# ---- design 1 ----
Fig. 1: design 1, placement by cell class
Drawn at 3 px/µm. Fill, decap, tap and diode cells in grey.
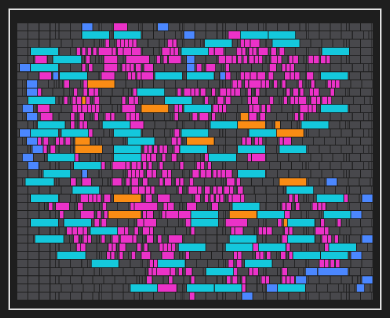

File: config.mk
export PLATFORM = sky130hd
export DESIGN_NAME = uart_txrx
export DESIGN_NICKNAME = d
export VERILOG_FILES = /design/src/rtl/uart_txrx.sv
export SDC_FILE = /design/constraint.sdc
export NUM_CORES = 1
export LEC_CHECK = 0
export ABC_AREA = 1
export CORE_ASPECT_RATIO = 0.8
export CORE_MARGIN = 2
export CORE_UTILIZATION = 35
export CTS_CLUSTER_DIAMETER = 60
export CTS_CLUSTER_SIZE = 12
export DETAILED_ROUTE_END_ITERATION = 12
export GPL_TIMING_DRIVEN = 0
export PLACE_DENSITY = 0.51
export SLEW_MARGIN = 10
export SYNTH_ARGS = -nofsm -noshare
export SYNTH_HDL_FRONTEND = slang
export SYNTH_SLANG_ARGS = --single-unit
export TNS_END_PERCENT = 50
File: constraint.sdc
create_clock -name clk -period 2.05 [get_ports clk]
set_clock_uncertainty 0.05 [all_clocks]
set_input_delay 0.205 -clock clk [delete_from_list [all_inputs] [get_ports clk]]
set_output_delay 0.205 -clock clk [all_outputs]
set_load 0.05 [all_outputs]
File: src/rtl/uart_txrx.sv
// uart_txrx: 8N1 UART transmitter and receiver sharing one clock and reset.
// Reset `rst` is asynchronous and active low. The serial line idles high.
// Optional feature: define UART_FRAME_ERR_EN to add the `frame_err` output,
// a one-cycle pulse on a received frame whose stop bit is low.
module uart_txrx #(
    parameter int CLKS_PER_BIT = 868
) (
    input  logic       clk,
    input  logic       rst,
    input  logic [7:0] data_in,
    input  logic       start,
    output logic       tx,
    output logic       tx_busy,
    input  logic       rx,
    output logic [7:0] data,
    output logic       data_ready
`ifdef UART_FRAME_ERR_EN
    ,
    output logic       frame_err
`endif
);

    localparam logic [15:0] BIT_LAST  = 16'(CLKS_PER_BIT - 1);
    localparam logic [15:0] HALF_LAST = 16'(CLKS_PER_BIT / 2 - 1);

    typedef enum logic [1:0] {TX_IDLE, TX_START, TX_DATA, TX_STOP} tx_state_t;
    typedef enum logic [1:0] {RX_IDLE, RX_START, RX_DATA, RX_STOP} rx_state_t;

    tx_state_t   tx_state;
    logic [15:0] tx_cnt;
    logic [2:0]  tx_idx;
    logic [7:0]  tx_shift;

    rx_state_t   rx_state;
    logic [15:0] rx_cnt;
    logic [2:0]  rx_idx;
    logic [7:0]  rx_shift;
    logic        rx_s1;
    logic        rx_s2;
    logic        rx_armed;

    // Transmit FSM: latch the byte on start, hold each bit for CLKS_PER_BIT cycles.
    always_ff @(posedge clk or negedge rst) begin
        if (!rst) begin
            tx_state <= TX_IDLE;
            tx_cnt   <= '0;
            tx_idx   <= '0;
            tx_shift <= '0;
            tx       <= 1'b1;
            tx_busy  <= 1'b0;
        end else begin
            case (tx_state)
                TX_IDLE: begin
                    if (start) begin
                        tx_shift <= data_in;
                        tx       <= 1'b0;
                        tx_busy  <= 1'b1;
                        tx_cnt   <= '0;
                        tx_state <= TX_START;
                    end
                end
                TX_START: begin
                    if (tx_cnt == BIT_LAST) begin
                        tx_cnt   <= '0;
                        tx_idx   <= '0;
                        tx       <= tx_shift[0];
                        tx_state <= TX_DATA;
                    end else begin
                        tx_cnt <= tx_cnt + 16'd1;
                    end
                end
                TX_DATA: begin
                    if (tx_cnt == BIT_LAST) begin
                        tx_cnt <= '0;
                        if (tx_idx == 3'd7) begin
                            tx       <= 1'b1;
                            tx_state <= TX_STOP;
                        end else begin
                            tx_idx <= tx_idx + 3'd1;
                            tx     <= tx_shift[tx_idx + 3'd1];
                        end
                    end else begin
                        tx_cnt <= tx_cnt + 16'd1;
                    end
                end
                TX_STOP: begin
                    if (tx_cnt == BIT_LAST) begin
                        tx_cnt   <= '0;
                        tx_busy  <= 1'b0;
                        tx_state <= TX_IDLE;
                    end else begin
                        tx_cnt <= tx_cnt + 16'd1;
                    end
                end
                default: tx_state <= TX_IDLE;
            endcase
        end
    end

    // Two-flop synchroniser for the asynchronous serial input; resets to idle-high.
    always_ff @(posedge clk or negedge rst) begin
        if (!rst) begin
            rx_s1 <= 1'b1;
            rx_s2 <= 1'b1;
        end else begin
            rx_s1 <= rx;
            rx_s2 <= rx_s1;
        end
    end

    // Receive FSM: mid-bit sampling, glitch rejection, stop-bit validation.
    // The detection cycle counts toward the half bit (counter starts at 1), so
    // samples land mid-bit and data_ready arrives 2 + 9.5 bit times after the edge.
    always_ff @(posedge clk or negedge rst) begin
        if (!rst) begin
            rx_state   <= RX_IDLE;
            rx_cnt     <= '0;
            rx_idx     <= '0;
            rx_shift   <= '0;
            rx_armed   <= 1'b1;
            data       <= '0;
            data_ready <= 1'b0;
`ifdef UART_FRAME_ERR_EN
            frame_err  <= 1'b0;
`endif
        end else begin
            data_ready <= 1'b0;
`ifdef UART_FRAME_ERR_EN
            frame_err  <= 1'b0;
`endif
            case (rx_state)
                RX_IDLE: begin
                    rx_cnt <= '0;
                    if (!rx_armed) begin
                        // After a framing error, wait for the line to return high.
                        if (rx_s2) rx_armed <= 1'b1;
                    end else if (!rx_s2) begin
                        rx_cnt   <= 16'd1;
                        rx_state <= RX_START;
                    end
                end
                RX_START: begin
                    if (rx_cnt == HALF_LAST) begin
                        rx_cnt <= '0;
                        if (rx_s2) begin
                            rx_state <= RX_IDLE;
                        end else begin
                            rx_idx   <= '0;
                            rx_state <= RX_DATA;
                        end
                    end else begin
                        rx_cnt <= rx_cnt + 16'd1;
                    end
                end
                RX_DATA: begin
                    if (rx_cnt == BIT_LAST) begin
                        rx_cnt   <= '0;
                        rx_shift <= {rx_s2, rx_shift[7:1]};
                        if (rx_idx == 3'd7) begin
                            rx_state <= RX_STOP;
                        end else begin
                            rx_idx <= rx_idx + 3'd1;
                        end
                    end else begin
                        rx_cnt <= rx_cnt + 16'd1;
                    end
                end
                RX_STOP: begin
                    if (rx_cnt == BIT_LAST) begin
                        rx_cnt   <= '0;
                        rx_state <= RX_IDLE;
                        if (rx_s2) begin
                            data       <= rx_shift;
                            data_ready <= 1'b1;
                        end else begin
                            rx_armed  <= 1'b0;
`ifdef UART_FRAME_ERR_EN
                            frame_err <= 1'b1;
`endif
                        end
                    end else begin
                        rx_cnt <= rx_cnt + 16'd1;
                    end
                end
                default: rx_state <= RX_IDLE;
            endcase
        end
    end

endmodule

# ---- design 2 ----
### config.mk
export PLATFORM = sky130hd
export DESIGN_NAME = alu_arbiter_flat
export DESIGN_NICKNAME = d
export VERILOG_FILES = /design/src/rtl/alu_pkg.sv /design/src/rtl/alu_arbiter_if.sv /design/src/rtl/alu_machine.sv /design/src/rtl/alu_arbiter.sv /design/src/flat_wrapper.sv
export SDC_FILE = /design/constraint.sdc
export NUM_CORES = 1
export LEC_CHECK = 0
export CAP_MARGIN = 20
export CORE_MARGIN = 10
export CORE_UTILIZATION = 25
export CTS_BUF_LIST = sky130_fd_sc_hd__clkbuf_8
export CTS_CLUSTER_DIAMETER = 150
export DETAILED_ROUTE_END_ITERATION = 8
export DONT_BUFFER_PORTS = 1
export HOLD_SLACK_MARGIN = 0.02
export SYNTH_ARGS = -nofsm -noshare
export SYNTH_HDL_FRONTEND = slang
export SYNTH_HIERARCHICAL = 1
export SYNTH_SLANG_ARGS = --single-unit
### constraint.sdc
create_clock -name clk -period 4.18 [get_ports clk]
set_clock_uncertainty 0.2 [all_clocks]
set_input_delay 0.418 -clock clk [delete_from_list [all_inputs] [get_ports clk]]
set_output_delay 0.418 -clock clk [all_outputs]
set_load 0.005 [all_outputs]
### src/rtl/alu_pkg.sv
// Shared widths, FSM state type and opcodes for the
// two-requester ALU arbiter.
package alu_pkg;

  localparam int DW    = 4;
  localparam int OW    = 2;
  localparam int RW    = 5;
  localparam int CNT_W = 8;

  localparam logic [OW-1:0] OP_ADD = 2'b00;
  localparam logic [OW-1:0] OP_SUB = 2'b01;
  localparam logic [OW-1:0] OP_AND = 2'b10;
  localparam logic [OW-1:0] OP_XOR = 2'b11;

  typedef enum logic [1:0] {
    S_IDLE,
    S_EXEC,
    S_RESP
  } state_t;

endpackage

### src/rtl/alu_arbiter_if.sv
// Request/response handshake bundle for both
// requesters of the ALU arbiter.
interface alu_arbiter_if
  import alu_pkg::*;
();

  logic          req0_valid;
  logic          req0_ready;
  logic [DW-1:0] req0_a;
  logic [DW-1:0] req0_b;
  logic [OW-1:0] req0_op;
  logic          rsp0_valid;
  logic [RW-1:0] rsp0_data;
  logic          rsp0_ready;

  logic          req1_valid;
  logic          req1_ready;
  logic [DW-1:0] req1_a;
  logic [DW-1:0] req1_b;
  logic [OW-1:0] req1_op;
  logic          rsp1_valid;
  logic [RW-1:0] rsp1_data;
  logic          rsp1_ready;

  modport master (
    output req0_valid, req0_a, req0_b,
    output req0_op, rsp0_ready,
    input  req0_ready, rsp0_valid, rsp0_data,
    output req1_valid, req1_a, req1_b,
    output req1_op, rsp1_ready,
    input  req1_ready, rsp1_valid, rsp1_data
  );

  modport slave (
    input  req0_valid, req0_a, req0_b,
    input  req0_op, rsp0_ready,
    output req0_ready, rsp0_valid, rsp0_data,
    input  req1_valid, req1_a, req1_b,
    input  req1_op, rsp1_ready,
    output req1_ready, rsp1_valid, rsp1_data
  );

endinterface

### src/rtl/alu_machine.sv
// Combinational 4-bit ALU: extra is carry on add,
// borrow on subtract, zero for logic ops.
module alu_machine
  import alu_pkg::*;
(
  input  logic [DW-1:0] a,
  input  logic [DW-1:0] b,
  input  logic [OW-1:0] op,
  output logic [DW-1:0] out,
  output logic          extra
);

  logic [RW-1:0] res;

  always_comb begin
    res = '0;
    unique case (op)
      OP_ADD: res = {1'b0, a} + {1'b0, b};
      OP_SUB: res = {1'b0, a} - {1'b0, b};
      OP_AND: res = {1'b0, a & b};
      OP_XOR: res = {1'b0, a ^ b};
      default: res = '0;
    endcase
  end

  assign out   = res[DW-1:0];
  assign extra = res[RW-1];

endmodule

### src/rtl/alu_arbiter.sv
// Round-robin arbiter sharing one ALU between two
// requesters: IDLE accept, EXEC compute, RESP hold.
module alu_arbiter
  import alu_pkg::*;
#(
  parameter bit RR_INIT = 1'b0
) (
  input  logic             clk,
  input  logic             rst_n,
  alu_arbiter_if.slave     bus,
  output logic             busy,
  output logic             grant_id,
  output logic [CNT_W-1:0] ops_done
);

  state_t        state;
  logic          ptr;
  logic [DW-1:0] a_q;
  logic [DW-1:0] b_q;
  logic [OW-1:0] op_q;
  logic [RW-1:0] res_q;
  logic [DW-1:0] alu_out;
  logic          alu_extra;
  logic          pick;
  logic          acc;
  logic          done;
  logic          in_resp;

  // ptr only decides a tie; a lone requester always wins
  assign pick = (bus.req0_valid & bus.req1_valid)
              ? ptr : bus.req1_valid;

  assign acc = rst_n & (state == S_IDLE)
             & (bus.req0_valid | bus.req1_valid);

  assign bus.req0_ready = acc & ~pick;
  assign bus.req1_ready = acc & pick;

  assign in_resp = (state == S_RESP);
  assign done    = in_resp & (grant_id ? bus.rsp1_ready
                                       : bus.rsp0_ready);

  assign bus.rsp0_valid = in_resp & ~grant_id;
  assign bus.rsp1_valid = in_resp & grant_id;
  assign bus.rsp0_data  = bus.rsp0_valid ? res_q : '0;
  assign bus.rsp1_data  = bus.rsp1_valid ? res_q : '0;

  assign busy = (state != S_IDLE);

  alu_machine u_alu (
    .a     (a_q),
    .b     (b_q),
    .op    (op_q),
    .out   (alu_out),
    .extra (alu_extra)
  );

  always_ff @(posedge clk or negedge rst_n) begin
    if (!rst_n) begin
      state    <= S_IDLE;
      ptr      <= RR_INIT;
      grant_id <= 1'b0;
      a_q      <= '0;
      b_q      <= '0;
      op_q     <= '0;
      res_q    <= '0;
      ops_done <= '0;
    end else begin
      unique case (state)
        S_IDLE: begin
          if (acc) begin
            a_q      <= pick ? bus.req1_a : bus.req0_a;
            b_q      <= pick ? bus.req1_b : bus.req0_b;
            op_q     <= pick ? bus.req1_op : bus.req0_op;
            grant_id <= pick;
            ptr      <= ~pick;
            state    <= S_EXEC;
          end
        end
        S_EXEC: begin
          res_q <= {alu_extra, alu_out};
          state <= S_RESP;
        end
        S_RESP: begin
          if (done) begin
            ops_done <= ops_done + 1'b1;
            state    <= S_IDLE;
          end
        end
        default: state <= S_IDLE;
      endcase
    end
  end

endmodule

### src/flat_wrapper.sv
// flat-port wrapper written by rule: the top's interface ports become plain ports
module alu_arbiter_flat import alu_pkg::*;
#(
  parameter bit RR_INIT = 1'b0
)
  (clk, rst_n, busy, grant_id, ops_done, bus_req0_valid, bus_req0_a, bus_req0_b, bus_req0_op, bus_rsp0_ready, bus_req0_ready, bus_rsp0_valid, bus_rsp0_data, bus_req1_valid, bus_req1_a, bus_req1_b, bus_req1_op, bus_rsp1_ready, bus_req1_ready, bus_rsp1_valid, bus_rsp1_data);
  alu_arbiter_if bus_i ();
  input  logic clk;
  input  logic rst_n;
  output logic busy;
  output logic grant_id;
  output logic [CNT_W-1:0] ops_done;
  input wire logic [$bits(bus_i.req0_valid)-1:0] bus_req0_valid;
  input wire logic [$bits(bus_i.req0_a)-1:0] bus_req0_a;
  input wire logic [$bits(bus_i.req0_b)-1:0] bus_req0_b;
  input wire logic [$bits(bus_i.req0_op)-1:0] bus_req0_op;
  input wire logic [$bits(bus_i.rsp0_ready)-1:0] bus_rsp0_ready;
  output wire logic [$bits(bus_i.req0_ready)-1:0] bus_req0_ready;
  output wire logic [$bits(bus_i.rsp0_valid)-1:0] bus_rsp0_valid;
  output wire logic [$bits(bus_i.rsp0_data)-1:0] bus_rsp0_data;
  input wire logic [$bits(bus_i.req1_valid)-1:0] bus_req1_valid;
  input wire logic [$bits(bus_i.req1_a)-1:0] bus_req1_a;
  input wire logic [$bits(bus_i.req1_b)-1:0] bus_req1_b;
  input wire logic [$bits(bus_i.req1_op)-1:0] bus_req1_op;
  input wire logic [$bits(bus_i.rsp1_ready)-1:0] bus_rsp1_ready;
  output wire logic [$bits(bus_i.req1_ready)-1:0] bus_req1_ready;
  output wire logic [$bits(bus_i.rsp1_valid)-1:0] bus_rsp1_valid;
  output wire logic [$bits(bus_i.rsp1_data)-1:0] bus_rsp1_data;
  assign bus_i.req0_valid = bus_req0_valid;
  assign bus_i.req0_a = bus_req0_a;
  assign bus_i.req0_b = bus_req0_b;
  assign bus_i.req0_op = bus_req0_op;
  assign bus_i.rsp0_ready = bus_rsp0_ready;
  assign bus_req0_ready = bus_i.req0_ready;
  assign bus_rsp0_valid = bus_i.rsp0_valid;
  assign bus_rsp0_data = bus_i.rsp0_data;
  assign bus_i.req1_valid = bus_req1_valid;
  assign bus_i.req1_a = bus_req1_a;
  assign bus_i.req1_b = bus_req1_b;
  assign bus_i.req1_op = bus_req1_op;
  assign bus_i.rsp1_ready = bus_rsp1_ready;
  assign bus_req1_ready = bus_i.req1_ready;
  assign bus_rsp1_valid = bus_i.rsp1_valid;
  assign bus_rsp1_data = bus_i.rsp1_data;
  alu_arbiter #(.RR_INIT(RR_INIT)) u_core (.clk(clk), .rst_n(rst_n), .bus(bus_i), .busy(busy), .grant_id(grant_id), .ops_done(ops_done));
endmodule
# ---- design 3 ----
`config.mk`:
```
export PLATFORM = sky130hd
export DESIGN_NAME = dth_sensor_emu_flat
export DESIGN_NICKNAME = d
export VERILOG_FILES = /design/src/rtl/dth_sensor_emu_if.sv /design/src/rtl/dth_sensor_emu.sv /design/src/flat_wrapper.sv
export SDC_FILE = /design/constraint.sdc
export NUM_CORES = 1
export LEC_CHECK = 0
export CAP_MARGIN = 20
export CORE_MARGIN = 4
export CORE_UTILIZATION = 60
export DETAILED_ROUTE_END_ITERATION = 6
export PLACE_DENSITY = 0.82
export SYNTH_ARGS = -nofsm -noshare
export SYNTH_HDL_FRONTEND = slang
export SYNTH_SLANG_ARGS = --single-unit
```
`constraint.sdc`:
```
create_clock -name clk -period 10.04 [get_ports clk]
set_clock_uncertainty 0.2 [all_clocks]
set_input_delay 1.004 -clock clk [delete_from_list [all_inputs] [get_ports clk]]
set_output_delay 1.004 -clock clk [all_outputs]
set_load 0.03 [all_outputs]
```
`src/rtl/dth_sensor_emu_if.sv`:
```
// dth_sensor_emu_if: line, data and status signals between a host-side driver and the DHT sensor emulator
interface dth_sensor_emu_if;
    logic        dth_i;
    logic        dth_oe_o;
    logic [31:0] data_i;
    logic        load_i;
    logic        bad_sum_i;
    logic        busy_o;
    logic        frame_done_o;
    logic [7:0]  start_cnt_o;
    modport master (
        output dth_i, data_i, load_i, bad_sum_i,
        input  dth_oe_o, busy_o, frame_done_o, start_cnt_o
    );
    modport slave (
        input  dth_i, data_i, load_i, bad_sum_i,
        output dth_oe_o, busy_o, frame_done_o, start_cnt_o
    );
endinterface

```
`src/rtl/dth_sensor_emu.sv`:
```
// dth_sensor_emu: sensor end of the DHT single-wire protocol; answers a host start pulse with preamble, data and checksum
module dth_sensor_emu #(
    parameter int unsigned CLK_MHZ       = 100,
    parameter int unsigned START_MIN_US  = 1000,
    parameter int unsigned RESP_DELAY_US = 30,
    parameter int unsigned RESP_LOW_US   = 80,
    parameter int unsigned RESP_HIGH_US  = 80,
    parameter int unsigned BIT_LOW_US    = 50,
    parameter int unsigned BIT0_HIGH_US  = 26,
    parameter int unsigned BIT1_HIGH_US  = 70,
    parameter int unsigned END_LOW_US    = 50
) (
    input logic             clk,
    input logic             rst,
    dth_sensor_emu_if.slave bus
);
    localparam int unsigned ST_C = START_MIN_US * CLK_MHZ;
    localparam int unsigned RD_C = RESP_DELAY_US * CLK_MHZ;
    localparam int unsigned RL_C = RESP_LOW_US * CLK_MHZ;
    localparam int unsigned RH_C = RESP_HIGH_US * CLK_MHZ;
    localparam int unsigned BL_C = BIT_LOW_US * CLK_MHZ;
    localparam int unsigned B0_C = BIT0_HIGH_US * CLK_MHZ;
    localparam int unsigned B1_C = BIT1_HIGH_US * CLK_MHZ;
    localparam int unsigned EL_C = END_LOW_US * CLK_MHZ;
    localparam int CW = $clog2(ST_C + RD_C + RL_C + RH_C + BL_C + B0_C + B1_C + EL_C + 2);
    typedef enum logic [2:0] {IDLE, HOST_LOW, RESP_DELAY, RESP_LOW, RESP_HIGH, BIT_LOW, BIT_HIGH, END_LOW} state_t;
    state_t        state;
    logic          s1, s_dth, armed, tick, long_ok;
    logic [CW-1:0] cnt, dur;
    logic [31:0]   hold, sh;
    logic [39:0]   frame;
    logic [5:0]    idx;
    logic [7:0]    sum;
    always_comb begin
        sh      = bus.load_i ? bus.data_i : hold;
        sum     = sh[31:24] + sh[23:16] + sh[15:8] + sh[7:0];
        dur     = state == RESP_DELAY ? CW'(RD_C) :
                  state == RESP_LOW   ? CW'(RL_C) :
                  state == RESP_HIGH  ? CW'(RH_C) :
                  state == BIT_LOW    ? CW'(BL_C) :
                  state == BIT_HIGH   ? (frame[idx] ? CW'(B1_C) : CW'(B0_C)) : CW'(EL_C);
        tick    = cnt == dur - 1'b1;
        long_ok = cnt >= CW'(ST_C - 1);
    end
    // The IDLE cycle that first sees the low counts toward the host low time, hence the threshold of ST_C-1.
    // armed blocks a host low that outlasts the frame from re-triggering until the line is seen high.
    always_ff @(posedge clk) begin
        if (rst) begin
            state            <= IDLE;
            cnt              <= '0;
            s1               <= 1'b1;
            s_dth            <= 1'b1;
            armed            <= 1'b0;
            hold             <= '0;
            frame            <= '0;
            idx              <= '0;
            bus.dth_oe_o     <= 1'b0;
            bus.busy_o       <= 1'b0;
            bus.frame_done_o <= 1'b0;
            bus.start_cnt_o  <= '0;
        end else begin
            s1               <= bus.dth_i;
            s_dth            <= s1;
            hold             <= sh;
            bus.frame_done_o <= 1'b0;
            cnt              <= &cnt ? cnt : cnt + 1'b1;
            case (state)
                IDLE: begin
                    armed <= armed | s_dth;
                    if (!s_dth && armed) begin
                        state <= HOST_LOW;
                        cnt   <= '0;
                    end
                end
                HOST_LOW: if (s_dth) begin
                    cnt   <= '0;
                    state <= long_ok ? RESP_DELAY : IDLE;
                    if (long_ok) begin
                        bus.busy_o      <= 1'b1;
                        bus.start_cnt_o <= bus.start_cnt_o + 8'd1;
                        frame           <= {sh, sum ^ {7'd0, bus.bad_sum_i}};
                    end
                end
                RESP_DELAY: if (tick) begin
                    state        <= RESP_LOW;
                    cnt          <= '0;
                    bus.dth_oe_o <= 1'b1;
                end
                RESP_LOW: if (tick) begin
                    state        <= RESP_HIGH;
                    cnt          <= '0;
                    bus.dth_oe_o <= 1'b0;
                end
                RESP_HIGH: if (tick) begin
                    state        <= BIT_LOW;
                    cnt          <= '0;
                    idx          <= 6'd39;
                    bus.dth_oe_o <= 1'b1;
                end
                BIT_LOW: if (tick) begin
                    state        <= BIT_HIGH;
                    cnt          <= '0;
                    bus.dth_oe_o <= 1'b0;
                end
                BIT_HIGH: if (tick) begin
                    state        <= idx == 6'd0 ? END_LOW : BIT_LOW;
                    cnt          <= '0;
                    idx          <= idx - 6'd1;
                    bus.dth_oe_o <= 1'b1;
                end
                END_LOW: if (tick) begin
                    state            <= IDLE;
                    cnt              <= '0;
                    armed            <= 1'b0;
                    bus.dth_oe_o     <= 1'b0;
                    bus.busy_o       <= 1'b0;
                    bus.frame_done_o <= 1'b1;
                end
            endcase
        end
    end
endmodule

```
`src/flat_wrapper.sv`:
```
// flat-port wrapper written by rule: the top's interface ports become plain ports
module dth_sensor_emu_flat 
#(
    parameter int unsigned CLK_MHZ       = 100,
    parameter int unsigned START_MIN_US  = 1000,
    parameter int unsigned RESP_DELAY_US = 30,
    parameter int unsigned RESP_LOW_US   = 80,
    parameter int unsigned RESP_HIGH_US  = 80,
    parameter int unsigned BIT_LOW_US    = 50,
    parameter int unsigned BIT0_HIGH_US  = 26,
    parameter int unsigned BIT1_HIGH_US  = 70,
    parameter int unsigned END_LOW_US    = 50
)
  (clk, rst, bus_dth_i, bus_data_i, bus_load_i, bus_bad_sum_i, bus_dth_oe_o, bus_busy_o, bus_frame_done_o, bus_start_cnt_o);
  dth_sensor_emu_if bus_i ();
  input logic clk;
  input logic rst;
  input wire logic [$bits(bus_i.dth_i)-1:0] bus_dth_i;
  input wire logic [$bits(bus_i.data_i)-1:0] bus_data_i;
  input wire logic [$bits(bus_i.load_i)-1:0] bus_load_i;
  input wire logic [$bits(bus_i.bad_sum_i)-1:0] bus_bad_sum_i;
  output wire logic [$bits(bus_i.dth_oe_o)-1:0] bus_dth_oe_o;
  output wire logic [$bits(bus_i.busy_o)-1:0] bus_busy_o;
  output wire logic [$bits(bus_i.frame_done_o)-1:0] bus_frame_done_o;
  output wire logic [$bits(bus_i.start_cnt_o)-1:0] bus_start_cnt_o;
  assign bus_i.dth_i = bus_dth_i;
  assign bus_i.data_i = bus_data_i;
  assign bus_i.load_i = bus_load_i;
  assign bus_i.bad_sum_i = bus_bad_sum_i;
  assign bus_dth_oe_o = bus_i.dth_oe_o;
  assign bus_busy_o = bus_i.busy_o;
  assign bus_frame_done_o = bus_i.frame_done_o;
  assign bus_start_cnt_o = bus_i.start_cnt_o;
  dth_sensor_emu #(.CLK_MHZ(CLK_MHZ), .START_MIN_US(START_MIN_US), .RESP_DELAY_US(RESP_DELAY_US), .RESP_LOW_US(RESP_LOW_US), .RESP_HIGH_US(RESP_HIGH_US), .BIT_LOW_US(BIT_LOW_US), .BIT0_HIGH_US(BIT0_HIGH_US), .BIT1_HIGH_US(BIT1_HIGH_US), .END_LOW_US(END_LOW_US)) u_core (.clk(clk), .rst(rst), .bus(bus_i));
endmodule
```

==> layout pictures side by side <==
Routed clock nets over the placement.
(a)
Drawn at 6 px/µm.
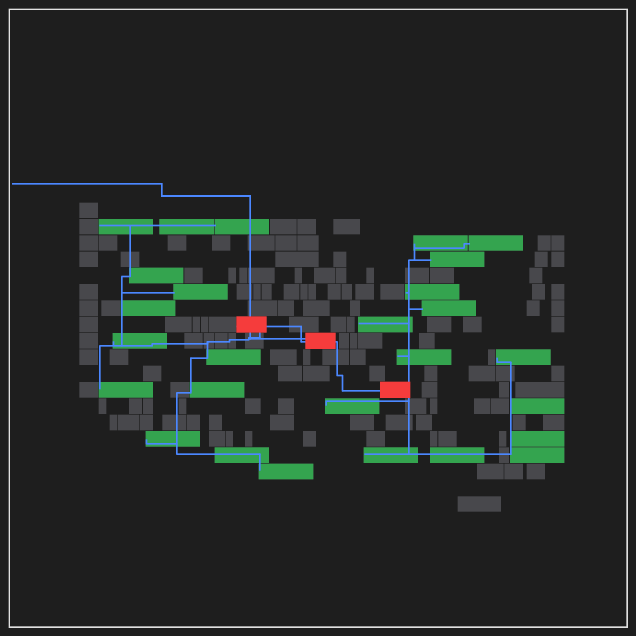
(b)
Drawn at 6 px/µm.
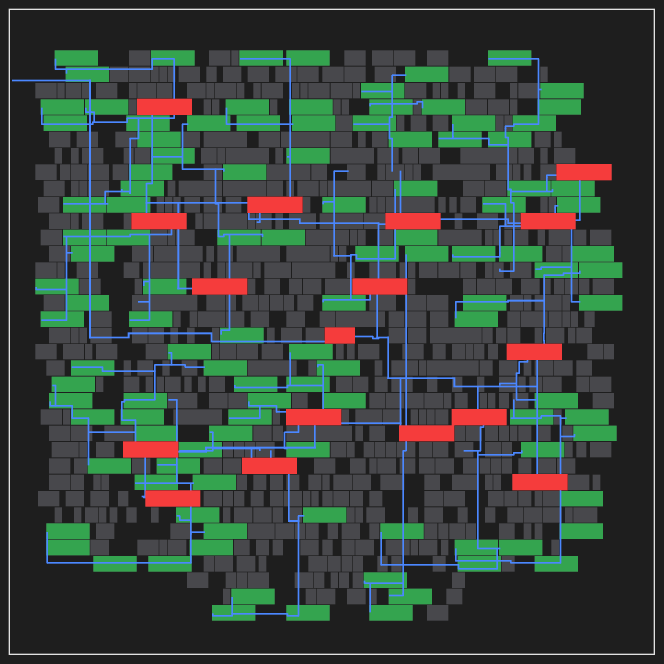
(c)
Drawn at 4 px/µm.
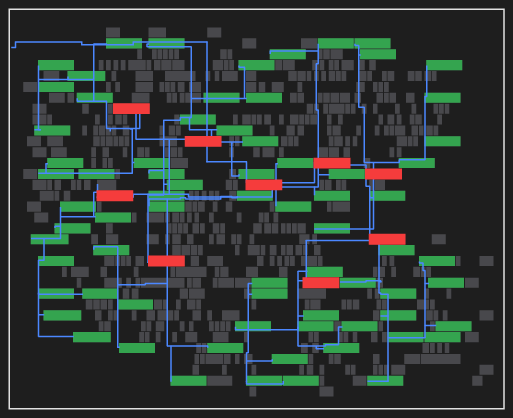
The one with the most sequential cells is (b).
- (b) = design 3
- (c) = design 1
- (a) = design 2

Key to (c):
- red: clock drivers (count 9)
- green: flip-flops (count 72)
- blue: clock wires (length 1120 µm)
- routed clock nets: 10
- flops lie: widely spread

Fig. 2: design 2, M2 wires
Drawn at 4 px/µm.
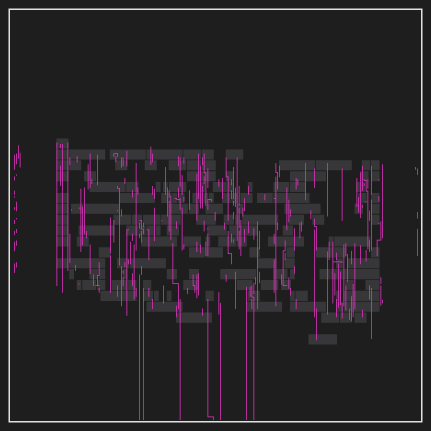
- main direction: vertical
- share of all routed wire: 37%
- nets with wire on the layer: 164
- longest straight run: 37.1 µm
- wire length on this layer: 1500 µm

Fig. 3: design 2, placement by cell class
Drawn at 4 px/µm. Fill, decap, tap and diode cells in grey.
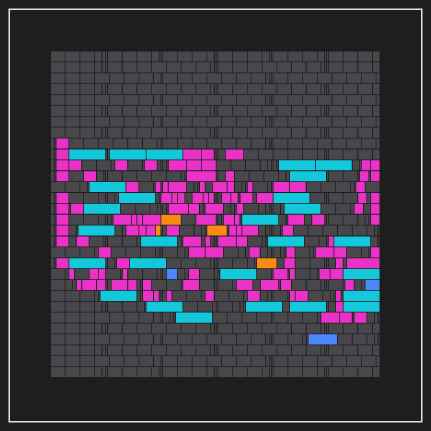
- cyan: flops (cells 27; share of their area 39%)
- blue: other buffers and delay cells (cells 3; share of their area 2.1%)
- magenta: combinational and other logic (cells 124; share of their area 57%)
- orange: clock drivers and dummy loads (cells 4; share of their area 2.6%)

==> results.py, design 2 <==
# Auto-generated metrics
metrics = {
    "yosys": {
        "simple_gate_area_share_pct": 19.5,
        "ys_chip_area_um2": 1710,
        "async_flop_share_pct": 100,
    },
    "worst_hold_path": {
        "hold_path_class": "input pin to flop",
    },
    "power_and_ir_drop": {
        "p_seq_uw": 550,
        "vdd_drop_max_v": 0.000245,
        "swShare_pct": 41.8,
        "power_frac_comb_pct": 51.6,
    },
    "critical_path": {
        "crit_slowest_cell": "dfrtp_1",
        "reg2reg_slack_ns": 1.62,
        "startpoint": "u_core/b_q[0]",
    },
    "cells_and_area": {
        "fill_cells": 710,
        "largest_cell_class": "multi-input combinational cells",
        "lay_top_count": "dfrtp_1",
        "final-comb-area_um2": 970,
        "nets": 196,
    },
    "drt": {
        "drt_iter0_markers": 28,
        "wl_per_cell_um": 17.0,
        "wl_met2_um": 1500,
    },
    "floorplanning": {
        "dieWidth_um": 103,
    },
    "sta": {
        "fmax_ghz": 0.391,
        "timing.final.crit_share_pct": 61.2,
    },
    "flow_run": {
        "cap_violations": 0,
    },
    "grt": {
        "use_met3_pct": 3.02,
        "grt.busiest_layer": "met1",
    },
    "run_status": {
        "outcome": "finished, final reports clean",
    },
    "cts": {
        "cts_buffers": 3,
    },
}
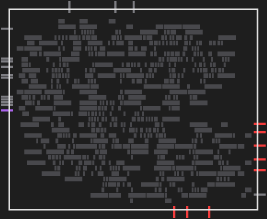
Fig. 4. Ports around the boundary (design 1).
Drawn at 2 px/µm. Pins as bars across the die edge, other pins in grey.
- red: data (pins 8; direction output; edge 5 right, 3 bottom)
- purple: data_ready (pins 1; direction output; edge left)

Fig. 5: design 1, clock nets
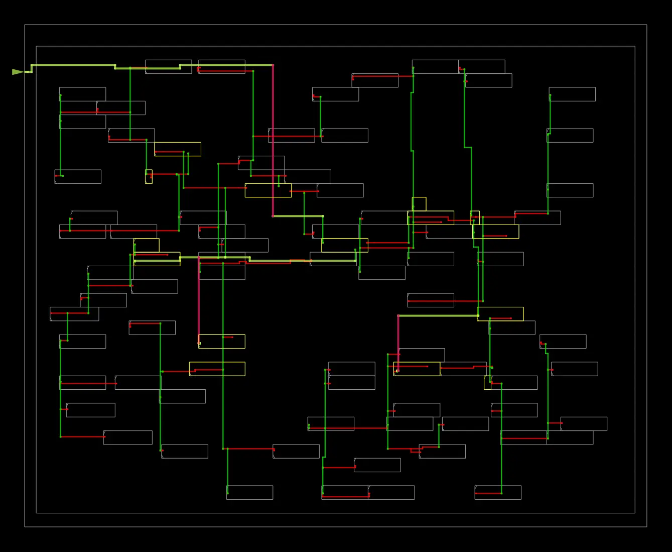
Worst-Skew Late Latency: 0.33 ns
total CTS buffers: 9

## Picture notes: Fig. 1
- cyan: flops (cells 72; share of their area 40%)
- blue: other buffers and delay cells (cells 30; share of their area 6.5%)
- magenta: combinational and other logic (cells 421; share of their area 47%)
- orange: clock drivers and dummy loads (cells 15; share of their area 6.4%)

==> results.py, design 1 <==
# Auto-generated metrics
metrics = {
    "place": {
        "port_buffers": 22,
        "dpl.cell_count": 664,
        "place_congestion": 0.837,
    },
    "cells_and_area": {
        "clock_area_share_pct": 6.11,
        "nNonClkBuffers": 30,
        "logic_gates": 343,
        "top_regs": "rx_cnt x16, tx_cnt x16",
    },
    "critical_path": {
        "worstSetupPathType": "flop to output port",
        "crit_slowest_cell": "clkdlybuf4s50_1",
    },
    "drt": {
        "num_vias": 3177,
    },
    "sta": {
        "hold_ws_ns": 0.243,
        "period_needed_ns": 1.90,
    },
    "run_status": {
        "outcome": "finished, final reports clean",
    },
    "yosys": {
        "synthTopLogicFamily": "simple AND/OR/NAND/NOR gates",
        "synth.top_cells.by_count": "128 x nand2_1, 69 x inv_1, 68 x dfrtp_1",
        "ys_cells": 497,
    },
    "power_and_ir_drop": {
        "maxPowerGroup": "registers",
        "power_mw": 5.16,
    },
}
Fig. 6: design 3, M2 wires
Drawn at 3 px/µm.
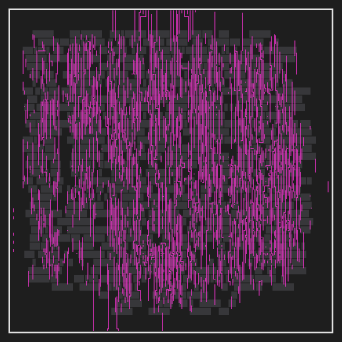
- nets with wire on the layer: 651
- share of all routed wire: 49%
- main direction: vertical

Fig. 7: design 3, ports around the boundary
Drawn at 2 px/µm. Pins as bars across the die edge, other pins in grey.
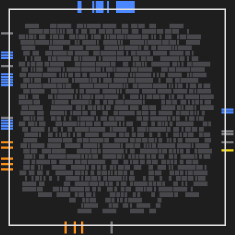
- yellow: bus_dth_oe_o (pins 1; direction output; edge right)
- blue: bus_data_i (pins 32; direction input; edge 18 top, 12 left, 2 right)
- orange: bus_start_cnt_o (pins 8; direction output; edge 5 left, 3 bottom)

==> results.py, design 3 <==
# Auto-generated metrics
metrics = {
    "place": {
        "place_congestion": 0.849,
        "dpl.cell_count": 777,
    },
    "cells_and_area": {
        "largest_reg_flops": 40,
        "nClkBuffers": 19,
        "nNonClkBuffers": 52,
    },
    "power_and_ir_drop": {
        "swShare_pct": 26.4,
        "maxPowerGroup": "the clock network",
        "power.switching_uw": 326,
        "p_per_area_nw_per_um2": 177,
    },
    "critical_path": {
        "slowest_delay_ns": 0.80,
        "critPathLaunchType": "flop",
        "ff2ff_path_depth": 13,
        "startpoint": "u_core.idx[1]",
    },
    "worst_hold_path": {
        "worstHoldStart": "u_core.s1",
        "hold_path_class": "flop to flop",
    },
    "sta": {
        "hold_ws_ns": 0.207,
    },
    "yosys": {
        "synth_seq_share_pct": 38.3,
        "top_area_share_pct": 38.3,
    },
    "drt": {
        "wirelength_met1_um": 6040,
        "ant_nets": 0,
    },
    "run_status": {
        "outcome": "finished, final reports clean",
    },
}

# ---- design 4 ----
Fig. 8: design 4, routed clock nets over the placement
Drawn at 6 px/µm.
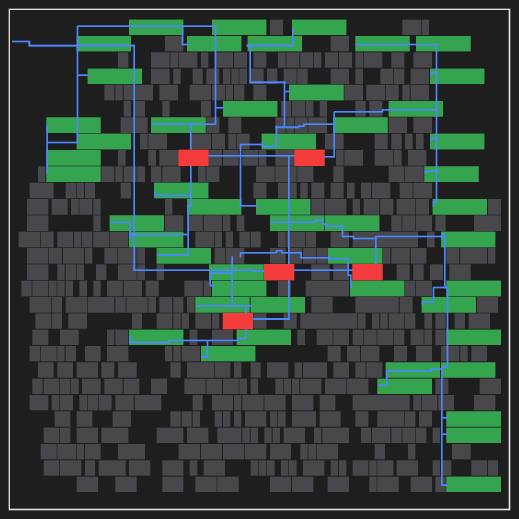

### src/rtl/timer_sequencer.sv
// Egg-timer control FSM: set-value entry, 1 Hz tick prescaler, counter load/decrement
// strobes, expiry alarm with timed auto-return, and display source selection.
module timer_sequencer #(
  parameter int unsigned TICK_DIV   = 50_000_000,
  parameter logic [11:0] MAX_TIME   = 12'd3599,
  parameter int unsigned ALARM_SECS = 10
) (
  input  logic        clk,
  input  logic        rst_n,
  input  logic        btn_min,
  input  logic        btn_sec,
  input  logic        btn_start,
  input  logic        btn_cancel,
  input  logic [11:0] cnt_value,
  output logic        cnt_load,
  output logic [11:0] cnt_load_val,
  output logic        cnt_en,
  output logic [11:0] disp_val,
  output logic        running,
  output logic        paused,
  output logic        alarm
);

  localparam int unsigned PW = (TICK_DIV > 1) ? $clog2(TICK_DIV) : 1;
  localparam int unsigned AW = (ALARM_SECS > 1) ? $clog2(ALARM_SECS) : 1;

  typedef enum logic [2:0] {StIdle, StLoad, StRun, StPause, StAlarm} state_e;

  state_e          state_q;
  logic [11:0]     set_val_q;
  logic [PW-1:0]   presc_q;
  logic [AW-1:0]   alarm_cnt_q;

  logic [12:0]     set_sum;
  logic [11:0]     set_next;
  logic            presc_wrap;
  logic            any_btn;
  logic            alarm_done;

  // Both set buttons together add 61 before saturating.
  always_comb begin
    set_sum = {1'b0, set_val_q} + (btn_min ? 13'd60 : 13'd0) + (btn_sec ? 13'd1 : 13'd0);
    if (set_sum > {1'b0, MAX_TIME}) begin
      set_next = MAX_TIME;
    end else begin
      set_next = set_sum[11:0];
    end
  end

  assign presc_wrap = (presc_q == PW'(TICK_DIV - 1));
  assign alarm_done = (alarm_cnt_q == AW'(ALARM_SECS - 1));
  assign any_btn    = btn_min | btn_sec | btn_start | btn_cancel;

  assign cnt_load_val = set_val_q;
  assign disp_val     = (state_q == StIdle) ? set_val_q : cnt_value;

  always_ff @(posedge clk or negedge rst_n) begin
    if (!rst_n) begin
      state_q     <= StIdle;
      set_val_q   <= '0;
      presc_q     <= '0;
      alarm_cnt_q <= '0;
      cnt_load    <= 1'b0;
      cnt_en      <= 1'b0;
      running     <= 1'b0;
      paused      <= 1'b0;
      alarm       <= 1'b0;
    end else begin
      cnt_load <= 1'b0;
      cnt_en   <= 1'b0;
      unique case (state_q)
        StIdle: begin
          if (btn_min || btn_sec) begin
            set_val_q <= set_next;
          end
          if (btn_start && (set_val_q != '0)) begin
            state_q     <= StLoad;
            cnt_load    <= 1'b1;
            presc_q     <= '0;
            alarm_cnt_q <= '0;
          end
        end

        StLoad: begin
          if (btn_cancel) begin
            state_q <= StIdle;
          end else begin
            state_q <= StRun;
            running <= 1'b1;
          end
        end

        StRun: begin
          if (btn_cancel) begin
            state_q <= StIdle;
            running <= 1'b0;
          end else if (cnt_value == '0) begin
            // Expiry outranks a same-cycle pause request.
            state_q     <= StAlarm;
            running     <= 1'b0;
            alarm       <= 1'b1;
            presc_q     <= '0;
            alarm_cnt_q <= '0;
          end else if (btn_start) begin
            // Prescaler is left untouched so the partial second survives the pause.
            state_q <= StPause;
            running <= 1'b0;
            paused  <= 1'b1;
          end else begin
            presc_q <= presc_wrap ? '0 : presc_q + PW'(1);
            cnt_en  <= presc_wrap;
          end
        end

        StPause: begin
          if (btn_cancel) begin
            state_q <= StIdle;
            paused  <= 1'b0;
          end else if (btn_start) begin
            state_q <= StRun;
            paused  <= 1'b0;
            running <= 1'b1;
          end
        end

        StAlarm: begin
          if (any_btn) begin
            state_q <= StIdle;
            alarm   <= 1'b0;
          end else if (presc_wrap) begin
            presc_q <= '0;
            if (alarm_done) begin
              state_q <= StIdle;
              alarm   <= 1'b0;
            end else begin
              alarm_cnt_q <= alarm_cnt_q + AW'(1);
            end
          end else begin
            presc_q <= presc_q + PW'(1);
          end
        end

        default: begin
          state_q <= StIdle;
          running <= 1'b0;
          paused  <= 1'b0;
          alarm   <= 1'b0;
        end
      endcase
    end
  end

endmodule
### config.mk
export PLATFORM = sky130hd
export DESIGN_NAME = timer_sequencer
export DESIGN_NICKNAME = d
export VERILOG_FILES = /design/src/rtl/timer_sequencer.sv
export SDC_FILE = /design/constraint.sdc
export NUM_CORES = 1
export LEC_CHECK = 0
export CAP_MARGIN = 15
export CORE_UTILIZATION = 55
export DETAILED_ROUTE_END_ITERATION = 16
export PLACE_DENSITY = 0.8
export SLEW_MARGIN = 10
export SYNTH_ARGS = -nofsm -noshare
export SYNTH_HDL_FRONTEND = slang
export SYNTH_SLANG_ARGS = --single-unit
### constraint.sdc
create_clock -name clk -period 3.4 [get_ports clk]
set_input_delay 0.85 -clock clk [delete_from_list [all_inputs] [get_ports clk]]
set_output_delay 0.85 -clock clk [all_outputs]
set_load 0.03 [all_outputs]
# ---- design 5 ----
`config.mk`:
```
export PLATFORM = sky130hd
export DESIGN_NAME = hilo_muldiv
export DESIGN_NICKNAME = d
export VERILOG_FILES = /design/src/rtl/hilo_muldiv.sv
export SDC_FILE = /design/constraint.sdc
export NUM_CORES = 1
export LEC_CHECK = 0
export ABC_AREA = 1
export CAP_MARGIN = 40
export CELL_PAD_IN_SITES_DETAIL_PLACEMENT = 0
export CELL_PAD_IN_SITES_GLOBAL_PLACEMENT = 1
export CORE_MARGIN = 2
export CORE_UTILIZATION = 40
export DETAILED_ROUTE_END_ITERATION = 16
export PLACE_DENSITY_LB_ADDON = 0.1
export SLEW_MARGIN = 10
export SYNTH_ARGS = -nofsm -noshare
export SYNTH_HDL_FRONTEND = slang
export SYNTH_SLANG_ARGS = --single-unit
```
`constraint.sdc`:
```
create_clock -name clk -period 13.85 [get_ports clk]
set_input_delay 2.77 -clock clk [delete_from_list [all_inputs] [get_ports clk]]
set_output_delay 2.77 -clock clk [all_outputs]
set_load 0.005 [all_outputs]
```
`src/rtl/hilo_muldiv.sv`:
```
// hilo_muldiv: sequential multiply/divide unit owning the architectural HI/LO pair.
// Iterative ops (MULT/MULTU/MADD/MADDU/DIV/DIVU) run 32 iterations through a
// start/busy/done handshake; MTHI/MTLO and rejected divides retire in one cycle.
// Define HILO_MULDIV_DIV_EN to build the restoring divider; without it DIV/DIVU
// always retire immediately with div_by_zero set and HI/LO untouched.

module hilo_muldiv #(
   parameter int unsigned WIDTH = 32
) (
   input  logic             clk,
   input  logic             reset,
   input  logic             start,
   input  logic [2:0]       op,
   input  logic [WIDTH-1:0] a,
   input  logic [WIDTH-1:0] b,
   output logic             busy,
   output logic             done,
   output logic             div_by_zero,
   output logic [WIDTH-1:0] hi,
   output logic [WIDTH-1:0] lo
);

   localparam int unsigned CW = $clog2(WIDTH);
   localparam logic [CW-1:0] LastIter = CW'(WIDTH - 1);

   // Codes 0/1 (MULT/MULTU) fall through to the plain-product path.
   localparam logic [2:0] OpMadd  = 3'd2;
   localparam logic [2:0] OpMaddu = 3'd3;
   localparam logic [2:0] OpDiv   = 3'd4;
   localparam logic [2:0] OpDivu  = 3'd5;
   localparam logic [2:0] OpMthi  = 3'd6;
   localparam logic [2:0] OpMtlo  = 3'd7;

   typedef enum logic [1:0] {StIdle, StRun, StFix} state_e;

   state_e             state_q;
   logic [CW-1:0]      cnt_q;
   logic [2:0]         op_q;
   logic [2*WIDTH-1:0] acc_q;      // {partial product} or {remainder, quotient}
   logic [WIDTH-1:0]   opnd_q;     // multiplicand or divisor magnitude
   logic [WIDTH-1:0]   hi_q, lo_q;
   logic               neg_res_q;  // negate product / quotient at fix-up
   logic               done_q, dbz_q;

   logic               is_signed, is_div, div_reject;
   logic [WIDTH-1:0]   abs_a, abs_b, opnd_init, res_hi, res_lo;
   logic [2*WIDTH-1:0] acc_init, step_next, prod_fix, madd_sum;
   logic [WIDTH:0]     mul_sum;
`ifdef HILO_MULDIV_DIV_EN
   logic               neg_rem_q;  // remainder follows dividend sign
   logic [WIDTH:0]     div_shift;
   logic [WIDTH-1:0]   div_trial, quo_fix, rem_fix;
`endif

   // Accept-time decode: operand magnitudes and initial datapath contents
   always_comb begin
      is_signed = (op == 3'd0) || (op == OpMadd) || (op == OpDiv);
      is_div    = (op == OpDiv) || (op == OpDivu);
      abs_a     = (is_signed && a[WIDTH-1]) ? -a : a;
      abs_b     = (is_signed && b[WIDTH-1]) ? -b : b;
      acc_init  = {{WIDTH{1'b0}}, abs_b};
      opnd_init = abs_a;
`ifdef HILO_MULDIV_DIV_EN
      div_reject = is_div && (b == '0);
      if (is_div) begin
         acc_init  = {{WIDTH{1'b0}}, abs_a};
         opnd_init = abs_b;
      end
`else
      div_reject = is_div;
`endif
   end

   // One iteration of the shift-add multiplier or the restoring divider
   always_comb begin
      mul_sum   = {1'b0, acc_q[2*WIDTH-1:WIDTH]} + {1'b0, {WIDTH{acc_q[0]}} & opnd_q};
      step_next = {mul_sum, acc_q[WIDTH-1:1]};
`ifdef HILO_MULDIV_DIV_EN
      div_shift = {acc_q[2*WIDTH-1:WIDTH], acc_q[WIDTH-1]};
      // Only meaningful when div_shift >= divisor, where it fits in WIDTH bits
      div_trial = div_shift[WIDTH-1:0] - opnd_q;
      if ((op_q == OpDiv) || (op_q == OpDivu)) begin
         if (div_shift >= {1'b0, opnd_q}) begin
            step_next = {div_trial, acc_q[WIDTH-2:0], 1'b1};
         end else begin
            step_next = {div_shift[WIDTH-1:0], acc_q[WIDTH-2:0], 1'b0};
         end
      end
`endif
   end

   // Result fix-up: apply result signs and accumulate for MADD/MADDU
   always_comb begin
      prod_fix = neg_res_q ? -acc_q : acc_q;
      madd_sum = {hi_q, lo_q} + prod_fix;
      {res_hi, res_lo} = prod_fix;
      if ((op_q == OpMadd) || (op_q == OpMaddu)) begin
         {res_hi, res_lo} = madd_sum;
      end
`ifdef HILO_MULDIV_DIV_EN
      quo_fix = neg_res_q ? -acc_q[WIDTH-1:0] : acc_q[WIDTH-1:0];
      rem_fix = neg_rem_q ? -acc_q[2*WIDTH-1:WIDTH] : acc_q[2*WIDTH-1:WIDTH];
      if ((op_q == OpDiv) || (op_q == OpDivu)) begin
         res_hi = rem_fix;
         res_lo = quo_fix;
      end
`endif
   end

   // Control FSM, iteration datapath and architectural HI/LO registers
   always_ff @(posedge clk or posedge reset) begin
      if (reset) begin
         state_q   <= StIdle;
         cnt_q     <= '0;
         op_q      <= '0;
         acc_q     <= '0;
         opnd_q    <= '0;
         hi_q      <= '0;
         lo_q      <= '0;
         neg_res_q <= 1'b0;
         done_q    <= 1'b0;
         dbz_q     <= 1'b0;
`ifdef HILO_MULDIV_DIV_EN
         neg_rem_q <= 1'b0;
`endif
      end else begin
         done_q <= 1'b0;
         dbz_q  <= 1'b0;
         case (state_q)
            StIdle: begin
               if (start) begin
                  if (op == OpMthi) begin
                     hi_q   <= a;
                     done_q <= 1'b1;
                  end else if (op == OpMtlo) begin
                     lo_q   <= a;
                     done_q <= 1'b1;
                  end else if (div_reject) begin
                     done_q <= 1'b1;
                     dbz_q  <= 1'b1;
                  end else begin
                     op_q      <= op;
                     acc_q     <= acc_init;
                     opnd_q    <= opnd_init;
                     neg_res_q <= is_signed & (a[WIDTH-1] ^ b[WIDTH-1]);
`ifdef HILO_MULDIV_DIV_EN
                     neg_rem_q <= is_signed & a[WIDTH-1];
`endif
                     cnt_q     <= '0;
                     state_q   <= StRun;
                  end
               end
            end
            StRun: begin
               acc_q <= step_next;
               cnt_q <= cnt_q + 1'b1;
               if (cnt_q == LastIter) begin
                  state_q <= StFix;
               end
            end
            StFix: begin
               hi_q    <= res_hi;
               lo_q    <= res_lo;
               done_q  <= 1'b1;
               state_q <= StIdle;
            end
            default: state_q <= StIdle;
         endcase
      end
   end

   assign busy        = (state_q != StIdle);
   assign done        = done_q;
   assign div_by_zero = dbz_q;
   assign hi          = hi_q;
   assign lo          = lo_q;

endmodule

```
# ---- design 6 ----
$ cat src/rtl/game_pkg.sv
`default_nettype none
// ============================================================================
// Module      : game_pkg
// Description : Shared screen, colour and slot-state definitions.
// Revision    : 1.0 - initial release
// ============================================================================
package game_pkg;
    localparam int SCREEN_W       = 640;
    localparam int SCREEN_H       = 480;
    localparam int SHIP_Y_DEFAULT = 440;

    localparam logic [2:0] COLOR_BLACK = 3'b000;
    localparam logic [2:0] COLOR_WHITE = 3'b111;

    typedef logic [9:0] pos_t;

    typedef enum logic {
        SLOT_IDLE   = 1'b0,
        SLOT_FLYING = 1'b1
    } slot_state_e;
endpackage
`default_nettype wire

$ cat src/rtl/laser_slot.sv
`default_nettype none
// ============================================================================
// Module      : laser_slot
// Description : One laser slot: IDLE/FLYING state, position and pixel compare.
// Revision    : 1.0 - initial release
// ============================================================================
module laser_slot
    import game_pkg::*;
#(
    parameter int SPEED      = 2,
    parameter int LASER_W    = 2,
    parameter int LASER_H    = 8,
    parameter int SHIP_Y     = SHIP_Y_DEFAULT,
    parameter int SCREEN_TOP = 0
) (
    input  logic       clk,
    input  logic       rst_n,
    input  logic       step,
    input  logic       launch,
    input  logic       kill,
    input  logic [9:0] gun_x,
    input  logic [9:0] h_pos,
    input  logic [9:0] v_pos,
    output logic       flying,
    output logic       lit
);
    slot_state_e state_q, state_d;
    pos_t        x_q, x_d;
    pos_t        y_q, y_d;

    logic [10:0] x_e, y_e, h_e, v_e;

    // Kill beats step beats launch; a freshly launched slot does not move this cycle.
    always_comb begin
        state_d = state_q;
        x_d     = x_q;
        y_d     = y_q;
        if (kill) begin
            state_d = SLOT_IDLE;
        end else if (state_q == SLOT_FLYING) begin
            if (step) begin
                if ({1'b0, y_q} >= 11'(SCREEN_TOP + SPEED)) begin
                    y_d = y_q - 10'(SPEED);
                end else begin
                    state_d = SLOT_IDLE;
                end
            end
        end else if (launch) begin
            state_d = SLOT_FLYING;
            x_d     = gun_x;
            y_d     = 10'(SHIP_Y - LASER_H);
        end
    end

    always_ff @(posedge clk or negedge rst_n) begin
        if (!rst_n) begin
            state_q <= SLOT_IDLE;
            x_q     <= '0;
            y_q     <= '0;
        end else begin
            state_q <= state_d;
            x_q     <= x_d;
            y_q     <= y_d;
        end
    end

    assign x_e = {1'b0, x_q};
    assign y_e = {1'b0, y_q};
    assign h_e = {1'b0, h_pos};
    assign v_e = {1'b0, v_pos};

    assign flying = (state_q == SLOT_FLYING);
    assign lit    = flying
                  && (h_e >= x_e) && (h_e < x_e + 11'(LASER_W))
                  && (v_e >= y_e) && (v_e < y_e + 11'(LASER_H));
endmodule
`default_nettype wire

$ cat src/rtl/laser_bank.sv
`default_nettype none
// ============================================================================
// Module      : laser_bank
// Description : Multi-shot laser engine; LASER_AUTOFIRE_EN makes fire level-driven.
// Revision    : 1.0 - initial release
// ============================================================================
module laser_bank
    import game_pkg::*;
#(
    parameter int         NUM_SHOTS  = 4,
    parameter int         SPEED      = 2,
    parameter int         COOLDOWN   = 16,
    parameter int         LASER_W    = 2,
    parameter int         LASER_H    = 8,
    parameter int         SHIP_Y     = SHIP_Y_DEFAULT,
    parameter int         SCREEN_TOP = 0,
    parameter logic [2:0] COLOR      = COLOR_WHITE,
    localparam int        SLOT_W     = (NUM_SHOTS > 1) ? $clog2(NUM_SHOTS) : 1
) (
    input  logic                 clk,
    input  logic                 reset,
    input  logic                 stepEnable,
    input  logic                 fire,
    input  logic [9:0]           gunPosition,
    input  logic [9:0]           hPos,
    input  logic [9:0]           vPos,
    input  logic                 killValid,
    input  logic [SLOT_W-1:0]    killSlot,
    output logic [2:0]           colorLaser,
    output logic                 pixelHit,
    output logic [SLOT_W-1:0]    pixelSlot,
    output logic [NUM_SHOTS-1:0] activeMask
);
    localparam int CD_W = (COOLDOWN > 0) ? $clog2(COOLDOWN + 1) : 1;

    logic [NUM_SHOTS-1:0] flying, lit, kill_vec, free_vec, launch_vec;
    logic [SLOT_W-1:0]    free_idx;
    logic                 free_any, launch_req, launch_go;
    logic [CD_W-1:0]      cd_q, cd_d;
    logic                 fire_q;
    logic [2:0]           color_q, color_d;
    logic                 hit_q, hit_d;
    logic [SLOT_W-1:0]    slot_q, slot_d;

`ifdef LASER_AUTOFIRE_EN
    assign launch_req = fire_q;
`else
    logic fire_prev_q;

    always_ff @(posedge clk or negedge reset) begin
        if (!reset) fire_prev_q <= 1'b0;
        else        fire_prev_q <= fire_q;
    end

    assign launch_req = fire_q & ~fire_prev_q;
`endif

    // A slot being killed this cycle is not offered as free until next cycle.
    always_comb begin
        kill_vec = killValid ? (NUM_SHOTS'(1) << killSlot) : '0;
        free_vec = ~flying & ~kill_vec;
        free_any = |free_vec;
        free_idx = '0;
        for (int i = NUM_SHOTS - 1; i >= 0; i--) begin
            if (free_vec[i]) free_idx = SLOT_W'(i);
        end
        launch_go  = launch_req && (cd_q == '0) && free_any;
        launch_vec = launch_go ? (NUM_SHOTS'(1) << free_idx) : '0;

        cd_d = cd_q;
        if (launch_go) begin
            cd_d = CD_W'(COOLDOWN);
        end else if (stepEnable && (cd_q != '0)) begin
            cd_d = cd_q - CD_W'(1);
        end
    end

    always_comb begin
        hit_d  = |lit;
        slot_d = '0;
        for (int i = NUM_SHOTS - 1; i >= 0; i--) begin
            if (lit[i]) slot_d = SLOT_W'(i);
        end
        color_d = hit_d ? COLOR : COLOR_BLACK;
    end

    always_ff @(posedge clk or negedge reset) begin
        if (!reset) begin
            fire_q  <= 1'b0;
            cd_q    <= '0;
            color_q <= COLOR_BLACK;
            hit_q   <= 1'b0;
            slot_q  <= '0;
        end else begin
            fire_q  <= fire;
            cd_q    <= cd_d;
            color_q <= color_d;
            hit_q   <= hit_d;
            slot_q  <= slot_d;
        end
    end

    for (genvar g = 0; g < NUM_SHOTS; g++) begin : g_slot
        laser_slot #(
            .SPEED      (SPEED),
            .LASER_W    (LASER_W),
            .LASER_H    (LASER_H),
            .SHIP_Y     (SHIP_Y),
            .SCREEN_TOP (SCREEN_TOP)
        ) u_slot (
            .clk    (clk),
            .rst_n  (reset),
            .step   (stepEnable),
            .launch (launch_vec[g]),
            .kill   (kill_vec[g]),
            .gun_x  (gunPosition),
            .h_pos  (hPos),
            .v_pos  (vPos),
            .flying (flying[g]),
            .lit    (lit[g])
        );
    end

    assign colorLaser = color_q;
    assign pixelHit   = hit_q;
    assign pixelSlot  = slot_q;
    assign activeMask = flying;
endmodule
`default_nettype wire

$ cat config.mk
export PLATFORM = sky130hd
export DESIGN_NAME = laser_bank
export DESIGN_NICKNAME = d
export VERILOG_FILES = /design/src/rtl/game_pkg.sv /design/src/rtl/laser_slot.sv /design/src/rtl/laser_bank.sv
export SDC_FILE = /design/constraint.sdc
export NUM_CORES = 1
export LEC_CHECK = 0
export ABC_AREA = 1
export CORE_MARGIN = 2
export CORE_UTILIZATION = 50
export CTS_CLUSTER_DIAMETER = 80
export DETAILED_ROUTE_END_ITERATION = 7
export PLACE_DENSITY = 0.76
export SETUP_SLACK_MARGIN = 0.4
export SYNTH_ARGS = -nofsm -noshare
export SYNTH_HDL_FRONTEND = slang
export SYNTH_SLANG_ARGS = --single-unit
$ cat constraint.sdc
create_clock -name clk -period 2.06 [get_ports clk]
set_input_delay 0.412 -clock clk [delete_from_list [all_inputs] [get_ports clk]]
set_output_delay 0.412 -clock clk [all_outputs]
set_load 0.02 [all_outputs]
Fig. 9: design 4, clock nets
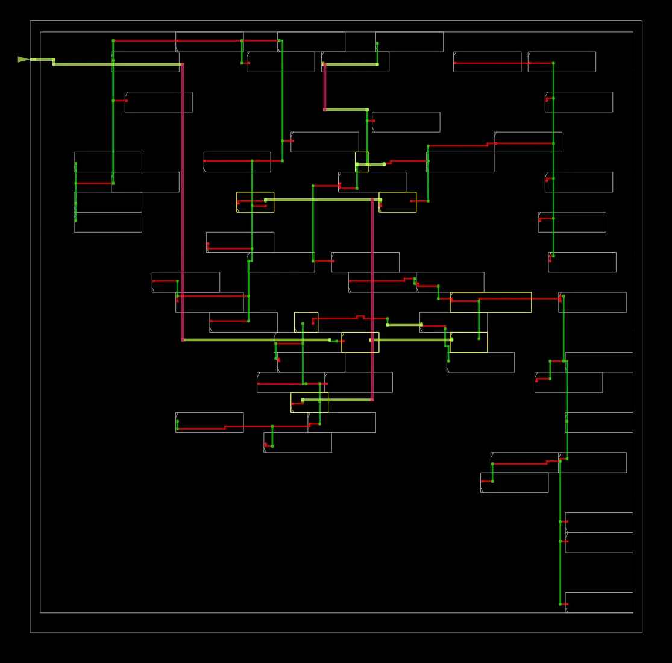
total CTS buffers: 5
clock buffers: 5

## Picture notes: Fig. 8
- red: clock drivers (count 5)
- green: flip-flops (count 50)
- blue: clock wires (length 613 µm)
- flops lie: widely spread

==> results.py, design 4 <==
# Auto-generated metrics
metrics = {
    "cells_and_area": {
        "mostFrequentLayoutCells": "65 x nand2_1, 50 x dfrtp_1, 45 x clkdlybuf4s50_1, 36 x nor2_1, 24 x buf_4",
        "stdcell_area_um2": 4380,
        "nFlopsAndLatches": 50,
        "largest_reg_flops": 26,
        "drive_gt1_share_pct": 9.76,
        "fin_util_pct": 69.0,
    },
    "grt": {
        "grt.busiest_layer": "met2",
        "grt_pass1_wl_um": 16600,
    },
    "place": {
        "place_ws_ns": -0.0682,
        "place_congestion": 0.942,
    },
    "sta": {
        "drv_slew": 0,
    },
    "yosys": {
        "area_leaders": "dfrtp_1 35%, nand2_1 6.7%, a22o_1 3.9%",
        "syn-cell-area_um2": 3620,
        "syn_avg_cell_area_um2": 8.28,
        "ys_chip_area_um2": 3620,
    },
    "drt": {
        "ant_nets": 0,
        "wl_per_cell_um": 17.7,
    },
    "run_status": {
        "outcome": "finished, final reports clean",
    },
    "critical_path": {
        "worstSetupEndpointType": "flop",
        "worstSetupPathType": "input pin to flop",
        "critical_path_buf_inv_count": 1,
    },
    "power_and_ir_drop": {
        "power_mw": 3.53,
        "p_int_mw": 1.82,
        "pg_comb_mw": 2.20,
    },
    "cts": {
        "cts_hold_buf": 0,
        "cts_sinks": 50,
    },
    "worst_hold_path": {
        "hold_path_class": "flop to flop",
    },
}
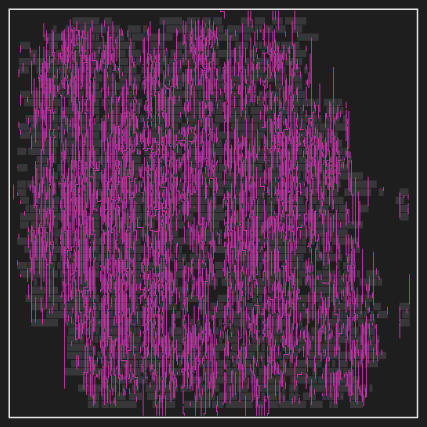
Fig. 10. M2 wires (design 6).
Drawn at 3 px/µm.
- main direction: vertical
- wire length on this layer: 13400 µm
- longest straight run: 36.0 µm

Fig. 11: design 6, placement by cell class
Drawn at 3 px/µm. Fill, decap, tap and diode cells in grey.
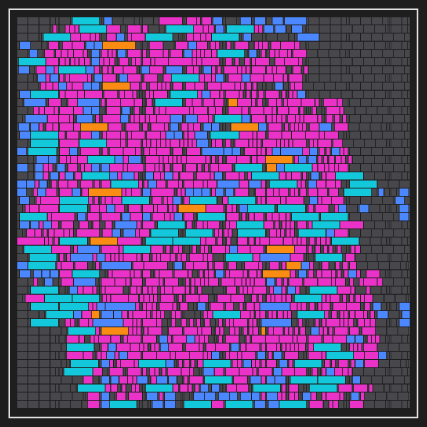
- magenta: combinational and other logic (cells 1043; share of their area 60%)
- orange: clock drivers and dummy loads (cells 16; share of their area 2.8%)
- blue: other buffers and delay cells (cells 221; share of their area 18%)
- cyan: flops (cells 90; share of their area 19%)

==> results.py, design 6 <==
# Auto-generated metrics
metrics = {
    "sta": {
        "setup_tns_ns": -1.35,
        "fin_ws_ns": -0.479,
        "finalSetupViolations": 3,
    },
    "drt": {
        "wirelength_met1_um": 11400,
    },
    "critical_path": {
        "cp_max_fo": 2,
        "ff2ff_path_depth": 16,
    },
    "run_status": {
        "outcome": "complete, but fails checks",
        "violations": "negative setup slack",
    },
    "cells_and_area": {
        "top_register": "g_slot.u_slot.x_q",
        "area_growth_pct": 39.7,
    },
    "yosys": {
        "area_leaders": "dfrtp_1 26%, ha_1 23%, nand2_1 11%",
        "syn_avg_cell_area_um2": 7.48,
        "simple_gate_area_share_pct": 24.7,
    },
    "worst_hold_path": {
        "holdPathStages": 0,
    },
    "cts": {
        "clock-root-buffer": "clkbuf_16",
    },
}
Fig. 12: design 5, routed clock nets over the placement
Drawn at 2 px/µm.
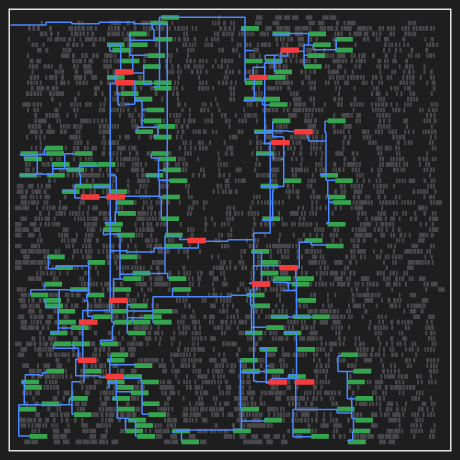
- blue: clock wires (length 2740 µm)
- red: clock drivers (count 17)
- green: flip-flops (count 172)
- routed clock nets: 18

Fig. 13: design 5, M2 wires
Drawn at 1.5 px/µm.
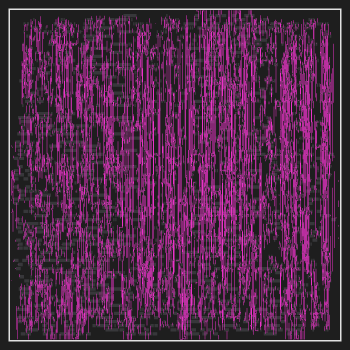
- nets with wire on the layer: 2728
- wire length on this layer: 34.8 mm

==> results.py, design 5 <==
# Auto-generated metrics
metrics = {
    "run_status": {
        "outcome": "finished, final reports clean",
    },
    "cells_and_area": {
        "area_growth_pct": 14.2,
        "logic_gates": 2519,
        "stdcell_area_um2": 21300,
        "lay_top_count": "nand2_1",
        "nClkBuffers": 18,
    },
    "power_and_ir_drop": {
        "power_frac_comb_pct": 75.6,
        "p_int_mw": 2.62,
        "vdd_drop_max_v": 0.000168,
    },
    "place": {
        "dpl.cell_count": 3904,
        "place_congestion": 1.01,
    },
    "critical_path": {
        "crit_family": "buffers and inverters",
        "timing.critical_path.to": "acc_q[16]",
        "cp.required_ns": 14.18,
        "ff2ff_path_depth": 23,
    },
    "sta": {
        "setup_tns_ns": 0,
        "hold_viol_final": 0,
        "fmax_ghz": 0.194,
    },
    "cts": {
        "cts_setup_buffers": 0,
        "clk_pin_slew_worst_paths_ns": 0.07,
        "clk_path_buf_depth": 2,
    },
    "drt": {
        "drt_iter0_markers": 1822,
    },
    "yosys": {
        "syn_inst": 3220,
        "synth_seq_share_pct": 23.1,
        "synth.distinct_cells": 44,
    },
    "grt": {
        "grt.busiest_layer": "met2",
    },
}

# ---- design 7 ----
Fig. 14: design 7, M2 wires
Drawn at 2 px/µm.
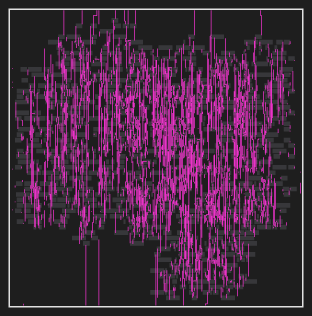

===== src/rtl/uart_prog_loader_pkg.sv =====
// rtl/uart_prog_loader_pkg.sv - shared types and constants for the UART program loader
// Purpose: frame parser state encoding, fixed field sizes, sync default and
//          the address-field byte count helper.
package uart_prog_loader_pkg;

  typedef enum logic [2:0] {
    S_IDLE = 3'd0,
    S_TGT  = 3'd1,
    S_ADDR = 3'd2,
    S_LEN  = 3'd3,
    S_DATA = 3'd4,
    S_CHK  = 3'd5
  } state_e;

  localparam int          LEN_BYTES         = 2;
  localparam int          CHK_W             = 8;
  localparam logic [7:0]  SYNC_BYTE_DEFAULT = 8'hA5;
  localparam int          CNT_W             = 8;

  // Number of bytes carrying the word address on the wire.
  function automatic int addr_bytes(input int aw);
    return (aw + 7) / 8;
  endfunction

endpackage


===== src/rtl/prog_byte_timer.sv =====
// rtl/prog_byte_timer.sv - inter-byte idle timer for the program loader
// Purpose: loadable down-counter; clr_i reloads Cycles, en_i counts down to
//          zero and holds there. Cycles == 0 disables expiry entirely.
// Ports:
//   clk_i      clock
//   rst_i      synchronous active-high reset (reloads)
//   clr_i      reload the counter
//   en_i       count down this cycle
//   expired_o  counter has reached zero (and timer is enabled)
module prog_byte_timer #(
  parameter int Cycles = 1_000_000
) (
  input  logic clk_i,
  input  logic rst_i,
  input  logic clr_i,
  input  logic en_i,
  output logic expired_o
);

  localparam int  CW      = (Cycles < 2) ? 1 : $clog2(Cycles + 1);
  localparam bit  ENABLED = (Cycles != 0);
  localparam logic [CW-1:0] LOAD = CW'(Cycles);

  logic [CW-1:0] cnt_q;

  always_ff @(posedge clk_i) begin
    if (rst_i || clr_i) begin
      cnt_q <= LOAD;
    end else if (en_i && (cnt_q != '0)) begin
      cnt_q <= cnt_q - 1'b1;
    end
  end

  assign expired_o = ENABLED && (cnt_q == '0);

endmodule


===== src/rtl/uart_prog_loader.sv =====
// rtl/uart_prog_loader.sv - framed, checksummed multi-target boot programmer
// Purpose: parses SYNC|TGT|ADDR|LEN|payload|CHK records from the programming
//          UART and writes assembled words into one of NumTargets memories,
//          holding the system in reset until a good LAST record arrives.
// Ports:
//   clk_i, rst_i          clock, synchronous active-high reset
//   prog_i                programming enable level
//   rx_dv_i, rx_byte_i    received byte strobe and data
//   we_o                  one-hot per-target write strobe (1-cycle)
//   addr_o, wdata_o       write address / data, held between writes
//   prog_rst_no           active-low system reset
//   busy_o                record in progress
//   done_o, err_o         good LAST record / error pulses
module uart_prog_loader
  import uart_prog_loader_pkg::*;
#(
  parameter int         DataWidth     = 32,
  parameter int         AddrWidth     = 12,
  parameter int         NumTargets    = 2,
  parameter int         TimeoutCycles = 1_000_000,
  parameter logic [7:0] SyncByte      = SYNC_BYTE_DEFAULT
) (
  input  logic                  clk_i,
  input  logic                  rst_i,
  input  logic                  prog_i,
  input  logic                  rx_dv_i,
  input  logic [7:0]            rx_byte_i,
  output logic [NumTargets-1:0] we_o,
  output logic [AddrWidth-1:0]  addr_o,
  output logic [DataWidth-1:0]  wdata_o,
  output logic                  prog_rst_no,
  output logic                  busy_o,
  output logic                  done_o,
  output logic                  err_o
);

  localparam int                    ADDR_B  = addr_bytes(AddrWidth);
  localparam int                    WORD_B  = DataWidth / 8;
  localparam logic [3:0]            NUM_TGT = 4'(NumTargets);
  localparam logic [NumTargets-1:0] TGT_ONE = NumTargets'(1);

  state_e                 state_q, state_d;
  logic [CNT_W-1:0]       cnt_q, cnt_d;
  logic [2:0]             tgt_q, tgt_d;
  logic                   last_q, last_d;
  logic [AddrWidth-1:0]   waddr_q, waddr_d;
  logic [15:0]            len_q, len_d;
  logic [DataWidth-1:0]   word_q, word_d;
  logic [CHK_W-1:0]       chk_q, chk_d;
  logic                   armed_q, armed_d;
  logic [NumTargets-1:0]  we_q, we_d;
  logic [AddrWidth-1:0]   addr_o_q, addr_o_d;
  logic [DataWidth-1:0]   wdata_q, wdata_d;
  logic                   done_q, done_d;
  logic                   err_q, err_d;

  logic                   byte_ok;
  logic                   tmr_expired;
  logic [CHK_W-1:0]       chk_sum;

  assign byte_ok = rx_dv_i & prog_i;
  assign chk_sum = chk_q + rx_byte_i;

  // Idle time is only measured inside a record; any accepted byte or IDLE
  // keeps the timer topped up.
  prog_byte_timer #(
    .Cycles (TimeoutCycles)
  ) u_timer (
    .clk_i     (clk_i),
    .rst_i     (rst_i),
    .clr_i     (byte_ok || (state_q == S_IDLE)),
    .en_i      (state_q != S_IDLE),
    .expired_o (tmr_expired)
  );

  always_ff @(posedge clk_i) begin
    if (rst_i) begin
      state_q  <= S_IDLE;
      cnt_q    <= '0;
      tgt_q    <= '0;
      last_q   <= 1'b0;
      waddr_q  <= '0;
      len_q    <= '0;
      word_q   <= '0;
      chk_q    <= '0;
      armed_q  <= 1'b0;
      we_q     <= '0;
      addr_o_q <= '0;
      wdata_q  <= '0;
      done_q   <= 1'b0;
      err_q    <= 1'b0;
    end else begin
      state_q  <= state_d;
      cnt_q    <= cnt_d;
      tgt_q    <= tgt_d;
      last_q   <= last_d;
      waddr_q  <= waddr_d;
      len_q    <= len_d;
      word_q   <= word_d;
      chk_q    <= chk_d;
      armed_q  <= armed_d;
      we_q     <= we_d;
      addr_o_q <= addr_o_d;
      wdata_q  <= wdata_d;
      done_q   <= done_d;
      err_q    <= err_d;
    end
  end

  always_comb begin
    state_d  = state_q;
    cnt_d    = cnt_q;
    tgt_d    = tgt_q;
    last_d   = last_q;
    waddr_d  = waddr_q;
    len_d    = len_q;
    word_d   = word_q;
    chk_d    = chk_q;
    armed_d  = armed_q;
    we_d     = '0;
    addr_o_d = addr_o_q;
    wdata_d  = wdata_q;
    done_d   = 1'b0;
    err_d    = 1'b0;

    if ((state_q != S_IDLE) && !prog_i) begin
      // Programming withdrawn mid-record: abandon it, keep armed.
      err_d   = 1'b1;
      state_d = S_IDLE;
    end else if (byte_ok) begin
      case (state_q)
        S_IDLE: begin
          if (rx_byte_i == SyncByte) begin
            state_d = S_TGT;
            armed_d = 1'b1;
            chk_d   = '0;
          end
        end
        S_TGT: begin
          chk_d  = chk_sum;
          tgt_d  = rx_byte_i[2:0];
          last_d = rx_byte_i[7];
          cnt_d  = '0;
          if ({1'b0, rx_byte_i[2:0]} >= NUM_TGT) begin
            err_d   = 1'b1;
            state_d = S_IDLE;
          end else begin
            state_d = S_ADDR;
          end
        end
        S_ADDR: begin
          chk_d = chk_sum;
          // Address bytes beyond AddrWidth are discarded.
          for (int b = 0; b < 8; b++) begin
            if (int'(cnt_q) * 8 + b < AddrWidth) begin
              waddr_d[int'(cnt_q) * 8 + b] = rx_byte_i[b];
            end
          end
          if (cnt_q == CNT_W'(ADDR_B - 1)) begin
            cnt_d   = '0;
            state_d = S_LEN;
          end else begin
            cnt_d = cnt_q + 1'b1;
          end
        end
        S_LEN: begin
          chk_d = chk_sum;
          len_d[int'(cnt_q) * 8 +: 8] = rx_byte_i;
          if (cnt_q == CNT_W'(LEN_BYTES - 1)) begin
            cnt_d   = '0;
            state_d = (len_d == 16'd0) ? S_CHK : S_DATA;
          end else begin
            cnt_d = cnt_q + 1'b1;
          end
        end
        S_DATA: begin
          chk_d = chk_sum;
          word_d[int'(cnt_q) * 8 +: 8] = rx_byte_i;
          if (cnt_q == CNT_W'(WORD_B - 1)) begin
            cnt_d    = '0;
            we_d     = TGT_ONE << tgt_q;
            addr_o_d = waddr_q;
            wdata_d  = word_d;
            waddr_d  = waddr_q + 1'b1;
            if (len_q == 16'd1) begin
              state_d = S_CHK;
            end else begin
              len_d = len_q - 16'd1;
            end
          end else begin
            cnt_d = cnt_q + 1'b1;
          end
        end
        S_CHK: begin
          state_d = S_IDLE;
          if (rx_byte_i == chk_q) begin
            if (last_q) begin
              done_d  = 1'b1;
              armed_d = 1'b0;
            end
          end else begin
            err_d = 1'b1;
          end
        end
        default: state_d = S_IDLE;
      endcase
    end else if ((state_q != S_IDLE) && tmr_expired) begin
      err_d   = 1'b1;
      state_d = S_IDLE;
    end
  end

  always_comb begin
    we_o        = we_q;
    addr_o      = addr_o_q;
    wdata_o     = wdata_q;
    done_o      = done_q;
    err_o       = err_q;
    busy_o      = (state_q != S_IDLE);
    prog_rst_no = ~(armed_q | prog_i);
  end

endmodule


===== config.mk =====
export PLATFORM = sky130hd
export DESIGN_NAME = uart_prog_loader
export DESIGN_NICKNAME = d
export VERILOG_FILES = /design/src/rtl/uart_prog_loader_pkg.sv /design/src/rtl/prog_byte_timer.sv /design/src/rtl/uart_prog_loader.sv
export SDC_FILE = /design/constraint.sdc
export NUM_CORES = 1
export LEC_CHECK = 0
export ABC_AREA = 0
export CAP_MARGIN = 25
export CORE_AREA = 2 2 144 146
export DETAILED_ROUTE_END_ITERATION = 12
export DIE_AREA = 0 0 146 148
export GPL_TIMING_DRIVEN = 0
export HOLD_SLACK_MARGIN = 0.12
export PLACE_DENSITY = 0.63
export SLEW_MARGIN = 20
export SYNTH_ARGS = -nofsm -noshare
export SYNTH_HDL_FRONTEND = slang
export SYNTH_SLANG_ARGS = --single-unit

===== constraint.sdc =====
create_clock -name clk_i -period 5.7 [get_ports clk_i]
set_input_delay 0.855 -clock clk_i [delete_from_list [all_inputs] [get_ports clk_i]]
set_output_delay 0.855 -clock clk_i [all_outputs]
set_load 0.01 [all_outputs]

# ---- design 8 ----
--- src/rtl/fsm_control_pkg.sv ---
// Shared constants and state encoding for the FIFO-switch control FSM.
// The arbiter and FIFOs import this package for the threshold width.
package fsm_control_pkg;

  localparam int FSM_NUM_FIFO   = 8;
  localparam int FSM_UMBRAL_W   = 3;
  localparam int FSM_DEFAULT_AF = 6;
  localparam int FSM_DEFAULT_AE = 1;

  typedef enum logic [2:0] {
    RESET  = 3'd0,
    INIT   = 3'd1,
    IDLE   = 3'd2,
    ACTIVE = 3'd3,
    ERROR  = 3'd4
  } state_t;

endpackage

--- src/rtl/fsm_control_umbral_check.sv ---
// Combinational threshold validator: almost-empty must sit strictly below a
// non-zero almost-full. Also instantiated by the FIFO benches.
module umbral_check #(
  parameter int W = 3
) (
  input  logic [W-1:0] af,
  input  logic [W-1:0] ae,
  output logic         valid
);

  assign valid = (ae < af) && (af != '0);

endmodule

--- src/rtl/fsm_control.sv ---
// Bring-up / configuration / error control FSM for the 4-in/4-out FIFO switch.
// Every output is a register updated on the same edge as the state.
module fsm_control
  import fsm_control_pkg::*;
#(
  parameter int NUM_FIFO   = FSM_NUM_FIFO,
  parameter int UMBRAL_W   = FSM_UMBRAL_W,
  parameter int DEFAULT_AF = FSM_DEFAULT_AF,
  parameter int DEFAULT_AE = FSM_DEFAULT_AE
) (
  input  logic                clk,
  input  logic                reset,
  input  logic                init,
  input  logic [UMBRAL_W-1:0] umbral_af_in,
  input  logic [UMBRAL_W-1:0] umbral_ae_in,
  input  logic [NUM_FIFO-1:0] fifo_empty,
  input  logic [NUM_FIFO-1:0] fifo_error,
  output logic [2:0]          state,
  output logic [UMBRAL_W-1:0] umbral_af,
  output logic [UMBRAL_W-1:0] umbral_ae,
  output logic                arb_en,
  output logic                idle_out,
  output logic                error_out,
  output logic [NUM_FIFO-1:0] error_src,
  output logic                cfg_load
);

  state_t              state_reg, state_next;
  logic [UMBRAL_W-1:0] af_reg, af_next;
  logic [UMBRAL_W-1:0] ae_reg, ae_next;
  logic                arb_en_reg, arb_en_next;
  logic                idle_reg, idle_next;
  logic                error_reg, error_next;
  logic [NUM_FIFO-1:0] error_src_reg, error_src_next;
  logic                cfg_load_reg, cfg_load_next;

  logic cfg_valid;
  logic all_empty;
  logic any_error;

  assign all_empty = &fifo_empty;
  assign any_error = |fifo_error;

  umbral_check #(
    .W(UMBRAL_W)
  ) u_umbral_check (
    .af   (umbral_af_in),
    .ae   (umbral_ae_in),
    .valid(cfg_valid)
  );

  always_comb begin
    state_next    = state_reg;
    af_next       = af_reg;
    ae_next       = ae_reg;
    cfg_load_next = 1'b0;

    case (state_reg)
      RESET: state_next = INIT;
      INIT: begin
        if (any_error) begin
          state_next = ERROR;
        end else if (!init && cfg_valid) begin
          af_next       = umbral_af_in;
          ae_next       = umbral_ae_in;
          cfg_load_next = 1'b1;
          state_next    = all_empty ? IDLE : ACTIVE;
        end
      end
      IDLE, ACTIVE: begin
        if (any_error) begin
          state_next = ERROR;
        end else if (init) begin
          state_next = INIT;
        end else begin
          state_next = all_empty ? IDLE : ACTIVE;
        end
      end
      ERROR: state_next = ERROR;
      // Codes 5-7 can only appear through upset; recover via RESET.
      default: state_next = RESET;
    endcase

    // Outputs are a function of the state being entered so they stay aligned.
    arb_en_next    = (state_next == IDLE) || (state_next == ACTIVE);
    idle_next      = (state_next == IDLE);
    error_next     = (state_next == ERROR);
    error_src_next = error_src_reg | ((state_next == ERROR) ? fifo_error : '0);
  end

  always_ff @(posedge clk or negedge reset) begin
    if (!reset) begin
      state_reg     <= RESET;
      af_reg        <= UMBRAL_W'(DEFAULT_AF);
      ae_reg        <= UMBRAL_W'(DEFAULT_AE);
      arb_en_reg    <= 1'b0;
      idle_reg      <= 1'b0;
      error_reg     <= 1'b0;
      error_src_reg <= '0;
      cfg_load_reg  <= 1'b0;
    end else begin
      state_reg     <= state_next;
      af_reg        <= af_next;
      ae_reg        <= ae_next;
      arb_en_reg    <= arb_en_next;
      idle_reg      <= idle_next;
      error_reg     <= error_next;
      error_src_reg <= error_src_next;
      cfg_load_reg  <= cfg_load_next;
    end
  end

  assign state     = state_reg;
  assign umbral_af = af_reg;
  assign umbral_ae = ae_reg;
  assign arb_en    = arb_en_reg;
  assign idle_out  = idle_reg;
  assign error_out = error_reg;
  assign error_src = error_src_reg;
  assign cfg_load  = cfg_load_reg;

endmodule

--- config.mk ---
export PLATFORM = sky130hd
export DESIGN_NAME = fsm_control
export DESIGN_NICKNAME = d
export VERILOG_FILES = /design/src/rtl/fsm_control_pkg.sv /design/src/rtl/fsm_control_umbral_check.sv /design/src/rtl/fsm_control.sv
export SDC_FILE = /design/constraint.sdc
export NUM_CORES = 1
export LEC_CHECK = 0
export CORE_UTILIZATION = 45
export CTS_CLUSTER_DIAMETER = 100
export DETAILED_ROUTE_END_ITERATION = 8
export DONT_BUFFER_PORTS = 1
export REMOVE_ABC_BUFFERS = 1
export SYNTH_ARGS = -nofsm -noshare
export SYNTH_HDL_FRONTEND = slang
export SYNTH_HIERARCHICAL = 1
export SYNTH_SLANG_ARGS = --single-unit
--- constraint.sdc ---
create_clock -name clk -period 2.45 [get_ports clk]
set_clock_uncertainty 0.1 [all_clocks]
set_input_delay 0.49 -clock clk [delete_from_list [all_inputs] [get_ports clk]]
set_output_delay 0.49 -clock clk [all_outputs]
set_load 0.01 [all_outputs]
# ---- design 9 ----
==> src/rtl/arith_pkg.sv <==
// Shared arithmetic constants and helpers
// for the pipelined adder datapath.
package arith_pkg;

   localparam int DEF_WIDTH  = 8;
   localparam int DEF_STAGES = 2;

   function automatic int chunk_w(input int width, input int stages);
      return width / stages;
   endfunction

   // One full adder: returns {carry, sum}.
   function automatic logic [1:0] fa(input logic x, input logic y,
                                     input logic ci);
      return {(x & y) | (ci & (x ^ y)), x ^ y ^ ci};
   endfunction

endpackage

==> src/rtl/rca_chunk.sv <==
// Combinational ripple-carry chunk built
// from single-bit full adders.
module rca_chunk
   import arith_pkg::*;
#(
   parameter int CHUNK = 4
) (
   input  logic [CHUNK-1:0] a,
   input  logic [CHUNK-1:0] b,
   input  logic             c_i,
   output logic [CHUNK-1:0] s,
   output logic             c_o,
   output logic             c_msb
);

   logic       cy;
   logic [1:0] r;

   // Ripple the carry bit by bit; c_msb is the carry into the top bit.
   always_comb begin
      cy    = c_i;
      s     = '0;
      c_msb = 1'b0;
      r     = '0;
      for (int i = 0; i < CHUNK; i++) begin
         c_msb = cy;
         r     = fa(a[i], b[i], cy);
         s[i]  = r[0];
         cy    = r[1];
      end
      c_o = cy;
   end

endmodule

==> src/rtl/pipelined_rca.sv <==
// Pipelined ripple-carry adder/subtractor:
// one chunk per stage, carries registered between stages.
module pipelined_rca
   import arith_pkg::*;
#(
   parameter int WIDTH  = DEF_WIDTH,
   parameter int STAGES = DEF_STAGES
) (
   input  logic             clk,
   input  logic             rst,
   input  logic             in_valid,
   output logic             in_ready,
   input  logic [WIDTH-1:0] a,
   input  logic [WIDTH-1:0] b,
   input  logic             c_i,
   input  logic             sub,
   output logic             out_valid,
   input  logic             out_ready,
   output logic [WIDTH-1:0] s,
   output logic             c_o,
   output logic             ovf
);

   localparam int CW = chunk_w(WIDTH, STAGES);
   localparam int L  = STAGES - 1;

   if (WIDTH % STAGES != 0) begin : g_chk
      $error("pipelined_rca: WIDTH must be divisible by STAGES");
   end

   logic               en;
   logic [STAGES-1:0]  vld_q, vld_d;
   logic [STAGES-1:0]  cy_q, cy_d;
   logic               cmsb_q, cmsb_d;
   logic [WIDTH-1:0]   sum_q [STAGES];
   logic [WIDTH-1:0]   sum_d [STAGES];
   logic [WIDTH-1:0]   a_q   [STAGES];
   logic [WIDTH-1:0]   a_d   [STAGES];
   logic [WIDTH-1:0]   b_q   [STAGES];
   logic [WIDTH-1:0]   b_d   [STAGES];

   logic [WIDTH-1:0]   a_src [STAGES];
   logic [WIDTH-1:0]   b_src [STAGES];
   logic [WIDTH-1:0]   s_src [STAGES];
   logic [STAGES-1:0]  c_src, v_src;
   logic [CW-1:0]      ch_s  [STAGES];
   logic [STAGES-1:0]  ch_co, ch_msb;

   assign out_valid = vld_q[L];
   assign en        = ~out_valid | out_ready;
   assign in_ready  = en;
   assign s         = sum_q[L];
   assign c_o       = cy_q[L];
   assign ovf       = cmsb_q ^ cy_q[L];

   for (genvar k = 0; k < STAGES; k++) begin : g_stage
      if (k == 0) begin : g_head
         assign a_src[k] = a;
         assign b_src[k] = sub ? ~b : b;
         assign c_src[k] = sub | c_i;
         assign v_src[k] = in_valid;
         assign s_src[k] = '0;
      end else begin : g_tail
         assign a_src[k] = a_q[k-1];
         assign b_src[k] = b_q[k-1];
         assign c_src[k] = cy_q[k-1];
         assign v_src[k] = vld_q[k-1];
         assign s_src[k] = sum_q[k-1];
      end

      rca_chunk #(
         .CHUNK(CW)
      ) u_chunk (
         .a    (a_src[k][k*CW +: CW]),
         .b    (b_src[k][k*CW +: CW]),
         .c_i  (c_src[k]),
         .s    (ch_s[k]),
         .c_o  (ch_co[k]),
         .c_msb(ch_msb[k])
      );
   end

   // Next state of every stage: merge this stage's chunk sum into the partial result.
   always_comb begin
      vld_d  = v_src;
      cy_d   = ch_co;
      cmsb_d = ch_msb[L];
      for (int k = 0; k < STAGES; k++) begin
         a_d[k]               = a_src[k];
         b_d[k]               = b_src[k];
         sum_d[k]             = s_src[k];
         sum_d[k][k*CW +: CW] = ch_s[k];
      end
   end

   // Operand bits already consumed are dropped by synthesis; fold them here.
   logic unused_q;
   always_comb begin
      unused_q = ^ch_msb;
      for (int k = 0; k < STAGES; k++) begin
         unused_q = unused_q ^ (^a_q[k]) ^ (^b_q[k]);
      end
   end

   // Stage registers advance together whenever the output can move.
   always_ff @(posedge clk) begin
      if (rst) begin
         vld_q  <= '0;
         cy_q   <= '0;
         cmsb_q <= 1'b0;
         for (int k = 0; k < STAGES; k++) begin
            sum_q[k] <= '0;
            a_q[k]   <= '0;
            b_q[k]   <= '0;
         end
      end else if (en) begin
         vld_q  <= vld_d;
         cy_q   <= cy_d;
         cmsb_q <= cmsb_d;
         for (int k = 0; k < STAGES; k++) begin
            sum_q[k] <= sum_d[k];
            a_q[k]   <= a_d[k];
            b_q[k]   <= b_d[k];
         end
      end
   end

endmodule

==> config.mk <==
export PLATFORM = sky130hd
export DESIGN_NAME = pipelined_rca
export DESIGN_NICKNAME = d
export VERILOG_FILES = /design/src/rtl/arith_pkg.sv /design/src/rtl/rca_chunk.sv /design/src/rtl/pipelined_rca.sv
export SDC_FILE = /design/constraint.sdc
export NUM_CORES = 1
export LEC_CHECK = 0
export CORE_AREA = 2 2 59 61
export DETAILED_ROUTE_END_ITERATION = 6
export DIE_AREA = 0 0 61 63
export GPL_TIMING_DRIVEN = 0
export PLACE_DENSITY_LB_ADDON = 0.1
export SETUP_SLACK_MARGIN = 0.3
export SYNTH_ARGS = -nofsm -noshare
export SYNTH_HDL_FRONTEND = slang
export SYNTH_SLANG_ARGS = --single-unit
export TNS_END_PERCENT = 100
==> constraint.sdc <==
create_clock -name clk -period 3.5 [get_ports clk]
set_clock_uncertainty 0.05 [all_clocks]
set_input_delay 0.525 -clock clk [delete_from_list [all_inputs] [get_ports clk]]
set_output_delay 0.525 -clock clk [all_outputs]
set_load 0.005 [all_outputs]

==> layout pictures side by side <==
Ports around the boundary.
shot_01.png
Drawn at 2 px/µm. Pins as bars across the die edge, other pins in grey.
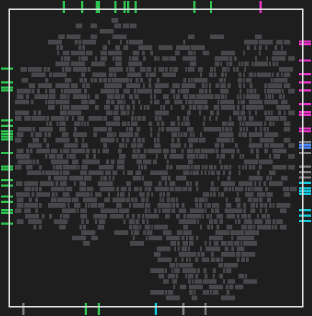
shot_02.png
Drawn at 6 px/µm. Pins as bars across the die edge, other pins in grey.
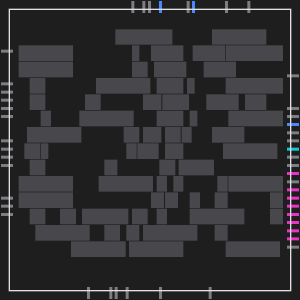
shot_03.png
Drawn at 4 px/µm. Pins as bars across the die edge, other pins in grey.
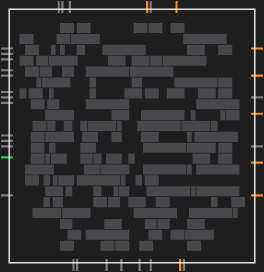
shot_02.png: design 8
shot_01.png: design 7
shot_03.png: design 9
- fewest pins: shot_03.png
- most pins: shot_01.png

Key to shot_01.png:
- blue: we_o (pins 2; direction output; edge right)
- cyan: rx_byte_i (pins 8; direction input; edge 7 right, 1 bottom)
- magenta: addr_o (pins 12; direction output; edge 11 right, 1 top)
- green: wdata_o (pins 32; direction output; edge 20 left, 10 top, 2 bottom)
- all pins by edge: 25 right, 20 left, 11 top, 6 bottom

Fig. 15: design 9, placement by cell class
Drawn at 6 px/µm. Fill, decap, tap and diode cells in grey.
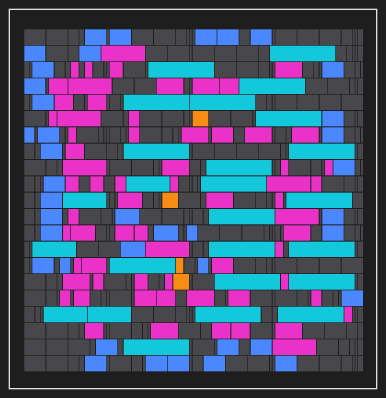
- blue: other buffers and delay cells (cells 39; share of their area 22%)
- cyan: flops (cells 25; share of their area 41%)
- orange: clock drivers and dummy loads (cells 4; share of their area 1.5%)
- magenta: combinational and other logic (cells 66; share of their area 36%)

==> results.py, design 9 <==
# Auto-generated metrics
metrics = {
    "grt": {
        "grt_util_met1_pct": 17.6,
        "grt_max_degree": 21,
        "first_global_vias": 801,
        "gr-usage-all-layers_pct": 13.1,
    },
    "critical_path": {
        "crit_chain": "clkdlybuf4s50_1 -> xor2_1 -> fa_1 -> inv_1 -> fa_1 -> fa_1 -> inv_1 -> fa_1 -> nor3b_2",
        "timing.critical_path.to": "sum_q[0][3]",
        "worstSetupEndpointType": "flop",
    },
    "floorplanning": {
        "die-area_um2": 3840,
    },
    "run_status": {
        "outcome": "finished, final reports clean",
    },
    "yosys": {
        "simple_gate_area_share_pct": 21.3,
        "async_flop_share_pct": 0,
    },
    "cts": {
        "cts_tree": "built",
        "cts_setup_buffers": 0,
    },
    "cells_and_area": {
        "inverters": 14,
        "fin_util_pct": 54.9,
    },
}
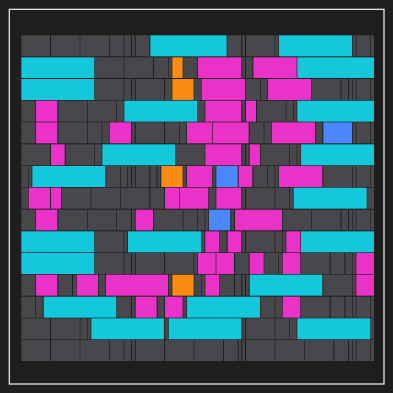
Fig. 16. Placement by cell class (design 8).
Drawn at 8 px/µm. Fill, decap, tap and diode cells in grey.
- blue: other buffers and delay cells (cells 3; share of their area 2.7%)
- magenta: combinational and other logic (cells 42; share of their area 38%)
- cyan: flops (cells 21; share of their area 56%)
- orange: clock drivers and dummy loads (cells 4; share of their area 2.8%)

==> results.py, design 8 <==
# Auto-generated metrics
metrics = {
    "grt": {
        "antenna_found_initial": 0,
        "globalRouteMet2Util_pct": 21.9,
    },
    "drt": {
        "drt_first_pass_iters": 3,
        "wl_per_cell_um": 15.9,
    },
    "yosys": {
        "syn-cell-area_um2": 897,
        "synthTopLogicFamily": "simple AND/OR/NAND/NOR gates",
        "synth.distinct_cells": 25,
        "synth-edff-count": 0,
        "ys_chip_area_um2": 897,
    },
    "cells_and_area": {
        "nNonClkBuffers": 3,
        "drive_gt1_share_pct": 27.1,
        "largest_cell_class": "sequential cells",
        "fin_util_pct": 54.1,
    },
    "sta": {
        "setup_tns_ns": 0,
    },
    "run_status": {
        "outcome": "finished, final reports clean",
    },
    "power_and_ir_drop": {
        "maxPowerGroup": "registers",
    },
    "critical_path": {
        "worstSetupPathType": "input pin to flop",
    },
    "floorplanning": {
        "boundaryPins": 46,
    },
    "place": {
        "place_congestion": 0.727,
    },
}
Fig. 17: design 7, routed clock nets over the placement
Drawn at 4 px/µm.
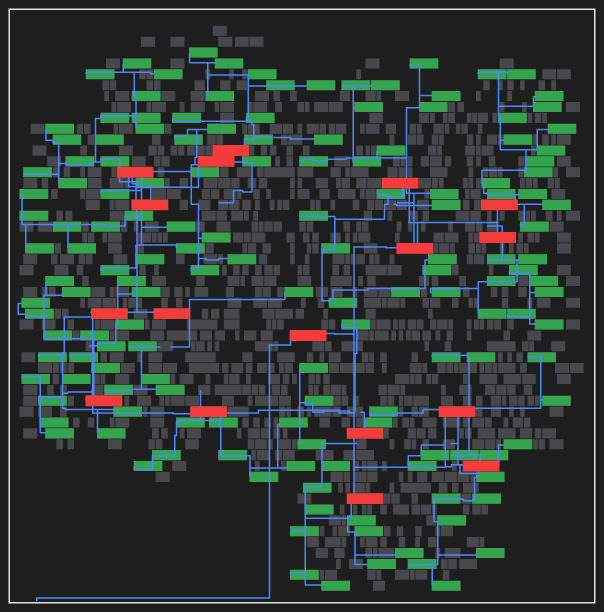
- red: clock drivers (count 17)
- green: flip-flops (count 152)
- blue: clock wires (length 2130 µm)
- routed clock nets: 18

## Picture notes: Fig. 14
- nets with wire on the layer: 808
- wire length on this layer: 9760 µm
- share of all routed wire: 44%
- main direction: vertical
- longest straight run: 72.1 µm

==> results.py, design 7 <==
# Auto-generated metrics
metrics = {
    "power_and_ir_drop": {
        "vdd_drop_max_v": 0.000206,
        "p_int_mw": 1.65,
        "power.switching_uw": 565,
        "clk-power_mw": 1.08,
    },
    "drt": {
        "wirelength_met1_um": 10700,
    },
    "grt": {
        "antenna_found_initial": 0,
        "grt_util_met1_pct": 29.3,
    },
    "critical_path": {
        "startpoint": "rx_byte_i[1]",
        "timing.critical_path.to": "chk_q[6]",
        "cp.required_ns": 6.02,
    },
    "cells_and_area": {
        "final-comb-area_um2": 4490,
        "nFlopsAndLatches": 152,
    },
    "cts": {
        "clk_path_buf_depth": 2,
    },
    "sta": {
        "setup_tns_ns": 0,
    },
    "place": {
        "dp_hpwl_um": 15500,
    },
    "run_status": {
        "outcome": "finished, final reports clean",
    },
    "yosys": {
        "most_common_cell": "dfxtp_1",
    },
}

# ---- design 10 ----
Fig. 18: design 10, routed clock nets over the placement
Drawn at 2 px/µm.
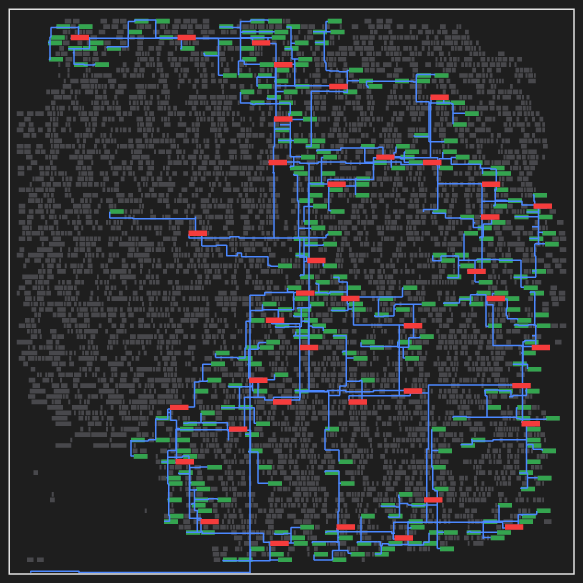

$ cat src/rtl/seq_alu.sv
// Handshaked RV32IM/RV64IM-style execute unit: single-cycle ALU ops plus iterative
// shift-add multiply and restoring divide, all results registered behind valid/ready.
module seq_alu #(
    parameter int unsigned XLEN = 32
) (
    input  logic            clk,
    input  logic            rst,
    input  logic            in_valid,
    output logic            in_ready,
    input  logic [4:0]      op,
    input  logic [XLEN-1:0] a,
    input  logic [XLEN-1:0] b,
    output logic            out_valid,
    input  logic            out_ready,
    output logic [XLEN-1:0] result,
    output logic            zero,
    output logic            busy
);

    localparam int unsigned SW = $clog2(XLEN);
    localparam int unsigned CW = SW + 1;
    localparam logic [XLEN-1:0] MinInt = {1'b1, {(XLEN-1){1'b0}}};

    localparam logic [4:0] OpAdd = 5'd0,  OpSub = 5'd1,  OpAnd = 5'd2,  OpOr = 5'd3;
    localparam logic [4:0] OpXor = 5'd4,  OpSll = 5'd5,  OpSrl = 5'd6,  OpSra = 5'd7;
    localparam logic [4:0] OpSlt = 5'd8,  OpSltu = 5'd9, OpMul = 5'd10, OpMulh = 5'd11;
    localparam logic [4:0] OpMulhsu = 5'd12, OpMulhu = 5'd13, OpDiv = 5'd14, OpDivu = 5'd15;
    localparam logic [4:0] OpRem = 5'd16, OpRemu = 5'd17;

    typedef enum logic [1:0] {StIdle, StMul, StDiv, StDone} state_e;

    state_e            state_q, state_d, start_state;
    logic              accept, last;
    logic [CW-1:0]     cnt_q;
    logic [4:0]        op_q;
    logic [XLEN-1:0]   result_q;
    logic              zero_q;

    logic              is_mul, is_div, is_rem, div_signed, div_special;
    logic [XLEN-1:0]   alu_res, div_fixed, a_mag, b_mag, start_res;

    logic [2*XLEN-1:0] prod_q, mcand_q, addend, prod_nxt;
    logic [XLEN-1:0]   mplier_q, mul_res;
    logic              bneg_q;

    logic [XLEN-1:0]   rem_q, quo_q, dvs_q, rem_nxt, quo_nxt, div_res;
    logic [XLEN:0]     shifted, diff;
    logic              qneg_q, rneg_q;

    assign accept = in_valid && in_ready;
    assign last   = (cnt_q == CW'(XLEN - 1));

    // Decode of the incoming request
    always_comb begin
        is_mul      = (op >= OpMul) && (op <= OpMulhu);
        is_div      = (op >= OpDiv) && (op <= OpRemu);
        is_rem      = (op == OpRem) || (op == OpRemu);
        div_signed  = (op == OpDiv) || (op == OpRem);
        a_mag       = (div_signed && a[XLEN-1]) ? -a : a;
        b_mag       = (div_signed && b[XLEN-1]) ? -b : b;
        div_special = 1'b0;
        div_fixed   = '0;
        if (b == '0) begin
            div_special = 1'b1;
            div_fixed   = is_rem ? a : '1;
        end else if (div_signed && (a == MinInt) && (b == '1)) begin
            div_special = 1'b1;
            div_fixed   = is_rem ? '0 : MinInt;
        end
        start_res = is_div ? div_fixed : alu_res;
        if (is_mul) begin
            start_state = StMul;
        end else if (is_div && !div_special) begin
            start_state = StDiv;
        end else begin
            start_state = StDone;
        end
    end

    always_comb begin
        alu_res = '0;
        case (op)
            OpAdd:   alu_res = a + b;
            OpSub:   alu_res = a - b;
            OpAnd:   alu_res = a & b;
            OpOr:    alu_res = a | b;
            OpXor:   alu_res = a ^ b;
            OpSll:   alu_res = a << b[SW-1:0];
            OpSrl:   alu_res = a >> b[SW-1:0];
            OpSra:   alu_res = $signed(a) >>> b[SW-1:0];
            OpSlt:   alu_res = {{(XLEN-1){1'b0}}, $signed(a) < $signed(b)};
            OpSltu:  alu_res = {{(XLEN-1){1'b0}}, a < b};
            default: alu_res = '0;
        endcase
    end

    // Multiplier msb carries negative weight for signed x signed.
    always_comb begin
        addend   = mplier_q[0] ? mcand_q : '0;
        prod_nxt = (last && bneg_q) ? prod_q - addend : prod_q + addend;
        mul_res  = (op_q == OpMul) ? prod_nxt[XLEN-1:0] : prod_nxt[2*XLEN-1:XLEN];
    end

    always_comb begin
        shifted = {rem_q, quo_q[XLEN-1]};
        diff    = shifted - {1'b0, dvs_q};
        rem_nxt = diff[XLEN] ? shifted[XLEN-1:0] : diff[XLEN-1:0];
        quo_nxt = {quo_q[XLEN-2:0], ~diff[XLEN]};
        if ((op_q == OpRem) || (op_q == OpRemu)) begin
            div_res = rneg_q ? -rem_nxt : rem_nxt;
        end else begin
            div_res = qneg_q ? -quo_nxt : quo_nxt;
        end
    end

    always_ff @(posedge clk) begin
        if (rst) begin
            state_q <= StIdle;
        end else begin
            state_q <= state_d;
        end
    end

    always_comb begin
        state_d = state_q;
        case (state_q)
            StIdle:  if (accept) state_d = start_state;
            StMul:   if (last) state_d = StDone;
            StDiv:   if (last) state_d = StDone;
            StDone: begin
                if (accept) begin
                    state_d = start_state;
                end else if (out_ready) begin
                    state_d = StIdle;
                end
            end
            default: state_d = StIdle;
        endcase
    end

    always_comb begin
        in_ready  = (state_q == StIdle) || ((state_q == StDone) && out_ready);
        out_valid = (state_q == StDone);
        busy      = (state_q == StMul) || (state_q == StDiv);
        result    = result_q;
        zero      = zero_q;
    end

    always_ff @(posedge clk) begin
        if (rst) begin
            cnt_q    <= '0;
            op_q     <= '0;
            result_q <= '0;
            zero_q   <= 1'b0;
            prod_q   <= '0;
            mcand_q  <= '0;
            mplier_q <= '0;
            bneg_q   <= 1'b0;
            rem_q    <= '0;
            quo_q    <= '0;
            dvs_q    <= '0;
            qneg_q   <= 1'b0;
            rneg_q   <= 1'b0;
        end else if (accept) begin
            cnt_q    <= '0;
            op_q     <= op;
            prod_q   <= '0;
            mcand_q  <= ((op == OpMulh) || (op == OpMulhsu)) ?
                        {{XLEN{a[XLEN-1]}}, a} : {{XLEN{1'b0}}, a};
            mplier_q <= b;
            bneg_q   <= (op == OpMulh);
            rem_q    <= '0;
            quo_q    <= a_mag;
            dvs_q    <= b_mag;
            qneg_q   <= div_signed && (a[XLEN-1] ^ b[XLEN-1]);
            rneg_q   <= div_signed && a[XLEN-1];
            if (start_state == StDone) begin
                result_q <= start_res;
                zero_q   <= (start_res == '0);
            end
        end else if (state_q == StMul) begin
            cnt_q    <= cnt_q + CW'(1);
            prod_q   <= prod_nxt;
            mcand_q  <= mcand_q << 1;
            mplier_q <= mplier_q >> 1;
            if (last) begin
                result_q <= mul_res;
                zero_q   <= (mul_res == '0);
            end
        end else if (state_q == StDiv) begin
            cnt_q <= cnt_q + CW'(1);
            rem_q <= rem_nxt;
            quo_q <= quo_nxt;
            if (last) begin
                result_q <= div_res;
                zero_q   <= (div_res == '0);
            end
        end
    end

endmodule

$ cat config.mk
export PLATFORM = sky130hd
export DESIGN_NAME = seq_alu
export DESIGN_NICKNAME = d
export VERILOG_FILES = /design/src/rtl/seq_alu.sv
export SDC_FILE = /design/constraint.sdc
export NUM_CORES = 2
export LEC_CHECK = 0
export CAP_MARGIN = 20
export CORE_MARGIN = 3
export CORE_UTILIZATION = 45
export DETAILED_ROUTE_END_ITERATION = 6
export GPL_ROUTABILITY_DRIVEN = 0
export REMOVE_ABC_BUFFERS = 1
export SLEW_MARGIN = 20
export SYNTH_ARGS = -nofsm -noshare
export SYNTH_HDL_FRONTEND = slang
export SYNTH_SLANG_ARGS = --single-unit
export TNS_END_PERCENT = 5
$ cat constraint.sdc
create_clock -name clk -period 7.18 [get_ports clk]
set_input_delay 1.077 -clock clk [delete_from_list [all_inputs] [get_ports clk]]
set_output_delay 1.077 -clock clk [all_outputs]
set_load 0.05 [all_outputs]
# ---- design 11 ----
$ cat src/rtl/program_counter.sv
// Fetch-stage program counter: loads the externally computed next PC every
// rising edge and returns to RESET_ADDR on a synchronous, active-high reset.
module program_counter #(
  parameter int                 WIDTH      = 32,
  parameter logic [WIDTH-1:0]   RESET_ADDR = 32'h0000_0000
) (
  input  logic             i_clk,
  input  logic             i_reset,
  input  logic [WIDTH-1:0] i_nextPC,
  output logic [WIDTH-1:0] o_addr,
  output logic             o_misaligned
);

  logic [WIDTH-1:0] pc_r;

  // Word alignment flag for a 32-bit instruction address.
  function automatic logic misaligned_f(input logic [1:0] low_bits);
    return |low_bits;
  endfunction

  // PC register: reset vector wins over the next-PC input on the same edge.
  always_ff @(posedge i_clk) begin
    if (i_reset) begin
      pc_r <= RESET_ADDR;
    end else begin
      pc_r <= i_nextPC;
    end
  end

  assign o_addr       = pc_r;
  assign o_misaligned = misaligned_f(pc_r[1:0]);

endmodule

$ cat config.mk
export PLATFORM = sky130hd
export DESIGN_NAME = program_counter
export DESIGN_NICKNAME = d
export VERILOG_FILES = /design/src/rtl/program_counter.sv
export SDC_FILE = /design/constraint.sdc
export NUM_CORES = 1
export LEC_CHECK = 0
export ABC_AREA = 1
export CORE_MARGIN = 3
export CORE_UTILIZATION = 35
export CTS_CLUSTER_SIZE = 16
export DETAILED_ROUTE_END_ITERATION = 10
export PLACE_DENSITY = 0.8
export SYNTH_ARGS = -nofsm -noshare
export SYNTH_HDL_FRONTEND = slang
export SYNTH_SLANG_ARGS = --single-unit
$ cat constraint.sdc
create_clock -name i_clk -period 0.8 [get_ports i_clk]
set_input_delay 0.12 -clock i_clk [delete_from_list [all_inputs] [get_ports i_clk]]
set_output_delay 0.12 -clock i_clk [all_outputs]
set_load 0.05 [all_outputs]

## Gallery

Clock nets.
image #1
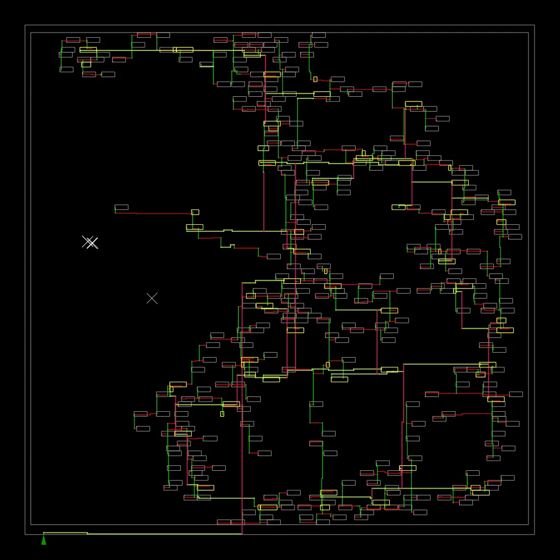
image #2
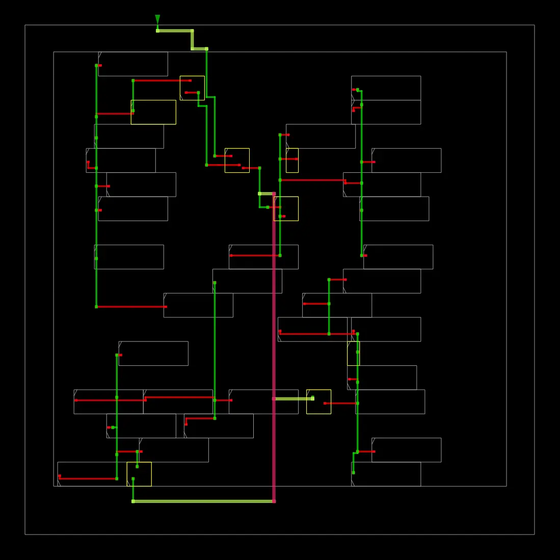
design 11 -> image #2
design 10 -> image #1
- most clock buffers: image #1
- most sequential cells: image #1

Fig. 19: design 11, ports around the boundary
Drawn at 4 px/µm. Pins as bars across the die edge, other pins in grey.
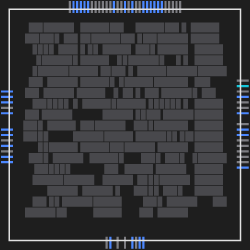
- blue: i_nextPC (pins 32; direction input; edge 14 top, 9 left, 5 right, 4 bottom)
- cyan: o_misaligned (pins 1; direction output; edge right)

==> results.py, design 11 <==
# Auto-generated metrics
metrics = {
    "sta": {
        "fin_ws_ns": -0.246,
        "finalSetupViolations": 33,
    },
    "cells_and_area": {
        "area_growth_pct": 122,
        "lay_top_count": "buf_12",
    },
    "cts": {
        "clock-root-buffer": "clkbuf_4",
        "cts_buffers": 5,
    },
    "drt": {
        "wl_per_cell_um": 12.6,
    },
    "run_status": {
        "outcome": "complete, but fails checks",
        "violations": "negative setup slack",
    },
    "grt": {
        "grt_max_degree": 33,
        "grt_util_met1_pct": 14.1,
    },
    "power_and_ir_drop": {
        "clock_power_share_pct": 25.1,
        "power_frac_comb_pct": 26.4,
        "pg_comb_uw": 964,
    },
    "worst_hold_path": {
        "min_to": "o_addr[25]",
    },
    "place": {
        "place_congestion": 0.641,
    },
}
Fig. 20: design 10, placement by cell class
Drawn at 1.5 px/µm. Fill, decap, tap and diode cells in grey.
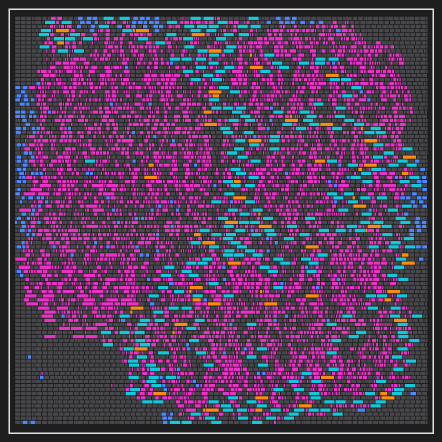
- blue: other buffers and delay cells (cells 230; share of their area 5.5%)
- orange: clock drivers and dummy loads (cells 65; share of their area 3.4%)
- magenta: combinational and other logic (cells 4109; share of their area 74%)
- cyan: flops (cells 305; share of their area 17%)

About Fig. 18:
- red: clock drivers (count 39)
- green: flip-flops (count 305)
- blue: clock wires (length 4950 µm)
- routed clock nets: 40

==> results.py, design 10 <==
# Auto-generated metrics
metrics = {
    "power_and_ir_drop": {
        "clock_power_share_pct": 11.1,
        "pwr-share-seq_pct": 15.8,
        "p_per_area_nw_per_um2": 464,
    },
    "drt": {
        "drt_first_pass_iters": 7,
        "top_layer": "met5",
        "ant_nets": 0,
        "num_vias": 38000,
        "drc": 7,
    },
    "flow_run": {
        "warnings": 95,
    },
    "run_status": {
        "outcome": "complete, but fails checks",
        "violations": "design-rule violations",
    },
    "critical_path": {
        "cp_max_fo": 7,
        "worstReg2RegStart": "mcand_q[5]",
        "critPathLaunchType": "flop",
        "cp.required_ns": 7.67,
    },
    "cells_and_area": {
        "drive_gt1_share_pct": 7.39,
        "logic_gates": 3943,
        "largest_cell_class": "multi-input combinational cells",
    },
    "grt": {
        "grt_max_degree": 86,
    },
    "yosys": {
        "area_leaders": "dfxtp_1 18%, ha_1 7.5%, nor2_1 7.2%",
        "ys_chip_area_um2": 34200,
        "syn_inst": 4791,
        "ys_sh_aoi_pct": 30.1,
    },
    "sta": {
        "hold_viol_final": 0,
    },
    "cts": {
        "clk_path_buf_depth": 3,
    },
}

# ---- design 12 ----
Fig. 21: design 12, placement by cell class
Drawn at 4 px/µm. Fill, decap, tap and diode cells in grey.
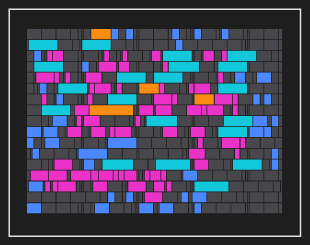

$ cat src/rtl/universal_shift_register_pkg.sv
// Shared definitions for the universal shift register and the serial-link
// blocks built on it: mode encoding and small mode-decoding helpers.
package universal_shift_register_pkg;

  // Operating modes. These encodings are what sits on the 2-bit mode bus.
  typedef enum logic [1:0] {
    MODE_HOLD = 2'b00,
    MODE_SHR  = 2'b01,
    MODE_SHL  = 2'b10,
    MODE_LOAD = 2'b11
  } shift_mode_e;

  // True for the two modes that move one bit and advance the word counter.
  function automatic logic is_shift(input logic [1:0] mode);
    return (mode == MODE_SHR) || (mode == MODE_SHL);
  endfunction

  // True for the mode that replaces the register and aborts a partial word.
  function automatic logic is_load(input logic [1:0] mode);
    return mode == MODE_LOAD;
  endfunction

endpackage

$ cat src/rtl/shift_bit_counter.sv
// Counts shifts within the current word. wrap is asserted on the increment
// that completes a word (cnt at WIDTH-1), in the same cycle, so the parent
// can register its strobe and snapshot on that edge. The counter returns to
// zero on the wrapping edge with no idle cycle in between.
module shift_bit_counter #(
  parameter int WIDTH = 8,
  parameter int CNT_W = $clog2(WIDTH)
) (
  input  logic             clk,
  input  logic             rst,
  input  logic             inc,
  input  logic             clr,
  output logic [CNT_W-1:0] cnt,
  output logic             wrap
);

  localparam logic [CNT_W-1:0] LAST = CNT_W'(WIDTH - 1);

  // Word completion: this increment is the WIDTH-th shift of the word.
  assign wrap = inc && !clr && (cnt == LAST);

  // Shift counter: reset and clear abort the word, wrap restarts it.
  always_ff @(posedge clk) begin
    if (rst) begin
      cnt <= '0;
    end else if (clr) begin
      cnt <= '0;
    end else if (inc) begin
      if (wrap) begin
        cnt <= '0;
      end else begin
        cnt <= cnt + 1'b1;
      end
    end
  end

endmodule

$ cat src/rtl/universal_shift_register.sv
// Universal shift register: hold, shift right, shift left and parallel load,
// with serial taps at both ends, a per-word shift counter, a one-cycle
// word_done strobe and a word_q snapshot taken on every completed word.
// Every output is a register or a direct tap of one.
module universal_shift_register
  import universal_shift_register_pkg::*;
#(
  parameter int               WIDTH       = 8,
  parameter logic [WIDTH-1:0] RESET_VALUE = '0,
  parameter int               CNT_W       = $clog2(WIDTH)
) (
  input  logic             clk,
  input  logic             rst,
  input  logic             en,
  input  logic [1:0]       mode,
  input  logic             sr_in,
  input  logic             sl_in,
  input  logic [WIDTH-1:0] pin,
  output logic [WIDTH-1:0] q,
  output logic             so_lsb,
  output logic             so_msb,
  output logic [CNT_W-1:0] shift_cnt,
  output logic             word_done,
  output logic [WIDTH-1:0] word_q
);

  logic [WIDTH-1:0] q_next;
  logic             cnt_inc;
  logic             cnt_clr;
  logic             cnt_wrap;

  // Counter controls: only enabled shifts count, an enabled load aborts.
  assign cnt_inc = en && is_shift(mode);
  assign cnt_clr = en && is_load(mode);

  // Mode mux: the value q takes on the next edge (also the word snapshot).
  always_comb begin
    q_next = q;
    if (en) begin
      case (mode)
        MODE_SHR:  q_next = {sr_in, q[WIDTH-1:1]};
        MODE_SHL:  q_next = {q[WIDTH-2:0], sl_in};
        MODE_LOAD: q_next = pin;
        default:   q_next = q;
      endcase
    end
  end

  // Data register.
  always_ff @(posedge clk) begin
    if (rst) begin
      q <= RESET_VALUE;
    end else begin
      q <= q_next;
    end
  end

  // Word completion: strobe for one cycle and capture the post-shift value.
  always_ff @(posedge clk) begin
    if (rst) begin
      word_done <= 1'b0;
      word_q    <= '0;
    end else begin
      word_done <= cnt_wrap;
      if (cnt_wrap) begin
        word_q <= q_next;
      end
    end
  end

  shift_bit_counter #(
    .WIDTH (WIDTH),
    .CNT_W (CNT_W)
  ) u_counter (
    .clk  (clk),
    .rst  (rst),
    .inc  (cnt_inc),
    .clr  (cnt_clr),
    .cnt  (shift_cnt),
    .wrap (cnt_wrap)
  );

  // Serial taps are the registered end bits, not a look-ahead.
  assign so_lsb = q[0];
  assign so_msb = q[WIDTH-1];

endmodule
$ cat config.mk
export PLATFORM = sky130hd
export DESIGN_NAME = universal_shift_register
export DESIGN_NICKNAME = d
export VERILOG_FILES = /design/src/rtl/universal_shift_register_pkg.sv /design/src/rtl/shift_bit_counter.sv /design/src/rtl/universal_shift_register.sv
export SDC_FILE = /design/constraint.sdc
export NUM_CORES = 1
export LEC_CHECK = 0
export CELL_PAD_IN_SITES_DETAIL_PLACEMENT = 0
export CELL_PAD_IN_SITES_GLOBAL_PLACEMENT = 1
export CORE_ASPECT_RATIO = 0.75
export CORE_MARGIN = 4
export CORE_UTILIZATION = 33
export DETAILED_ROUTE_END_ITERATION = 8
export PLACE_DENSITY_LB_ADDON = 0.1
export RECOVER_POWER = 100
export SLEW_MARGIN = 40
export SYNTH_ARGS = -nofsm -noshare
export SYNTH_HDL_FRONTEND = slang
export SYNTH_SLANG_ARGS = --single-unit
$ cat constraint.sdc
create_clock -name clk -period 1.8 [get_ports clk]
set_input_delay 0.18 -clock clk [delete_from_list [all_inputs] [get_ports clk]]
set_output_delay 0.18 -clock clk [all_outputs]
set_load 0.1 [all_outputs]
# ---- design 13 ----
==> src/rtl/featuremap_accum.sv <==
// Cross-channel accumulator: sums N_CH interleaved partials per pixel, adds bias,
// optional ReLU, saturates to DATA_WIDTH and presents one pixel with frame tracking.
module featuremap_accum #(
    parameter int DATA_WIDTH   = 24,
    parameter int N_CH         = 6,
    parameter int BIAS         = 0,
    parameter int ACT_MODE     = 0,
    parameter int FRAME_PIXELS = 576
) (
    input  logic                  clk,
    input  logic                  rst,
    input  logic                  clear,
    input  logic [DATA_WIDTH-1:0] data_in,
    input  logic                  valid_in,
    output logic                  in_ready,
    output logic [DATA_WIDTH-1:0] data_out,
    output logic                  valid_out,
    input  logic                  out_ready,
    output logic                  frame_done
);
    localparam int AW = DATA_WIDTH + $clog2(N_CH) + 1;
    localparam int CW = (N_CH > 1) ? $clog2(N_CH) : 1;
    localparam int PW = (FRAME_PIXELS > 1) ? $clog2(FRAME_PIXELS) : 1;
    localparam logic [CW-1:0] CH_LAST  = CW'(N_CH - 1);
    localparam logic [PW-1:0] PIX_LAST = PW'(FRAME_PIXELS - 1);
    localparam logic [DATA_WIDTH-1:0] BIAS_RAW = DATA_WIDTH'(BIAS);
    localparam logic [AW-1:0] BIAS_EXT = {{(AW-DATA_WIDTH){BIAS_RAW[DATA_WIDTH-1]}}, BIAS_RAW};
    localparam logic [DATA_WIDTH-1:0] SAT_MAX = {1'b0, {(DATA_WIDTH-1){1'b1}}};
    localparam logic [DATA_WIDTH-1:0] SAT_MIN = {1'b1, {(DATA_WIDTH-1){1'b0}}};

    logic [AW-1:0]         acc_reg, acc_next;
    logic [CW-1:0]         ch_cnt_reg, ch_cnt_next;
    logic [PW-1:0]         pix_cnt_reg, pix_cnt_next;
    logic [DATA_WIDTH-1:0] data_out_reg, data_out_next;
    logic                  valid_out_reg, valid_out_next;
    logic                  frame_done_reg, frame_done_next;

    logic                  take;
    logic                  last_ch;
    logic [AW-1:0]         x_ext;
    logic [AW-1:0]         partial;
    logic [AW-1:0]         biased;
    logic [AW-1:0]         activated;
    logic [AW-DATA_WIDTH:0] top_bits;
    logic [DATA_WIDTH-1:0] sat_val;

    // A clear cycle refuses the sample so the upstream handshake stays honest.
    assign in_ready = rst & ~clear & ~(valid_out_reg & ~out_ready);
    assign take     = valid_in & in_ready;
    assign last_ch  = (ch_cnt_reg == CH_LAST);

    assign x_ext     = {{(AW-DATA_WIDTH){data_in[DATA_WIDTH-1]}}, data_in};
    assign partial   = (ch_cnt_reg == '0) ? x_ext : acc_reg + x_ext;
    assign biased    = partial + BIAS_EXT;
    assign activated = (ACT_MODE == 1 && biased[AW-1]) ? '0 : biased;

    // In range exactly when every bit above the output sign bit matches it.
    assign top_bits = activated[AW-1:DATA_WIDTH-1];
    always_comb begin
        sat_val = activated[DATA_WIDTH-1:0];
        if (!(&top_bits) && (|top_bits)) begin
            sat_val = activated[AW-1] ? SAT_MIN : SAT_MAX;
        end
    end

    always_comb begin
        acc_next        = acc_reg;
        ch_cnt_next     = ch_cnt_reg;
        pix_cnt_next    = pix_cnt_reg;
        data_out_next   = data_out_reg;
        valid_out_next  = valid_out_reg;
        frame_done_next = frame_done_reg;

        if (valid_out_reg && out_ready) begin
            valid_out_next  = 1'b0;
            frame_done_next = 1'b0;
        end

        if (clear) begin
            acc_next     = '0;
            ch_cnt_next  = '0;
            pix_cnt_next = '0;
        end else if (take) begin
            if (last_ch) begin
                ch_cnt_next     = '0;
                data_out_next   = sat_val;
                valid_out_next  = 1'b1;
                frame_done_next = (pix_cnt_reg == PIX_LAST);
                pix_cnt_next    = (pix_cnt_reg == PIX_LAST) ? '0 : pix_cnt_reg + 1'b1;
            end else begin
                acc_next    = partial;
                ch_cnt_next = ch_cnt_reg + 1'b1;
            end
        end
    end

    always_ff @(posedge clk) begin
        if (!rst) begin
            acc_reg        <= '0;
            ch_cnt_reg     <= '0;
            pix_cnt_reg    <= '0;
            data_out_reg   <= '0;
            valid_out_reg  <= 1'b0;
            frame_done_reg <= 1'b0;
        end else begin
            acc_reg        <= acc_next;
            ch_cnt_reg     <= ch_cnt_next;
            pix_cnt_reg    <= pix_cnt_next;
            data_out_reg   <= data_out_next;
            valid_out_reg  <= valid_out_next;
            frame_done_reg <= frame_done_next;
        end
    end

    assign data_out   = data_out_reg;
    assign valid_out  = valid_out_reg;
    assign frame_done = frame_done_reg;
endmodule

==> config.mk <==
export PLATFORM = sky130hd
export DESIGN_NAME = featuremap_accum
export DESIGN_NICKNAME = d
export VERILOG_FILES = /design/src/rtl/featuremap_accum.sv
export SDC_FILE = /design/constraint.sdc
export NUM_CORES = 1
export LEC_CHECK = 0
export CORE_ASPECT_RATIO = 0.5
export CORE_UTILIZATION = 50
export CTS_CLUSTER_DIAMETER = 200
export DETAILED_ROUTE_END_ITERATION = 6
export DONT_BUFFER_PORTS = 1
export PLACE_DENSITY_LB_ADDON = 0.12
export RECOVER_POWER = 50
export SLEW_MARGIN = 10
export SYNTH_ARGS = -nofsm -noshare
export SYNTH_HDL_FRONTEND = slang
export SYNTH_SLANG_ARGS = --single-unit
==> constraint.sdc <==
create_clock -name clk -period 4 [get_ports clk]
set_input_delay 0.6 -clock clk [delete_from_list [all_inputs] [get_ports clk]]
set_output_delay 0.6 -clock clk [all_outputs]
set_load 0.01 [all_outputs]
# ---- design 14 ----
$ cat src/rtl/aether_cmd_sequencer.sv
// Aether command sequencer: queues host commands, issues them one at a time on cmd_o,
// waits for the engine interrupt on blocking instructions and captures response data.
module aether_cmd_sequencer #(
    parameter int unsigned CmdFifoDepth  = 16,
    parameter int unsigned RespFifoDepth = 8,
    parameter logic [3:0]  NopInstr      = 4'h0,
    parameter logic [15:0] BlockingMask  = 16'hFFFE,
    parameter logic [15:0] CaptureMask   = 16'h0004,
    parameter int unsigned WaitTimeout   = 1_000_000
) (
    input  logic                          clk_i,
    input  logic                          rst_i,
    input  logic [23:0]                   host_cmd_i,
    input  logic                          host_cmd_valid_i,
    output logic                          host_cmd_ready_o,
    output logic [15:0]                   resp_data_o,
    output logic                          resp_valid_o,
    input  logic                          resp_ready_i,
    output logic [23:0]                   cmd_o,
    input  logic [15:0]                   engine_data_i,
    input  logic                          engine_interrupt_i,
    output logic                          busy_o,
    output logic                          timeout_o,
    output logic [$clog2(CmdFifoDepth):0] cmd_count_o
);

    localparam int unsigned CmdAw    = $clog2(CmdFifoDepth);
    localparam int unsigned CmdPtrW  = CmdAw + 1;
    localparam int unsigned RespAw   = $clog2(RespFifoDepth);
    localparam int unsigned RespPtrW = RespAw + 1;
    localparam int unsigned CntW     = $clog2(WaitTimeout);

    localparam logic [CmdPtrW-1:0]  CmdFull  = CmdPtrW'(CmdFifoDepth);
    localparam logic [RespPtrW-1:0] RespFull = RespPtrW'(RespFifoDepth);
    localparam logic [CntW-1:0]     CntLast  = CntW'(WaitTimeout - 1);
    localparam logic [23:0]         NopCmd   = {NopInstr, 20'h0};

    typedef enum logic [1:0] {StIdle, StIssue, StWait, StStall} state_e;

    state_e state_q, state_d;

    // ---------------------------------------------------------------- command FIFO
    logic [23:0]        cmd_mem_q [CmdFifoDepth];
    logic [CmdPtrW-1:0] cmd_wr_ptr_q, cmd_rd_ptr_q;
    logic [CmdPtrW-1:0] cmd_count;
    logic               cmd_full, cmd_empty, cmd_push, cmd_pop;
    logic [23:0]        cmd_head;

    assign cmd_count        = cmd_wr_ptr_q - cmd_rd_ptr_q;
    assign cmd_full         = (cmd_count == CmdFull);
    assign cmd_empty        = (cmd_count == '0);
    assign cmd_head         = cmd_mem_q[cmd_rd_ptr_q[CmdAw-1:0]];
    assign host_cmd_ready_o = ~rst_i & ~cmd_full;
    assign cmd_push         = host_cmd_valid_i & host_cmd_ready_o;
    assign cmd_count_o      = cmd_count;

    always_ff @(posedge clk_i) begin
        if (rst_i) begin
            cmd_wr_ptr_q <= '0;
            cmd_rd_ptr_q <= '0;
        end else begin
            if (cmd_push) begin
                cmd_wr_ptr_q <= cmd_wr_ptr_q + 1'b1;
            end
            if (cmd_pop) begin
                cmd_rd_ptr_q <= cmd_rd_ptr_q + 1'b1;
            end
        end
    end

    always_ff @(posedge clk_i) begin
        if (cmd_push) begin
            cmd_mem_q[cmd_wr_ptr_q[CmdAw-1:0]] <= host_cmd_i;
        end
    end

    // --------------------------------------------------------------- response FIFO
    logic [15:0]         resp_mem_q [RespFifoDepth];
    logic [RespPtrW-1:0] resp_wr_ptr_q, resp_rd_ptr_q;
    logic [RespPtrW-1:0] resp_count;
    logic                resp_full, resp_push, resp_pop, resp_can_push;
    logic [15:0]         resp_wdata;

    assign resp_count   = resp_wr_ptr_q - resp_rd_ptr_q;
    assign resp_full    = (resp_count == RespFull);
    assign resp_valid_o = (resp_count != '0);
    assign resp_data_o  = resp_mem_q[resp_rd_ptr_q[RespAw-1:0]];
    assign resp_pop     = resp_valid_o & resp_ready_i;
    // A host pop in the same cycle frees the slot the push needs.
    assign resp_can_push = ~resp_full | resp_pop;

    always_ff @(posedge clk_i) begin
        if (rst_i) begin
            resp_wr_ptr_q <= '0;
            resp_rd_ptr_q <= '0;
        end else begin
            if (resp_push) begin
                resp_wr_ptr_q <= resp_wr_ptr_q + 1'b1;
            end
            if (resp_pop) begin
                resp_rd_ptr_q <= resp_rd_ptr_q + 1'b1;
            end
        end
    end

    always_ff @(posedge clk_i) begin
        if (resp_push) begin
            resp_mem_q[resp_wr_ptr_q[RespAw-1:0]] <= resp_wdata;
        end
    end

    // ------------------------------------------------------------ sequencer state
    logic [23:0]     cmd_q;
    logic [3:0]      cur_instr_q;
    logic            irq_q;
    logic [CntW-1:0] wait_cnt_q;
    logic            timeout_q;
    logic [15:0]     stall_data_q;

    logic irq_edge, wait_expired, cur_blocking, cur_capture;
    logic stall_load, timeout_set, timeout_clr;

    assign irq_edge     = engine_interrupt_i & ~irq_q;
    assign wait_expired = (wait_cnt_q == CntLast);
    assign cur_blocking = BlockingMask[cur_instr_q];
    assign cur_capture  = CaptureMask[cur_instr_q];

    always_ff @(posedge clk_i) begin
        if (rst_i) begin
            state_q <= StIdle;
        end else begin
            state_q <= state_d;
        end
    end

    always_comb begin
        state_d = state_q;
        unique case (state_q)
            StIdle: begin
                if (!cmd_empty) begin
                    state_d = StIssue;
                end
            end
            StIssue: begin
                state_d = cur_blocking ? StWait : StIdle;
            end
            StWait: begin
                // An interrupt edge takes priority over an expiring timeout.
                if (irq_edge) begin
                    state_d = (cur_capture && !resp_can_push) ? StStall : StIdle;
                end else if (wait_expired) begin
                    state_d = StIdle;
                end
            end
            StStall: begin
                if (resp_can_push) begin
                    state_d = StIdle;
                end
            end
            default: state_d = StIdle;
        endcase
    end

    always_comb begin
        cmd_pop     = 1'b0;
        resp_push   = 1'b0;
        resp_wdata  = engine_data_i;
        stall_load  = 1'b0;
        timeout_set = 1'b0;
        timeout_clr = 1'b0;
        unique case (state_q)
            StIdle: begin
                cmd_pop = ~cmd_empty;
            end
            StIssue: begin
                timeout_clr = cur_blocking;
            end
            StWait: begin
                if (irq_edge) begin
                    if (cur_capture) begin
                        resp_push  = resp_can_push;
                        stall_load = ~resp_can_push;
                    end
                end else if (wait_expired) begin
                    timeout_set = 1'b1;
                end
            end
            StStall: begin
                resp_wdata = stall_data_q;
                resp_push  = resp_can_push;
            end
            default: ;
        endcase
    end

    always_ff @(posedge clk_i) begin
        if (rst_i) begin
            cmd_q        <= NopCmd;
            cur_instr_q  <= NopInstr;
            irq_q        <= 1'b0;
            wait_cnt_q   <= '0;
            timeout_q    <= 1'b0;
            stall_data_q <= '0;
        end else begin
            irq_q <= engine_interrupt_i;
            // cmd_o carries a command for exactly the issue cycle, NOP otherwise.
            cmd_q <= cmd_pop ? cmd_head : NopCmd;
            if (cmd_pop) begin
                cur_instr_q <= cmd_head[23:20];
            end
            if (state_q == StWait) begin
                wait_cnt_q <= wait_cnt_q + 1'b1;
            end else begin
                wait_cnt_q <= '0;
            end
            if (timeout_set) begin
                timeout_q <= 1'b1;
            end else if (timeout_clr) begin
                timeout_q <= 1'b0;
            end
            if (stall_load) begin
                stall_data_q <= engine_data_i;
            end
        end
    end

    assign cmd_o     = cmd_q;
    assign timeout_o = timeout_q;
    assign busy_o    = (state_q != StIdle) | ~cmd_empty;

endmodule

$ cat config.mk
export PLATFORM = sky130hd
export DESIGN_NAME = aether_cmd_sequencer
export DESIGN_NICKNAME = d
export VERILOG_FILES = /design/src/rtl/aether_cmd_sequencer.sv
export SDC_FILE = /design/constraint.sdc
export NUM_CORES = 1
export LEC_CHECK = 0
export ABC_AREA = 0
export CORE_ASPECT_RATIO = 0.5
export CORE_MARGIN = 2
export CORE_UTILIZATION = 25
export CTS_BUF_LIST = sky130_fd_sc_hd__clkbuf_8
export DETAILED_ROUTE_END_ITERATION = 10
export SETUP_SLACK_MARGIN = 0.4
export SYNTH_ARGS = -nofsm -noshare
export SYNTH_HDL_FRONTEND = slang
export SYNTH_SLANG_ARGS = --single-unit
$ cat constraint.sdc
create_clock -name clk_i -period 8 [get_ports clk_i]
set_input_delay 2.4 -clock clk_i [delete_from_list [all_inputs] [get_ports clk_i]]
set_output_delay 2.4 -clock clk_i [all_outputs]
set_load 0.005 [all_outputs]
# ---- design 15 ----
[config.mk]
export PLATFORM = sky130hd
export DESIGN_NAME = seq_restoring_divider
export DESIGN_NICKNAME = d
export VERILOG_FILES = /design/src/rtl/seq_restoring_divider.sv
export SDC_FILE = /design/constraint.sdc
export NUM_CORES = 1
export LEC_CHECK = 0
export ABC_AREA = 1
export CORE_MARGIN = 3
export CORE_UTILIZATION = 38
export DETAILED_ROUTE_END_ITERATION = 6
export SLEW_MARGIN = 20
export SYNTH_ARGS = -nofsm -noshare
export SYNTH_HDL_FRONTEND = slang
export SYNTH_SLANG_ARGS = --single-unit
[constraint.sdc]
create_clock -name clk -period 2.36 [get_ports clk]
set_clock_uncertainty 0.15 [all_clocks]
set_input_delay 0.472 -clock clk [delete_from_list [all_inputs] [get_ports clk]]
set_output_delay 0.472 -clock clk [all_outputs]
set_load 0.05 [all_outputs]
[src/rtl/seq_restoring_divider.sv]
// Sequential unsigned restoring divider: one quotient bit per clock using a
// single (WIDTH+1)-bit trial subtraction whose borrow chooses restore or keep.
module seq_restoring_divider #(
    parameter int WIDTH = 4
) (
    input  logic             clk,
    input  logic             rst,
    input  logic             start,
    input  logic [WIDTH-1:0] dividend,
    input  logic [WIDTH-1:0] divisor,
    output logic             busy,
    output logic             done,
    output logic [WIDTH-1:0] quotient,
    output logic [WIDTH-1:0] remainder,
    output logic             div_by_zero
);

    // Handshake: start is taken only in IDLE or DONE (operands captured on that
    // edge); done pulses for one cycle when results are valid, and the results
    // then hold until the next completed operation.
    localparam int CW = $clog2(WIDTH + 1);

    typedef enum logic [1:0] {
        S_IDLE = 2'd0,
        S_RUN  = 2'd1,
        S_DONE = 2'd2
    } state_t;

    state_t           state;
    logic [WIDTH-1:0] r;
    logic [WIDTH-1:0] q;
    logic [WIDTH-1:0] d;
    logic [CW-1:0]    count;

    logic [WIDTH:0]   p;
    logic [WIDTH+1:0] diff;
    logic             borrow;
    logic [WIDTH-1:0] r_next;
    logic [WIDTH-1:0] q_next;

    // Extra guard bit makes the borrow explicit regardless of operand values.
    always_comb begin
        p      = {r, q[WIDTH-1]};
        diff   = {1'b0, p} - {2'b00, d};
        borrow = diff[WIDTH+1];
        r_next = borrow ? p[WIDTH-1:0] : diff[WIDTH-1:0];
        q_next = {q[WIDTH-2:0], ~borrow};
    end

    always_ff @(posedge clk) begin
        if (rst) begin
            state       <= S_IDLE;
            r           <= '0;
            q           <= '0;
            d           <= '0;
            count       <= '0;
            busy        <= 1'b0;
            done        <= 1'b0;
            quotient    <= '0;
            remainder   <= '0;
            div_by_zero <= 1'b0;
        end else begin
            done <= 1'b0;
            case (state)
                S_IDLE, S_DONE: begin
                    if (start) begin
                        r <= '0;
                        q <= dividend;
                        d <= divisor;
                        if (divisor == '0) begin
                            state       <= S_DONE;
                            busy        <= 1'b0;
                            done        <= 1'b1;
                            quotient    <= '1;
                            remainder   <= dividend;
                            div_by_zero <= 1'b1;
                        end else begin
                            state       <= S_RUN;
                            busy        <= 1'b1;
                            count       <= CW'(WIDTH);
                            div_by_zero <= 1'b0;
                        end
                    end else begin
                        state <= S_IDLE;
                        busy  <= 1'b0;
                    end
                end
                S_RUN: begin
                    r     <= r_next;
                    q     <= q_next;
                    count <= count - 1'b1;
                    if (count == CW'(1)) begin
                        state     <= S_DONE;
                        busy      <= 1'b0;
                        done      <= 1'b1;
                        quotient  <= q_next;
                        remainder <= r_next;
                    end
                end
                default: begin
                    state <= S_IDLE;
                    busy  <= 1'b0;
                end
            endcase
        end
    end

endmodule

Fig. 22: design 15, clock nets
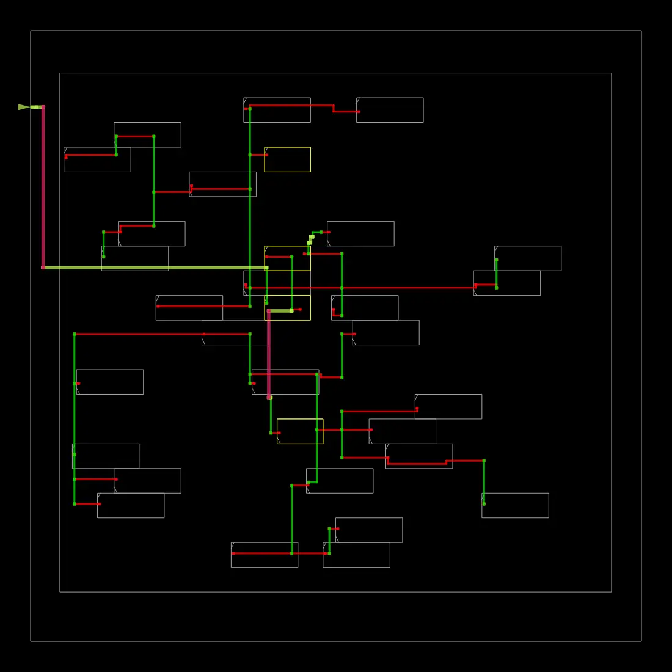
Sink Count: 28
total CTS buffers: 3
seq_cells: 28

==> results.py, design 15 <==
# Auto-generated metrics
metrics = {
    "run_status": {
        "outcome": "finished, final reports clean",
    },
    "cells_and_area": {
        "fin_util_pct": 50.3,
        "logic_gates": 120,
        "stdcell_area_um2": 1740,
    },
    "power_and_ir_drop": {
        "p_per_area_nw_per_um2": 648,
        "pg_comb_uw": 295,
        "p_int_uw": 763,
        "maxPowerGroup": "registers",
    },
    "drt": {
        "drt_first_pass_iters": 4,
    },
    "flow_run": {
        "warnings": 27,
    },
    "critical_path": {
        "reg2reg_slack_ns": 0.44,
        "critPathLaunchType": "flop",
    },
    "sta": {
        "maxSlewHeadroom_pct": 66.0,
        "rsz0062_at_grt": "no",
    },
    "yosys": {
        "syn_inst": 195,
    },
    "grt": {
        "antenna_found_initial": 0,
    },
    "place": {
        "place_area_um2": 1690,
    },
}
Fig. 23: design 13, ports around the boundary
Drawn at 3 px/µm. Pins as bars across the die edge, other pins in grey.
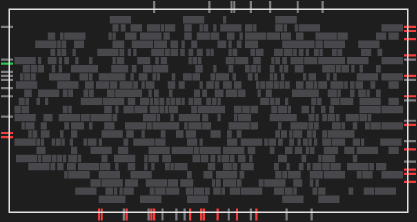
- red: data_out (pins 24; direction output; edge 11 bottom, 11 right, 2 left)
- green: in_ready (pins 1; direction output; edge left)
- all pins by edge: 20 bottom, 17 right, 11 left, 8 top

==> results.py, design 13 <==
# Auto-generated metrics
metrics = {
    "run_status": {
        "outcome": "complete, but fails checks",
        "violations": "max-capacitance violations, max-slew violations",
    },
    "drt": {
        "detail_route.vias_per_cell": 5.86,
        "num_vias": 3679,
        "drt_iter0_markers": 242,
    },
    "flow_run": {
        "cap_violations": 1,
    },
    "cells_and_area": {
        "clock_area_share_pct": 6.12,
        "logic_gates": 420,
    },
    "power_and_ir_drop": {
        "power_frac_comb_pct": 10.7,
        "clock_power_share_pct": 47.4,
    },
    "floorplanning": {
        "tap_cells": 112,
        "core_area_um2": 8120,
    },
    "yosys": {
        "synth.distinct_cells": 54,
        "ys_cells": 519,
        "synth_flop_count": 67,
    },
    "grt": {
        "antenna_found_initial": 0,
    },
    "cts": {
        "cts.htree.levels": 3,
    },
    "sta": {
        "hold_ws_ns": 0.408,
        "drv_slew": 24,
    },
}
Fig. 24: design 14, routed clock nets over the placement
Drawn at 1.5 px/µm.
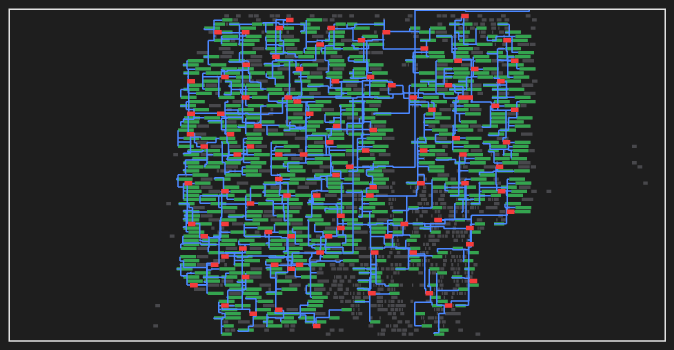
- green: flip-flops (count 607)
- blue: clock wires (length 7690 µm)
- red: clock drivers (count 99)
- routed clock nets: 100

Fig. 25: design 14, clock nets
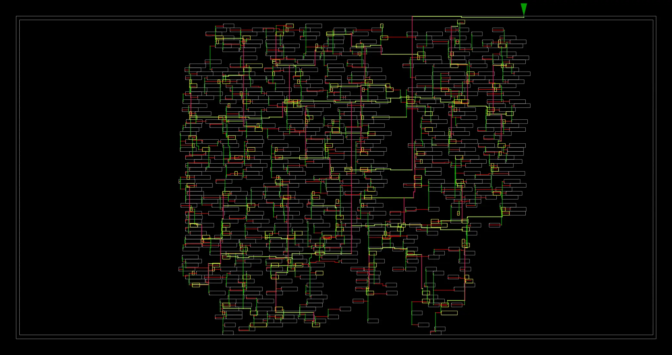
clock buffers: 112
Sink Count: 607
Worst-Skew Late Latency: 0.68 ns
Worst Skew: 0.0163 ns

==> results.py, design 14 <==
# Auto-generated metrics
metrics = {
    "drt": {
        "wirelength_met1_um": 19300,
    },
    "critical_path": {
        "reg2reg_slack_ns": 4.23,
        "worstPathArrival_ns": 3.39,
        "critPathLaunchType": "flop",
    },
    "power_and_ir_drop": {
        "p_int_mw": 5.79,
    },
    "sta": {
        "fmax_ghz": 0.173,
        "hold_viol_final": 0,
        "finalSetupViolations": 0,
        "maxSlewHeadroom_pct": 24.7,
    },
    "cells_and_area": {
        "mostFrequentLayoutCells": "512 x edfxtp_1, 148 x mux4_2, 112 x clkbuf_8, 92 x clkdlybuf4s50_1, 91 x dfxtp_1",
        "sh_seq_area_pct": 62.0,
    },
    "yosys": {
        "fp_nets": 1233,
        "syn-cell-area_um2": 23400,
        "area_leaders": "edfxtp_1 66%, mux4_2 14%, dfxtp_1 8.1%",
        "syn_avg_cell_area_um2": 19.9,
        "yosys.area.top_type": "edfxtp_1",
    },
    "grt": {
        "grt_pass1_wl_um": 73800,
    },
    "run_status": {
        "outcome": "finished, final reports clean",
    },
    "floorplanning": {
        "std_cell_rows": 79,
    },
}
Fig. 26: design 12, routed clock nets over the placement
Drawn at 8 px/µm.
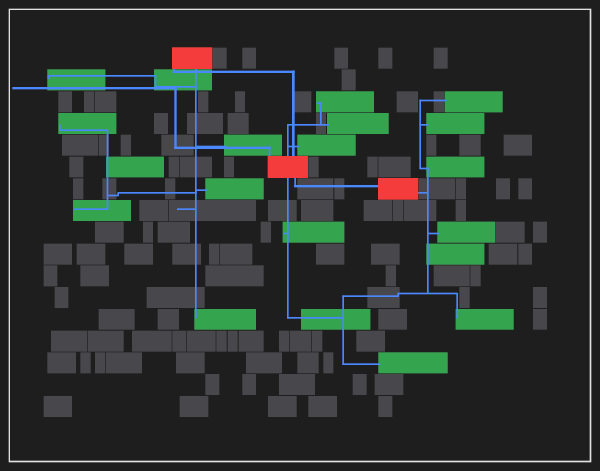
- red: clock drivers (count 3)
- green: flip-flops (count 20)
- blue: clock wires (length 281 µm)
- routed clock nets: 4

Notes on Fig. 21 above:
- orange: clock drivers and dummy loads (cells 4; share of their area 5.5%)
- cyan: flops (cells 20; share of their area 32%)
- magenta: combinational and other logic (cells 69; share of their area 40%)
- blue: other buffers and delay cells (cells 40; share of their area 23%)

==> results.py, design 12 <==
# Auto-generated metrics
metrics = {
    "power_and_ir_drop": {
        "p_per_area_nw_per_um2": 824,
        "leakagePower_nw": 0.541,
    },
    "sta": {
        "period_needed_ns": 1.64,
        "finalSetupViolations": 0,
        "fmax_ghz": 0.611,
    },
    "flow_run": {
        "cap_violations": 0,
    },
    "cts": {
        "cts_buffers": 3,
    },
    "cells_and_area": {
        "lay_top_count": "clkbuf_2",
        "fill_cells": 303,
        "mostFrequentLayoutCells": "22 x clkbuf_2, 20 x nor2_1, 15 x dfxtp_1, 14 x clkdlybuf4s50_1, 11 x inv_1",
        "drive_gt1_share_pct": 31.6,
        "nClkBuffers": 3,
    },
    "run_status": {
        "outcome": "finished, final reports clean",
    },
    "critical_path": {
        "critical_path_buf_inv_count": 3,
        "worstReg2RegStart": "u_counter.cnt[0]",
        "worstSetupPathType": "input pin to flop",
        "crit_chain": "clkdlybuf4s50_1 -> inv_1 -> ha_1 -> nor2b_4 -> buf_12 -> mux2_1 -> a211oi_1",
        "startpoint": "mode[0]",
    },
    "grt": {
        "globalRouteMet2Util_pct": 18.2,
        "grt_util_met1_pct": 16.0,
    },
    "place": {
        "place_ws_ns": -0.0746,
    },
    "yosys": {
        "ys_cells": 99,
        "async_flop_share_pct": 0,
        "xor_share_pct": 0,
    },
    "floorplanning": {
        "std_cell_rows": 17,
    },
}

# ---- design 16 ----
Fig. 27: design 16, clock nets
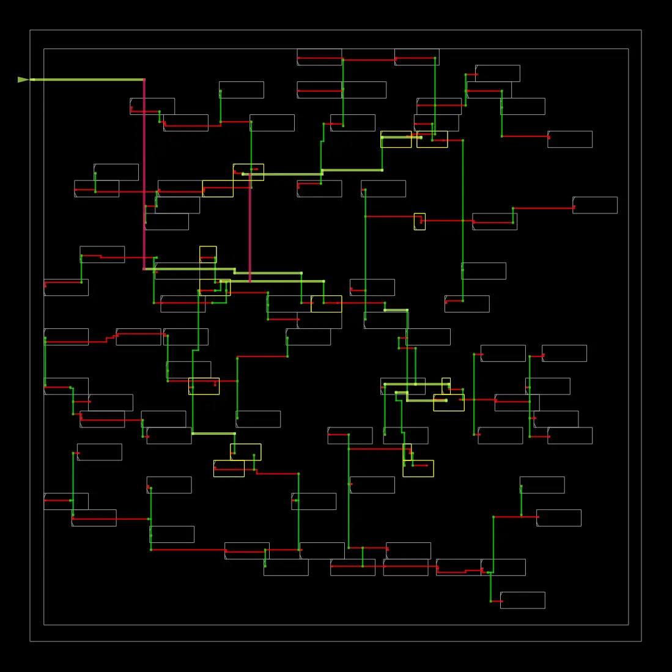

--- src/rtl/sru_pkg.sv ---
// Shared definitions for the shift/rotate unit: operation encodings,
// the sequencer state type and a legality helper for op codes.
package sru_pkg;

  localparam logic [2:0] OP_SHR  = 3'd0;
  localparam logic [2:0] OP_SHRA = 3'd1;
  localparam logic [2:0] OP_SHL  = 3'd2;
  localparam logic [2:0] OP_ROR  = 3'd3;
  localparam logic [2:0] OP_ROL  = 3'd4;

  typedef enum logic [1:0] {
    IDLE = 2'd0,
    RUN  = 2'd1,
    DONE = 2'd2
  } sru_state_e;

  // Codes 5..7 are reserved; such requests complete immediately with W=a.
  function automatic logic op_is_legal(input logic [2:0] op);
    return (op <= OP_ROL);
  endfunction

endpackage

--- src/rtl/sru_step.sv ---
// One combinational shift/rotate step of k bit positions (0..STEP).
// Also reports the last bit moved out of the word by this step
// (bit k-1 for right-going ops, bit WIDTH-k for left-going ops).
module sru_step
  import sru_pkg::*;
#(
  parameter int WIDTH = 32,
  parameter int STEP  = 1,
  parameter int K_W   = $clog2(STEP) + 1
) (
  input  logic [WIDTH-1:0] w_i,
  input  logic [2:0]       op_i,
  input  logic [K_W-1:0]   k_i,
  output logic [WIDTH-1:0] w_o,
  output logic             carry_o
);

  localparam int IDX_W = $clog2(WIDTH);

  logic [2*WIDTH-1:0] dbl;
  logic [2*WIDTH-1:0] ror_full;
  logic [2*WIDTH-1:0] rol_full;
  logic [IDX_W-1:0]   r_idx;
  logic [IDX_W-1:0]   l_idx;

  // Rotations use a doubled copy of the word so the wrapped bits fall out
  // of a plain shift; a step of k=0 leaves the word and carry untouched.
  always_comb begin
    dbl      = {w_i, w_i};
    ror_full = dbl >> k_i;
    rol_full = dbl << k_i;
    r_idx    = IDX_W'(k_i) - IDX_W'(1);
    l_idx    = IDX_W'(WIDTH - int'(k_i));
    w_o      = w_i;
    carry_o  = 1'b0;
    if (k_i != '0) begin
      case (op_i)
        OP_SHR: begin
          w_o     = w_i >> k_i;
          carry_o = w_i[r_idx];
        end
        OP_SHRA: begin
          w_o     = $signed(w_i) >>> k_i;
          carry_o = w_i[r_idx];
        end
        OP_SHL: begin
          w_o     = w_i << k_i;
          carry_o = w_i[l_idx];
        end
        OP_ROR: begin
          w_o     = ror_full[WIDTH-1:0];
          carry_o = w_i[r_idx];
        end
        OP_ROL: begin
          w_o     = rol_full[2*WIDTH-1:WIDTH];
          carry_o = w_i[l_idx];
        end
        default: begin
          w_o     = w_i;
          carry_o = 1'b0;
        end
      endcase
    end
  end

endmodule

--- src/rtl/shift_rotate_unit.sv ---
// Iterative shift/rotate unit: moves up to STEP bit positions per RUN
// cycle under a start/busy/done handshake.
// Optional feature: define SRU_CARRY_EN to add the 'carry' output, which
// holds the last bit shifted/rotated out and updates together with result.
//
// Handshake: start is sampled only in IDLE or DONE; a sampled start latches
// op/a/amt. busy is high exactly while RUN; done is high for the single
// cycle in DONE, and result is valid from that cycle until the next
// accepted start or reset. Holding start in DONE chains operations with
// no idle cycle. The FSM state is visible as state_q.
module shift_rotate_unit
  import sru_pkg::*;
#(
  parameter int WIDTH = 32,
  parameter int STEP  = 1
) (
  input  logic                     clk,
  input  logic                     clr,
  input  logic                     start,
  input  logic [2:0]               op,
  input  logic [WIDTH-1:0]         a,
  input  logic [$clog2(WIDTH)-1:0] amt,
  output logic                     busy,
  output logic                     done,
`ifdef SRU_CARRY_EN
  output logic [WIDTH-1:0]         result,
  output logic                     carry
`else
  output logic [WIDTH-1:0]         result
`endif
);

  localparam int AW  = $clog2(WIDTH);
  localparam int K_W = $clog2(STEP) + 1;

  sru_state_e       state_q, state_d;
  logic [2:0]       op_q, op_d;
  logic [WIDTH-1:0] w_q, w_d;
  logic [AW-1:0]    rem_q, rem_d;
  logic [WIDTH-1:0] result_q, result_d;
  logic [K_W-1:0]   k;
  logic [WIDTH-1:0] step_w;
  logic             step_carry;
`ifdef SRU_CARRY_EN
  logic             carry_q, carry_d;
`else
  logic             unused_step_carry;
  assign unused_step_carry = step_carry;
`endif

  // Bits to move this cycle: min(STEP, REM).
  always_comb begin
    if (rem_q >= AW'(STEP)) k = K_W'(STEP);
    else                    k = K_W'(rem_q);
  end

  sru_step #(
    .WIDTH (WIDTH),
    .STEP  (STEP),
    .K_W   (K_W)
  ) u_step (
    .w_i     (w_q),
    .op_i    (op_q),
    .k_i     (k),
    .w_o     (step_w),
    .carry_o (step_carry)
  );

  // Next-state and datapath update; result only changes on entry to DONE.
  always_comb begin
    state_d  = state_q;
    op_d     = op_q;
    w_d      = w_q;
    rem_d    = rem_q;
    result_d = result_q;
`ifdef SRU_CARRY_EN
    carry_d  = carry_q;
`endif
    case (state_q)
      IDLE, DONE: begin
        if (start) begin
          op_d  = op;
          w_d   = a;
          rem_d = amt;
          if ((amt == '0) || !op_is_legal(op)) begin
            state_d  = DONE;
            result_d = a;
`ifdef SRU_CARRY_EN
            carry_d  = 1'b0;
`endif
          end else begin
            state_d = RUN;
          end
        end else begin
          state_d = IDLE;
        end
      end
      RUN: begin
        w_d   = step_w;
        rem_d = rem_q - AW'(k);
        if (rem_d == '0) begin
          state_d  = DONE;
          result_d = step_w;
`ifdef SRU_CARRY_EN
          carry_d  = step_carry;
`endif
        end
      end
      default: state_d = IDLE;
    endcase
  end

  // State and datapath registers; clr aborts any operation in progress.
  always_ff @(posedge clk) begin
    if (!clr) begin
      state_q  <= IDLE;
      op_q     <= '0;
      w_q      <= '0;
      rem_q    <= '0;
      result_q <= '0;
`ifdef SRU_CARRY_EN
      carry_q  <= 1'b0;
`endif
    end else begin
      state_q  <= state_d;
      op_q     <= op_d;
      w_q      <= w_d;
      rem_q    <= rem_d;
      result_q <= result_d;
`ifdef SRU_CARRY_EN
      carry_q  <= carry_d;
`endif
    end
  end

  assign busy   = (state_q == RUN);
  assign done   = (state_q == DONE);
  assign result = result_q;
`ifdef SRU_CARRY_EN
  assign carry  = carry_q;
`endif

endmodule

--- config.mk ---
export PLATFORM = sky130hd
export DESIGN_NAME = shift_rotate_unit
export DESIGN_NICKNAME = d
export VERILOG_FILES = /design/src/rtl/sru_pkg.sv /design/src/rtl/sru_step.sv /design/src/rtl/shift_rotate_unit.sv
export SDC_FILE = /design/constraint.sdc
export NUM_CORES = 1
export LEC_CHECK = 0
export ABC_AREA = 1
export ABC_CLOCK_PERIOD_IN_PS = 3720
export CORE_MARGIN = 2
export CORE_UTILIZATION = 45
export CTS_CLUSTER_SIZE = 25
export DETAILED_ROUTE_END_ITERATION = 16
export GPL_ROUTABILITY_DRIVEN = 0
export PLACE_DENSITY = 0.73
export SLEW_MARGIN = 10
export SYNTH_ARGS = -nofsm -noshare
export SYNTH_HDL_FRONTEND = slang
export SYNTH_SLANG_ARGS = --single-unit
--- constraint.sdc ---
create_clock -name clk -period 3.72 [get_ports clk]
set_input_delay 0.744 -clock clk [delete_from_list [all_inputs] [get_ports clk]]
set_output_delay 0.744 -clock clk [all_outputs]
set_load 0.02 [all_outputs]
# ---- design 17 ----
**src/rtl/pc_sequencer_if.sv**
```systemverilog
// Instruction-memory fetch port between the PC sequencer (master) and
// the instruction memory (slave).
interface pc_sequencer_if;
  logic        imem_req;
  logic [31:0] imem_addr;
  logic        imem_ready;
  logic [31:0] imem_rdata;

  modport master (
    output imem_req,
    output imem_addr,
    input  imem_ready,
    input  imem_rdata
  );

  modport slave (
    input  imem_req,
    input  imem_addr,
    output imem_ready,
    output imem_rdata
  );
endinterface

```
**src/rtl/pc_sequencer.sv**
```systemverilog
// Program-counter sequencer: alternates FETCH and EXEC, selects the next PC,
// counts retired instructions and stops in a sticky HALT state on request or fault.
module pc_sequencer #(
  parameter logic [31:0] RESET_VECTOR  = 32'h0000_0000,
  parameter int          TIMEOUT       = 16,
  parameter logic [31:0] INSTRET_RESET = 32'h0000_0000  // reset value of instret, normally zero
) (
  input  logic           clk,
  input  logic           reset,
  pc_sequencer_if.master imem,
  output logic [31:0]    PC,
  output logic [31:0]    Instr,
  output logic           instr_valid,
  input  logic [1:0]     PCSrc,
  input  logic [31:0]    PCPlus4,
  input  logic [31:0]    PCTarget,
  input  logic [31:0]    ALUResult,
  input  logic           stall,
  output logic           halted,
  output logic           err,
  output logic [31:0]    instret
);

  localparam int WAIT_W = $clog2(TIMEOUT + 1);

  typedef enum logic [1:0] {
    S_FETCH = 2'd0,
    S_EXEC  = 2'd1,
    S_HALT  = 2'd2
  } state_e;

  state_e              state_q, state_d;
  logic [31:0]         pc_q, pc_d;
  logic [31:0]         instr_q, instr_d;
  logic [31:0]         instret_q, instret_d;
  logic [WAIT_W-1:0]   wait_q, wait_d;
  logic                err_q, err_d;
  logic [31:0]         next_pc;

  always_ff @(posedge clk) begin
    if (reset) begin
      state_q   <= S_FETCH;
      pc_q      <= RESET_VECTOR;
      instr_q   <= 32'h0;
      instret_q <= INSTRET_RESET;
      wait_q    <= '0;
      err_q     <= 1'b0;
    end else begin
      state_q   <= state_d;
      pc_q      <= pc_d;
      instr_q   <= instr_d;
      instret_q <= instret_d;
      wait_q    <= wait_d;
      err_q     <= err_d;
    end
  end

  always_comb begin
    state_d   = state_q;
    pc_d      = pc_q;
    instr_d   = instr_q;
    instret_d = instret_q;
    wait_d    = wait_q;
    err_d     = err_q;
    next_pc   = pc_q;

    unique case (PCSrc)
      2'b00:   next_pc = PCPlus4;
      2'b01:   next_pc = PCTarget;
      2'b10:   next_pc = ALUResult & 32'hFFFF_FFFE;
      default: next_pc = pc_q;
    endcase

    case (state_q)
      S_FETCH: begin
        if (imem.imem_ready) begin
          instr_d = imem.imem_rdata;
          state_d = S_EXEC;
          wait_d  = '0;
        end else if (wait_q == WAIT_W'(TIMEOUT - 1)) begin
          // TIMEOUT consecutive empty cycles, counting this one
          state_d = S_HALT;
          err_d   = 1'b1;
        end else begin
          wait_d = wait_q + WAIT_W'(1);
        end
      end
      S_EXEC: begin
        if (!stall) begin
          if (PCSrc == 2'b11) begin
            instret_d = instret_q + 32'd1;
            state_d   = S_HALT;
          end else if (next_pc[1:0] != 2'b00) begin
            // misaligned target: keep PC so the faulting instruction is visible
            err_d   = 1'b1;
            state_d = S_HALT;
          end else begin
            pc_d      = next_pc;
            instret_d = instret_q + 32'd1;
            wait_d    = '0;
            state_d   = S_FETCH;
          end
        end
      end
      S_HALT: begin
        state_d = S_HALT;
      end
      default: begin
        state_d = S_HALT;
        err_d   = 1'b1;
      end
    endcase
  end

  assign imem.imem_req  = (state_q == S_FETCH);
  assign imem.imem_addr = pc_q;
  assign PC             = pc_q;
  assign Instr          = instr_q;
  assign instr_valid    = (state_q == S_EXEC);
  assign halted         = (state_q == S_HALT);
  assign err            = err_q;
  assign instret        = instret_q;

endmodule

```
**src/flat_wrapper.sv**
```systemverilog
// flat-port wrapper written by rule: the top's interface ports become plain ports
module pc_sequencer_flat 
#(
  parameter logic [31:0] RESET_VECTOR  = 32'h0000_0000,
  parameter int          TIMEOUT       = 16,
  parameter logic [31:0] INSTRET_RESET = 32'h0000_0000                                          
)
  (clk, reset, PC, Instr, instr_valid, PCSrc, PCPlus4, PCTarget, ALUResult, stall, halted, err, instret, imem_imem_req, imem_imem_addr, imem_imem_ready, imem_imem_rdata);
  pc_sequencer_if imem_i ();
  input  logic clk;
  input  logic reset;
  output logic [31:0] PC;
  output logic [31:0] Instr;
  output logic instr_valid;
  input  logic [1:0] PCSrc;
  input  logic [31:0] PCPlus4;
  input  logic [31:0] PCTarget;
  input  logic [31:0] ALUResult;
  input  logic stall;
  output logic halted;
  output logic err;
  output logic [31:0] instret;
  output wire logic [$bits(imem_i.imem_req)-1:0] imem_imem_req;
  output wire logic [$bits(imem_i.imem_addr)-1:0] imem_imem_addr;
  input wire logic [$bits(imem_i.imem_ready)-1:0] imem_imem_ready;
  input wire logic [$bits(imem_i.imem_rdata)-1:0] imem_imem_rdata;
  assign imem_imem_req = imem_i.imem_req;
  assign imem_imem_addr = imem_i.imem_addr;
  assign imem_i.imem_ready = imem_imem_ready;
  assign imem_i.imem_rdata = imem_imem_rdata;
  pc_sequencer #(.RESET_VECTOR(RESET_VECTOR), .TIMEOUT(TIMEOUT), .INSTRET_RESET(INSTRET_RESET)) u_core (.clk(clk), .reset(reset), .imem(imem_i), .PC(PC), .Instr(Instr), .instr_valid(instr_valid), .PCSrc(PCSrc), .PCPlus4(PCPlus4), .PCTarget(PCTarget), .ALUResult(ALUResult), .stall(stall), .halted(halted), .err(err), .instret(instret));
endmodule
```
**config.mk**
```make
export PLATFORM = sky130hd
export DESIGN_NAME = pc_sequencer_flat
export DESIGN_NICKNAME = d
export VERILOG_FILES = /design/src/rtl/pc_sequencer_if.sv /design/src/rtl/pc_sequencer.sv /design/src/flat_wrapper.sv
export SDC_FILE = /design/constraint.sdc
export NUM_CORES = 1
export LEC_CHECK = 0
export CELL_PAD_IN_SITES_DETAIL_PLACEMENT = 1
export CELL_PAD_IN_SITES_GLOBAL_PLACEMENT = 1
export CORE_ASPECT_RATIO = 0.9
export CORE_MARGIN = 5
export CORE_UTILIZATION = 27
export DETAILED_ROUTE_END_ITERATION = 8
export MAX_ROUTING_LAYER = met4
export PLACE_DENSITY = 0.9
export SYNTH_ARGS = -nofsm -noshare
export SYNTH_HDL_FRONTEND = slang
export SYNTH_SLANG_ARGS = --single-unit
```
**constraint.sdc**
```tcl
create_clock -name clk -period 3.4 [get_ports clk]
set_input_delay 0.85 -clock clk [delete_from_list [all_inputs] [get_ports clk]]
set_output_delay 0.85 -clock clk [all_outputs]
set_load 0.005 [all_outputs]
```
# ---- design 18 ----
===== config.mk =====
export PLATFORM = sky130hd
export DESIGN_NAME = blackjack_hand_dealer
export DESIGN_NICKNAME = d
export VERILOG_FILES = /design/src/rtl/blackjack_pkg.sv /design/src/rtl/card_lfsr.sv /design/src/rtl/blackjack_hand_dealer.sv
export SDC_FILE = /design/constraint.sdc
export NUM_CORES = 1
export LEC_CHECK = 0
export ABC_AREA = 1
export CELL_PAD_IN_SITES_DETAIL_PLACEMENT = 1
export CELL_PAD_IN_SITES_GLOBAL_PLACEMENT = 1
export CORE_ASPECT_RATIO = 1.2
export CORE_MARGIN = 2
export CORE_UTILIZATION = 37
export DETAILED_ROUTE_END_ITERATION = 8
export HOLD_SLACK_MARGIN = 0.1
export PLACE_DENSITY_LB_ADDON = 0.1
export SETUP_SLACK_MARGIN = 0.3
export SYNTH_ARGS = -nofsm -noshare
export SYNTH_HDL_FRONTEND = slang
export SYNTH_SLANG_ARGS = --single-unit

===== constraint.sdc =====
create_clock -name clk -period 3.4 [get_ports clk]
set_input_delay 0.68 -clock clk [delete_from_list [all_inputs] [get_ports clk]]
set_output_delay 0.68 -clock clk [all_outputs]
set_load 0.02 [all_outputs]

===== src/rtl/blackjack_pkg.sv =====
// Shared types, slot layout and card scoring for the Blackjack hand-building stage.
package blackjack_pkg;

  typedef logic [3:0] rank_t;

  typedef enum logic [0:0] {
    IDLE = 1'b0,
    DRAW = 1'b1
  } state_e;

  localparam int unsigned NUM_SLOTS   = 22;
  localparam int unsigned DEALER_BASE = 0;
  localparam int unsigned PLAYER_BASE = 11;
  localparam int unsigned NUM_RANKS   = 13;
  localparam logic [15:0] LFSR_MASK   = 16'hB400;

  // Ace counts 1 here; the soft +10 is applied on the totals.
  function automatic logic [3:0] card_points(input rank_t r);
    if (r >= 4'd10) return 4'd10;
    return r;
  endfunction

endpackage


===== src/rtl/card_lfsr.sv =====
// Free-running 16-bit Galois LFSR (right shift, feedback mask applied when the LSB is 1).
module card_lfsr #(
  parameter logic [15:0] SEED = 16'hACE1,
  parameter logic [15:0] MASK = 16'hB400
) (
  input  logic        clk,
  input  logic        reset,
  output logic [15:0] lfsr
);

  always_ff @(posedge clk) begin
    if (reset) lfsr <= SEED;
    else if (lfsr[0]) lfsr <= (lfsr >> 1) ^ MASK;
    else lfsr <= lfsr >> 1;
  end

endmodule


===== src/rtl/blackjack_hand_dealer.sv =====
// Deals LFSR-drawn ranks into the dealer/player hands and publishes slots, counts and totals.
// Optional finite 52-card deck tracking is enabled with `define DECK_TRACK_EN.
module blackjack_hand_dealer
  import blackjack_pkg::*;
#(
  parameter logic [15:0] LFSR_SEED  = 16'hACE1,
  parameter int unsigned HAND_SLOTS = 11
) (
  input  logic       clk,
  input  logic       reset,
  input  logic       new_round,
  input  logic       shuffle,
  input  logic       deal_req,
  input  logic       deal_to_dealer,
  output logic       deal_ack,
  output logic       deal_err,
  output rank_t      dealt_rank,
  output logic       busy,
  output rank_t      card_values [0:NUM_SLOTS-1],
  output logic [3:0] dealer_card_count,
  output logic [3:0] player_card_count,
  output logic [6:0] dealer_total,
  output logic [6:0] player_total
);

  localparam logic [0:0] S_IDLE = IDLE;
  localparam logic [0:0] S_DRAW = DRAW;

  logic [0:0]  state, state_nx;
  logic [15:0] lfsr;
  logic        target_dealer;
  logic [6:0]  dealer_hard, player_hard;
  logic        dealer_ace, player_ace;
  rank_t       cand_rank;
  logic        cand_ok;
  logic        deck_avail;
  logic        req_full;
  logic        load_target;
  logic        commit;
  logic        err_c;
  logic [4:0]  write_idx;
  logic        unused_lfsr_hi;

  card_lfsr #(
    .SEED (LFSR_SEED),
    .MASK (LFSR_MASK)
  ) u_lfsr (
    .clk   (clk),
    .reset (reset),
    .lfsr  (lfsr)
  );

  assign unused_lfsr_hi = ^lfsr[15:4];
  assign cand_rank      = rank_t'(lfsr[3:0] + 4'd1);

`ifdef DECK_TRACK_EN
  logic [2:0] deck_rem [NUM_RANKS];
  logic [2:0] rem_sel;
  logic       any_left;

  // A pending shuffle counts as a full deck for this cycle's candidate.
  always_comb begin
    rem_sel  = 3'd0;
    any_left = 1'b0;
    for (int unsigned i = 0; i < NUM_RANKS; i++) begin
      if (lfsr[3:0] == 4'(i)) rem_sel = deck_rem[i];
      if (deck_rem[i] != 3'd0) any_left = 1'b1;
    end
    cand_ok    = (lfsr[3:0] <= 4'd12) && (shuffle || (rem_sel != 3'd0));
    deck_avail = shuffle || any_left;
  end

  always_ff @(posedge clk) begin
    for (int unsigned i = 0; i < NUM_RANKS; i++) begin
      if (reset)
        deck_rem[i] <= 3'd4;
      else if (commit && (lfsr[3:0] == 4'(i)))
        deck_rem[i] <= (shuffle ? 3'd4 : deck_rem[i]) - 3'd1;
      else if (shuffle)
        deck_rem[i] <= 3'd4;
    end
  end
`else
  logic unused_shuffle;

  assign unused_shuffle = shuffle;
  assign cand_ok        = (lfsr[3:0] <= 4'd12);
  assign deck_avail     = 1'b1;
`endif

  assign req_full = deal_to_dealer ? (dealer_card_count >= 4'(HAND_SLOTS))
                                   : (player_card_count >= 4'(HAND_SLOTS));

  assign write_idx = target_dealer ? 5'(DEALER_BASE) + 5'(dealer_card_count)
                                   : 5'(PLAYER_BASE) + 5'(player_card_count);

  always_ff @(posedge clk) begin
    if (reset) state <= S_IDLE;
    else state <= state_nx;
  end

  // Next state and per-cycle control strobes.
  always_comb begin
    state_nx    = state;
    load_target = 1'b0;
    commit      = 1'b0;
    err_c       = 1'b0;
    case (state)
      S_IDLE: begin
        if (deal_req && !deal_ack && !new_round) begin
          if (req_full || !deck_avail) begin
            err_c = 1'b1;
          end else begin
            load_target = 1'b1;
            state_nx    = S_DRAW;
          end
        end
      end
      S_DRAW: begin
        if (new_round) begin
          state_nx = S_IDLE;
        end else if (cand_ok) begin
          commit   = 1'b1;
          state_nx = S_IDLE;
        end
      end
      default: state_nx = S_IDLE;
    endcase
  end

  always_ff @(posedge clk) begin
    if (reset) begin
      deal_ack      <= 1'b0;
      deal_err      <= 1'b0;
      busy          <= 1'b0;
      dealt_rank    <= '0;
      target_dealer <= 1'b0;
    end else begin
      deal_ack <= commit || err_c;
      deal_err <= err_c;
      busy     <= (state_nx == S_DRAW);
      if (load_target) target_dealer <= deal_to_dealer;
      if (commit) dealt_rank <= cand_rank;
    end
  end

  // Hand storage: slots, counts, hard sums and ace flags commit together.
  always_ff @(posedge clk) begin
    if (reset || new_round) begin
      for (int unsigned i = 0; i < NUM_SLOTS; i++) card_values[i] <= '0;
      dealer_card_count <= '0;
      player_card_count <= '0;
      dealer_hard       <= '0;
      player_hard       <= '0;
      dealer_ace        <= 1'b0;
      player_ace        <= 1'b0;
    end else if (commit) begin
      for (int unsigned i = 0; i < NUM_SLOTS; i++) begin
        if (write_idx == 5'(i)) card_values[i] <= cand_rank;
      end
      if (target_dealer) begin
        dealer_card_count <= dealer_card_count + 4'd1;
        dealer_hard       <= dealer_hard + 7'(card_points(cand_rank));
        if (cand_rank == 4'd1) dealer_ace <= 1'b1;
      end else begin
        player_card_count <= player_card_count + 4'd1;
        player_hard       <= player_hard + 7'(card_points(cand_rank));
        if (cand_rank == 4'd1) player_ace <= 1'b1;
      end
    end
  end

  // One ace may count 11 while the hand stays at or below 21.
  assign dealer_total = (dealer_ace && (dealer_hard <= 7'd11)) ? dealer_hard + 7'd10 : dealer_hard;
  assign player_total = (player_ace && (player_hard <= 7'd11)) ? player_hard + 7'd10 : player_hard;

endmodule


Fig. 28: design 18, placement by cell class
Drawn at 2 px/µm. Fill, decap, tap and diode cells in grey.
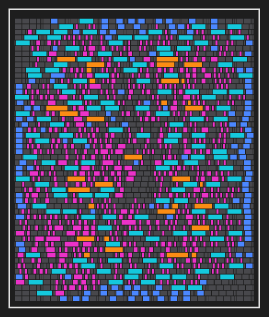
- orange: clock drivers and dummy loads (cells 32; share of their area 7.7%)
- cyan: flops (cells 136; share of their area 33%)
- magenta: combinational and other logic (cells 705; share of their area 42%)
- blue: other buffers and delay cells (cells 136; share of their area 17%)

Fig. 29: design 18, clock nets
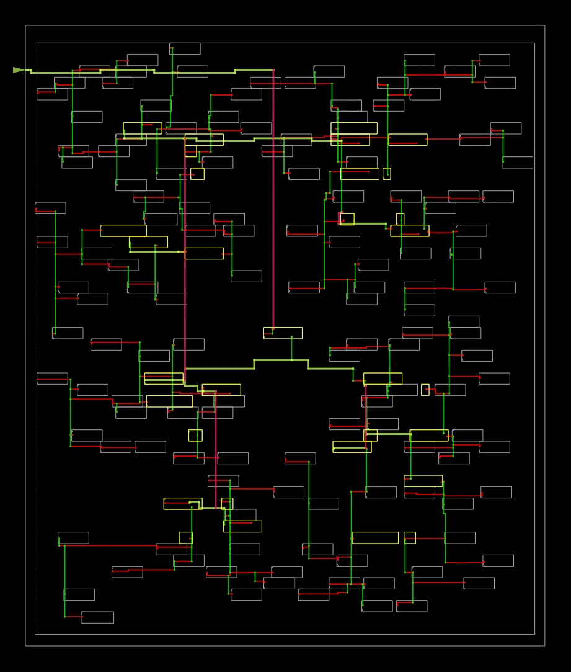
Clock group: 1.96 mW
seq_cells: 136
Worst-Skew Late Latency: 0.42 ns

==> results.py, design 18 <==
# Auto-generated metrics
metrics = {
    "critical_path": {
        "reg2reg_slack_ns": 0.60,
        "cp_max_fo": 5,
        "crit_chain": "inv_1 -> ha_1 -> nand2_1 -> o21ai_0 -> nand2_1 -> nand2_1 -> o21ai_0 -> clkdlybuf4s50_1",
        "startpoint": "dealer_hard[2]",
        "critPathLaunchType": "flop",
    },
    "yosys": {
        "most_common_cell": "nor2_1",
        "synthFlopType": "dfxtp_1",
        "adder_share_pct": 4.32,
        "syn_avg_cell_area_um2": 7.19,
        "synth.top_cells.by_count": "201 x nor2_1, 170 x nand2_1, 136 x dfxtp_1",
        "synth-edff-count": 0,
    },
    "run_status": {
        "outcome": "finished, final reports clean",
    },
    "power_and_ir_drop": {
        "power_frac_comb_pct": 5.7,
        "vdd_drop_max_v": 0.000306,
    },
    "sta": {
        "worst_slew_pin_slew_ns": 0.928,
        "fmax_ghz": 0.338,
        "hold_viol_final": 0,
    },
    "floorplanning": {
        "die_y_um": 148,
    },
    "drt": {
        "wl_met2_um": 9110,
    },
    "flow_run": {
        "cap_violations": 0,
    },
    "cells_and_area": {
        "clock_area_share_pct": 7.45,
        "n_antenna_cell": 0,
        "fin_util_pct": 49.7,
    },
    "place": {
        "port_buffers": 121,
    },
}
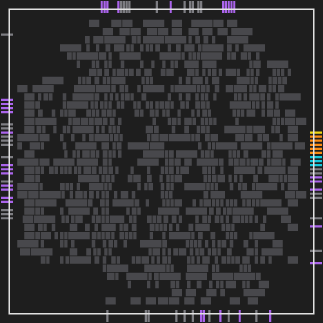
Fig. 30. Ports around the boundary (design 16).
Drawn at 3 px/µm. Pins as bars across the die edge, other pins in grey.
- yellow: busy (pins 1; direction output; edge right)
- cyan: op (pins 3; direction input; edge right)
- purple: result (pins 32; direction output; edge 12 left, 10 top, 5 right, 5 bottom)
- orange: amt (pins 5; direction input; edge right)
- all pins by edge: 23 left, 20 top, 20 right, 14 bottom

Fig. 31: design 16, placement by cell class
Drawn at 4 px/µm. Fill, decap, tap and diode cells in grey.
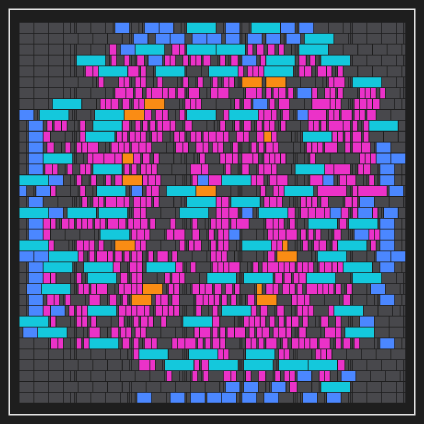
- orange: clock drivers and dummy loads (cells 15; share of their area 3.4%)
- cyan: flops (cells 74; share of their area 29%)
- magenta: combinational and other logic (cells 574; share of their area 51%)
- blue: other buffers and delay cells (cells 83; share of their area 16%)

Notes on Fig. 27 above:
Worst-Skew Late Latency: 0.34 ns
Worst Skew: 0.00678 ns
total CTS buffers: 9
clock buffers: 13

==> results.py, design 16 <==
# Auto-generated metrics
metrics = {
    "run_status": {
        "outcome": "finished, final reports clean",
    },
    "cells_and_area": {
        "nFlopsAndLatches": 74,
        "largest_cell_class": "multi-input combinational cells",
    },
    "critical_path": {
        "slowest_delay_ns": 0.51,
        "timing.critical_path.to": "result[28]",
    },
    "cts": {
        "cts.htree.levels": 3,
    },
    "yosys": {
        "synthFlopType": "dfxtp_1",
        "synthTopLogicFamily": "simple AND/OR/NAND/NOR gates",
        "async_flop_share_pct": 0,
        "most_common_cell": "nand2_1",
    },
    "place": {
        "place_area_um2": 4990,
    },
    "power_and_ir_drop": {
        "p_int_mw": 1.70,
        "maxPowerGroup": "combinational logic",
    },
    "sta": {
        "finalSetupViolations": 0,
    },
    "drt": {
        "wl_per_cell_um": 13.0,
    },
    "floorplanning": {
        "die-area_um2": 10200,
    },
}
Fig. 32: design 17, clock nets
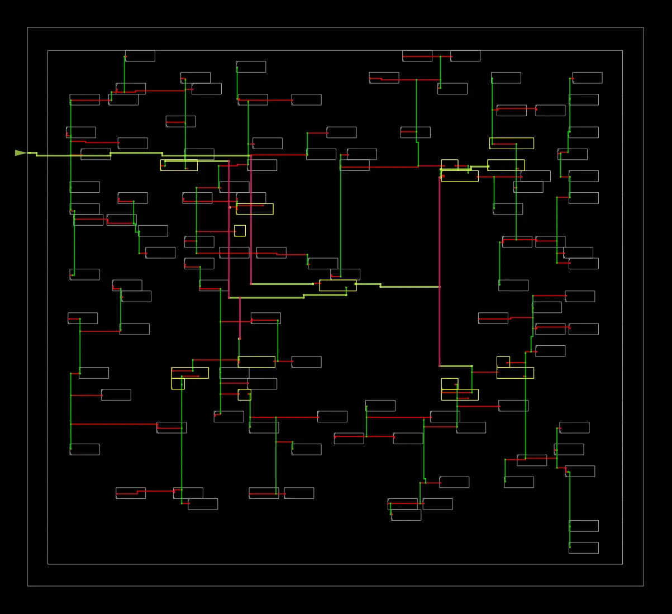
Clock group: 1.10 mW
seq_cells: 104
clock buffers: 9

==> results.py, design 17 <==
# Auto-generated metrics
metrics = {
    "run_status": {
        "outcome": "finished, final reports clean",
    },
    "cts": {
        "clock-root-buffer": "clkbuf_16",
        "cts_buffers": 9,
    },
    "floorplanning": {
        "dieWidth_um": 153,
    },
    "power_and_ir_drop": {
        "leakagePower_nw": 2.73,
        "pg_comb_uw": 481,
    },
    "place": {
        "place_ws_ns": 0.173,
        "place_congestion": 0.818,
        "dp_hpwl_um": 14000,
    },
    "yosys": {
        "fp_nets": 768,
        "synth_warnings": 0,
        "ys_cells": 631,
        "syn_inst": 631,
    },
    "drt": {
        "wirelength_um": 18700,
        "wl_met2_um": 9030,
    },
    "sta": {
        "skew_ns": 0.00552,
    },
    "cells_and_area": {
        "final-nonclk-buf-share_pct": 34.5,
    },
}

## Gallery

M2 wires.
panel A
Drawn at 2 px/µm.
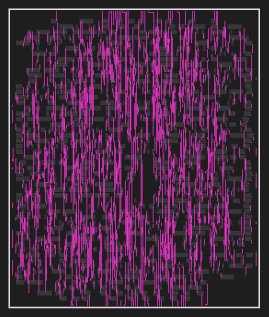
panel B
Drawn at 2 px/µm.
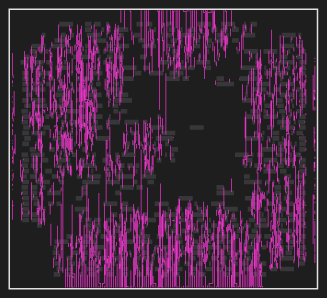
panel C
Drawn at 4 px/µm.
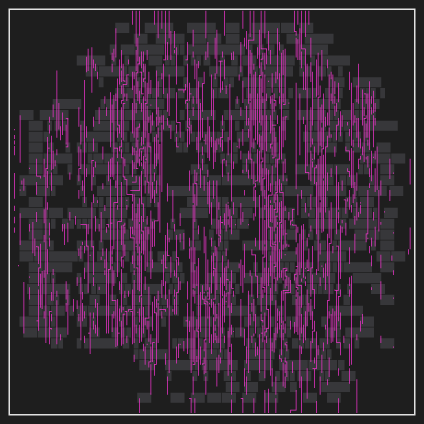
The one with the smallest die is panel C.
| picture | from |
|---|---|
| panel C | design 16 |
| panel B | design 17 |
| panel A | design 18 |


# ---- design 19 ----
==> src/rtl/pr_decouple_pkg.sv <==
// pr_decouple_pkg: state encoding and default timing constants for the PR decouple sequencer
package pr_decouple_pkg;
  typedef enum logic [1:0] {
    COUPLED   = 2'd0,
    DRAIN     = 2'd1,
    DECOUPLED = 2'd2,
    RECOUPLE  = 2'd3
  } pr_state_t;
  localparam int DEF_TIMEOUT_CYCLES  = 65535;
  localparam int DEF_RECOUPLE_CYCLES = 16;
endpackage

==> src/rtl/pr_decouple_ctrl_axis_pkt_tracker.sv <==
// axis_pkt_tracker: flags an AXI4-Stream interface as mid-packet between a non-last and a last beat
module axis_pkt_tracker (
  input  logic clk,
  input  logic rst_n,
  input  logic valid,
  input  logic ready,
  input  logic last,
  input  logic clear,
  output logic busy
);
  always_ff @(posedge clk or negedge rst_n)
    if (!rst_n) busy <= 1'b0;
    else busy <= clear ? 1'b0 : (valid && ready) ? !last : busy;
endmodule

==> src/rtl/pr_decouple_ctrl.sv <==
// pr_decouple_ctrl: drains PCIe streams and cfg_mgmt, then isolates and resets the reconfigurable partition
module pr_decouple_ctrl
  import pr_decouple_pkg::*;
#(
  parameter int TIMEOUT_CYCLES  = DEF_TIMEOUT_CYCLES,
  parameter int RECOUPLE_CYCLES = DEF_RECOUPLE_CYCLES
) (
  input  logic       user_clk,
  input  logic       user_resetn,
  input  logic       decouple_req,
  input  logic       cq_tvalid,
  input  logic       cq_tready,
  input  logic       cq_tlast,
  input  logic       rc_tvalid,
  input  logic       rc_tready,
  input  logic       rc_tlast,
  input  logic       cc_tvalid,
  input  logic       cc_tready,
  input  logic       cc_tlast,
  input  logic       rq_tvalid,
  input  logic       rq_tlast,
  input  logic [3:0] rq_tready,
  input  logic       mgmt_read_en,
  input  logic       mgmt_write_en,
  input  logic       mgmt_read_write_done,
  output logic       pr_decouple,
  output logic       rp_resetn,
  output logic [1:0] decouple_state,
  output logic       drain_timeout
);
  localparam int MAXC = (TIMEOUT_CYCLES > RECOUPLE_CYCLES) ? TIMEOUT_CYCLES : RECOUPLE_CYCLES;
  localparam int TW   = $clog2(MAXC + 1);
  pr_state_t     state, nxt;
  logic [TW-1:0] timer;
  logic [3:0]    valid, ready, last, busy;
  logic          mgmt_busy, mgmt_en, quiet, enter_dec, timeout_hit, recouple_hit;
  logic          unused_rq_ready;
  assign unused_rq_ready = ^rq_tready[3:1];
  assign valid   = {cq_tvalid, rc_tvalid, cc_tvalid, rq_tvalid};
  assign ready   = {cq_tready, rc_tready, cc_tready, rq_tready[0]};
  assign last    = {cq_tlast, rc_tlast, cc_tlast, rq_tlast};
  assign mgmt_en = mgmt_read_en | mgmt_write_en;
  assign quiet   = ~|busy & ~mgmt_busy & ~|(valid & ready) & ~mgmt_en;
  assign timeout_hit  = timer == TW'(TIMEOUT_CYCLES - 1);
  assign recouple_hit = timer == TW'(RECOUPLE_CYCLES - 1);
  // the decoupler truncates open packets, so tracking restarts clean on isolation
  assign enter_dec = (nxt == DECOUPLED) && (state != DECOUPLED);
  assign decouple_state = state;
  for (genvar i = 0; i < 4; i++) begin : g_trk
    axis_pkt_tracker u_trk (
      .clk  (user_clk),
      .rst_n(user_resetn),
      .valid(valid[i]),
      .ready(ready[i]),
      .last (last[i]),
      .clear(enter_dec),
      .busy (busy[i])
    );
  end
  always_comb begin
    nxt = state;
    case (state)
      COUPLED:   nxt = decouple_req ? DRAIN : COUPLED;
      DRAIN:     nxt = !decouple_req ? COUPLED : (quiet || timeout_hit) ? DECOUPLED : DRAIN;
      DECOUPLED: nxt = decouple_req ? DECOUPLED : RECOUPLE;
      default:   nxt = decouple_req ? DECOUPLED : recouple_hit ? COUPLED : RECOUPLE;
    endcase
  end
  always_ff @(posedge user_clk or negedge user_resetn)
    if (!user_resetn) begin
      state         <= COUPLED;
      timer         <= '0;
      pr_decouple   <= 1'b0;
      rp_resetn     <= 1'b0;
      drain_timeout <= 1'b0;
      mgmt_busy     <= 1'b0;
    end else begin
      state         <= nxt;
      timer         <= (nxt != state) ? '0 : (&timer) ? timer : timer + TW'(1);
      pr_decouple   <= (nxt == DECOUPLED) || (nxt == RECOUPLE);
      rp_resetn     <= nxt != DECOUPLED;
      drain_timeout <= (state == COUPLED && nxt == DRAIN) ? 1'b0
                     : (state == DRAIN && nxt == DECOUPLED && !quiet) ? 1'b1 : drain_timeout;
      mgmt_busy     <= enter_dec ? 1'b0 : mgmt_en ? 1'b1 : mgmt_read_write_done ? 1'b0 : mgmt_busy;
    end
endmodule
==> config.mk <==
export PLATFORM = sky130hd
export DESIGN_NAME = pr_decouple_ctrl
export DESIGN_NICKNAME = d
export VERILOG_FILES = /design/src/rtl/pr_decouple_pkg.sv /design/src/rtl/pr_decouple_ctrl_axis_pkt_tracker.sv /design/src/rtl/pr_decouple_ctrl.sv
export SDC_FILE = /design/constraint.sdc
export NUM_CORES = 1
export LEC_CHECK = 0
export CAP_MARGIN = 30
export CORE_UTILIZATION = 42
export DETAILED_ROUTE_END_ITERATION = 8
export PLACE_DENSITY_LB_ADDON = 0.12
export REMOVE_ABC_BUFFERS = 1
export SYNTH_ARGS = -nofsm -noshare
export SYNTH_HDL_FRONTEND = slang
export SYNTH_SLANG_ARGS = --single-unit
==> constraint.sdc <==
create_clock -name user_clk -period 2.1 [get_ports user_clk]
set_input_delay 0.42 -clock user_clk [delete_from_list [all_inputs] [get_ports user_clk]]
set_output_delay 0.42 -clock user_clk [all_outputs]
set_load 0.01 [all_outputs]
# ---- design 20 ----
`src/rtl/coin_pkg.sv`:
```
// Shared coin values, default credit ceiling and acceptor state encoding.
package coin_pkg;
  localparam int COIN5_VAL          = 5;
  localparam int COIN10_VAL         = 10;
  localparam int CREDIT_MAX_DEFAULT = 20;
  localparam int BAL_W              = 5;

  typedef enum logic {
    ST_IDLE   = 1'b0,
    ST_REFUND = 1'b1
  } state_t;

  // Value of a coin, one bit wider than balance so sums up to 40 never wrap.
  function automatic logic [BAL_W:0] coin_value(input logic is10);
    return is10 ? (BAL_W+1)'(COIN10_VAL) : (BAL_W+1)'(COIN5_VAL);
  endfunction
endpackage

```
`src/rtl/coin_debounce.sv`:
```
// Coin sensor debouncer: one accept pulse per stable-high period, re-armed after a stable-low period.
module coin_debounce #(
  parameter int DEBOUNCE_CYCLES = 4
) (
  input  logic clk,
  input  logic rst,
  input  logic sense,
  output logic accept
);
  localparam logic [3:0] LAST = 4'(DEBOUNCE_CYCLES - 1);

  logic [3:0] cnt_reg;
  logic       fired_reg;
  logic       accept_reg;

  // The counter tracks consecutive samples that disagree with fired_reg;
  // reaching DEBOUNCE_CYCLES flips the flag, and a low->high flip emits the pulse.
  always_ff @(posedge clk) begin
    if (!rst) begin
      cnt_reg    <= '0;
      fired_reg  <= 1'b0;
      accept_reg <= 1'b0;
    end else begin
      accept_reg <= 1'b0;
      if (sense == fired_reg) begin
        cnt_reg <= '0;
      end else if (cnt_reg == LAST) begin
        cnt_reg    <= '0;
        fired_reg  <= ~fired_reg;
        accept_reg <= ~fired_reg;
      end else begin
        cnt_reg <= cnt_reg + 4'd1;
      end
    end
  end

  assign accept = accept_reg;
endmodule

```
`src/rtl/coin_acceptor.sv`:
```
// Coin acceptor: debounced 5/10 sensors, credit/refund FSM with balance tracking.
// Define COIN_ACCEPTOR_SYNC_EN to add 2-flop input synchronizers ahead of the debouncers.
module coin_acceptor
  import coin_pkg::*;
#(
  parameter int DEBOUNCE_CYCLES = 4,
  parameter int CREDIT_MAX      = CREDIT_MAX_DEFAULT
) (
  input  logic             clk,
  input  logic             rst,
  input  logic             coin5_raw,
  input  logic             coin10_raw,
  input  logic             vend_done,
  input  logic             cancel,
  output logic             credit5,
  output logic             credit10,
  output logic             coin_reject,
  output logic             refund5,
  output logic [BAL_W-1:0] balance,
  output logic             busy
);
  // Bit 0 is the 5-unit sensor, bit 1 the 10-unit sensor.
  logic [1:0] raw_vec;
  logic [1:0] sense_vec;
  logic [1:0] accept_vec;

  assign raw_vec = {coin10_raw, coin5_raw};

`ifdef COIN_ACCEPTOR_SYNC_EN
  logic [1:0] sync1_reg;
  logic [1:0] sync2_reg;

  always_ff @(posedge clk) begin
    if (!rst) begin
      sync1_reg <= '0;
      sync2_reg <= '0;
    end else begin
      sync1_reg <= raw_vec;
      sync2_reg <= sync1_reg;
    end
  end

  assign sense_vec = sync2_reg;
`else
  assign sense_vec = raw_vec;
`endif

  genvar gi;
  generate
    for (gi = 0; gi < 2; gi++) begin : g_deb
      coin_debounce #(
        .DEBOUNCE_CYCLES(DEBOUNCE_CYCLES)
      ) u_deb (
        .clk    (clk),
        .rst    (rst),
        .sense  (sense_vec[gi]),
        .accept (accept_vec[gi])
      );
    end
  endgenerate

  state_t           state_reg;
  logic [BAL_W-1:0] balance_reg;
  logic             pend5_reg;
  logic             pend5_next;
  logic             gap_reg;
  logic             credit5_reg;
  logic             credit10_reg;
  logic             reject_reg;
  logic             refund5_reg;

  logic             coin_valid;
  logic             coin_is10;
  logic             coin_fits;
  logic [BAL_W:0]   base_bal;
  logic [BAL_W:0]   sum_bal;
  logic [BAL_W:0]   coin_bal;

  // One coin per cycle: a 10 always goes first, a simultaneous 5 waits one cycle.
  always_comb begin
    coin_valid = accept_vec[1] | accept_vec[0] | pend5_reg;
    coin_is10  = accept_vec[1];
    pend5_next = pend5_reg ? (accept_vec[1] | accept_vec[0])
                           : (accept_vec[1] & accept_vec[0]);
    base_bal   = (state_reg == ST_IDLE && vend_done) ? '0 : {1'b0, balance_reg};
    sum_bal    = base_bal + coin_value(coin_is10);
    coin_fits  = (state_reg == ST_IDLE) && (sum_bal <= (BAL_W+1)'(CREDIT_MAX));
    coin_bal   = (coin_valid && coin_fits) ? sum_bal : base_bal;
  end

  always_ff @(posedge clk) begin
    if (!rst) begin
      state_reg    <= ST_IDLE;
      balance_reg  <= '0;
      pend5_reg    <= 1'b0;
      gap_reg      <= 1'b0;
      credit5_reg  <= 1'b0;
      credit10_reg <= 1'b0;
      reject_reg   <= 1'b0;
      refund5_reg  <= 1'b0;
    end else begin
      pend5_reg    <= pend5_next;
      credit5_reg  <= coin_valid && coin_fits && !coin_is10;
      credit10_reg <= coin_valid && coin_fits && coin_is10;
      reject_reg   <= coin_valid && !coin_fits;
      refund5_reg  <= 1'b0;
      if (state_reg == ST_IDLE) begin
        balance_reg <= coin_bal[BAL_W-1:0];
        gap_reg     <= 1'b0;
        if (cancel && coin_bal != '0) begin
          state_reg <= ST_REFUND;
        end
      end else begin
        // Refund pulses alternate with gap cycles; leave one cycle after the last.
        if (balance_reg == '0) begin
          state_reg <= ST_IDLE;
        end else if (!gap_reg) begin
          refund5_reg <= 1'b1;
          balance_reg <= balance_reg - BAL_W'(COIN5_VAL);
          gap_reg     <= 1'b1;
        end else begin
          gap_reg <= 1'b0;
        end
      end
    end
  end

  assign credit5     = credit5_reg;
  assign credit10    = credit10_reg;
  assign coin_reject = reject_reg;
  assign refund5     = refund5_reg;
  assign balance     = balance_reg;
  assign busy        = (state_reg == ST_REFUND);
endmodule

```
`config.mk`:
```
export PLATFORM = sky130hd
export DESIGN_NAME = coin_acceptor
export DESIGN_NICKNAME = d
export VERILOG_FILES = /design/src/rtl/coin_pkg.sv /design/src/rtl/coin_debounce.sv /design/src/rtl/coin_acceptor.sv
export SDC_FILE = /design/constraint.sdc
export NUM_CORES = 1
export LEC_CHECK = 0
export CORE_MARGIN = 4
export CORE_UTILIZATION = 55
export DETAILED_ROUTE_END_ITERATION = 12
export GPL_TIMING_DRIVEN = 0
export PLACE_DENSITY_LB_ADDON = 0.3
export SKIP_CTS_REPAIR_TIMING = 1
export SKIP_LAST_GASP = 1
export SYNTH_ARGS = -nofsm -noshare
export SYNTH_HDL_FRONTEND = slang
export SYNTH_HIERARCHICAL = 1
export SYNTH_SLANG_ARGS = --single-unit
export TNS_END_PERCENT = 30
```
`constraint.sdc`:
```
create_clock -name clk -period 3.75 [get_ports clk]
set_input_delay 0.75 -clock clk [delete_from_list [all_inputs] [get_ports clk]]
set_output_delay 0.75 -clock clk [all_outputs]
set_load 0.005 [all_outputs]
```
# ---- design 21 ----
## config.mk

```make
export PLATFORM = sky130hd
export DESIGN_NAME = mul_iter_unit_flat
export DESIGN_NICKNAME = d
export VERILOG_FILES = /design/src/rtl/mul_iter_unit_if.sv /design/src/rtl/mul_iter_unit.sv /design/src/flat_wrapper.sv
export SDC_FILE = /design/constraint.sdc
export NUM_CORES = 1
export LEC_CHECK = 0
export CAP_MARGIN = 25
export CORE_ASPECT_RATIO = 0.8
export CORE_MARGIN = 4
export CORE_UTILIZATION = 40
export CTS_BUF_LIST = sky130_fd_sc_hd__clkbuf_4 sky130_fd_sc_hd__clkbuf_8 sky130_fd_sc_hd__clkbuf_16
export DETAILED_ROUTE_END_ITERATION = 10
export PLACE_DENSITY = 0.57
export SETUP_SLACK_MARGIN = 0.5
export SLEW_MARGIN = 20
export SYNTH_ARGS = -nofsm -noshare
export SYNTH_HDL_FRONTEND = slang
export SYNTH_SLANG_ARGS = --single-unit
```

## constraint.sdc

```tcl
create_clock -name clk -period 4.2 [get_ports clk]
set_input_delay 1.26 -clock clk [delete_from_list [all_inputs] [get_ports clk]]
set_output_delay 1.26 -clock clk [all_outputs]
set_load 0.03 [all_outputs]
```

## src/rtl/mul_iter_unit_if.sv

```systemverilog
// Start/done handshake and result bus of the iterative multiplier.
// master drives the request side, slave is the multiplier.
interface mul_iter_unit_if #(
  parameter int WIDTH = 32
);
  logic             start;
  logic [1:0]       op;
  logic [WIDTH-1:0] a;
  logic [WIDTH-1:0] b;
  logic             busy;
  logic             done;
  logic [WIDTH-1:0] result_lo;
  logic [WIDTH-1:0] result_hi;
  logic             flag_n;
  logic             flag_z;

  modport master (
    output start, op, a, b,
    input  busy, done, result_lo, result_hi, flag_n, flag_z
  );

  modport slave (
    input  start, op, a, b,
    output busy, done, result_lo, result_hi, flag_n, flag_z
  );
endinterface

```

## src/rtl/mul_iter_unit.sv

```systemverilog
// Iterative shift-add multiplier (MUL/UMULL/SMULL), done pulse WIDTH+2 cycles after start.
// Optional MUL_ITER_EARLY_TERM_EN: leave RUN as soon as the remaining multiplier bits are zero.
module mul_iter_unit #(
  parameter int WIDTH = 32
) (
  input  logic            clk,
  input  logic            reset,
  mul_iter_unit_if.slave  bus
);
  localparam int CNT_W = $clog2(WIDTH) + 1;
  localparam logic [CNT_W-1:0] LAST_CNT = CNT_W'(WIDTH - 1);
  localparam logic [1:0] OP_UMULL = 2'b01;
  localparam logic [1:0] OP_SMULL = 2'b10;

  typedef enum logic [1:0] {
    S_IDLE,
    S_RUN,
    S_SIGN,
    S_DONE
  } state_t;

  state_t               state_q;
  logic [1:0]           op_q;
  logic                 neg_q;
  logic [2*WIDTH-1:0]   mcand_q;
  logic [WIDTH-1:0]     mplr_q;
  logic [2*WIDTH-1:0]   acc_q;
  logic [CNT_W-1:0]     cnt_q;
  logic                 busy_q;
  logic                 done_q;
  logic [WIDTH-1:0]     lo_q;
  logic [WIDTH-1:0]     hi_q;
  logic                 n_q;
  logic                 z_q;

  logic                 smull_d;
  logic [WIDTH-1:0]     a_mag_d;
  logic [WIDTH-1:0]     b_mag_d;
  logic                 neg_d;
  logic [2*WIDTH-1:0]   acc_d;
  logic [WIDTH-1:0]     mplr_d;
  logic [2*WIDTH-1:0]   fin_d;
  logic                 long_d;
  logic [WIDTH-1:0]     lo_d;
  logic [WIDTH-1:0]     hi_d;
  logic                 n_d;
  logic                 z_d;
  logic                 last_d;

  always_comb begin
    smull_d = (bus.op == OP_SMULL);
    // Magnitudes are unsigned, so the most negative value maps cleanly to 2^(WIDTH-1).
    a_mag_d = (smull_d && bus.a[WIDTH-1]) ? (~bus.a + WIDTH'(1)) : bus.a;
    b_mag_d = (smull_d && bus.b[WIDTH-1]) ? (~bus.b + WIDTH'(1)) : bus.b;
    neg_d   = smull_d && (bus.a[WIDTH-1] ^ bus.b[WIDTH-1]);

    acc_d   = mplr_q[0] ? (acc_q + mcand_q) : acc_q;
    mplr_d  = mplr_q >> 1;
    fin_d   = neg_q ? (~acc_q + (2*WIDTH)'(1)) : acc_q;

    long_d  = (op_q == OP_UMULL) || (op_q == OP_SMULL);
    lo_d    = fin_d[WIDTH-1:0];
    hi_d    = long_d ? fin_d[2*WIDTH-1:WIDTH] : '0;
    n_d     = long_d ? hi_d[WIDTH-1] : lo_d[WIDTH-1];
    z_d     = long_d ? (fin_d == '0) : (lo_d == '0);
  end

`ifdef MUL_ITER_EARLY_TERM_EN
  assign last_d = (cnt_q == LAST_CNT) || (mplr_d == '0);
`else
  assign last_d = (cnt_q == LAST_CNT);
`endif

  always_ff @(posedge clk) begin
    if (reset) begin
      state_q <= S_IDLE;
      op_q    <= '0;
      neg_q   <= 1'b0;
      mcand_q <= '0;
      mplr_q  <= '0;
      acc_q   <= '0;
      cnt_q   <= '0;
      busy_q  <= 1'b0;
      done_q  <= 1'b0;
      lo_q    <= '0;
      hi_q    <= '0;
      n_q     <= 1'b0;
      z_q     <= 1'b0;
    end else begin
      case (state_q)
        S_IDLE, S_DONE: begin
          done_q <= 1'b0;
          if (bus.start) begin
            op_q    <= bus.op;
            neg_q   <= neg_d;
            mcand_q <= {{WIDTH{1'b0}}, a_mag_d};
            mplr_q  <= b_mag_d;
            acc_q   <= '0;
            cnt_q   <= '0;
            busy_q  <= 1'b1;
            state_q <= S_RUN;
          end else begin
            state_q <= S_IDLE;
          end
        end
        S_RUN: begin
          acc_q   <= acc_d;
          mcand_q <= mcand_q << 1;
          mplr_q  <= mplr_d;
          cnt_q   <= cnt_q + CNT_W'(1);
          if (last_d) begin
            state_q <= S_SIGN;
          end
        end
        S_SIGN: begin
          // Results and flags are registered here so they are valid in the DONE cycle.
          acc_q   <= fin_d;
          lo_q    <= lo_d;
          hi_q    <= hi_d;
          n_q     <= n_d;
          z_q     <= z_d;
          busy_q  <= 1'b0;
          done_q  <= 1'b1;
          state_q <= S_DONE;
        end
        default: state_q <= S_IDLE;
      endcase
    end
  end

  assign bus.busy      = busy_q;
  assign bus.done      = done_q;
  assign bus.result_lo = lo_q;
  assign bus.result_hi = hi_q;
  assign bus.flag_n    = n_q;
  assign bus.flag_z    = z_q;
endmodule

```

## src/flat_wrapper.sv

```systemverilog
// flat-port wrapper written by rule: the top's interface ports become plain ports
module mul_iter_unit_flat 
#(
  parameter int WIDTH = 32
)
  (clk, reset, bus_start, bus_op, bus_a, bus_b, bus_busy, bus_done, bus_result_lo, bus_result_hi, bus_flag_n, bus_flag_z);
  mul_iter_unit_if #(.WIDTH(WIDTH)) bus_i ();
  input  logic clk;
  input  logic reset;
  input wire logic [$bits(bus_i.start)-1:0] bus_start;
  input wire logic [$bits(bus_i.op)-1:0] bus_op;
  input wire logic [$bits(bus_i.a)-1:0] bus_a;
  input wire logic [$bits(bus_i.b)-1:0] bus_b;
  output wire logic [$bits(bus_i.busy)-1:0] bus_busy;
  output wire logic [$bits(bus_i.done)-1:0] bus_done;
  output wire logic [$bits(bus_i.result_lo)-1:0] bus_result_lo;
  output wire logic [$bits(bus_i.result_hi)-1:0] bus_result_hi;
  output wire logic [$bits(bus_i.flag_n)-1:0] bus_flag_n;
  output wire logic [$bits(bus_i.flag_z)-1:0] bus_flag_z;
  assign bus_i.start = bus_start;
  assign bus_i.op = bus_op;
  assign bus_i.a = bus_a;
  assign bus_i.b = bus_b;
  assign bus_busy = bus_i.busy;
  assign bus_done = bus_i.done;
  assign bus_result_lo = bus_i.result_lo;
  assign bus_result_hi = bus_i.result_hi;
  assign bus_flag_n = bus_i.flag_n;
  assign bus_flag_z = bus_i.flag_z;
  mul_iter_unit #(.WIDTH(WIDTH)) u_core (.clk(clk), .reset(reset), .bus(bus_i));
endmodule
```

# ---- design 22 ----
==> src/rtl/lane_merge.sv <==
// lane_merge: merges two valid/ready lanes through per-lane FIFOs into one round-robin, lane-tagged registered output (clk, async active-low rst; laneN_data/valid/ready in, data_out/out_valid/out_lane/out_ready out)
module lane_merge #(
  parameter int DATA_WIDTH = 3,
  parameter int DEPTH = 2
) (
  input  logic                  clk,
  input  logic                  rst,
  input  logic [DATA_WIDTH-1:0] lane1_data,
  input  logic                  lane1_valid,
  output logic                  lane1_ready,
  input  logic [DATA_WIDTH-1:0] lane2_data,
  input  logic                  lane2_valid,
  output logic                  lane2_ready,
  output logic [DATA_WIDTH-1:0] data_out,
  output logic                  out_valid,
  input  logic                  out_ready,
  output logic                  out_lane
);
  localparam int AW = $clog2(DEPTH);
  localparam int CW = $clog2(DEPTH + 1);
  logic [DATA_WIDTH-1:0] din [2];
  logic [DATA_WIDTH-1:0] head [2];
  logic [1:0] vin, rdy, push, pop, ne;
  logic live, last_grant, grant, load;
  assign din[0] = lane1_data;
  assign din[1] = lane2_data;
  assign vin = {lane2_valid, lane1_valid};
  assign lane1_ready = rdy[0];
  assign lane2_ready = rdy[1];
  assign grant = &ne ? ~last_grant : ne[1];
  assign load = !out_valid || out_ready;
  assign pop = {load && |ne && grant, load && |ne && !grant};
  for (genvar l = 0; l < 2; l++) begin : g_lane
    logic [DATA_WIDTH-1:0] mem [DEPTH];
    logic [AW-1:0] wp, rp;
    logic [CW-1:0] cnt;
    assign rdy[l] = live && cnt != CW'(DEPTH);
    assign push[l] = vin[l] && rdy[l];
    assign ne[l] = cnt != '0;
    assign head[l] = mem[rp];
    always_ff @(posedge clk or negedge rst)
      if (!rst) begin
        wp <= '0;
        rp <= '0;
        cnt <= '0;
      end else begin
        if (push[l]) wp <= wp + 1'b1;
        if (pop[l]) rp <= rp + 1'b1;
        cnt <= cnt + CW'(push[l]) - CW'(pop[l]);
      end
    always_ff @(posedge clk)
      if (push[l]) mem[wp] <= din[l];
  end
  always_ff @(posedge clk or negedge rst)
    if (!rst) begin
      out_valid <= 1'b0;
      data_out <= '0;
      out_lane <= 1'b0;
      last_grant <= 1'b1;
      live <= 1'b0;
    end else begin
      live <= 1'b1;
      if (load) begin
        out_valid <= |ne;
        if (|ne) begin
          data_out <= head[grant];
          out_lane <= grant;
          last_grant <= grant;
        end
      end
    end
endmodule

==> config.mk <==
export PLATFORM = sky130hd
export DESIGN_NAME = lane_merge
export DESIGN_NICKNAME = d
export VERILOG_FILES = /design/src/rtl/lane_merge.sv
export SDC_FILE = /design/constraint.sdc
export NUM_CORES = 1
export LEC_CHECK = 0
export ABC_CLOCK_PERIOD_IN_PS = 2040
export CAP_MARGIN = 5
export CORE_MARGIN = 2
export CORE_UTILIZATION = 55
export CTS_CLUSTER_SIZE = 14
export DETAILED_ROUTE_END_ITERATION = 12
export DONT_BUFFER_PORTS = 1
export PLACE_DENSITY_LB_ADDON = 0.3
export RECOVER_POWER = 25
export SLEW_MARGIN = 20
export SYNTH_ARGS = -nofsm -noshare
export SYNTH_HDL_FRONTEND = slang
export SYNTH_SLANG_ARGS = --single-unit
==> constraint.sdc <==
create_clock -name clk -period 2.04 [get_ports clk]
set_input_delay 0.408 -clock clk [delete_from_list [all_inputs] [get_ports clk]]
set_output_delay 0.408 -clock clk [all_outputs]
set_load 0.01 [all_outputs]
# ---- design 23 ----
### config.mk
export PLATFORM = sky130hd
export DESIGN_NAME = wdg_timer
export DESIGN_NICKNAME = d
export VERILOG_FILES = /design/src/rtl/wdg_timer.sv
export SDC_FILE = /design/constraint.sdc
export NUM_CORES = 1
export LEC_CHECK = 0
export CORE_MARGIN = 5
export CORE_UTILIZATION = 50
export DETAILED_ROUTE_END_ITERATION = 8
export GPL_ROUTABILITY_DRIVEN = 0
export PLACE_DENSITY_LB_ADDON = 0.08
export SLEW_MARGIN = 20
export SYNTH_ARGS = -nofsm -noshare
export SYNTH_HDL_FRONTEND = slang
export SYNTH_SLANG_ARGS = --single-unit
### constraint.sdc
create_clock -name clk -period 7.65 [get_ports clk]
set_input_delay 1.53 -clock clk [delete_from_list [all_inputs] [get_ports clk]]
set_output_delay 1.53 -clock clk [all_outputs]
set_load 0.05 [all_outputs]
### src/rtl/wdg_timer.sv
// Programmable windowed watchdog: prescaled tick counter, keyed kick, sticky timeout.
// Configured through a single-cycle register port; only sys_res clears a timeout.
module wdg_timer #(
    parameter int          CNT_W           = 32,
    parameter int          PRESCALE        = 1024,
    parameter logic [31:0] DEFAULT_TIMEOUT = 32'd1000,
    parameter int          WARN_TICKS      = 16,
    parameter logic [31:0] KICK_KEY        = 32'hA5C3_5A3C
) (
    input  logic        clk,
    input  logic        sys_res,
    input  logic        cfg_we,
    input  logic        cfg_re,
    input  logic [1:0]  cfg_addr,
    input  logic [31:0] cfg_wdata,
    output logic [31:0] cfg_rdata,
    output logic        warn,
    output logic        wdg_to
);

    localparam int PRE_W = (PRESCALE > 1) ? $clog2(PRESCALE) : 1;
    localparam logic [PRE_W-1:0] PRE_MAX  = PRE_W'(PRESCALE - 1);
    localparam logic [CNT_W:0]   WARN_EXT = (CNT_W + 1)'(WARN_TICKS);

    localparam logic [1:0] A_CTRL    = 2'd0;
    localparam logic [1:0] A_TIMEOUT = 2'd1;
    localparam logic [1:0] A_WINDOW  = 2'd2;
    localparam logic [1:0] A_KICK    = 2'd3;

    logic             r_en;
    logic             r_win_en;
    logic             r_lock;
    logic             r_to;
    logic [CNT_W-1:0] r_timeout;
    logic [CNT_W-1:0] r_window;
    logic [CNT_W-1:0] r_cnt;
    logic [PRE_W-1:0] r_pre;
    logic [31:0]      r_rdata;

    logic             w_active;
    logic             w_tick;
    logic             w_cfg_wr;
    logic             w_kick;
    logic             w_kick_ok;
    logic             w_stop;
    logic [31:0]      w_rd_mux;

    always_comb begin
        w_active  = r_en & ~r_to;
        w_tick    = w_active & (r_pre == PRE_MAX);
        // Config writes are blocked by LOCK and by a latched timeout.
        w_cfg_wr  = cfg_we & ~r_to & ~r_lock;
        w_kick    = cfg_we & w_active & (cfg_addr == A_KICK);
        w_kick_ok = (cfg_wdata == KICK_KEY) & (~r_win_en | (r_cnt >= r_window));
        w_stop    = w_cfg_wr & (cfg_addr == A_CTRL) & ~cfg_wdata[0];
    end

    always_comb begin
        w_rd_mux = 32'd0;
        case (cfg_addr)
            A_CTRL:    w_rd_mux = {29'd0, r_lock, r_win_en, r_en};
            A_TIMEOUT: w_rd_mux = 32'(r_timeout);
            A_WINDOW:  w_rd_mux = 32'(r_window);
            default:   w_rd_mux = 32'(r_cnt);
        endcase
    end

    always_ff @(posedge clk) begin
        if (sys_res) begin
            r_en      <= 1'b0;
            r_win_en  <= 1'b0;
            r_lock    <= 1'b0;
            r_to      <= 1'b0;
            r_timeout <= CNT_W'(DEFAULT_TIMEOUT);
            r_window  <= '0;
            r_cnt     <= '0;
            r_pre     <= '0;
            r_rdata   <= 32'd0;
        end else begin
            if (w_cfg_wr) begin
                case (cfg_addr)
                    A_CTRL: begin
                        r_en     <= cfg_wdata[0];
                        r_win_en <= cfg_wdata[1];
                        r_lock   <= cfg_wdata[2];
                    end
                    A_TIMEOUT: r_timeout <= cfg_wdata[CNT_W-1:0];
                    A_WINDOW:  r_window  <= cfg_wdata[CNT_W-1:0];
                    default: ;
                endcase
            end

            // A kick takes priority over the tick that may land in the same cycle.
            if (w_kick) begin
                if (w_kick_ok) begin
                    r_cnt <= '0;
                    r_pre <= '0;
                end else begin
                    r_to <= 1'b1;
                end
            end else if (w_stop) begin
                r_cnt <= '0;
                r_pre <= '0;
            end else if (w_active) begin
                r_pre <= w_tick ? '0 : r_pre + 1'b1;
                if (w_tick) begin
                    if (r_cnt >= r_timeout) begin
                        r_to <= 1'b1;
                    end else begin
                        r_cnt <= r_cnt + 1'b1;
                    end
                end
            end

            if (cfg_re) begin
                r_rdata <= w_rd_mux;
            end
        end
    end

    assign cfg_rdata = r_rdata;
    assign wdg_to    = r_to;
    // Extra bit keeps cnt + WARN_TICKS from wrapping near the top of the range.
    assign warn      = r_en & ~r_to & (({1'b0, r_cnt} + WARN_EXT) >= {1'b0, r_timeout});

endmodule

Fig. 33: design 20, clock nets
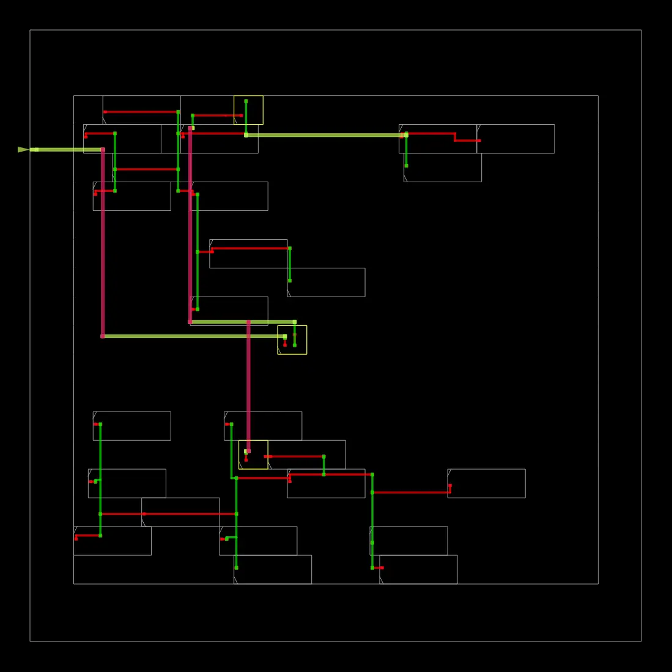
Clock group: 109 µW
Sink Count: 24

Fig. 34: design 20, M2 wires
Drawn at 6 px/µm.
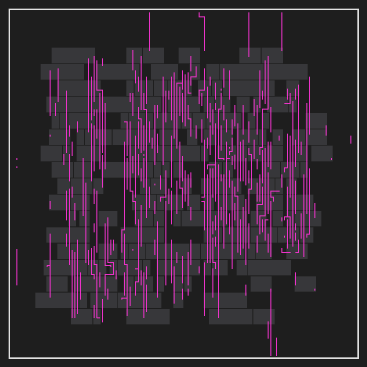
- main direction: vertical
- share of all routed wire: 50%
- longest straight run: 25.5 µm
- nets with wire on the layer: 168
- wire length on this layer: 1410 µm

==> results.py, design 20 <==
# Auto-generated metrics
metrics = {
    "cells_and_area": {
        "nClkBuffers": 3,
        "nNonClkBuffers": 17,
        "comb_share_pct": 53.2,
        "register_area_um2": 480,
        "final-comb-area_um2": 837,
    },
    "sta": {
        "setup_tns_ns": 0,
        "skew_ns": 0.00343,
    },
    "worst_hold_path": {
        "min_to": "g_deb[1].u_deb/cnt_reg[0]",
    },
    "run_status": {
        "outcome": "finished, final reports clean",
    },
    "drt": {
        "top_layer": "met4",
        "wirelength_um": 2840,
    },
    "grt": {
        "antenna_found_initial": 0,
        "use_met3_pct": 3.34,
    },
    "floorplanning": {
        "die-area_um2": 3350,
        "die_y_um": 57.9,
    },
    "yosys": {
        "synth_warnings": 6,
        "ys_sh_aoi_pct": 20.5,
        "area_leaders": "dfxtp_1 35%, ha_1 8.2%, a21oi_1 4.7%",
        "ys_chip_area_um2": 1370,
    },
    "critical_path": {
        "crit_chain": "clkdlybuf4s50_1 -> a21oi_1 -> ha_1 -> fa_1 -> or2_1 -> a222oi_1 -> a211oi_2 -> nor2_4 -> nor2_2 -> a311o_1",
    },
    "power_and_ir_drop": {
        "maxPowerGroup": "registers",
        "swShare_pct": 22.7,
    },
    "cts": {
        "clock-root-buffer": "clkbuf_4",
        "clk_path_buf_depth": 2,
    },
    "place": {
        "dpl.cell_count": 202,
    },
}
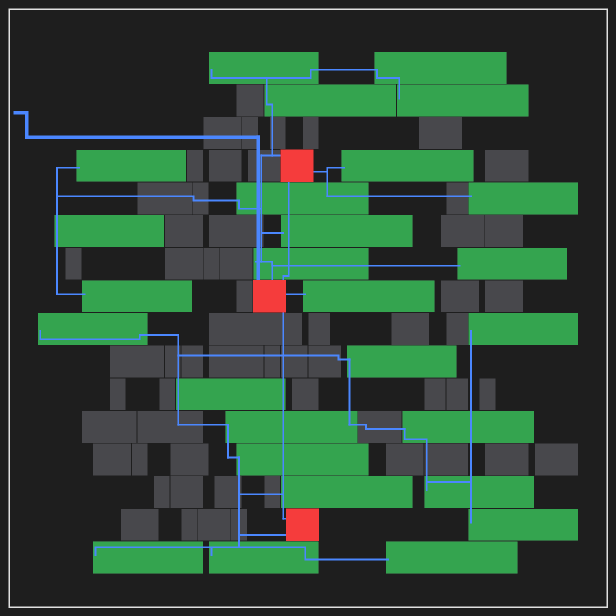
Fig. 35. Routed clock nets over the placement (design 22).
Drawn at 12 px/µm.
- blue: clock wires (length 301 µm)
- red: clock drivers (count 3)
- green: flip-flops (count 27)
- routed clock nets: 4

==> results.py, design 22 <==
# Auto-generated metrics
metrics = {
    "cells_and_area": {
        "top_register": "g_lane.mem",
        "largest_reg_flops": 12,
        "sh_seq_area_pct": 60.1,
        "largest_cell_class": "sequential cells",
    },
    "yosys": {
        "yosys.area.top_type": "edfxtp_1",
        "syn-cell-area_um2": 1150,
        "most_common_cell": "dfrtp_1",
        "fp_nets": 99,
    },
    "drt": {
        "drt_iter0_markers": 7,
        "wirelength_um": 1880,
    },
    "sta": {
        "setup_tns_ns": 0,
        "timing.final.crit_share_pct": 87.9,
    },
    "critical_path": {
        "startpoint": "g_lane[1].cnt[1]",
    },
    "run_status": {
        "outcome": "finished, final reports clean",
    },
    "grt": {
        "grt_util_met1_pct": 20.2,
        "overflow": 0,
    },
    "floorplanning": {
        "std_cell_rows": 16,
    },
    "place": {
        "place_area_um2": 1190,
        "dp_hpwl_um": 1440,
    },
}
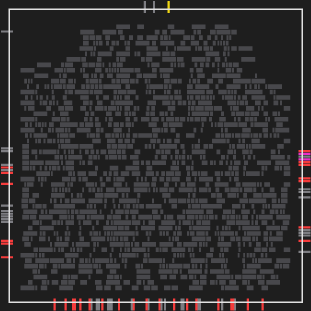
Fig. 36. Ports around the boundary (design 23).
Drawn at 2 px/µm. Pins as bars across the die edge, other pins in grey.
- yellow: wdg_to (pins 1; direction output; edge top)
- magenta: cfg_addr (pins 2; direction input; edge right)
- red: cfg_rdata (pins 32; direction output; edge 19 bottom, 7 right, 6 left)
- all pins by edge: 35 bottom, 17 right, 17 left, 3 top

==> results.py, design 23 <==
# Auto-generated metrics
metrics = {
    "grt": {
        "globalRouteMet2Util_pct": 45.0,
        "overflow": 0,
        "antenna_found_initial": 0,
        "grt_max_degree": 76,
    },
    "power_and_ir_drop": {
        "p_int_mw": 1.36,
        "vdd_drop_max_v": 0.000198,
        "swShare_pct": 28.1,
        "power.switching_uw": 532,
    },
    "run_status": {
        "outcome": "finished, final reports clean",
    },
    "yosys": {
        "ys_cells": 1191,
        "fp_nets": 1324,
        "async_flop_share_pct": 0,
        "synth-edff-count": 0,
        "top_area_share_pct": 30.9,
    },
    "cells_and_area": {
        "lay_top_count": "nand2_1",
        "mostFrequentLayoutCells": "195 x nand2_1, 142 x dfxtp_1, 95 x ha_1, 90 x a21oi_1, 87 x inv_1",
    },
    "cts": {
        "cts_setup_buffers": 0,
        "cts_hold_buf": 0,
        "clock-root-buffer": "clkbuf_16",
    },
    "drt": {
        "drt_iter0_markers": 785,
    },
    "critical_path": {
        "worstReg2RegStart": "r_cnt[30]",
        "critPathLaunchType": "flop",
    },
    "sta": {
        "fin_ws_ns": 1.09,
        "worst_slew_pin_slew_ns": 1.01,
        "drv_slew": 0,
    },
    "worst_hold_path": {
        "holdPathStages": 2,
    },
}
Fig. 37: design 19, clock nets
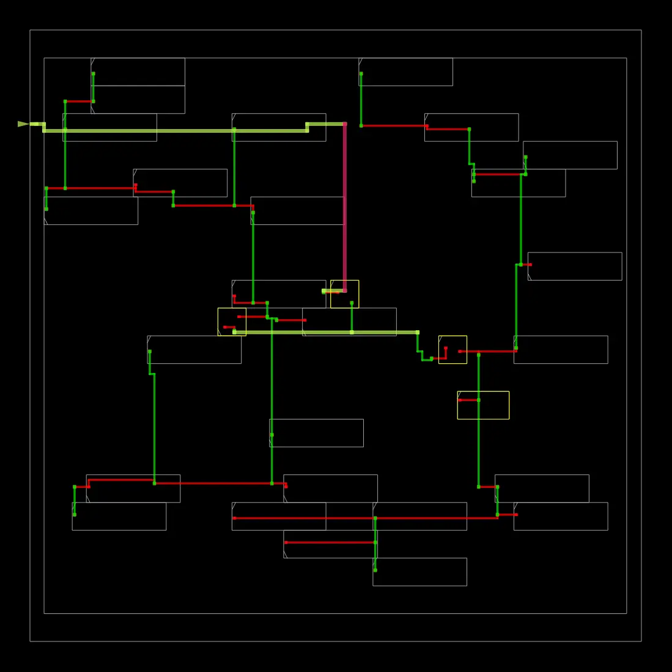
total CTS buffers: 3
clock buffers: 4
Sink Count: 26
Worst Skew: 0.00453 ns
Clock group: 252 µW

==> results.py, design 19 <==
# Auto-generated metrics
metrics = {
    "run_status": {
        "outcome": "finished, final reports clean",
    },
    "floorplanning": {
        "fp_util_pct": 45.3,
    },
    "cells_and_area": {
        "final_cell_count_no_fill": 231,
        "logic_gates": 121,
        "drive_gt1_share_pct": 10.7,
        "mostFrequentLayoutCells": "26 x dfrtp_1, 24 x nor2_1, 22 x clkdlybuf4s50_1, 14 x nand2_1, 11 x buf_4",
        "comb_share_pct": 40.7,
    },
    "sta": {
        "timing.final.crit_share_pct": 91.8,
        "rsz0062_at_grt": "no",
    },
    "yosys": {
        "area_leaders": "dfrtp_1 46%, nor2_1 6.4%, xor2_1 5.0%",
        "simple_gate_area_share_pct": 27.6,
    },
    "flow_run": {
        "cap_violations": 0,
    },
    "drt": {
        "wl_met2_um": 1630,
        "ant_nets": 0,
    },
    "cts": {
        "cts_hold_buf": 0,
        "clock_latency_ns": 0.32,
    },
    "place": {
        "place_congestion": 0.837,
        "dpl.cell_count": 227,
    },
    "grt": {
        "gr-usage-all-layers_pct": 19.7,
    },
}
Fig. 38: design 21, clock nets
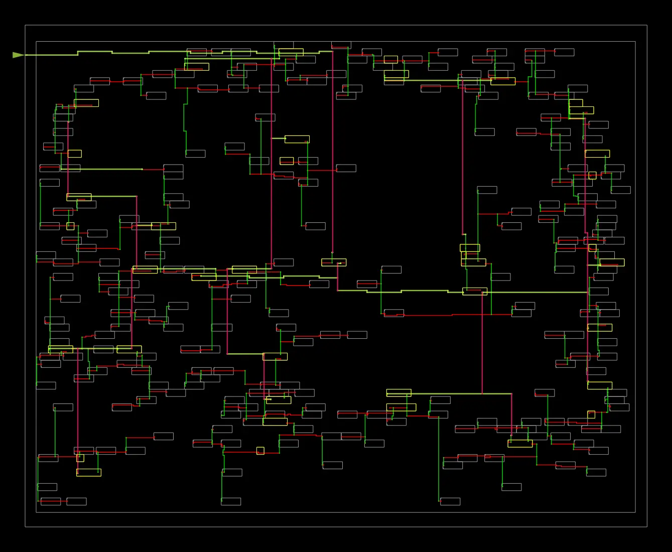
Clock group: 2.31 mW
seq_cells: 239

Fig. 39: design 21, routed clock nets over the placement
Drawn at 2 px/µm.
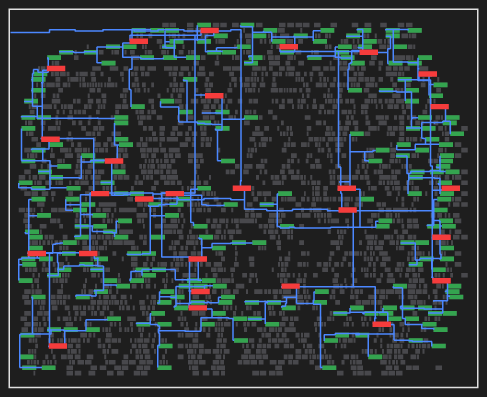
- red: clock drivers (count 27)
- blue: clock wires (length 3670 µm)
- green: flip-flops (count 239)
- flops lie: widely spread

==> results.py, design 21 <==
# Auto-generated metrics
metrics = {
    "cells_and_area": {
        "lay_top_count": "nand2_1",
        "final_cell_count_no_fill": 2834,
    },
    "grt": {
        "grt_pass1_wl_um": 92100,
    },
    "critical_path": {
        "reg2reg_slack_ns": 0.50,
        "critPathLaunchType": "flop",
        "reg2reg_to": "u_core.bus.flag_z",
        "crit_chain": "or4_1 -> nor3_2 -> nand4_1 -> o31ai_1 -> xnor2_2 -> nor4_2 -> buf_4 -> and4_1 -> a31oi_1 -> o21ai_1",
        "critical_path_buf_inv_count": 1,
    },
    "run_status": {
        "outcome": "finished, final reports clean",
    },
    "cts": {
        "clk_path_buf_depth": 3,
    },
    "floorplanning": {
        "die_y_um": 188,
        "dieWidth_um": 233,
    },
    "place": {
        "port_buffers": 136,
    },
    "drt": {
        "num_vias": 16800,
    },
    "worst_hold_path": {
        "worstHoldStart": "u_core.mplr_q[5]",
    },
    "yosys": {
        "syn-cell-area_um2": 16300,
    },
}

# ---- design 24 ----
Fig. 40: design 24, ports around the boundary
Drawn at 2 px/µm. Pins as bars across the die edge, other pins in grey.
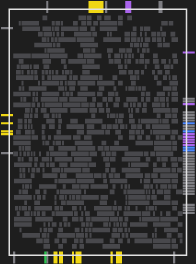

==> src/rtl/stopwatch_display_ctrl.sv <==
// stopwatch_display_ctrl
//
// Stopwatch controller for a VGA MM:SS.cc display. It owns the start/pause/clear
// state machine and the centisecond BCD count. It snapshots the count once per
// frame and maps each streamed pixel coordinate onto one of six 40x80 digit slots
// (order m1,m0,s1,s0,c1,c0) for a shared combinational glyph renderer.
//
// Optional feature macro: STOPWATCH_LAP_EN
//   When defined, a lap pulse in RUN toggles a freeze flag that stops the
//   per-frame snapshot load while counting continues. When undefined, lap is
//   ignored.
//
// Ports:
//   clk          pixel/system clock
//   rst          asynchronous active-high reset
//   start_stop   one-cycle pulse: IDLE->RUN, RUN->PAUSE, PAUSE->RUN
//   clear        one-cycle pulse: PAUSE->IDLE (wins over start_stop)
//   lap          one-cycle pulse: freeze toggle (STOPWATCH_LAP_EN only)
//   frame_start  one-cycle pulse at start of vertical blanking
//   hcnt, vcnt   current pixel column/row
//   glyph_x/y    slot-local coordinate (registered, one cycle latency)
//   glyph_d      digit code for the slot, 4'hF outside all slots
//   glyph_en     pixel lies inside a digit box
//   running      high while in RUN
//   time_bcd     live count {m1,m0,s1,s0,c1,c0}

module stopwatch_display_ctrl #(
  parameter int CLK_HZ   = 25000000,
  parameter int TICK_HZ  = 100,
  parameter int ORIGIN_X = 100,
  parameter int ORIGIN_Y = 200,
  parameter int PITCH    = 48
) (
  input  logic        clk,
  input  logic        rst,
  input  logic        start_stop,
  input  logic        clear,
  input  logic        lap,
  input  logic        frame_start,
  input  logic [9:0]  hcnt,
  input  logic [9:0]  vcnt,
  output logic [9:0]  glyph_x,
  output logic [9:0]  glyph_y,
  output logic [3:0]  glyph_d,
  output logic        glyph_en,
  output logic        running,
  output logic [23:0] time_bcd
);

  localparam int DIV = CLK_HZ / TICK_HZ;
  localparam int PW  = (DIV > 2) ? $clog2(DIV) : 1;
  localparam logic [PW-1:0] PRESC_MAX = PW'(DIV - 1);

  localparam logic [11:0] Y_LO = 12'(ORIGIN_Y);
  localparam logic [11:0] Y_HI = 12'(ORIGIN_Y + 79);

  typedef enum logic [1:0] {
    IDLE  = 2'd0,
    RUN   = 2'd1,
    PAUSE = 2'd2
  } state_t;

  state_t          state;
  state_t          state_next;
  logic            to_idle;
  logic            tick;
  logic [PW-1:0]   presc;
  logic [23:0]     time_q;
  logic [23:0]     snap;
  logic            freeze;

  logic [11:0]     h_ext;
  logic [11:0]     v_ext;
  logic            in_rows;
  logic            hit;
  logic [9:0]      x_next;
  logic [9:0]      y_next;
  logic [3:0]      d_next;

  // Increment a {m1,m0,s1,s0,c1,c0} BCD value with ripple carry; the tens
  // digits of seconds and minutes roll over at 5, so 59:59.99 wraps to zero.
  function automatic logic [23:0] bcd_inc(input logic [23:0] t);
    logic [23:0] r;
    logic        carry;
    logic [3:0]  lim;
    r     = t;
    carry = 1'b1;
    for (int i = 0; i < 6; i++) begin
      lim = (i == 3 || i == 5) ? 4'd5 : 4'd9;
      if (carry) begin
        if (r[4*i +: 4] == lim) begin
          r[4*i +: 4] = 4'd0;
        end else begin
          r[4*i +: 4] = r[4*i +: 4] + 4'd1;
          carry       = 1'b0;
        end
      end
    end
    return r;
  endfunction

  always_ff @(posedge clk or posedge rst) begin
    if (rst) begin
      state <= IDLE;
    end else begin
      state <= state_next;
    end
  end

  // Clear beats start_stop in PAUSE; clear is ignored in RUN and IDLE.
  always_comb begin
    state_next = state;
    to_idle    = 1'b0;
    case (state)
      IDLE: begin
        if (start_stop) state_next = RUN;
      end
      RUN: begin
        if (start_stop) state_next = PAUSE;
      end
      PAUSE: begin
        if (clear) begin
          state_next = IDLE;
          to_idle    = 1'b1;
        end else if (start_stop) begin
          state_next = RUN;
        end
      end
      default: begin
        state_next = IDLE;
      end
    endcase
  end

  // The prescaler advances whenever the current state is RUN, including the
  // cycle in which a pause is requested; it holds in PAUSE so a resume keeps
  // the partial centisecond.
  assign tick = (state == RUN) && (presc == PRESC_MAX);

  always_ff @(posedge clk or posedge rst) begin
    if (rst) begin
      presc <= '0;
    end else if (to_idle) begin
      presc <= '0;
    end else if (state == RUN) begin
      if (presc == PRESC_MAX) begin
        presc <= '0;
      end else begin
        presc <= presc + PW'(1);
      end
    end
  end

  always_ff @(posedge clk or posedge rst) begin
    if (rst) begin
      time_q <= 24'h000000;
    end else if (to_idle) begin
      time_q <= 24'h000000;
    end else if (tick) begin
      time_q <= bcd_inc(time_q);
    end
  end

`ifdef STOPWATCH_LAP_EN
  always_ff @(posedge clk or posedge rst) begin
    if (rst) begin
      freeze <= 1'b0;
    end else if (to_idle) begin
      freeze <= 1'b0;
    end else if (lap && state == RUN) begin
      freeze <= ~freeze;
    end
  end
`else
  logic unused_lap;
  assign unused_lap = lap;
  assign freeze     = 1'b0;
`endif

  // The snapshot samples the registered count, so a tick on the same edge
  // leaves the pre-tick value in the snapshot.
  always_ff @(posedge clk or posedge rst) begin
    if (rst) begin
      snap <= 24'h000000;
    end else if (frame_start && !freeze) begin
      snap <= time_q;
    end
  end

  assign h_ext   = {2'b00, hcnt};
  assign v_ext   = {2'b00, vcnt};
  assign in_rows = (v_ext >= Y_LO) && (v_ext <= Y_HI);

  // Slots never overlap (PITCH >= 40), so at most one bound check matches.
  // The loop unrolls into constant comparisons; no division is involved.
  always_comb begin
    hit    = 1'b0;
    x_next = 10'd0;
    y_next = 10'd0;
    d_next = 4'hF;
    for (int k = 0; k < 6; k++) begin
      if (in_rows &&
          h_ext >= 12'(ORIGIN_X + k * PITCH) &&
          h_ext <= 12'(ORIGIN_X + k * PITCH + 39)) begin
        hit    = 1'b1;
        x_next = 10'(h_ext - 12'(ORIGIN_X + k * PITCH));
        y_next = 10'(v_ext - Y_LO);
        d_next = snap[23 - 4*k -: 4];
      end
    end
  end

  always_ff @(posedge clk or posedge rst) begin
    if (rst) begin
      glyph_en <= 1'b0;
      glyph_x  <= 10'd0;
      glyph_y  <= 10'd0;
      glyph_d  <= 4'hF;
    end else begin
      glyph_en <= hit;
      glyph_x  <= x_next;
      glyph_y  <= y_next;
      glyph_d  <= d_next;
    end
  end

  assign running  = (state == RUN);
  assign time_bcd = time_q;

endmodule

==> config.mk <==
export PLATFORM = sky130hd
export DESIGN_NAME = stopwatch_display_ctrl
export DESIGN_NICKNAME = d
export VERILOG_FILES = /design/src/rtl/stopwatch_display_ctrl.sv
export SDC_FILE = /design/constraint.sdc
export NUM_CORES = 1
export LEC_CHECK = 0
export CORE_ASPECT_RATIO = 1.4
export CORE_UTILIZATION = 49
export DETAILED_ROUTE_END_ITERATION = 6
export PLACE_DENSITY_LB_ADDON = 0.08
export SLEW_MARGIN = 20
export SYNTH_ARGS = -nofsm -noshare
export SYNTH_HDL_FRONTEND = slang
export SYNTH_SLANG_ARGS = --single-unit
==> constraint.sdc <==
create_clock -name clk -period 3.1 [get_ports clk]
set_input_delay 0.465 -clock clk [delete_from_list [all_inputs] [get_ports clk]]
set_output_delay 0.465 -clock clk [all_outputs]
set_load 0.1 [all_outputs]
# ---- design 25 ----
==> src/rtl/program_ram_if.sv <==
// program_ram_if -- bus bundle between the CPU/loader side and program_ram.
//
// Fetch side : fetch_en, address -> instruction (registered, 1-cycle latency)
// Load side  : load_start, load_valid/load_ready byte stream on load_data,
//              load_end for early termination
// Status     : cpu_stall, prog_valid, load_err, word_count
//
// master : the CPU/loader, which drives fetch and load requests
// slave  : the program RAM
interface program_ram_if #(
  parameter int ADDR_W = 4,
  parameter int INST_W = 16
);
  logic              fetch_en;
  logic [ADDR_W-1:0] address;
  logic [INST_W-1:0] instruction;
  logic              load_start;
  logic              load_valid;
  logic [7:0]        load_data;
  logic              load_ready;
  logic              load_end;
  logic              cpu_stall;
  logic              prog_valid;
  logic              load_err;
  logic [ADDR_W:0]   word_count;

  modport master (
    output fetch_en, address, load_start, load_valid, load_data, load_end,
    input  instruction, load_ready, cpu_stall, prog_valid, load_err, word_count
  );

  modport slave (
    input  fetch_en, address, load_start, load_valid, load_data, load_end,
    output instruction, load_ready, cpu_stall, prog_valid, load_err, word_count
  );
endinterface

==> src/rtl/program_ram.sv <==
// program_ram -- instruction memory with a byte-serial program loader.
//
// A load is started with a load_start pulse. Bytes arrive MSB-first on the
// load_valid/load_ready stream and are packed into INST_W-bit words written
// sequentially from address 0. The load finishes when the memory fills or on
// load_end; a trailing partial word is dropped and flagged by load_err.
// While loading, cpu_stall is high and fetches return 0 (nop). In RUN with a
// valid program, fetches return mem[address] one cycle later.
//
// Ports:
//   clk   - single clock, rising edge
//   rst_n - asynchronous active-low reset
//   bus   - program_ram_if slave modport (fetch, load stream, status)
module program_ram #(
  parameter int ADDR_W = 4,
  parameter int INST_W = 16
) (
  input logic          clk,
  input logic          rst_n,
  program_ram_if.slave bus
);

  localparam int NBYTES = INST_W / 8;
  localparam int DEPTH  = 1 << ADDR_W;
  localparam int BCNT_W = (NBYTES > 1) ? $clog2(NBYTES) : 1;

  localparam logic [1:0] ST_IDLE = 2'd0;
  localparam logic [1:0] ST_LOAD = 2'd1;
  localparam logic [1:0] ST_RUN  = 2'd2;

  logic [INST_W-1:0] mem [DEPTH];

  logic [1:0]        state_reg, state_next;
  logic [ADDR_W-1:0] wptr_reg, wptr_next;
  logic [BCNT_W-1:0] bcnt_reg, bcnt_next;
  logic [INST_W-1:0] asm_reg, asm_next;
  logic [INST_W-1:0] asm_shift;
  logic [ADDR_W:0]   wcnt_reg, wcnt_next;
  logic              pv_reg, pv_next;
  logic              err_reg, err_next;
  logic [INST_W-1:0] instr_reg;
  logic              mem_we;
  logic              mem_full;
  logic              unused_top;

  // Byte assembler: the new byte enters lane 0 and every older byte moves up
  // one lane, so the first byte of a word ends up in the MSBs.
  generate
    for (genvar gi = 0; gi < NBYTES; gi++) begin : g_lane
      if (gi == 0) begin : g_first
        assign asm_shift[7:0] = bus.load_data;
      end else begin : g_rest
        assign asm_shift[8*gi +: 8] = asm_reg[8*(gi-1) +: 8];
      end
    end
  endgenerate

  // The top byte of the assembler is shifted out and never read.
  assign unused_top = ^asm_reg[INST_W-1 -: 8];

  assign mem_full = (wptr_reg == ADDR_W'(DEPTH - 1));

  always_comb begin
    state_next = state_reg;
    wptr_next  = wptr_reg;
    bcnt_next  = bcnt_reg;
    asm_next   = asm_reg;
    wcnt_next  = wcnt_reg;
    pv_next    = pv_reg;
    err_next   = err_reg;
    mem_we     = 1'b0;

    if (bus.load_start) begin
      // Also covers a restart while loading: any partial word is dropped.
      state_next = ST_LOAD;
      wptr_next  = '0;
      bcnt_next  = '0;
      wcnt_next  = '0;
      pv_next    = 1'b0;
      err_next   = 1'b0;
    end else if (state_reg == ST_LOAD) begin
      if (bus.load_valid) begin
        if (bcnt_reg == BCNT_W'(NBYTES - 1)) begin
          mem_we    = 1'b1;
          wptr_next = wptr_reg + ADDR_W'(1);
          wcnt_next = wcnt_reg + (ADDR_W+1)'(1);
          bcnt_next = '0;
        end else begin
          asm_next  = asm_shift;
          bcnt_next = bcnt_reg + BCNT_W'(1);
        end
      end

      // A full memory completes the load even if load_end arrives with it.
      if (mem_we && mem_full) begin
        state_next = ST_RUN;
        pv_next    = 1'b1;
        err_next   = 1'b0;
      end else if (bus.load_end) begin
        // End is judged after this cycle's byte has been taken.
        state_next = ST_RUN;
        if (bcnt_next == '0) begin
          pv_next  = 1'b1;
          err_next = 1'b0;
        end else begin
          pv_next   = (wcnt_next != '0);
          err_next  = 1'b1;
          bcnt_next = '0;
        end
      end
    end
  end

  always_ff @(posedge clk or negedge rst_n) begin
    if (!rst_n) begin
      state_reg <= ST_IDLE;
      wptr_reg  <= '0;
      bcnt_reg  <= '0;
      asm_reg   <= '0;
      wcnt_reg  <= '0;
      pv_reg    <= 1'b0;
      err_reg   <= 1'b0;
    end else begin
      state_reg <= state_next;
      wptr_reg  <= wptr_next;
      bcnt_reg  <= bcnt_next;
      asm_reg   <= asm_next;
      wcnt_reg  <= wcnt_next;
      pv_reg    <= pv_next;
      err_reg   <= err_next;
    end
  end

  // Storage is deliberately not reset so a program survives reset and reload.
  always_ff @(posedge clk) begin
    if (mem_we) begin
      mem[wptr_reg] <= asm_shift;
    end
  end

  // Registered fetch. A load_start in the same cycle already yields a nop, so
  // the CPU never sees an instruction from a program that is being replaced.
  always_ff @(posedge clk or negedge rst_n) begin
    if (!rst_n) begin
      instr_reg <= '0;
    end else if (bus.fetch_en) begin
      if (state_reg == ST_RUN && pv_reg && !bus.load_start) begin
        instr_reg <= mem[bus.address];
      end else begin
        instr_reg <= '0;
      end
    end
  end

  assign bus.instruction = instr_reg;
  assign bus.load_ready  = (state_reg == ST_LOAD);
  assign bus.cpu_stall   = (state_reg == ST_LOAD);
  assign bus.prog_valid  = pv_reg;
  assign bus.load_err    = err_reg;
  assign bus.word_count  = wcnt_reg;

endmodule

==> src/flat_wrapper.sv <==
// flat-port wrapper written by rule: the top's interface ports become plain ports
module program_ram_flat 
#(
  parameter int ADDR_W = 4,
  parameter int INST_W = 16
)
  (clk, rst_n, bus_fetch_en, bus_address, bus_load_start, bus_load_valid, bus_load_data, bus_load_end, bus_instruction, bus_load_ready, bus_cpu_stall, bus_prog_valid, bus_load_err, bus_word_count);
  program_ram_if #(.ADDR_W(ADDR_W), .INST_W(INST_W)) bus_i ();
  input logic clk;
  input logic rst_n;
  input wire logic [$bits(bus_i.fetch_en)-1:0] bus_fetch_en;
  input wire logic [$bits(bus_i.address)-1:0] bus_address;
  input wire logic [$bits(bus_i.load_start)-1:0] bus_load_start;
  input wire logic [$bits(bus_i.load_valid)-1:0] bus_load_valid;
  input wire logic [$bits(bus_i.load_data)-1:0] bus_load_data;
  input wire logic [$bits(bus_i.load_end)-1:0] bus_load_end;
  output wire logic [$bits(bus_i.instruction)-1:0] bus_instruction;
  output wire logic [$bits(bus_i.load_ready)-1:0] bus_load_ready;
  output wire logic [$bits(bus_i.cpu_stall)-1:0] bus_cpu_stall;
  output wire logic [$bits(bus_i.prog_valid)-1:0] bus_prog_valid;
  output wire logic [$bits(bus_i.load_err)-1:0] bus_load_err;
  output wire logic [$bits(bus_i.word_count)-1:0] bus_word_count;
  assign bus_i.fetch_en = bus_fetch_en;
  assign bus_i.address = bus_address;
  assign bus_i.load_start = bus_load_start;
  assign bus_i.load_valid = bus_load_valid;
  assign bus_i.load_data = bus_load_data;
  assign bus_i.load_end = bus_load_end;
  assign bus_instruction = bus_i.instruction;
  assign bus_load_ready = bus_i.load_ready;
  assign bus_cpu_stall = bus_i.cpu_stall;
  assign bus_prog_valid = bus_i.prog_valid;
  assign bus_load_err = bus_i.load_err;
  assign bus_word_count = bus_i.word_count;
  program_ram #(.ADDR_W(ADDR_W), .INST_W(INST_W)) u_core (.clk(clk), .rst_n(rst_n), .bus(bus_i));
endmodule
==> config.mk <==
export PLATFORM = sky130hd
export DESIGN_NAME = program_ram_flat
export DESIGN_NICKNAME = d
export VERILOG_FILES = /design/src/rtl/program_ram_if.sv /design/src/rtl/program_ram.sv /design/src/flat_wrapper.sv
export SDC_FILE = /design/constraint.sdc
export NUM_CORES = 1
export LEC_CHECK = 0
export CAP_MARGIN = 15
export CELL_PAD_IN_SITES_DETAIL_PLACEMENT = 1
export CELL_PAD_IN_SITES_GLOBAL_PLACEMENT = 1
export CORE_UTILIZATION = 50
export CTS_CLUSTER_SIZE = 12
export DETAILED_ROUTE_END_ITERATION = 6
export GPL_TIMING_DRIVEN = 0
export HOLD_SLACK_MARGIN = 0.03
export PLACE_DENSITY = 0.75
export SLEW_MARGIN = 20
export SYNTH_ARGS = -nofsm -noshare
export SYNTH_HDL_FRONTEND = slang
export SYNTH_SLANG_ARGS = --single-unit
==> constraint.sdc <==
create_clock -name clk -period 3.15 [get_ports clk]
set_input_delay 0.63 -clock clk [delete_from_list [all_inputs] [get_ports clk]]
set_output_delay 0.63 -clock clk [all_outputs]
set_load 0.02 [all_outputs]
# ---- design 26 ----
[src/rtl/fifo_burst_packer_if.sv]
// Bundles the FIFO read-side signals and the burst write-data handshake.
// The master modport is the packer's view; slave is the FIFO/downstream side.
interface fifo_burst_packer_if #(
  parameter int WIDTH     = 8,
  parameter int BURST_LEN = 8,
  parameter int DEPTH_P2  = 5
);
  logic [WIDTH-1:0]           fifo_data;
  logic                       fifo_empty;
  logic                       fifo_full;
  logic                       fifo_put;
  logic [DEPTH_P2:0]          fifo_fillcount;
  logic                       fifo_get;
  logic                       flush;
  logic [WIDTH*BURST_LEN-1:0] burst_data;
  logic [BURST_LEN-1:0]       burst_mask;
  logic                       burst_valid;
  logic                       burst_ready;
  logic                       flush_done;

  modport master (
    input  fifo_data, fifo_empty, fifo_full, fifo_put, fifo_fillcount, flush, burst_ready,
    output fifo_get, burst_data, burst_mask, burst_valid, flush_done
  );

  modport slave (
    output fifo_data, fifo_empty, fifo_full, fifo_put, fifo_fillcount, flush, burst_ready,
    input  fifo_get, burst_data, burst_mask, burst_valid, flush_done
  );
endinterface

[src/rtl/fifo_burst_packer.sv]
// Drains FIFO entries and packs BURST_LEN of them into one burst word with a lane mask;
// flush forces out a partial burst. Burst is held under valid/ready until accepted.
module fifo_burst_packer #(
  parameter int WIDTH     = 8,
  parameter int BURST_LEN = 8,
  parameter int DEPTH_P2  = 5
) (
  input logic                 clk,
  input logic                 reset,
  fifo_burst_packer_if.master bus
);
  localparam int BEAT_W = $clog2(BURST_LEN) + 1;
  localparam int LANE_W = (BURST_LEN > 1) ? $clog2(BURST_LEN) : 1;
  localparam logic [BEAT_W-1:0]   LAST_BEAT = BEAT_W'(BURST_LEN - 1);
  localparam logic [DEPTH_P2:0]   FULL_CNT  = (DEPTH_P2 + 1)'(BURST_LEN);

  typedef enum logic [1:0] {IDLE, COLLECT, PRESENT} state_t;

  state_t                     state, state_nxt;
  logic [BEAT_W-1:0]          beat;
  logic [LANE_W-1:0]          lane;
  logic                       flush_pend;
  logic                       flush_done_q;
  logic [WIDTH*BURST_LEN-1:0] data_q;
  logic [BURST_LEN-1:0]       mask_q;
  logic                       get;
  logic                       pop;
  logic                       accept;
  logic                       pend_clear;

  assign get    = (state == COLLECT);
  // The FIFO gives a simultaneous put priority, so a get during a put is ignored.
  assign pop    = get & ~bus.fifo_empty & ~(bus.fifo_put & ~bus.fifo_full);
  assign accept = (state == PRESENT) & bus.burst_ready;
  assign lane   = beat[LANE_W-1:0];

  assign bus.fifo_get    = get;
  assign bus.burst_valid = (state == PRESENT);
  assign bus.burst_data  = data_q;
  assign bus.burst_mask  = mask_q;
  assign bus.flush_done  = flush_done_q;

  always_comb begin
    state_nxt  = state;
    pend_clear = 1'b0;
    case (state)
      IDLE: begin
        if (bus.fifo_fillcount >= FULL_CNT || (flush_pend && !bus.fifo_empty))
          state_nxt = COLLECT;
        else if (flush_pend)
          pend_clear = 1'b1;
      end
      COLLECT: begin
        if (pop && beat == LAST_BEAT)
          state_nxt = PRESENT;
        else if (!pop && bus.fifo_empty && flush_pend && beat != '0)
          state_nxt = PRESENT;
      end
      PRESENT: begin
        if (bus.burst_ready) begin
          state_nxt  = IDLE;
          pend_clear = flush_pend & bus.fifo_empty;
        end
      end
      default: state_nxt = IDLE;
    endcase
  end

  always_ff @(posedge clk or posedge reset) begin
    if (reset) begin
      state        <= IDLE;
      beat         <= '0;
      flush_pend   <= 1'b0;
      flush_done_q <= 1'b0;
      data_q       <= '0;
      mask_q       <= '0;
    end else begin
      state        <= state_nxt;
      flush_done_q <= pend_clear;
      // A new flush arriving on the clearing edge stays pending for the next pass.
      if (bus.flush)
        flush_pend <= 1'b1;
      else if (pend_clear)
        flush_pend <= 1'b0;
      if (pop) begin
        data_q[lane*WIDTH +: WIDTH] <= bus.fifo_data;
        mask_q[lane]                <= 1'b1;
        beat                        <= beat + BEAT_W'(1);
      end
      if (accept) begin
        data_q <= '0;
        mask_q <= '0;
        beat   <= '0;
      end
    end
  end
endmodule
[src/flat_wrapper.sv]
// flat-port wrapper written by rule: the top's interface ports become plain ports
module fifo_burst_packer_flat 
#(
  parameter int WIDTH     = 8,
  parameter int BURST_LEN = 8,
  parameter int DEPTH_P2  = 5
)
  (clk, reset, bus_fifo_data, bus_fifo_empty, bus_fifo_full, bus_fifo_put, bus_fifo_fillcount, bus_flush, bus_burst_ready, bus_fifo_get, bus_burst_data, bus_burst_mask, bus_burst_valid, bus_flush_done);
  fifo_burst_packer_if #(.WIDTH(WIDTH), .BURST_LEN(BURST_LEN), .DEPTH_P2(DEPTH_P2)) bus_i ();
  input logic clk;
  input logic reset;
  input wire logic [$bits(bus_i.fifo_data)-1:0] bus_fifo_data;
  input wire logic [$bits(bus_i.fifo_empty)-1:0] bus_fifo_empty;
  input wire logic [$bits(bus_i.fifo_full)-1:0] bus_fifo_full;
  input wire logic [$bits(bus_i.fifo_put)-1:0] bus_fifo_put;
  input wire logic [$bits(bus_i.fifo_fillcount)-1:0] bus_fifo_fillcount;
  input wire logic [$bits(bus_i.flush)-1:0] bus_flush;
  input wire logic [$bits(bus_i.burst_ready)-1:0] bus_burst_ready;
  output wire logic [$bits(bus_i.fifo_get)-1:0] bus_fifo_get;
  output wire logic [$bits(bus_i.burst_data)-1:0] bus_burst_data;
  output wire logic [$bits(bus_i.burst_mask)-1:0] bus_burst_mask;
  output wire logic [$bits(bus_i.burst_valid)-1:0] bus_burst_valid;
  output wire logic [$bits(bus_i.flush_done)-1:0] bus_flush_done;
  assign bus_i.fifo_data = bus_fifo_data;
  assign bus_i.fifo_empty = bus_fifo_empty;
  assign bus_i.fifo_full = bus_fifo_full;
  assign bus_i.fifo_put = bus_fifo_put;
  assign bus_i.fifo_fillcount = bus_fifo_fillcount;
  assign bus_i.flush = bus_flush;
  assign bus_i.burst_ready = bus_burst_ready;
  assign bus_fifo_get = bus_i.fifo_get;
  assign bus_burst_data = bus_i.burst_data;
  assign bus_burst_mask = bus_i.burst_mask;
  assign bus_burst_valid = bus_i.burst_valid;
  assign bus_flush_done = bus_i.flush_done;
  fifo_burst_packer #(.WIDTH(WIDTH), .BURST_LEN(BURST_LEN), .DEPTH_P2(DEPTH_P2)) u_core (.clk(clk), .reset(reset), .bus(bus_i));
endmodule
[config.mk]
export PLATFORM = sky130hd
export DESIGN_NAME = fifo_burst_packer_flat
export DESIGN_NICKNAME = d
export VERILOG_FILES = /design/src/rtl/fifo_burst_packer_if.sv /design/src/rtl/fifo_burst_packer.sv /design/src/flat_wrapper.sv
export SDC_FILE = /design/constraint.sdc
export NUM_CORES = 1
export LEC_CHECK = 0
export ABC_AREA = 1
export CAP_MARGIN = 30
export CORE_ASPECT_RATIO = 1.4
export CORE_MARGIN = 1
export CORE_UTILIZATION = 45
export CTS_BUF_LIST = sky130_fd_sc_hd__clkbuf_16
export DETAILED_ROUTE_END_ITERATION = 8
export DONT_BUFFER_PORTS = 1
export SLEW_MARGIN = 20
export SYNTH_ARGS = -nofsm -noshare
export SYNTH_HDL_FRONTEND = slang
export SYNTH_SLANG_ARGS = --single-unit
[constraint.sdc]
create_clock -name clk -period 3.9 [get_ports clk]
set_input_delay 0.39 -clock clk [delete_from_list [all_inputs] [get_ports clk]]
set_output_delay 0.39 -clock clk [all_outputs]
set_load 0.02 [all_outputs]

## Gallery

Routed clock nets over the placement.
Drawn at 4 px/µm.
picture 1
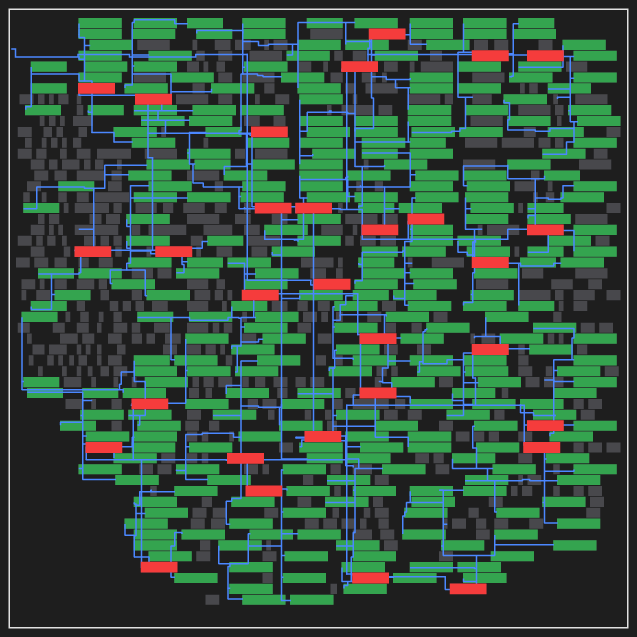
picture 2
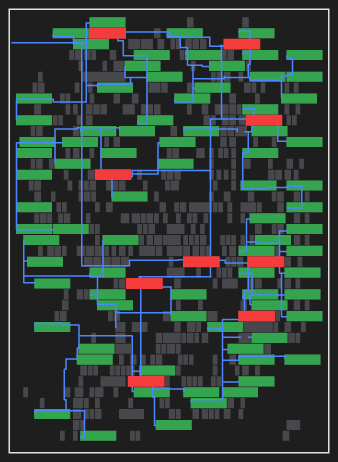
picture 3
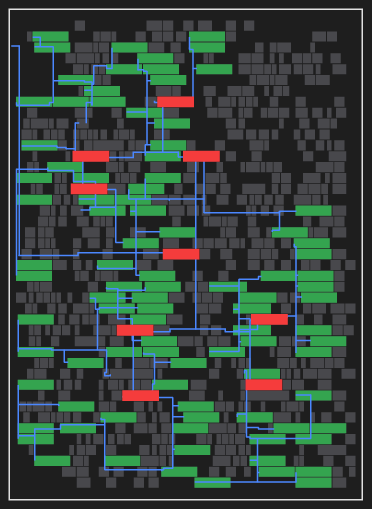
picture 3: design 24
picture 1: design 25
picture 2: design 26
- most sequential cells: picture 1
- smallest die: picture 2

Key to picture 3:
- green: flip-flops (count 93)
- red: clock drivers (count 9)
- blue: clock wires (length 1060 µm)
- flops lie: widely spread
- routed clock nets: 10

Fig. 41: design 25, clock nets
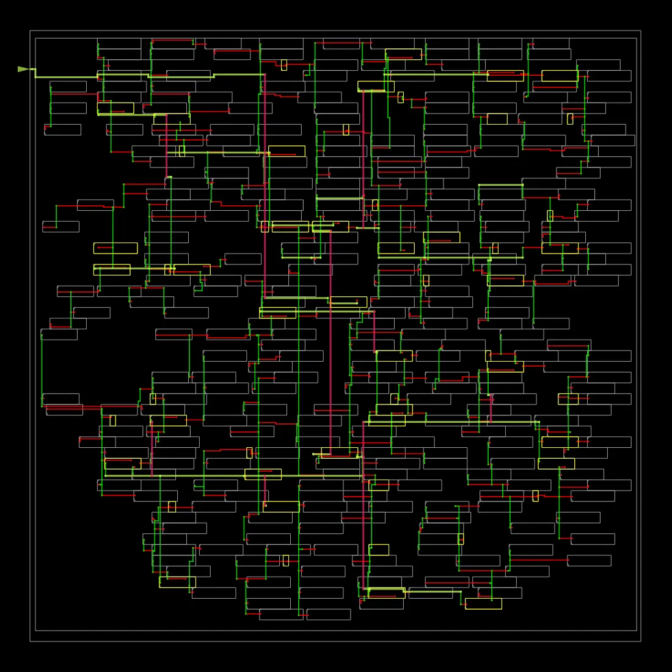
clock buffers: 51
Sink Count: 294

==> results.py, design 25 <==
# Auto-generated metrics
metrics = {
    "yosys": {
        "synth_seq_share_pct": 74.5,
        "synth.distinct_cells": 42,
        "most_common_cell": "edfxtp_1",
        "syn_inst": 625,
    },
    "flow_run": {
        "cap_violations": 0,
    },
    "cells_and_area": {
        "register_area_um2": 8640,
        "largest_reg_flops": 256,
        "n_antenna_cell": 0,
        "nFlopsAndLatches": 294,
    },
    "run_status": {
        "outcome": "finished, final reports clean",
    },
    "sta": {
        "fin_ws_ns": 0.300,
        "skew_ns": 0.00910,
    },
    "grt": {
        "first_global_vias": 6920,
        "globalRouteMet2Util_pct": 44.9,
        "use_met3_pct": 3.14,
        "grt.busiest_layer": "met2",
    },
    "power_and_ir_drop": {
        "power_mw": 8.31,
    },
    "place": {
        "dpl.cell_count": 970,
    },
    "worst_hold_path": {
        "worstHoldStart": "bus_load_start",
    },
    "critical_path": {
        "ff2ff_path_depth": 5,
        "critPathLaunchType": "input pin",
    },
}
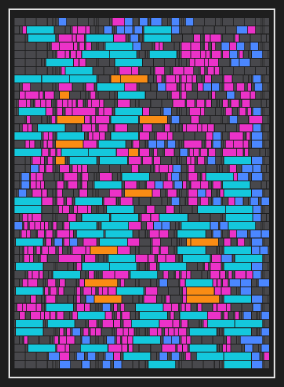
Fig. 42. Placement by cell class (design 24).
Drawn at 3 px/µm. Fill, decap, tap and diode cells in grey.
- orange: clock drivers and dummy loads (cells 16; share of their area 5.2%)
- blue: other buffers and delay cells (cells 112; share of their area 15%)
- cyan: flops (cells 93; share of their area 37%)
- magenta: combinational and other logic (cells 415; share of their area 43%)

About Fig. 40:
- green: start_stop (pins 1; direction input; edge bottom)
- yellow: time_bcd (pins 24; direction output; edge 12 bottom, 8 top, 4 left)
- blue: glyph_d (pins 4; direction output; edge right)
- purple: glyph_x (pins 10; direction output; edge 7 right, 3 top)

==> results.py, design 24 <==
# Auto-generated metrics
metrics = {
    "run_status": {
        "outcome": "finished, final reports clean",
    },
    "sta": {
        "timing.final.crit_share_pct": 89.7,
        "hold_ws_ns": 0.503,
        "drv_slew": 0,
    },
    "grt": {
        "overflow": 0,
        "grt_pass1_wl_um": 20400,
        "globalRouteMet2Util_pct": 46.7,
    },
    "cells_and_area": {
        "largest_cell_class": "multi-input combinational cells",
        "n_antenna_cell": 0,
    },
    "floorplanning": {
        "die-area_um2": 10700,
        "boundaryPins": 76,
    },
    "yosys": {
        "synth_warnings": 0,
        "synth.distinct_cells": 67,
        "ys_cells": 523,
        "ys_chip_area_um2": 5060,
        "synthTopLogicFamily": "AND-OR/OR-AND gates",
    },
    "critical_path": {
        "timing.critical_path.to": "glyph_d[1]",
        "worstSetupPathDepth": 9,
        "startpoint": "hcnt[2]",
    },
    "cts": {
        "cts_setup_buffers": 0,
        "cts_buffers": 9,
        "cts_hold_buf": 0,
        "cts_resized": 0,
    },
    "worst_hold_path": {
        "holdPathStages": 1,
        "worstHoldStart": "presc[17]",
    },
    "place": {
        "place_area_um2": 6080,
        "dp_hpwl_um": 9620,
    },
    "power_and_ir_drop": {
        "power.switching_uw": 965,
    },
}
Fig. 43: design 26, ports around the boundary
Drawn at 2 px/µm. Pins as bars across the die edge, other pins in grey.
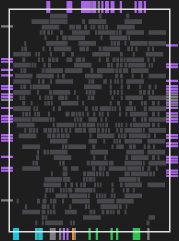
- orange: bus_fifo_put (pins 1; direction input; edge bottom)
- cyan: bus_fifo_fillcount (pins 6; direction input; edge bottom)
- green: bus_burst_mask (pins 8; direction output; edge bottom)
- purple: bus_burst_data (pins 64; direction output; edge 22 top, 22 right, 18 left, 2 bottom)
- all pins by edge: 27 right, 24 top, 24 bottom, 21 left

Fig. 44: design 26, M2 wires
Drawn at 3 px/µm.
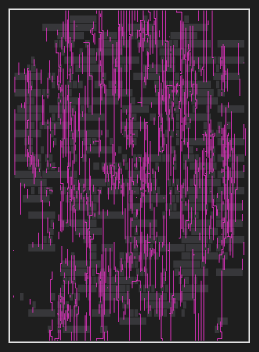
- wire length on this layer: 4430 µm
- main direction: vertical
- longest straight run: 44.9 µm
- nets with wire on the layer: 380
- share of all routed wire: 48%

==> results.py, design 26 <==
# Auto-generated metrics
metrics = {
    "yosys": {
        "ys_sh_aoi_pct": 6.41,
        "mux_area_share_pct": 0,
        "xor_share_pct": 0,
    },
    "critical_path": {
        "cp.required_ns": 4.13,
        "critical_path_buf_inv_count": 2,
        "worstSetupPathType": "flop to flop",
    },
    "drt": {
        "drt_first_pass_iters": 4,
        "drt_iter0_markers": 152,
    },
    "power_and_ir_drop": {
        "p_per_area_nw_per_um2": 748,
    },
    "cts": {
        "cts.htree.levels": 3,
    },
    "cells_and_area": {
        "largest_cell_class": "sequential cells",
        "clock_area_share_pct": 7.17,
    },
    "run_status": {
        "outcome": "finished, final reports clean",
    },
    "worst_hold_path": {
        "hold_path_class": "input pin to flop",
    },
    "floorplanning": {
        "die-area_um2": 8790,
    },
}


==> layout pictures side by side <==
Placement by cell class.
Plate I
Drawn at 4 px/µm. Fill, decap, tap and diode cells in grey.
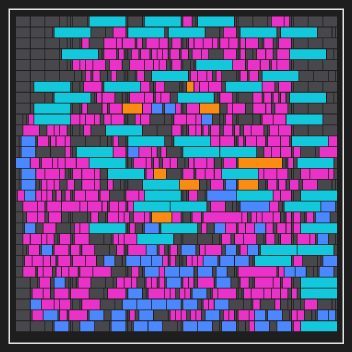
Plate II
Drawn at 6 px/µm. Fill, decap, tap and diode cells in grey.
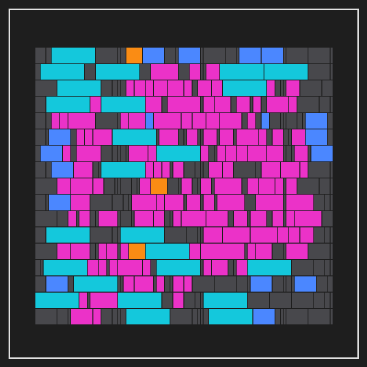
Plate III
Drawn at 4 px/µm. Fill, decap, tap and diode cells in grey.
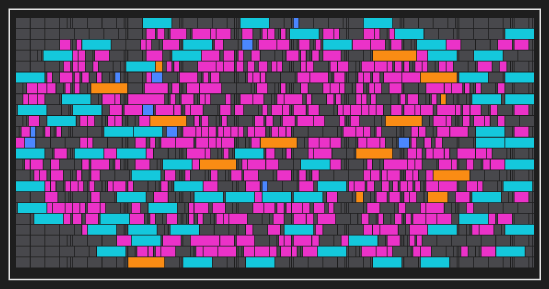
Plate IV
Drawn at 8 px/µm. Fill, decap, tap and diode cells in grey.
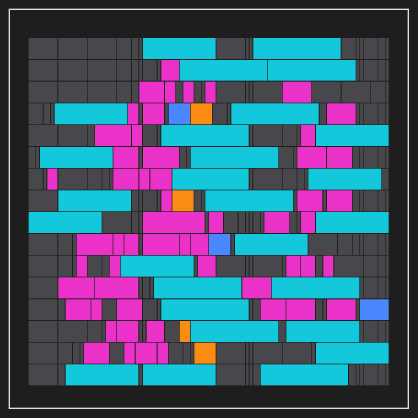
Plate V
Drawn at 2 px/µm. Fill, decap, tap and diode cells in grey.
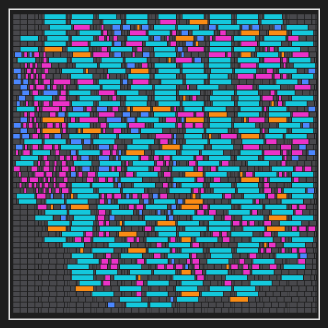
Plate VI
Drawn at 6 px/µm. Fill, decap, tap and diode cells in grey.
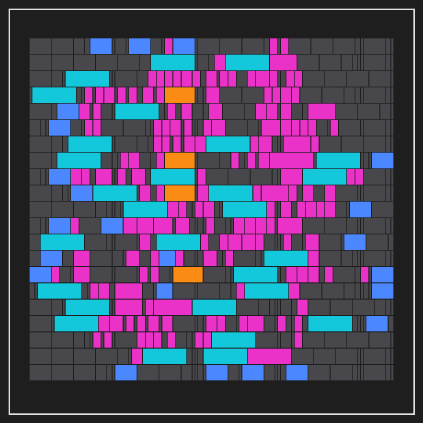
- design 4 = Plate I
- design 22 = Plate IV
- design 15 = Plate VI
- design 25 = Plate V
- design 20 = Plate II
- design 13 = Plate III
Of these, most cells: Plate V

Key to Plate VI:
- blue: other buffers and delay cells (cells 23; share of their area 13%)
- cyan: flops (cells 28; share of their area 33%)
- magenta: combinational and other logic (cells 164; share of their area 50%)
- orange: clock drivers and dummy loads (cells 4; share of their area 3.3%)


==> notes/layouts.md <==
Pictures saved along the way, in no particular order.

Clock nets.
image #1
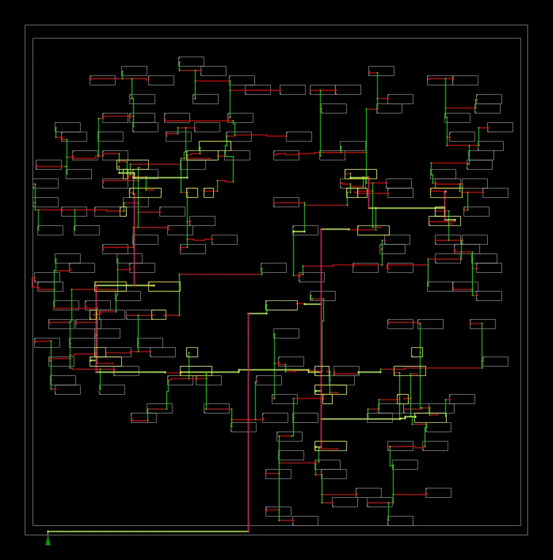
image #2
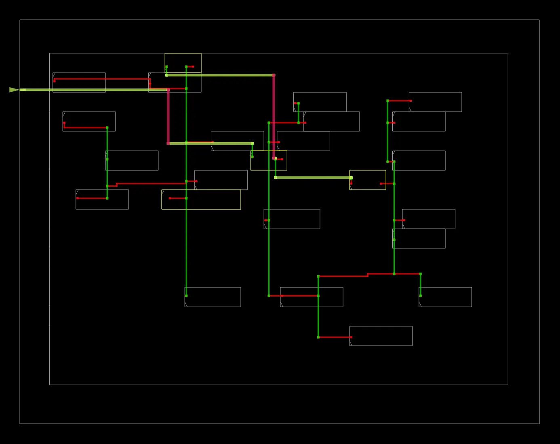
image #3
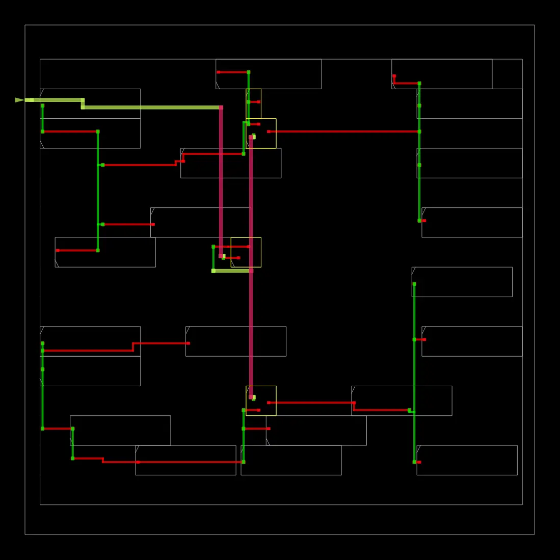
image #4
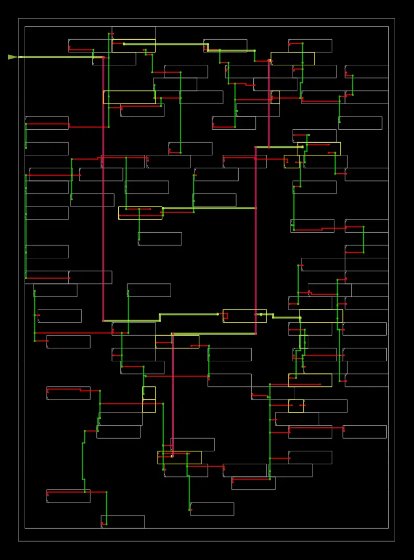
image #5
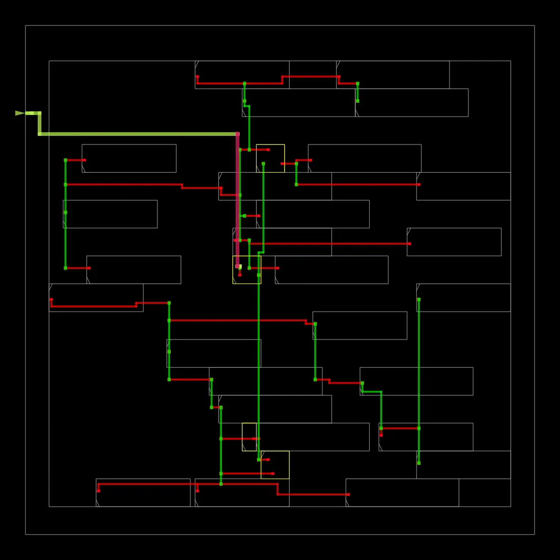
image #6
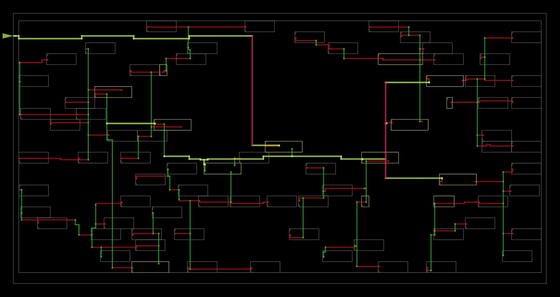
- most clock buffers: image #1
| from | picture |
|---|---|
| design 12 | image #2 |
| design 13 | image #6 |
| design 8 | image #3 |
| design 26 | image #4 |
| design 22 | image #5 |
| design 7 | image #1 |

Power figures rest on the tool's default switching activity, not on a simulated workload.
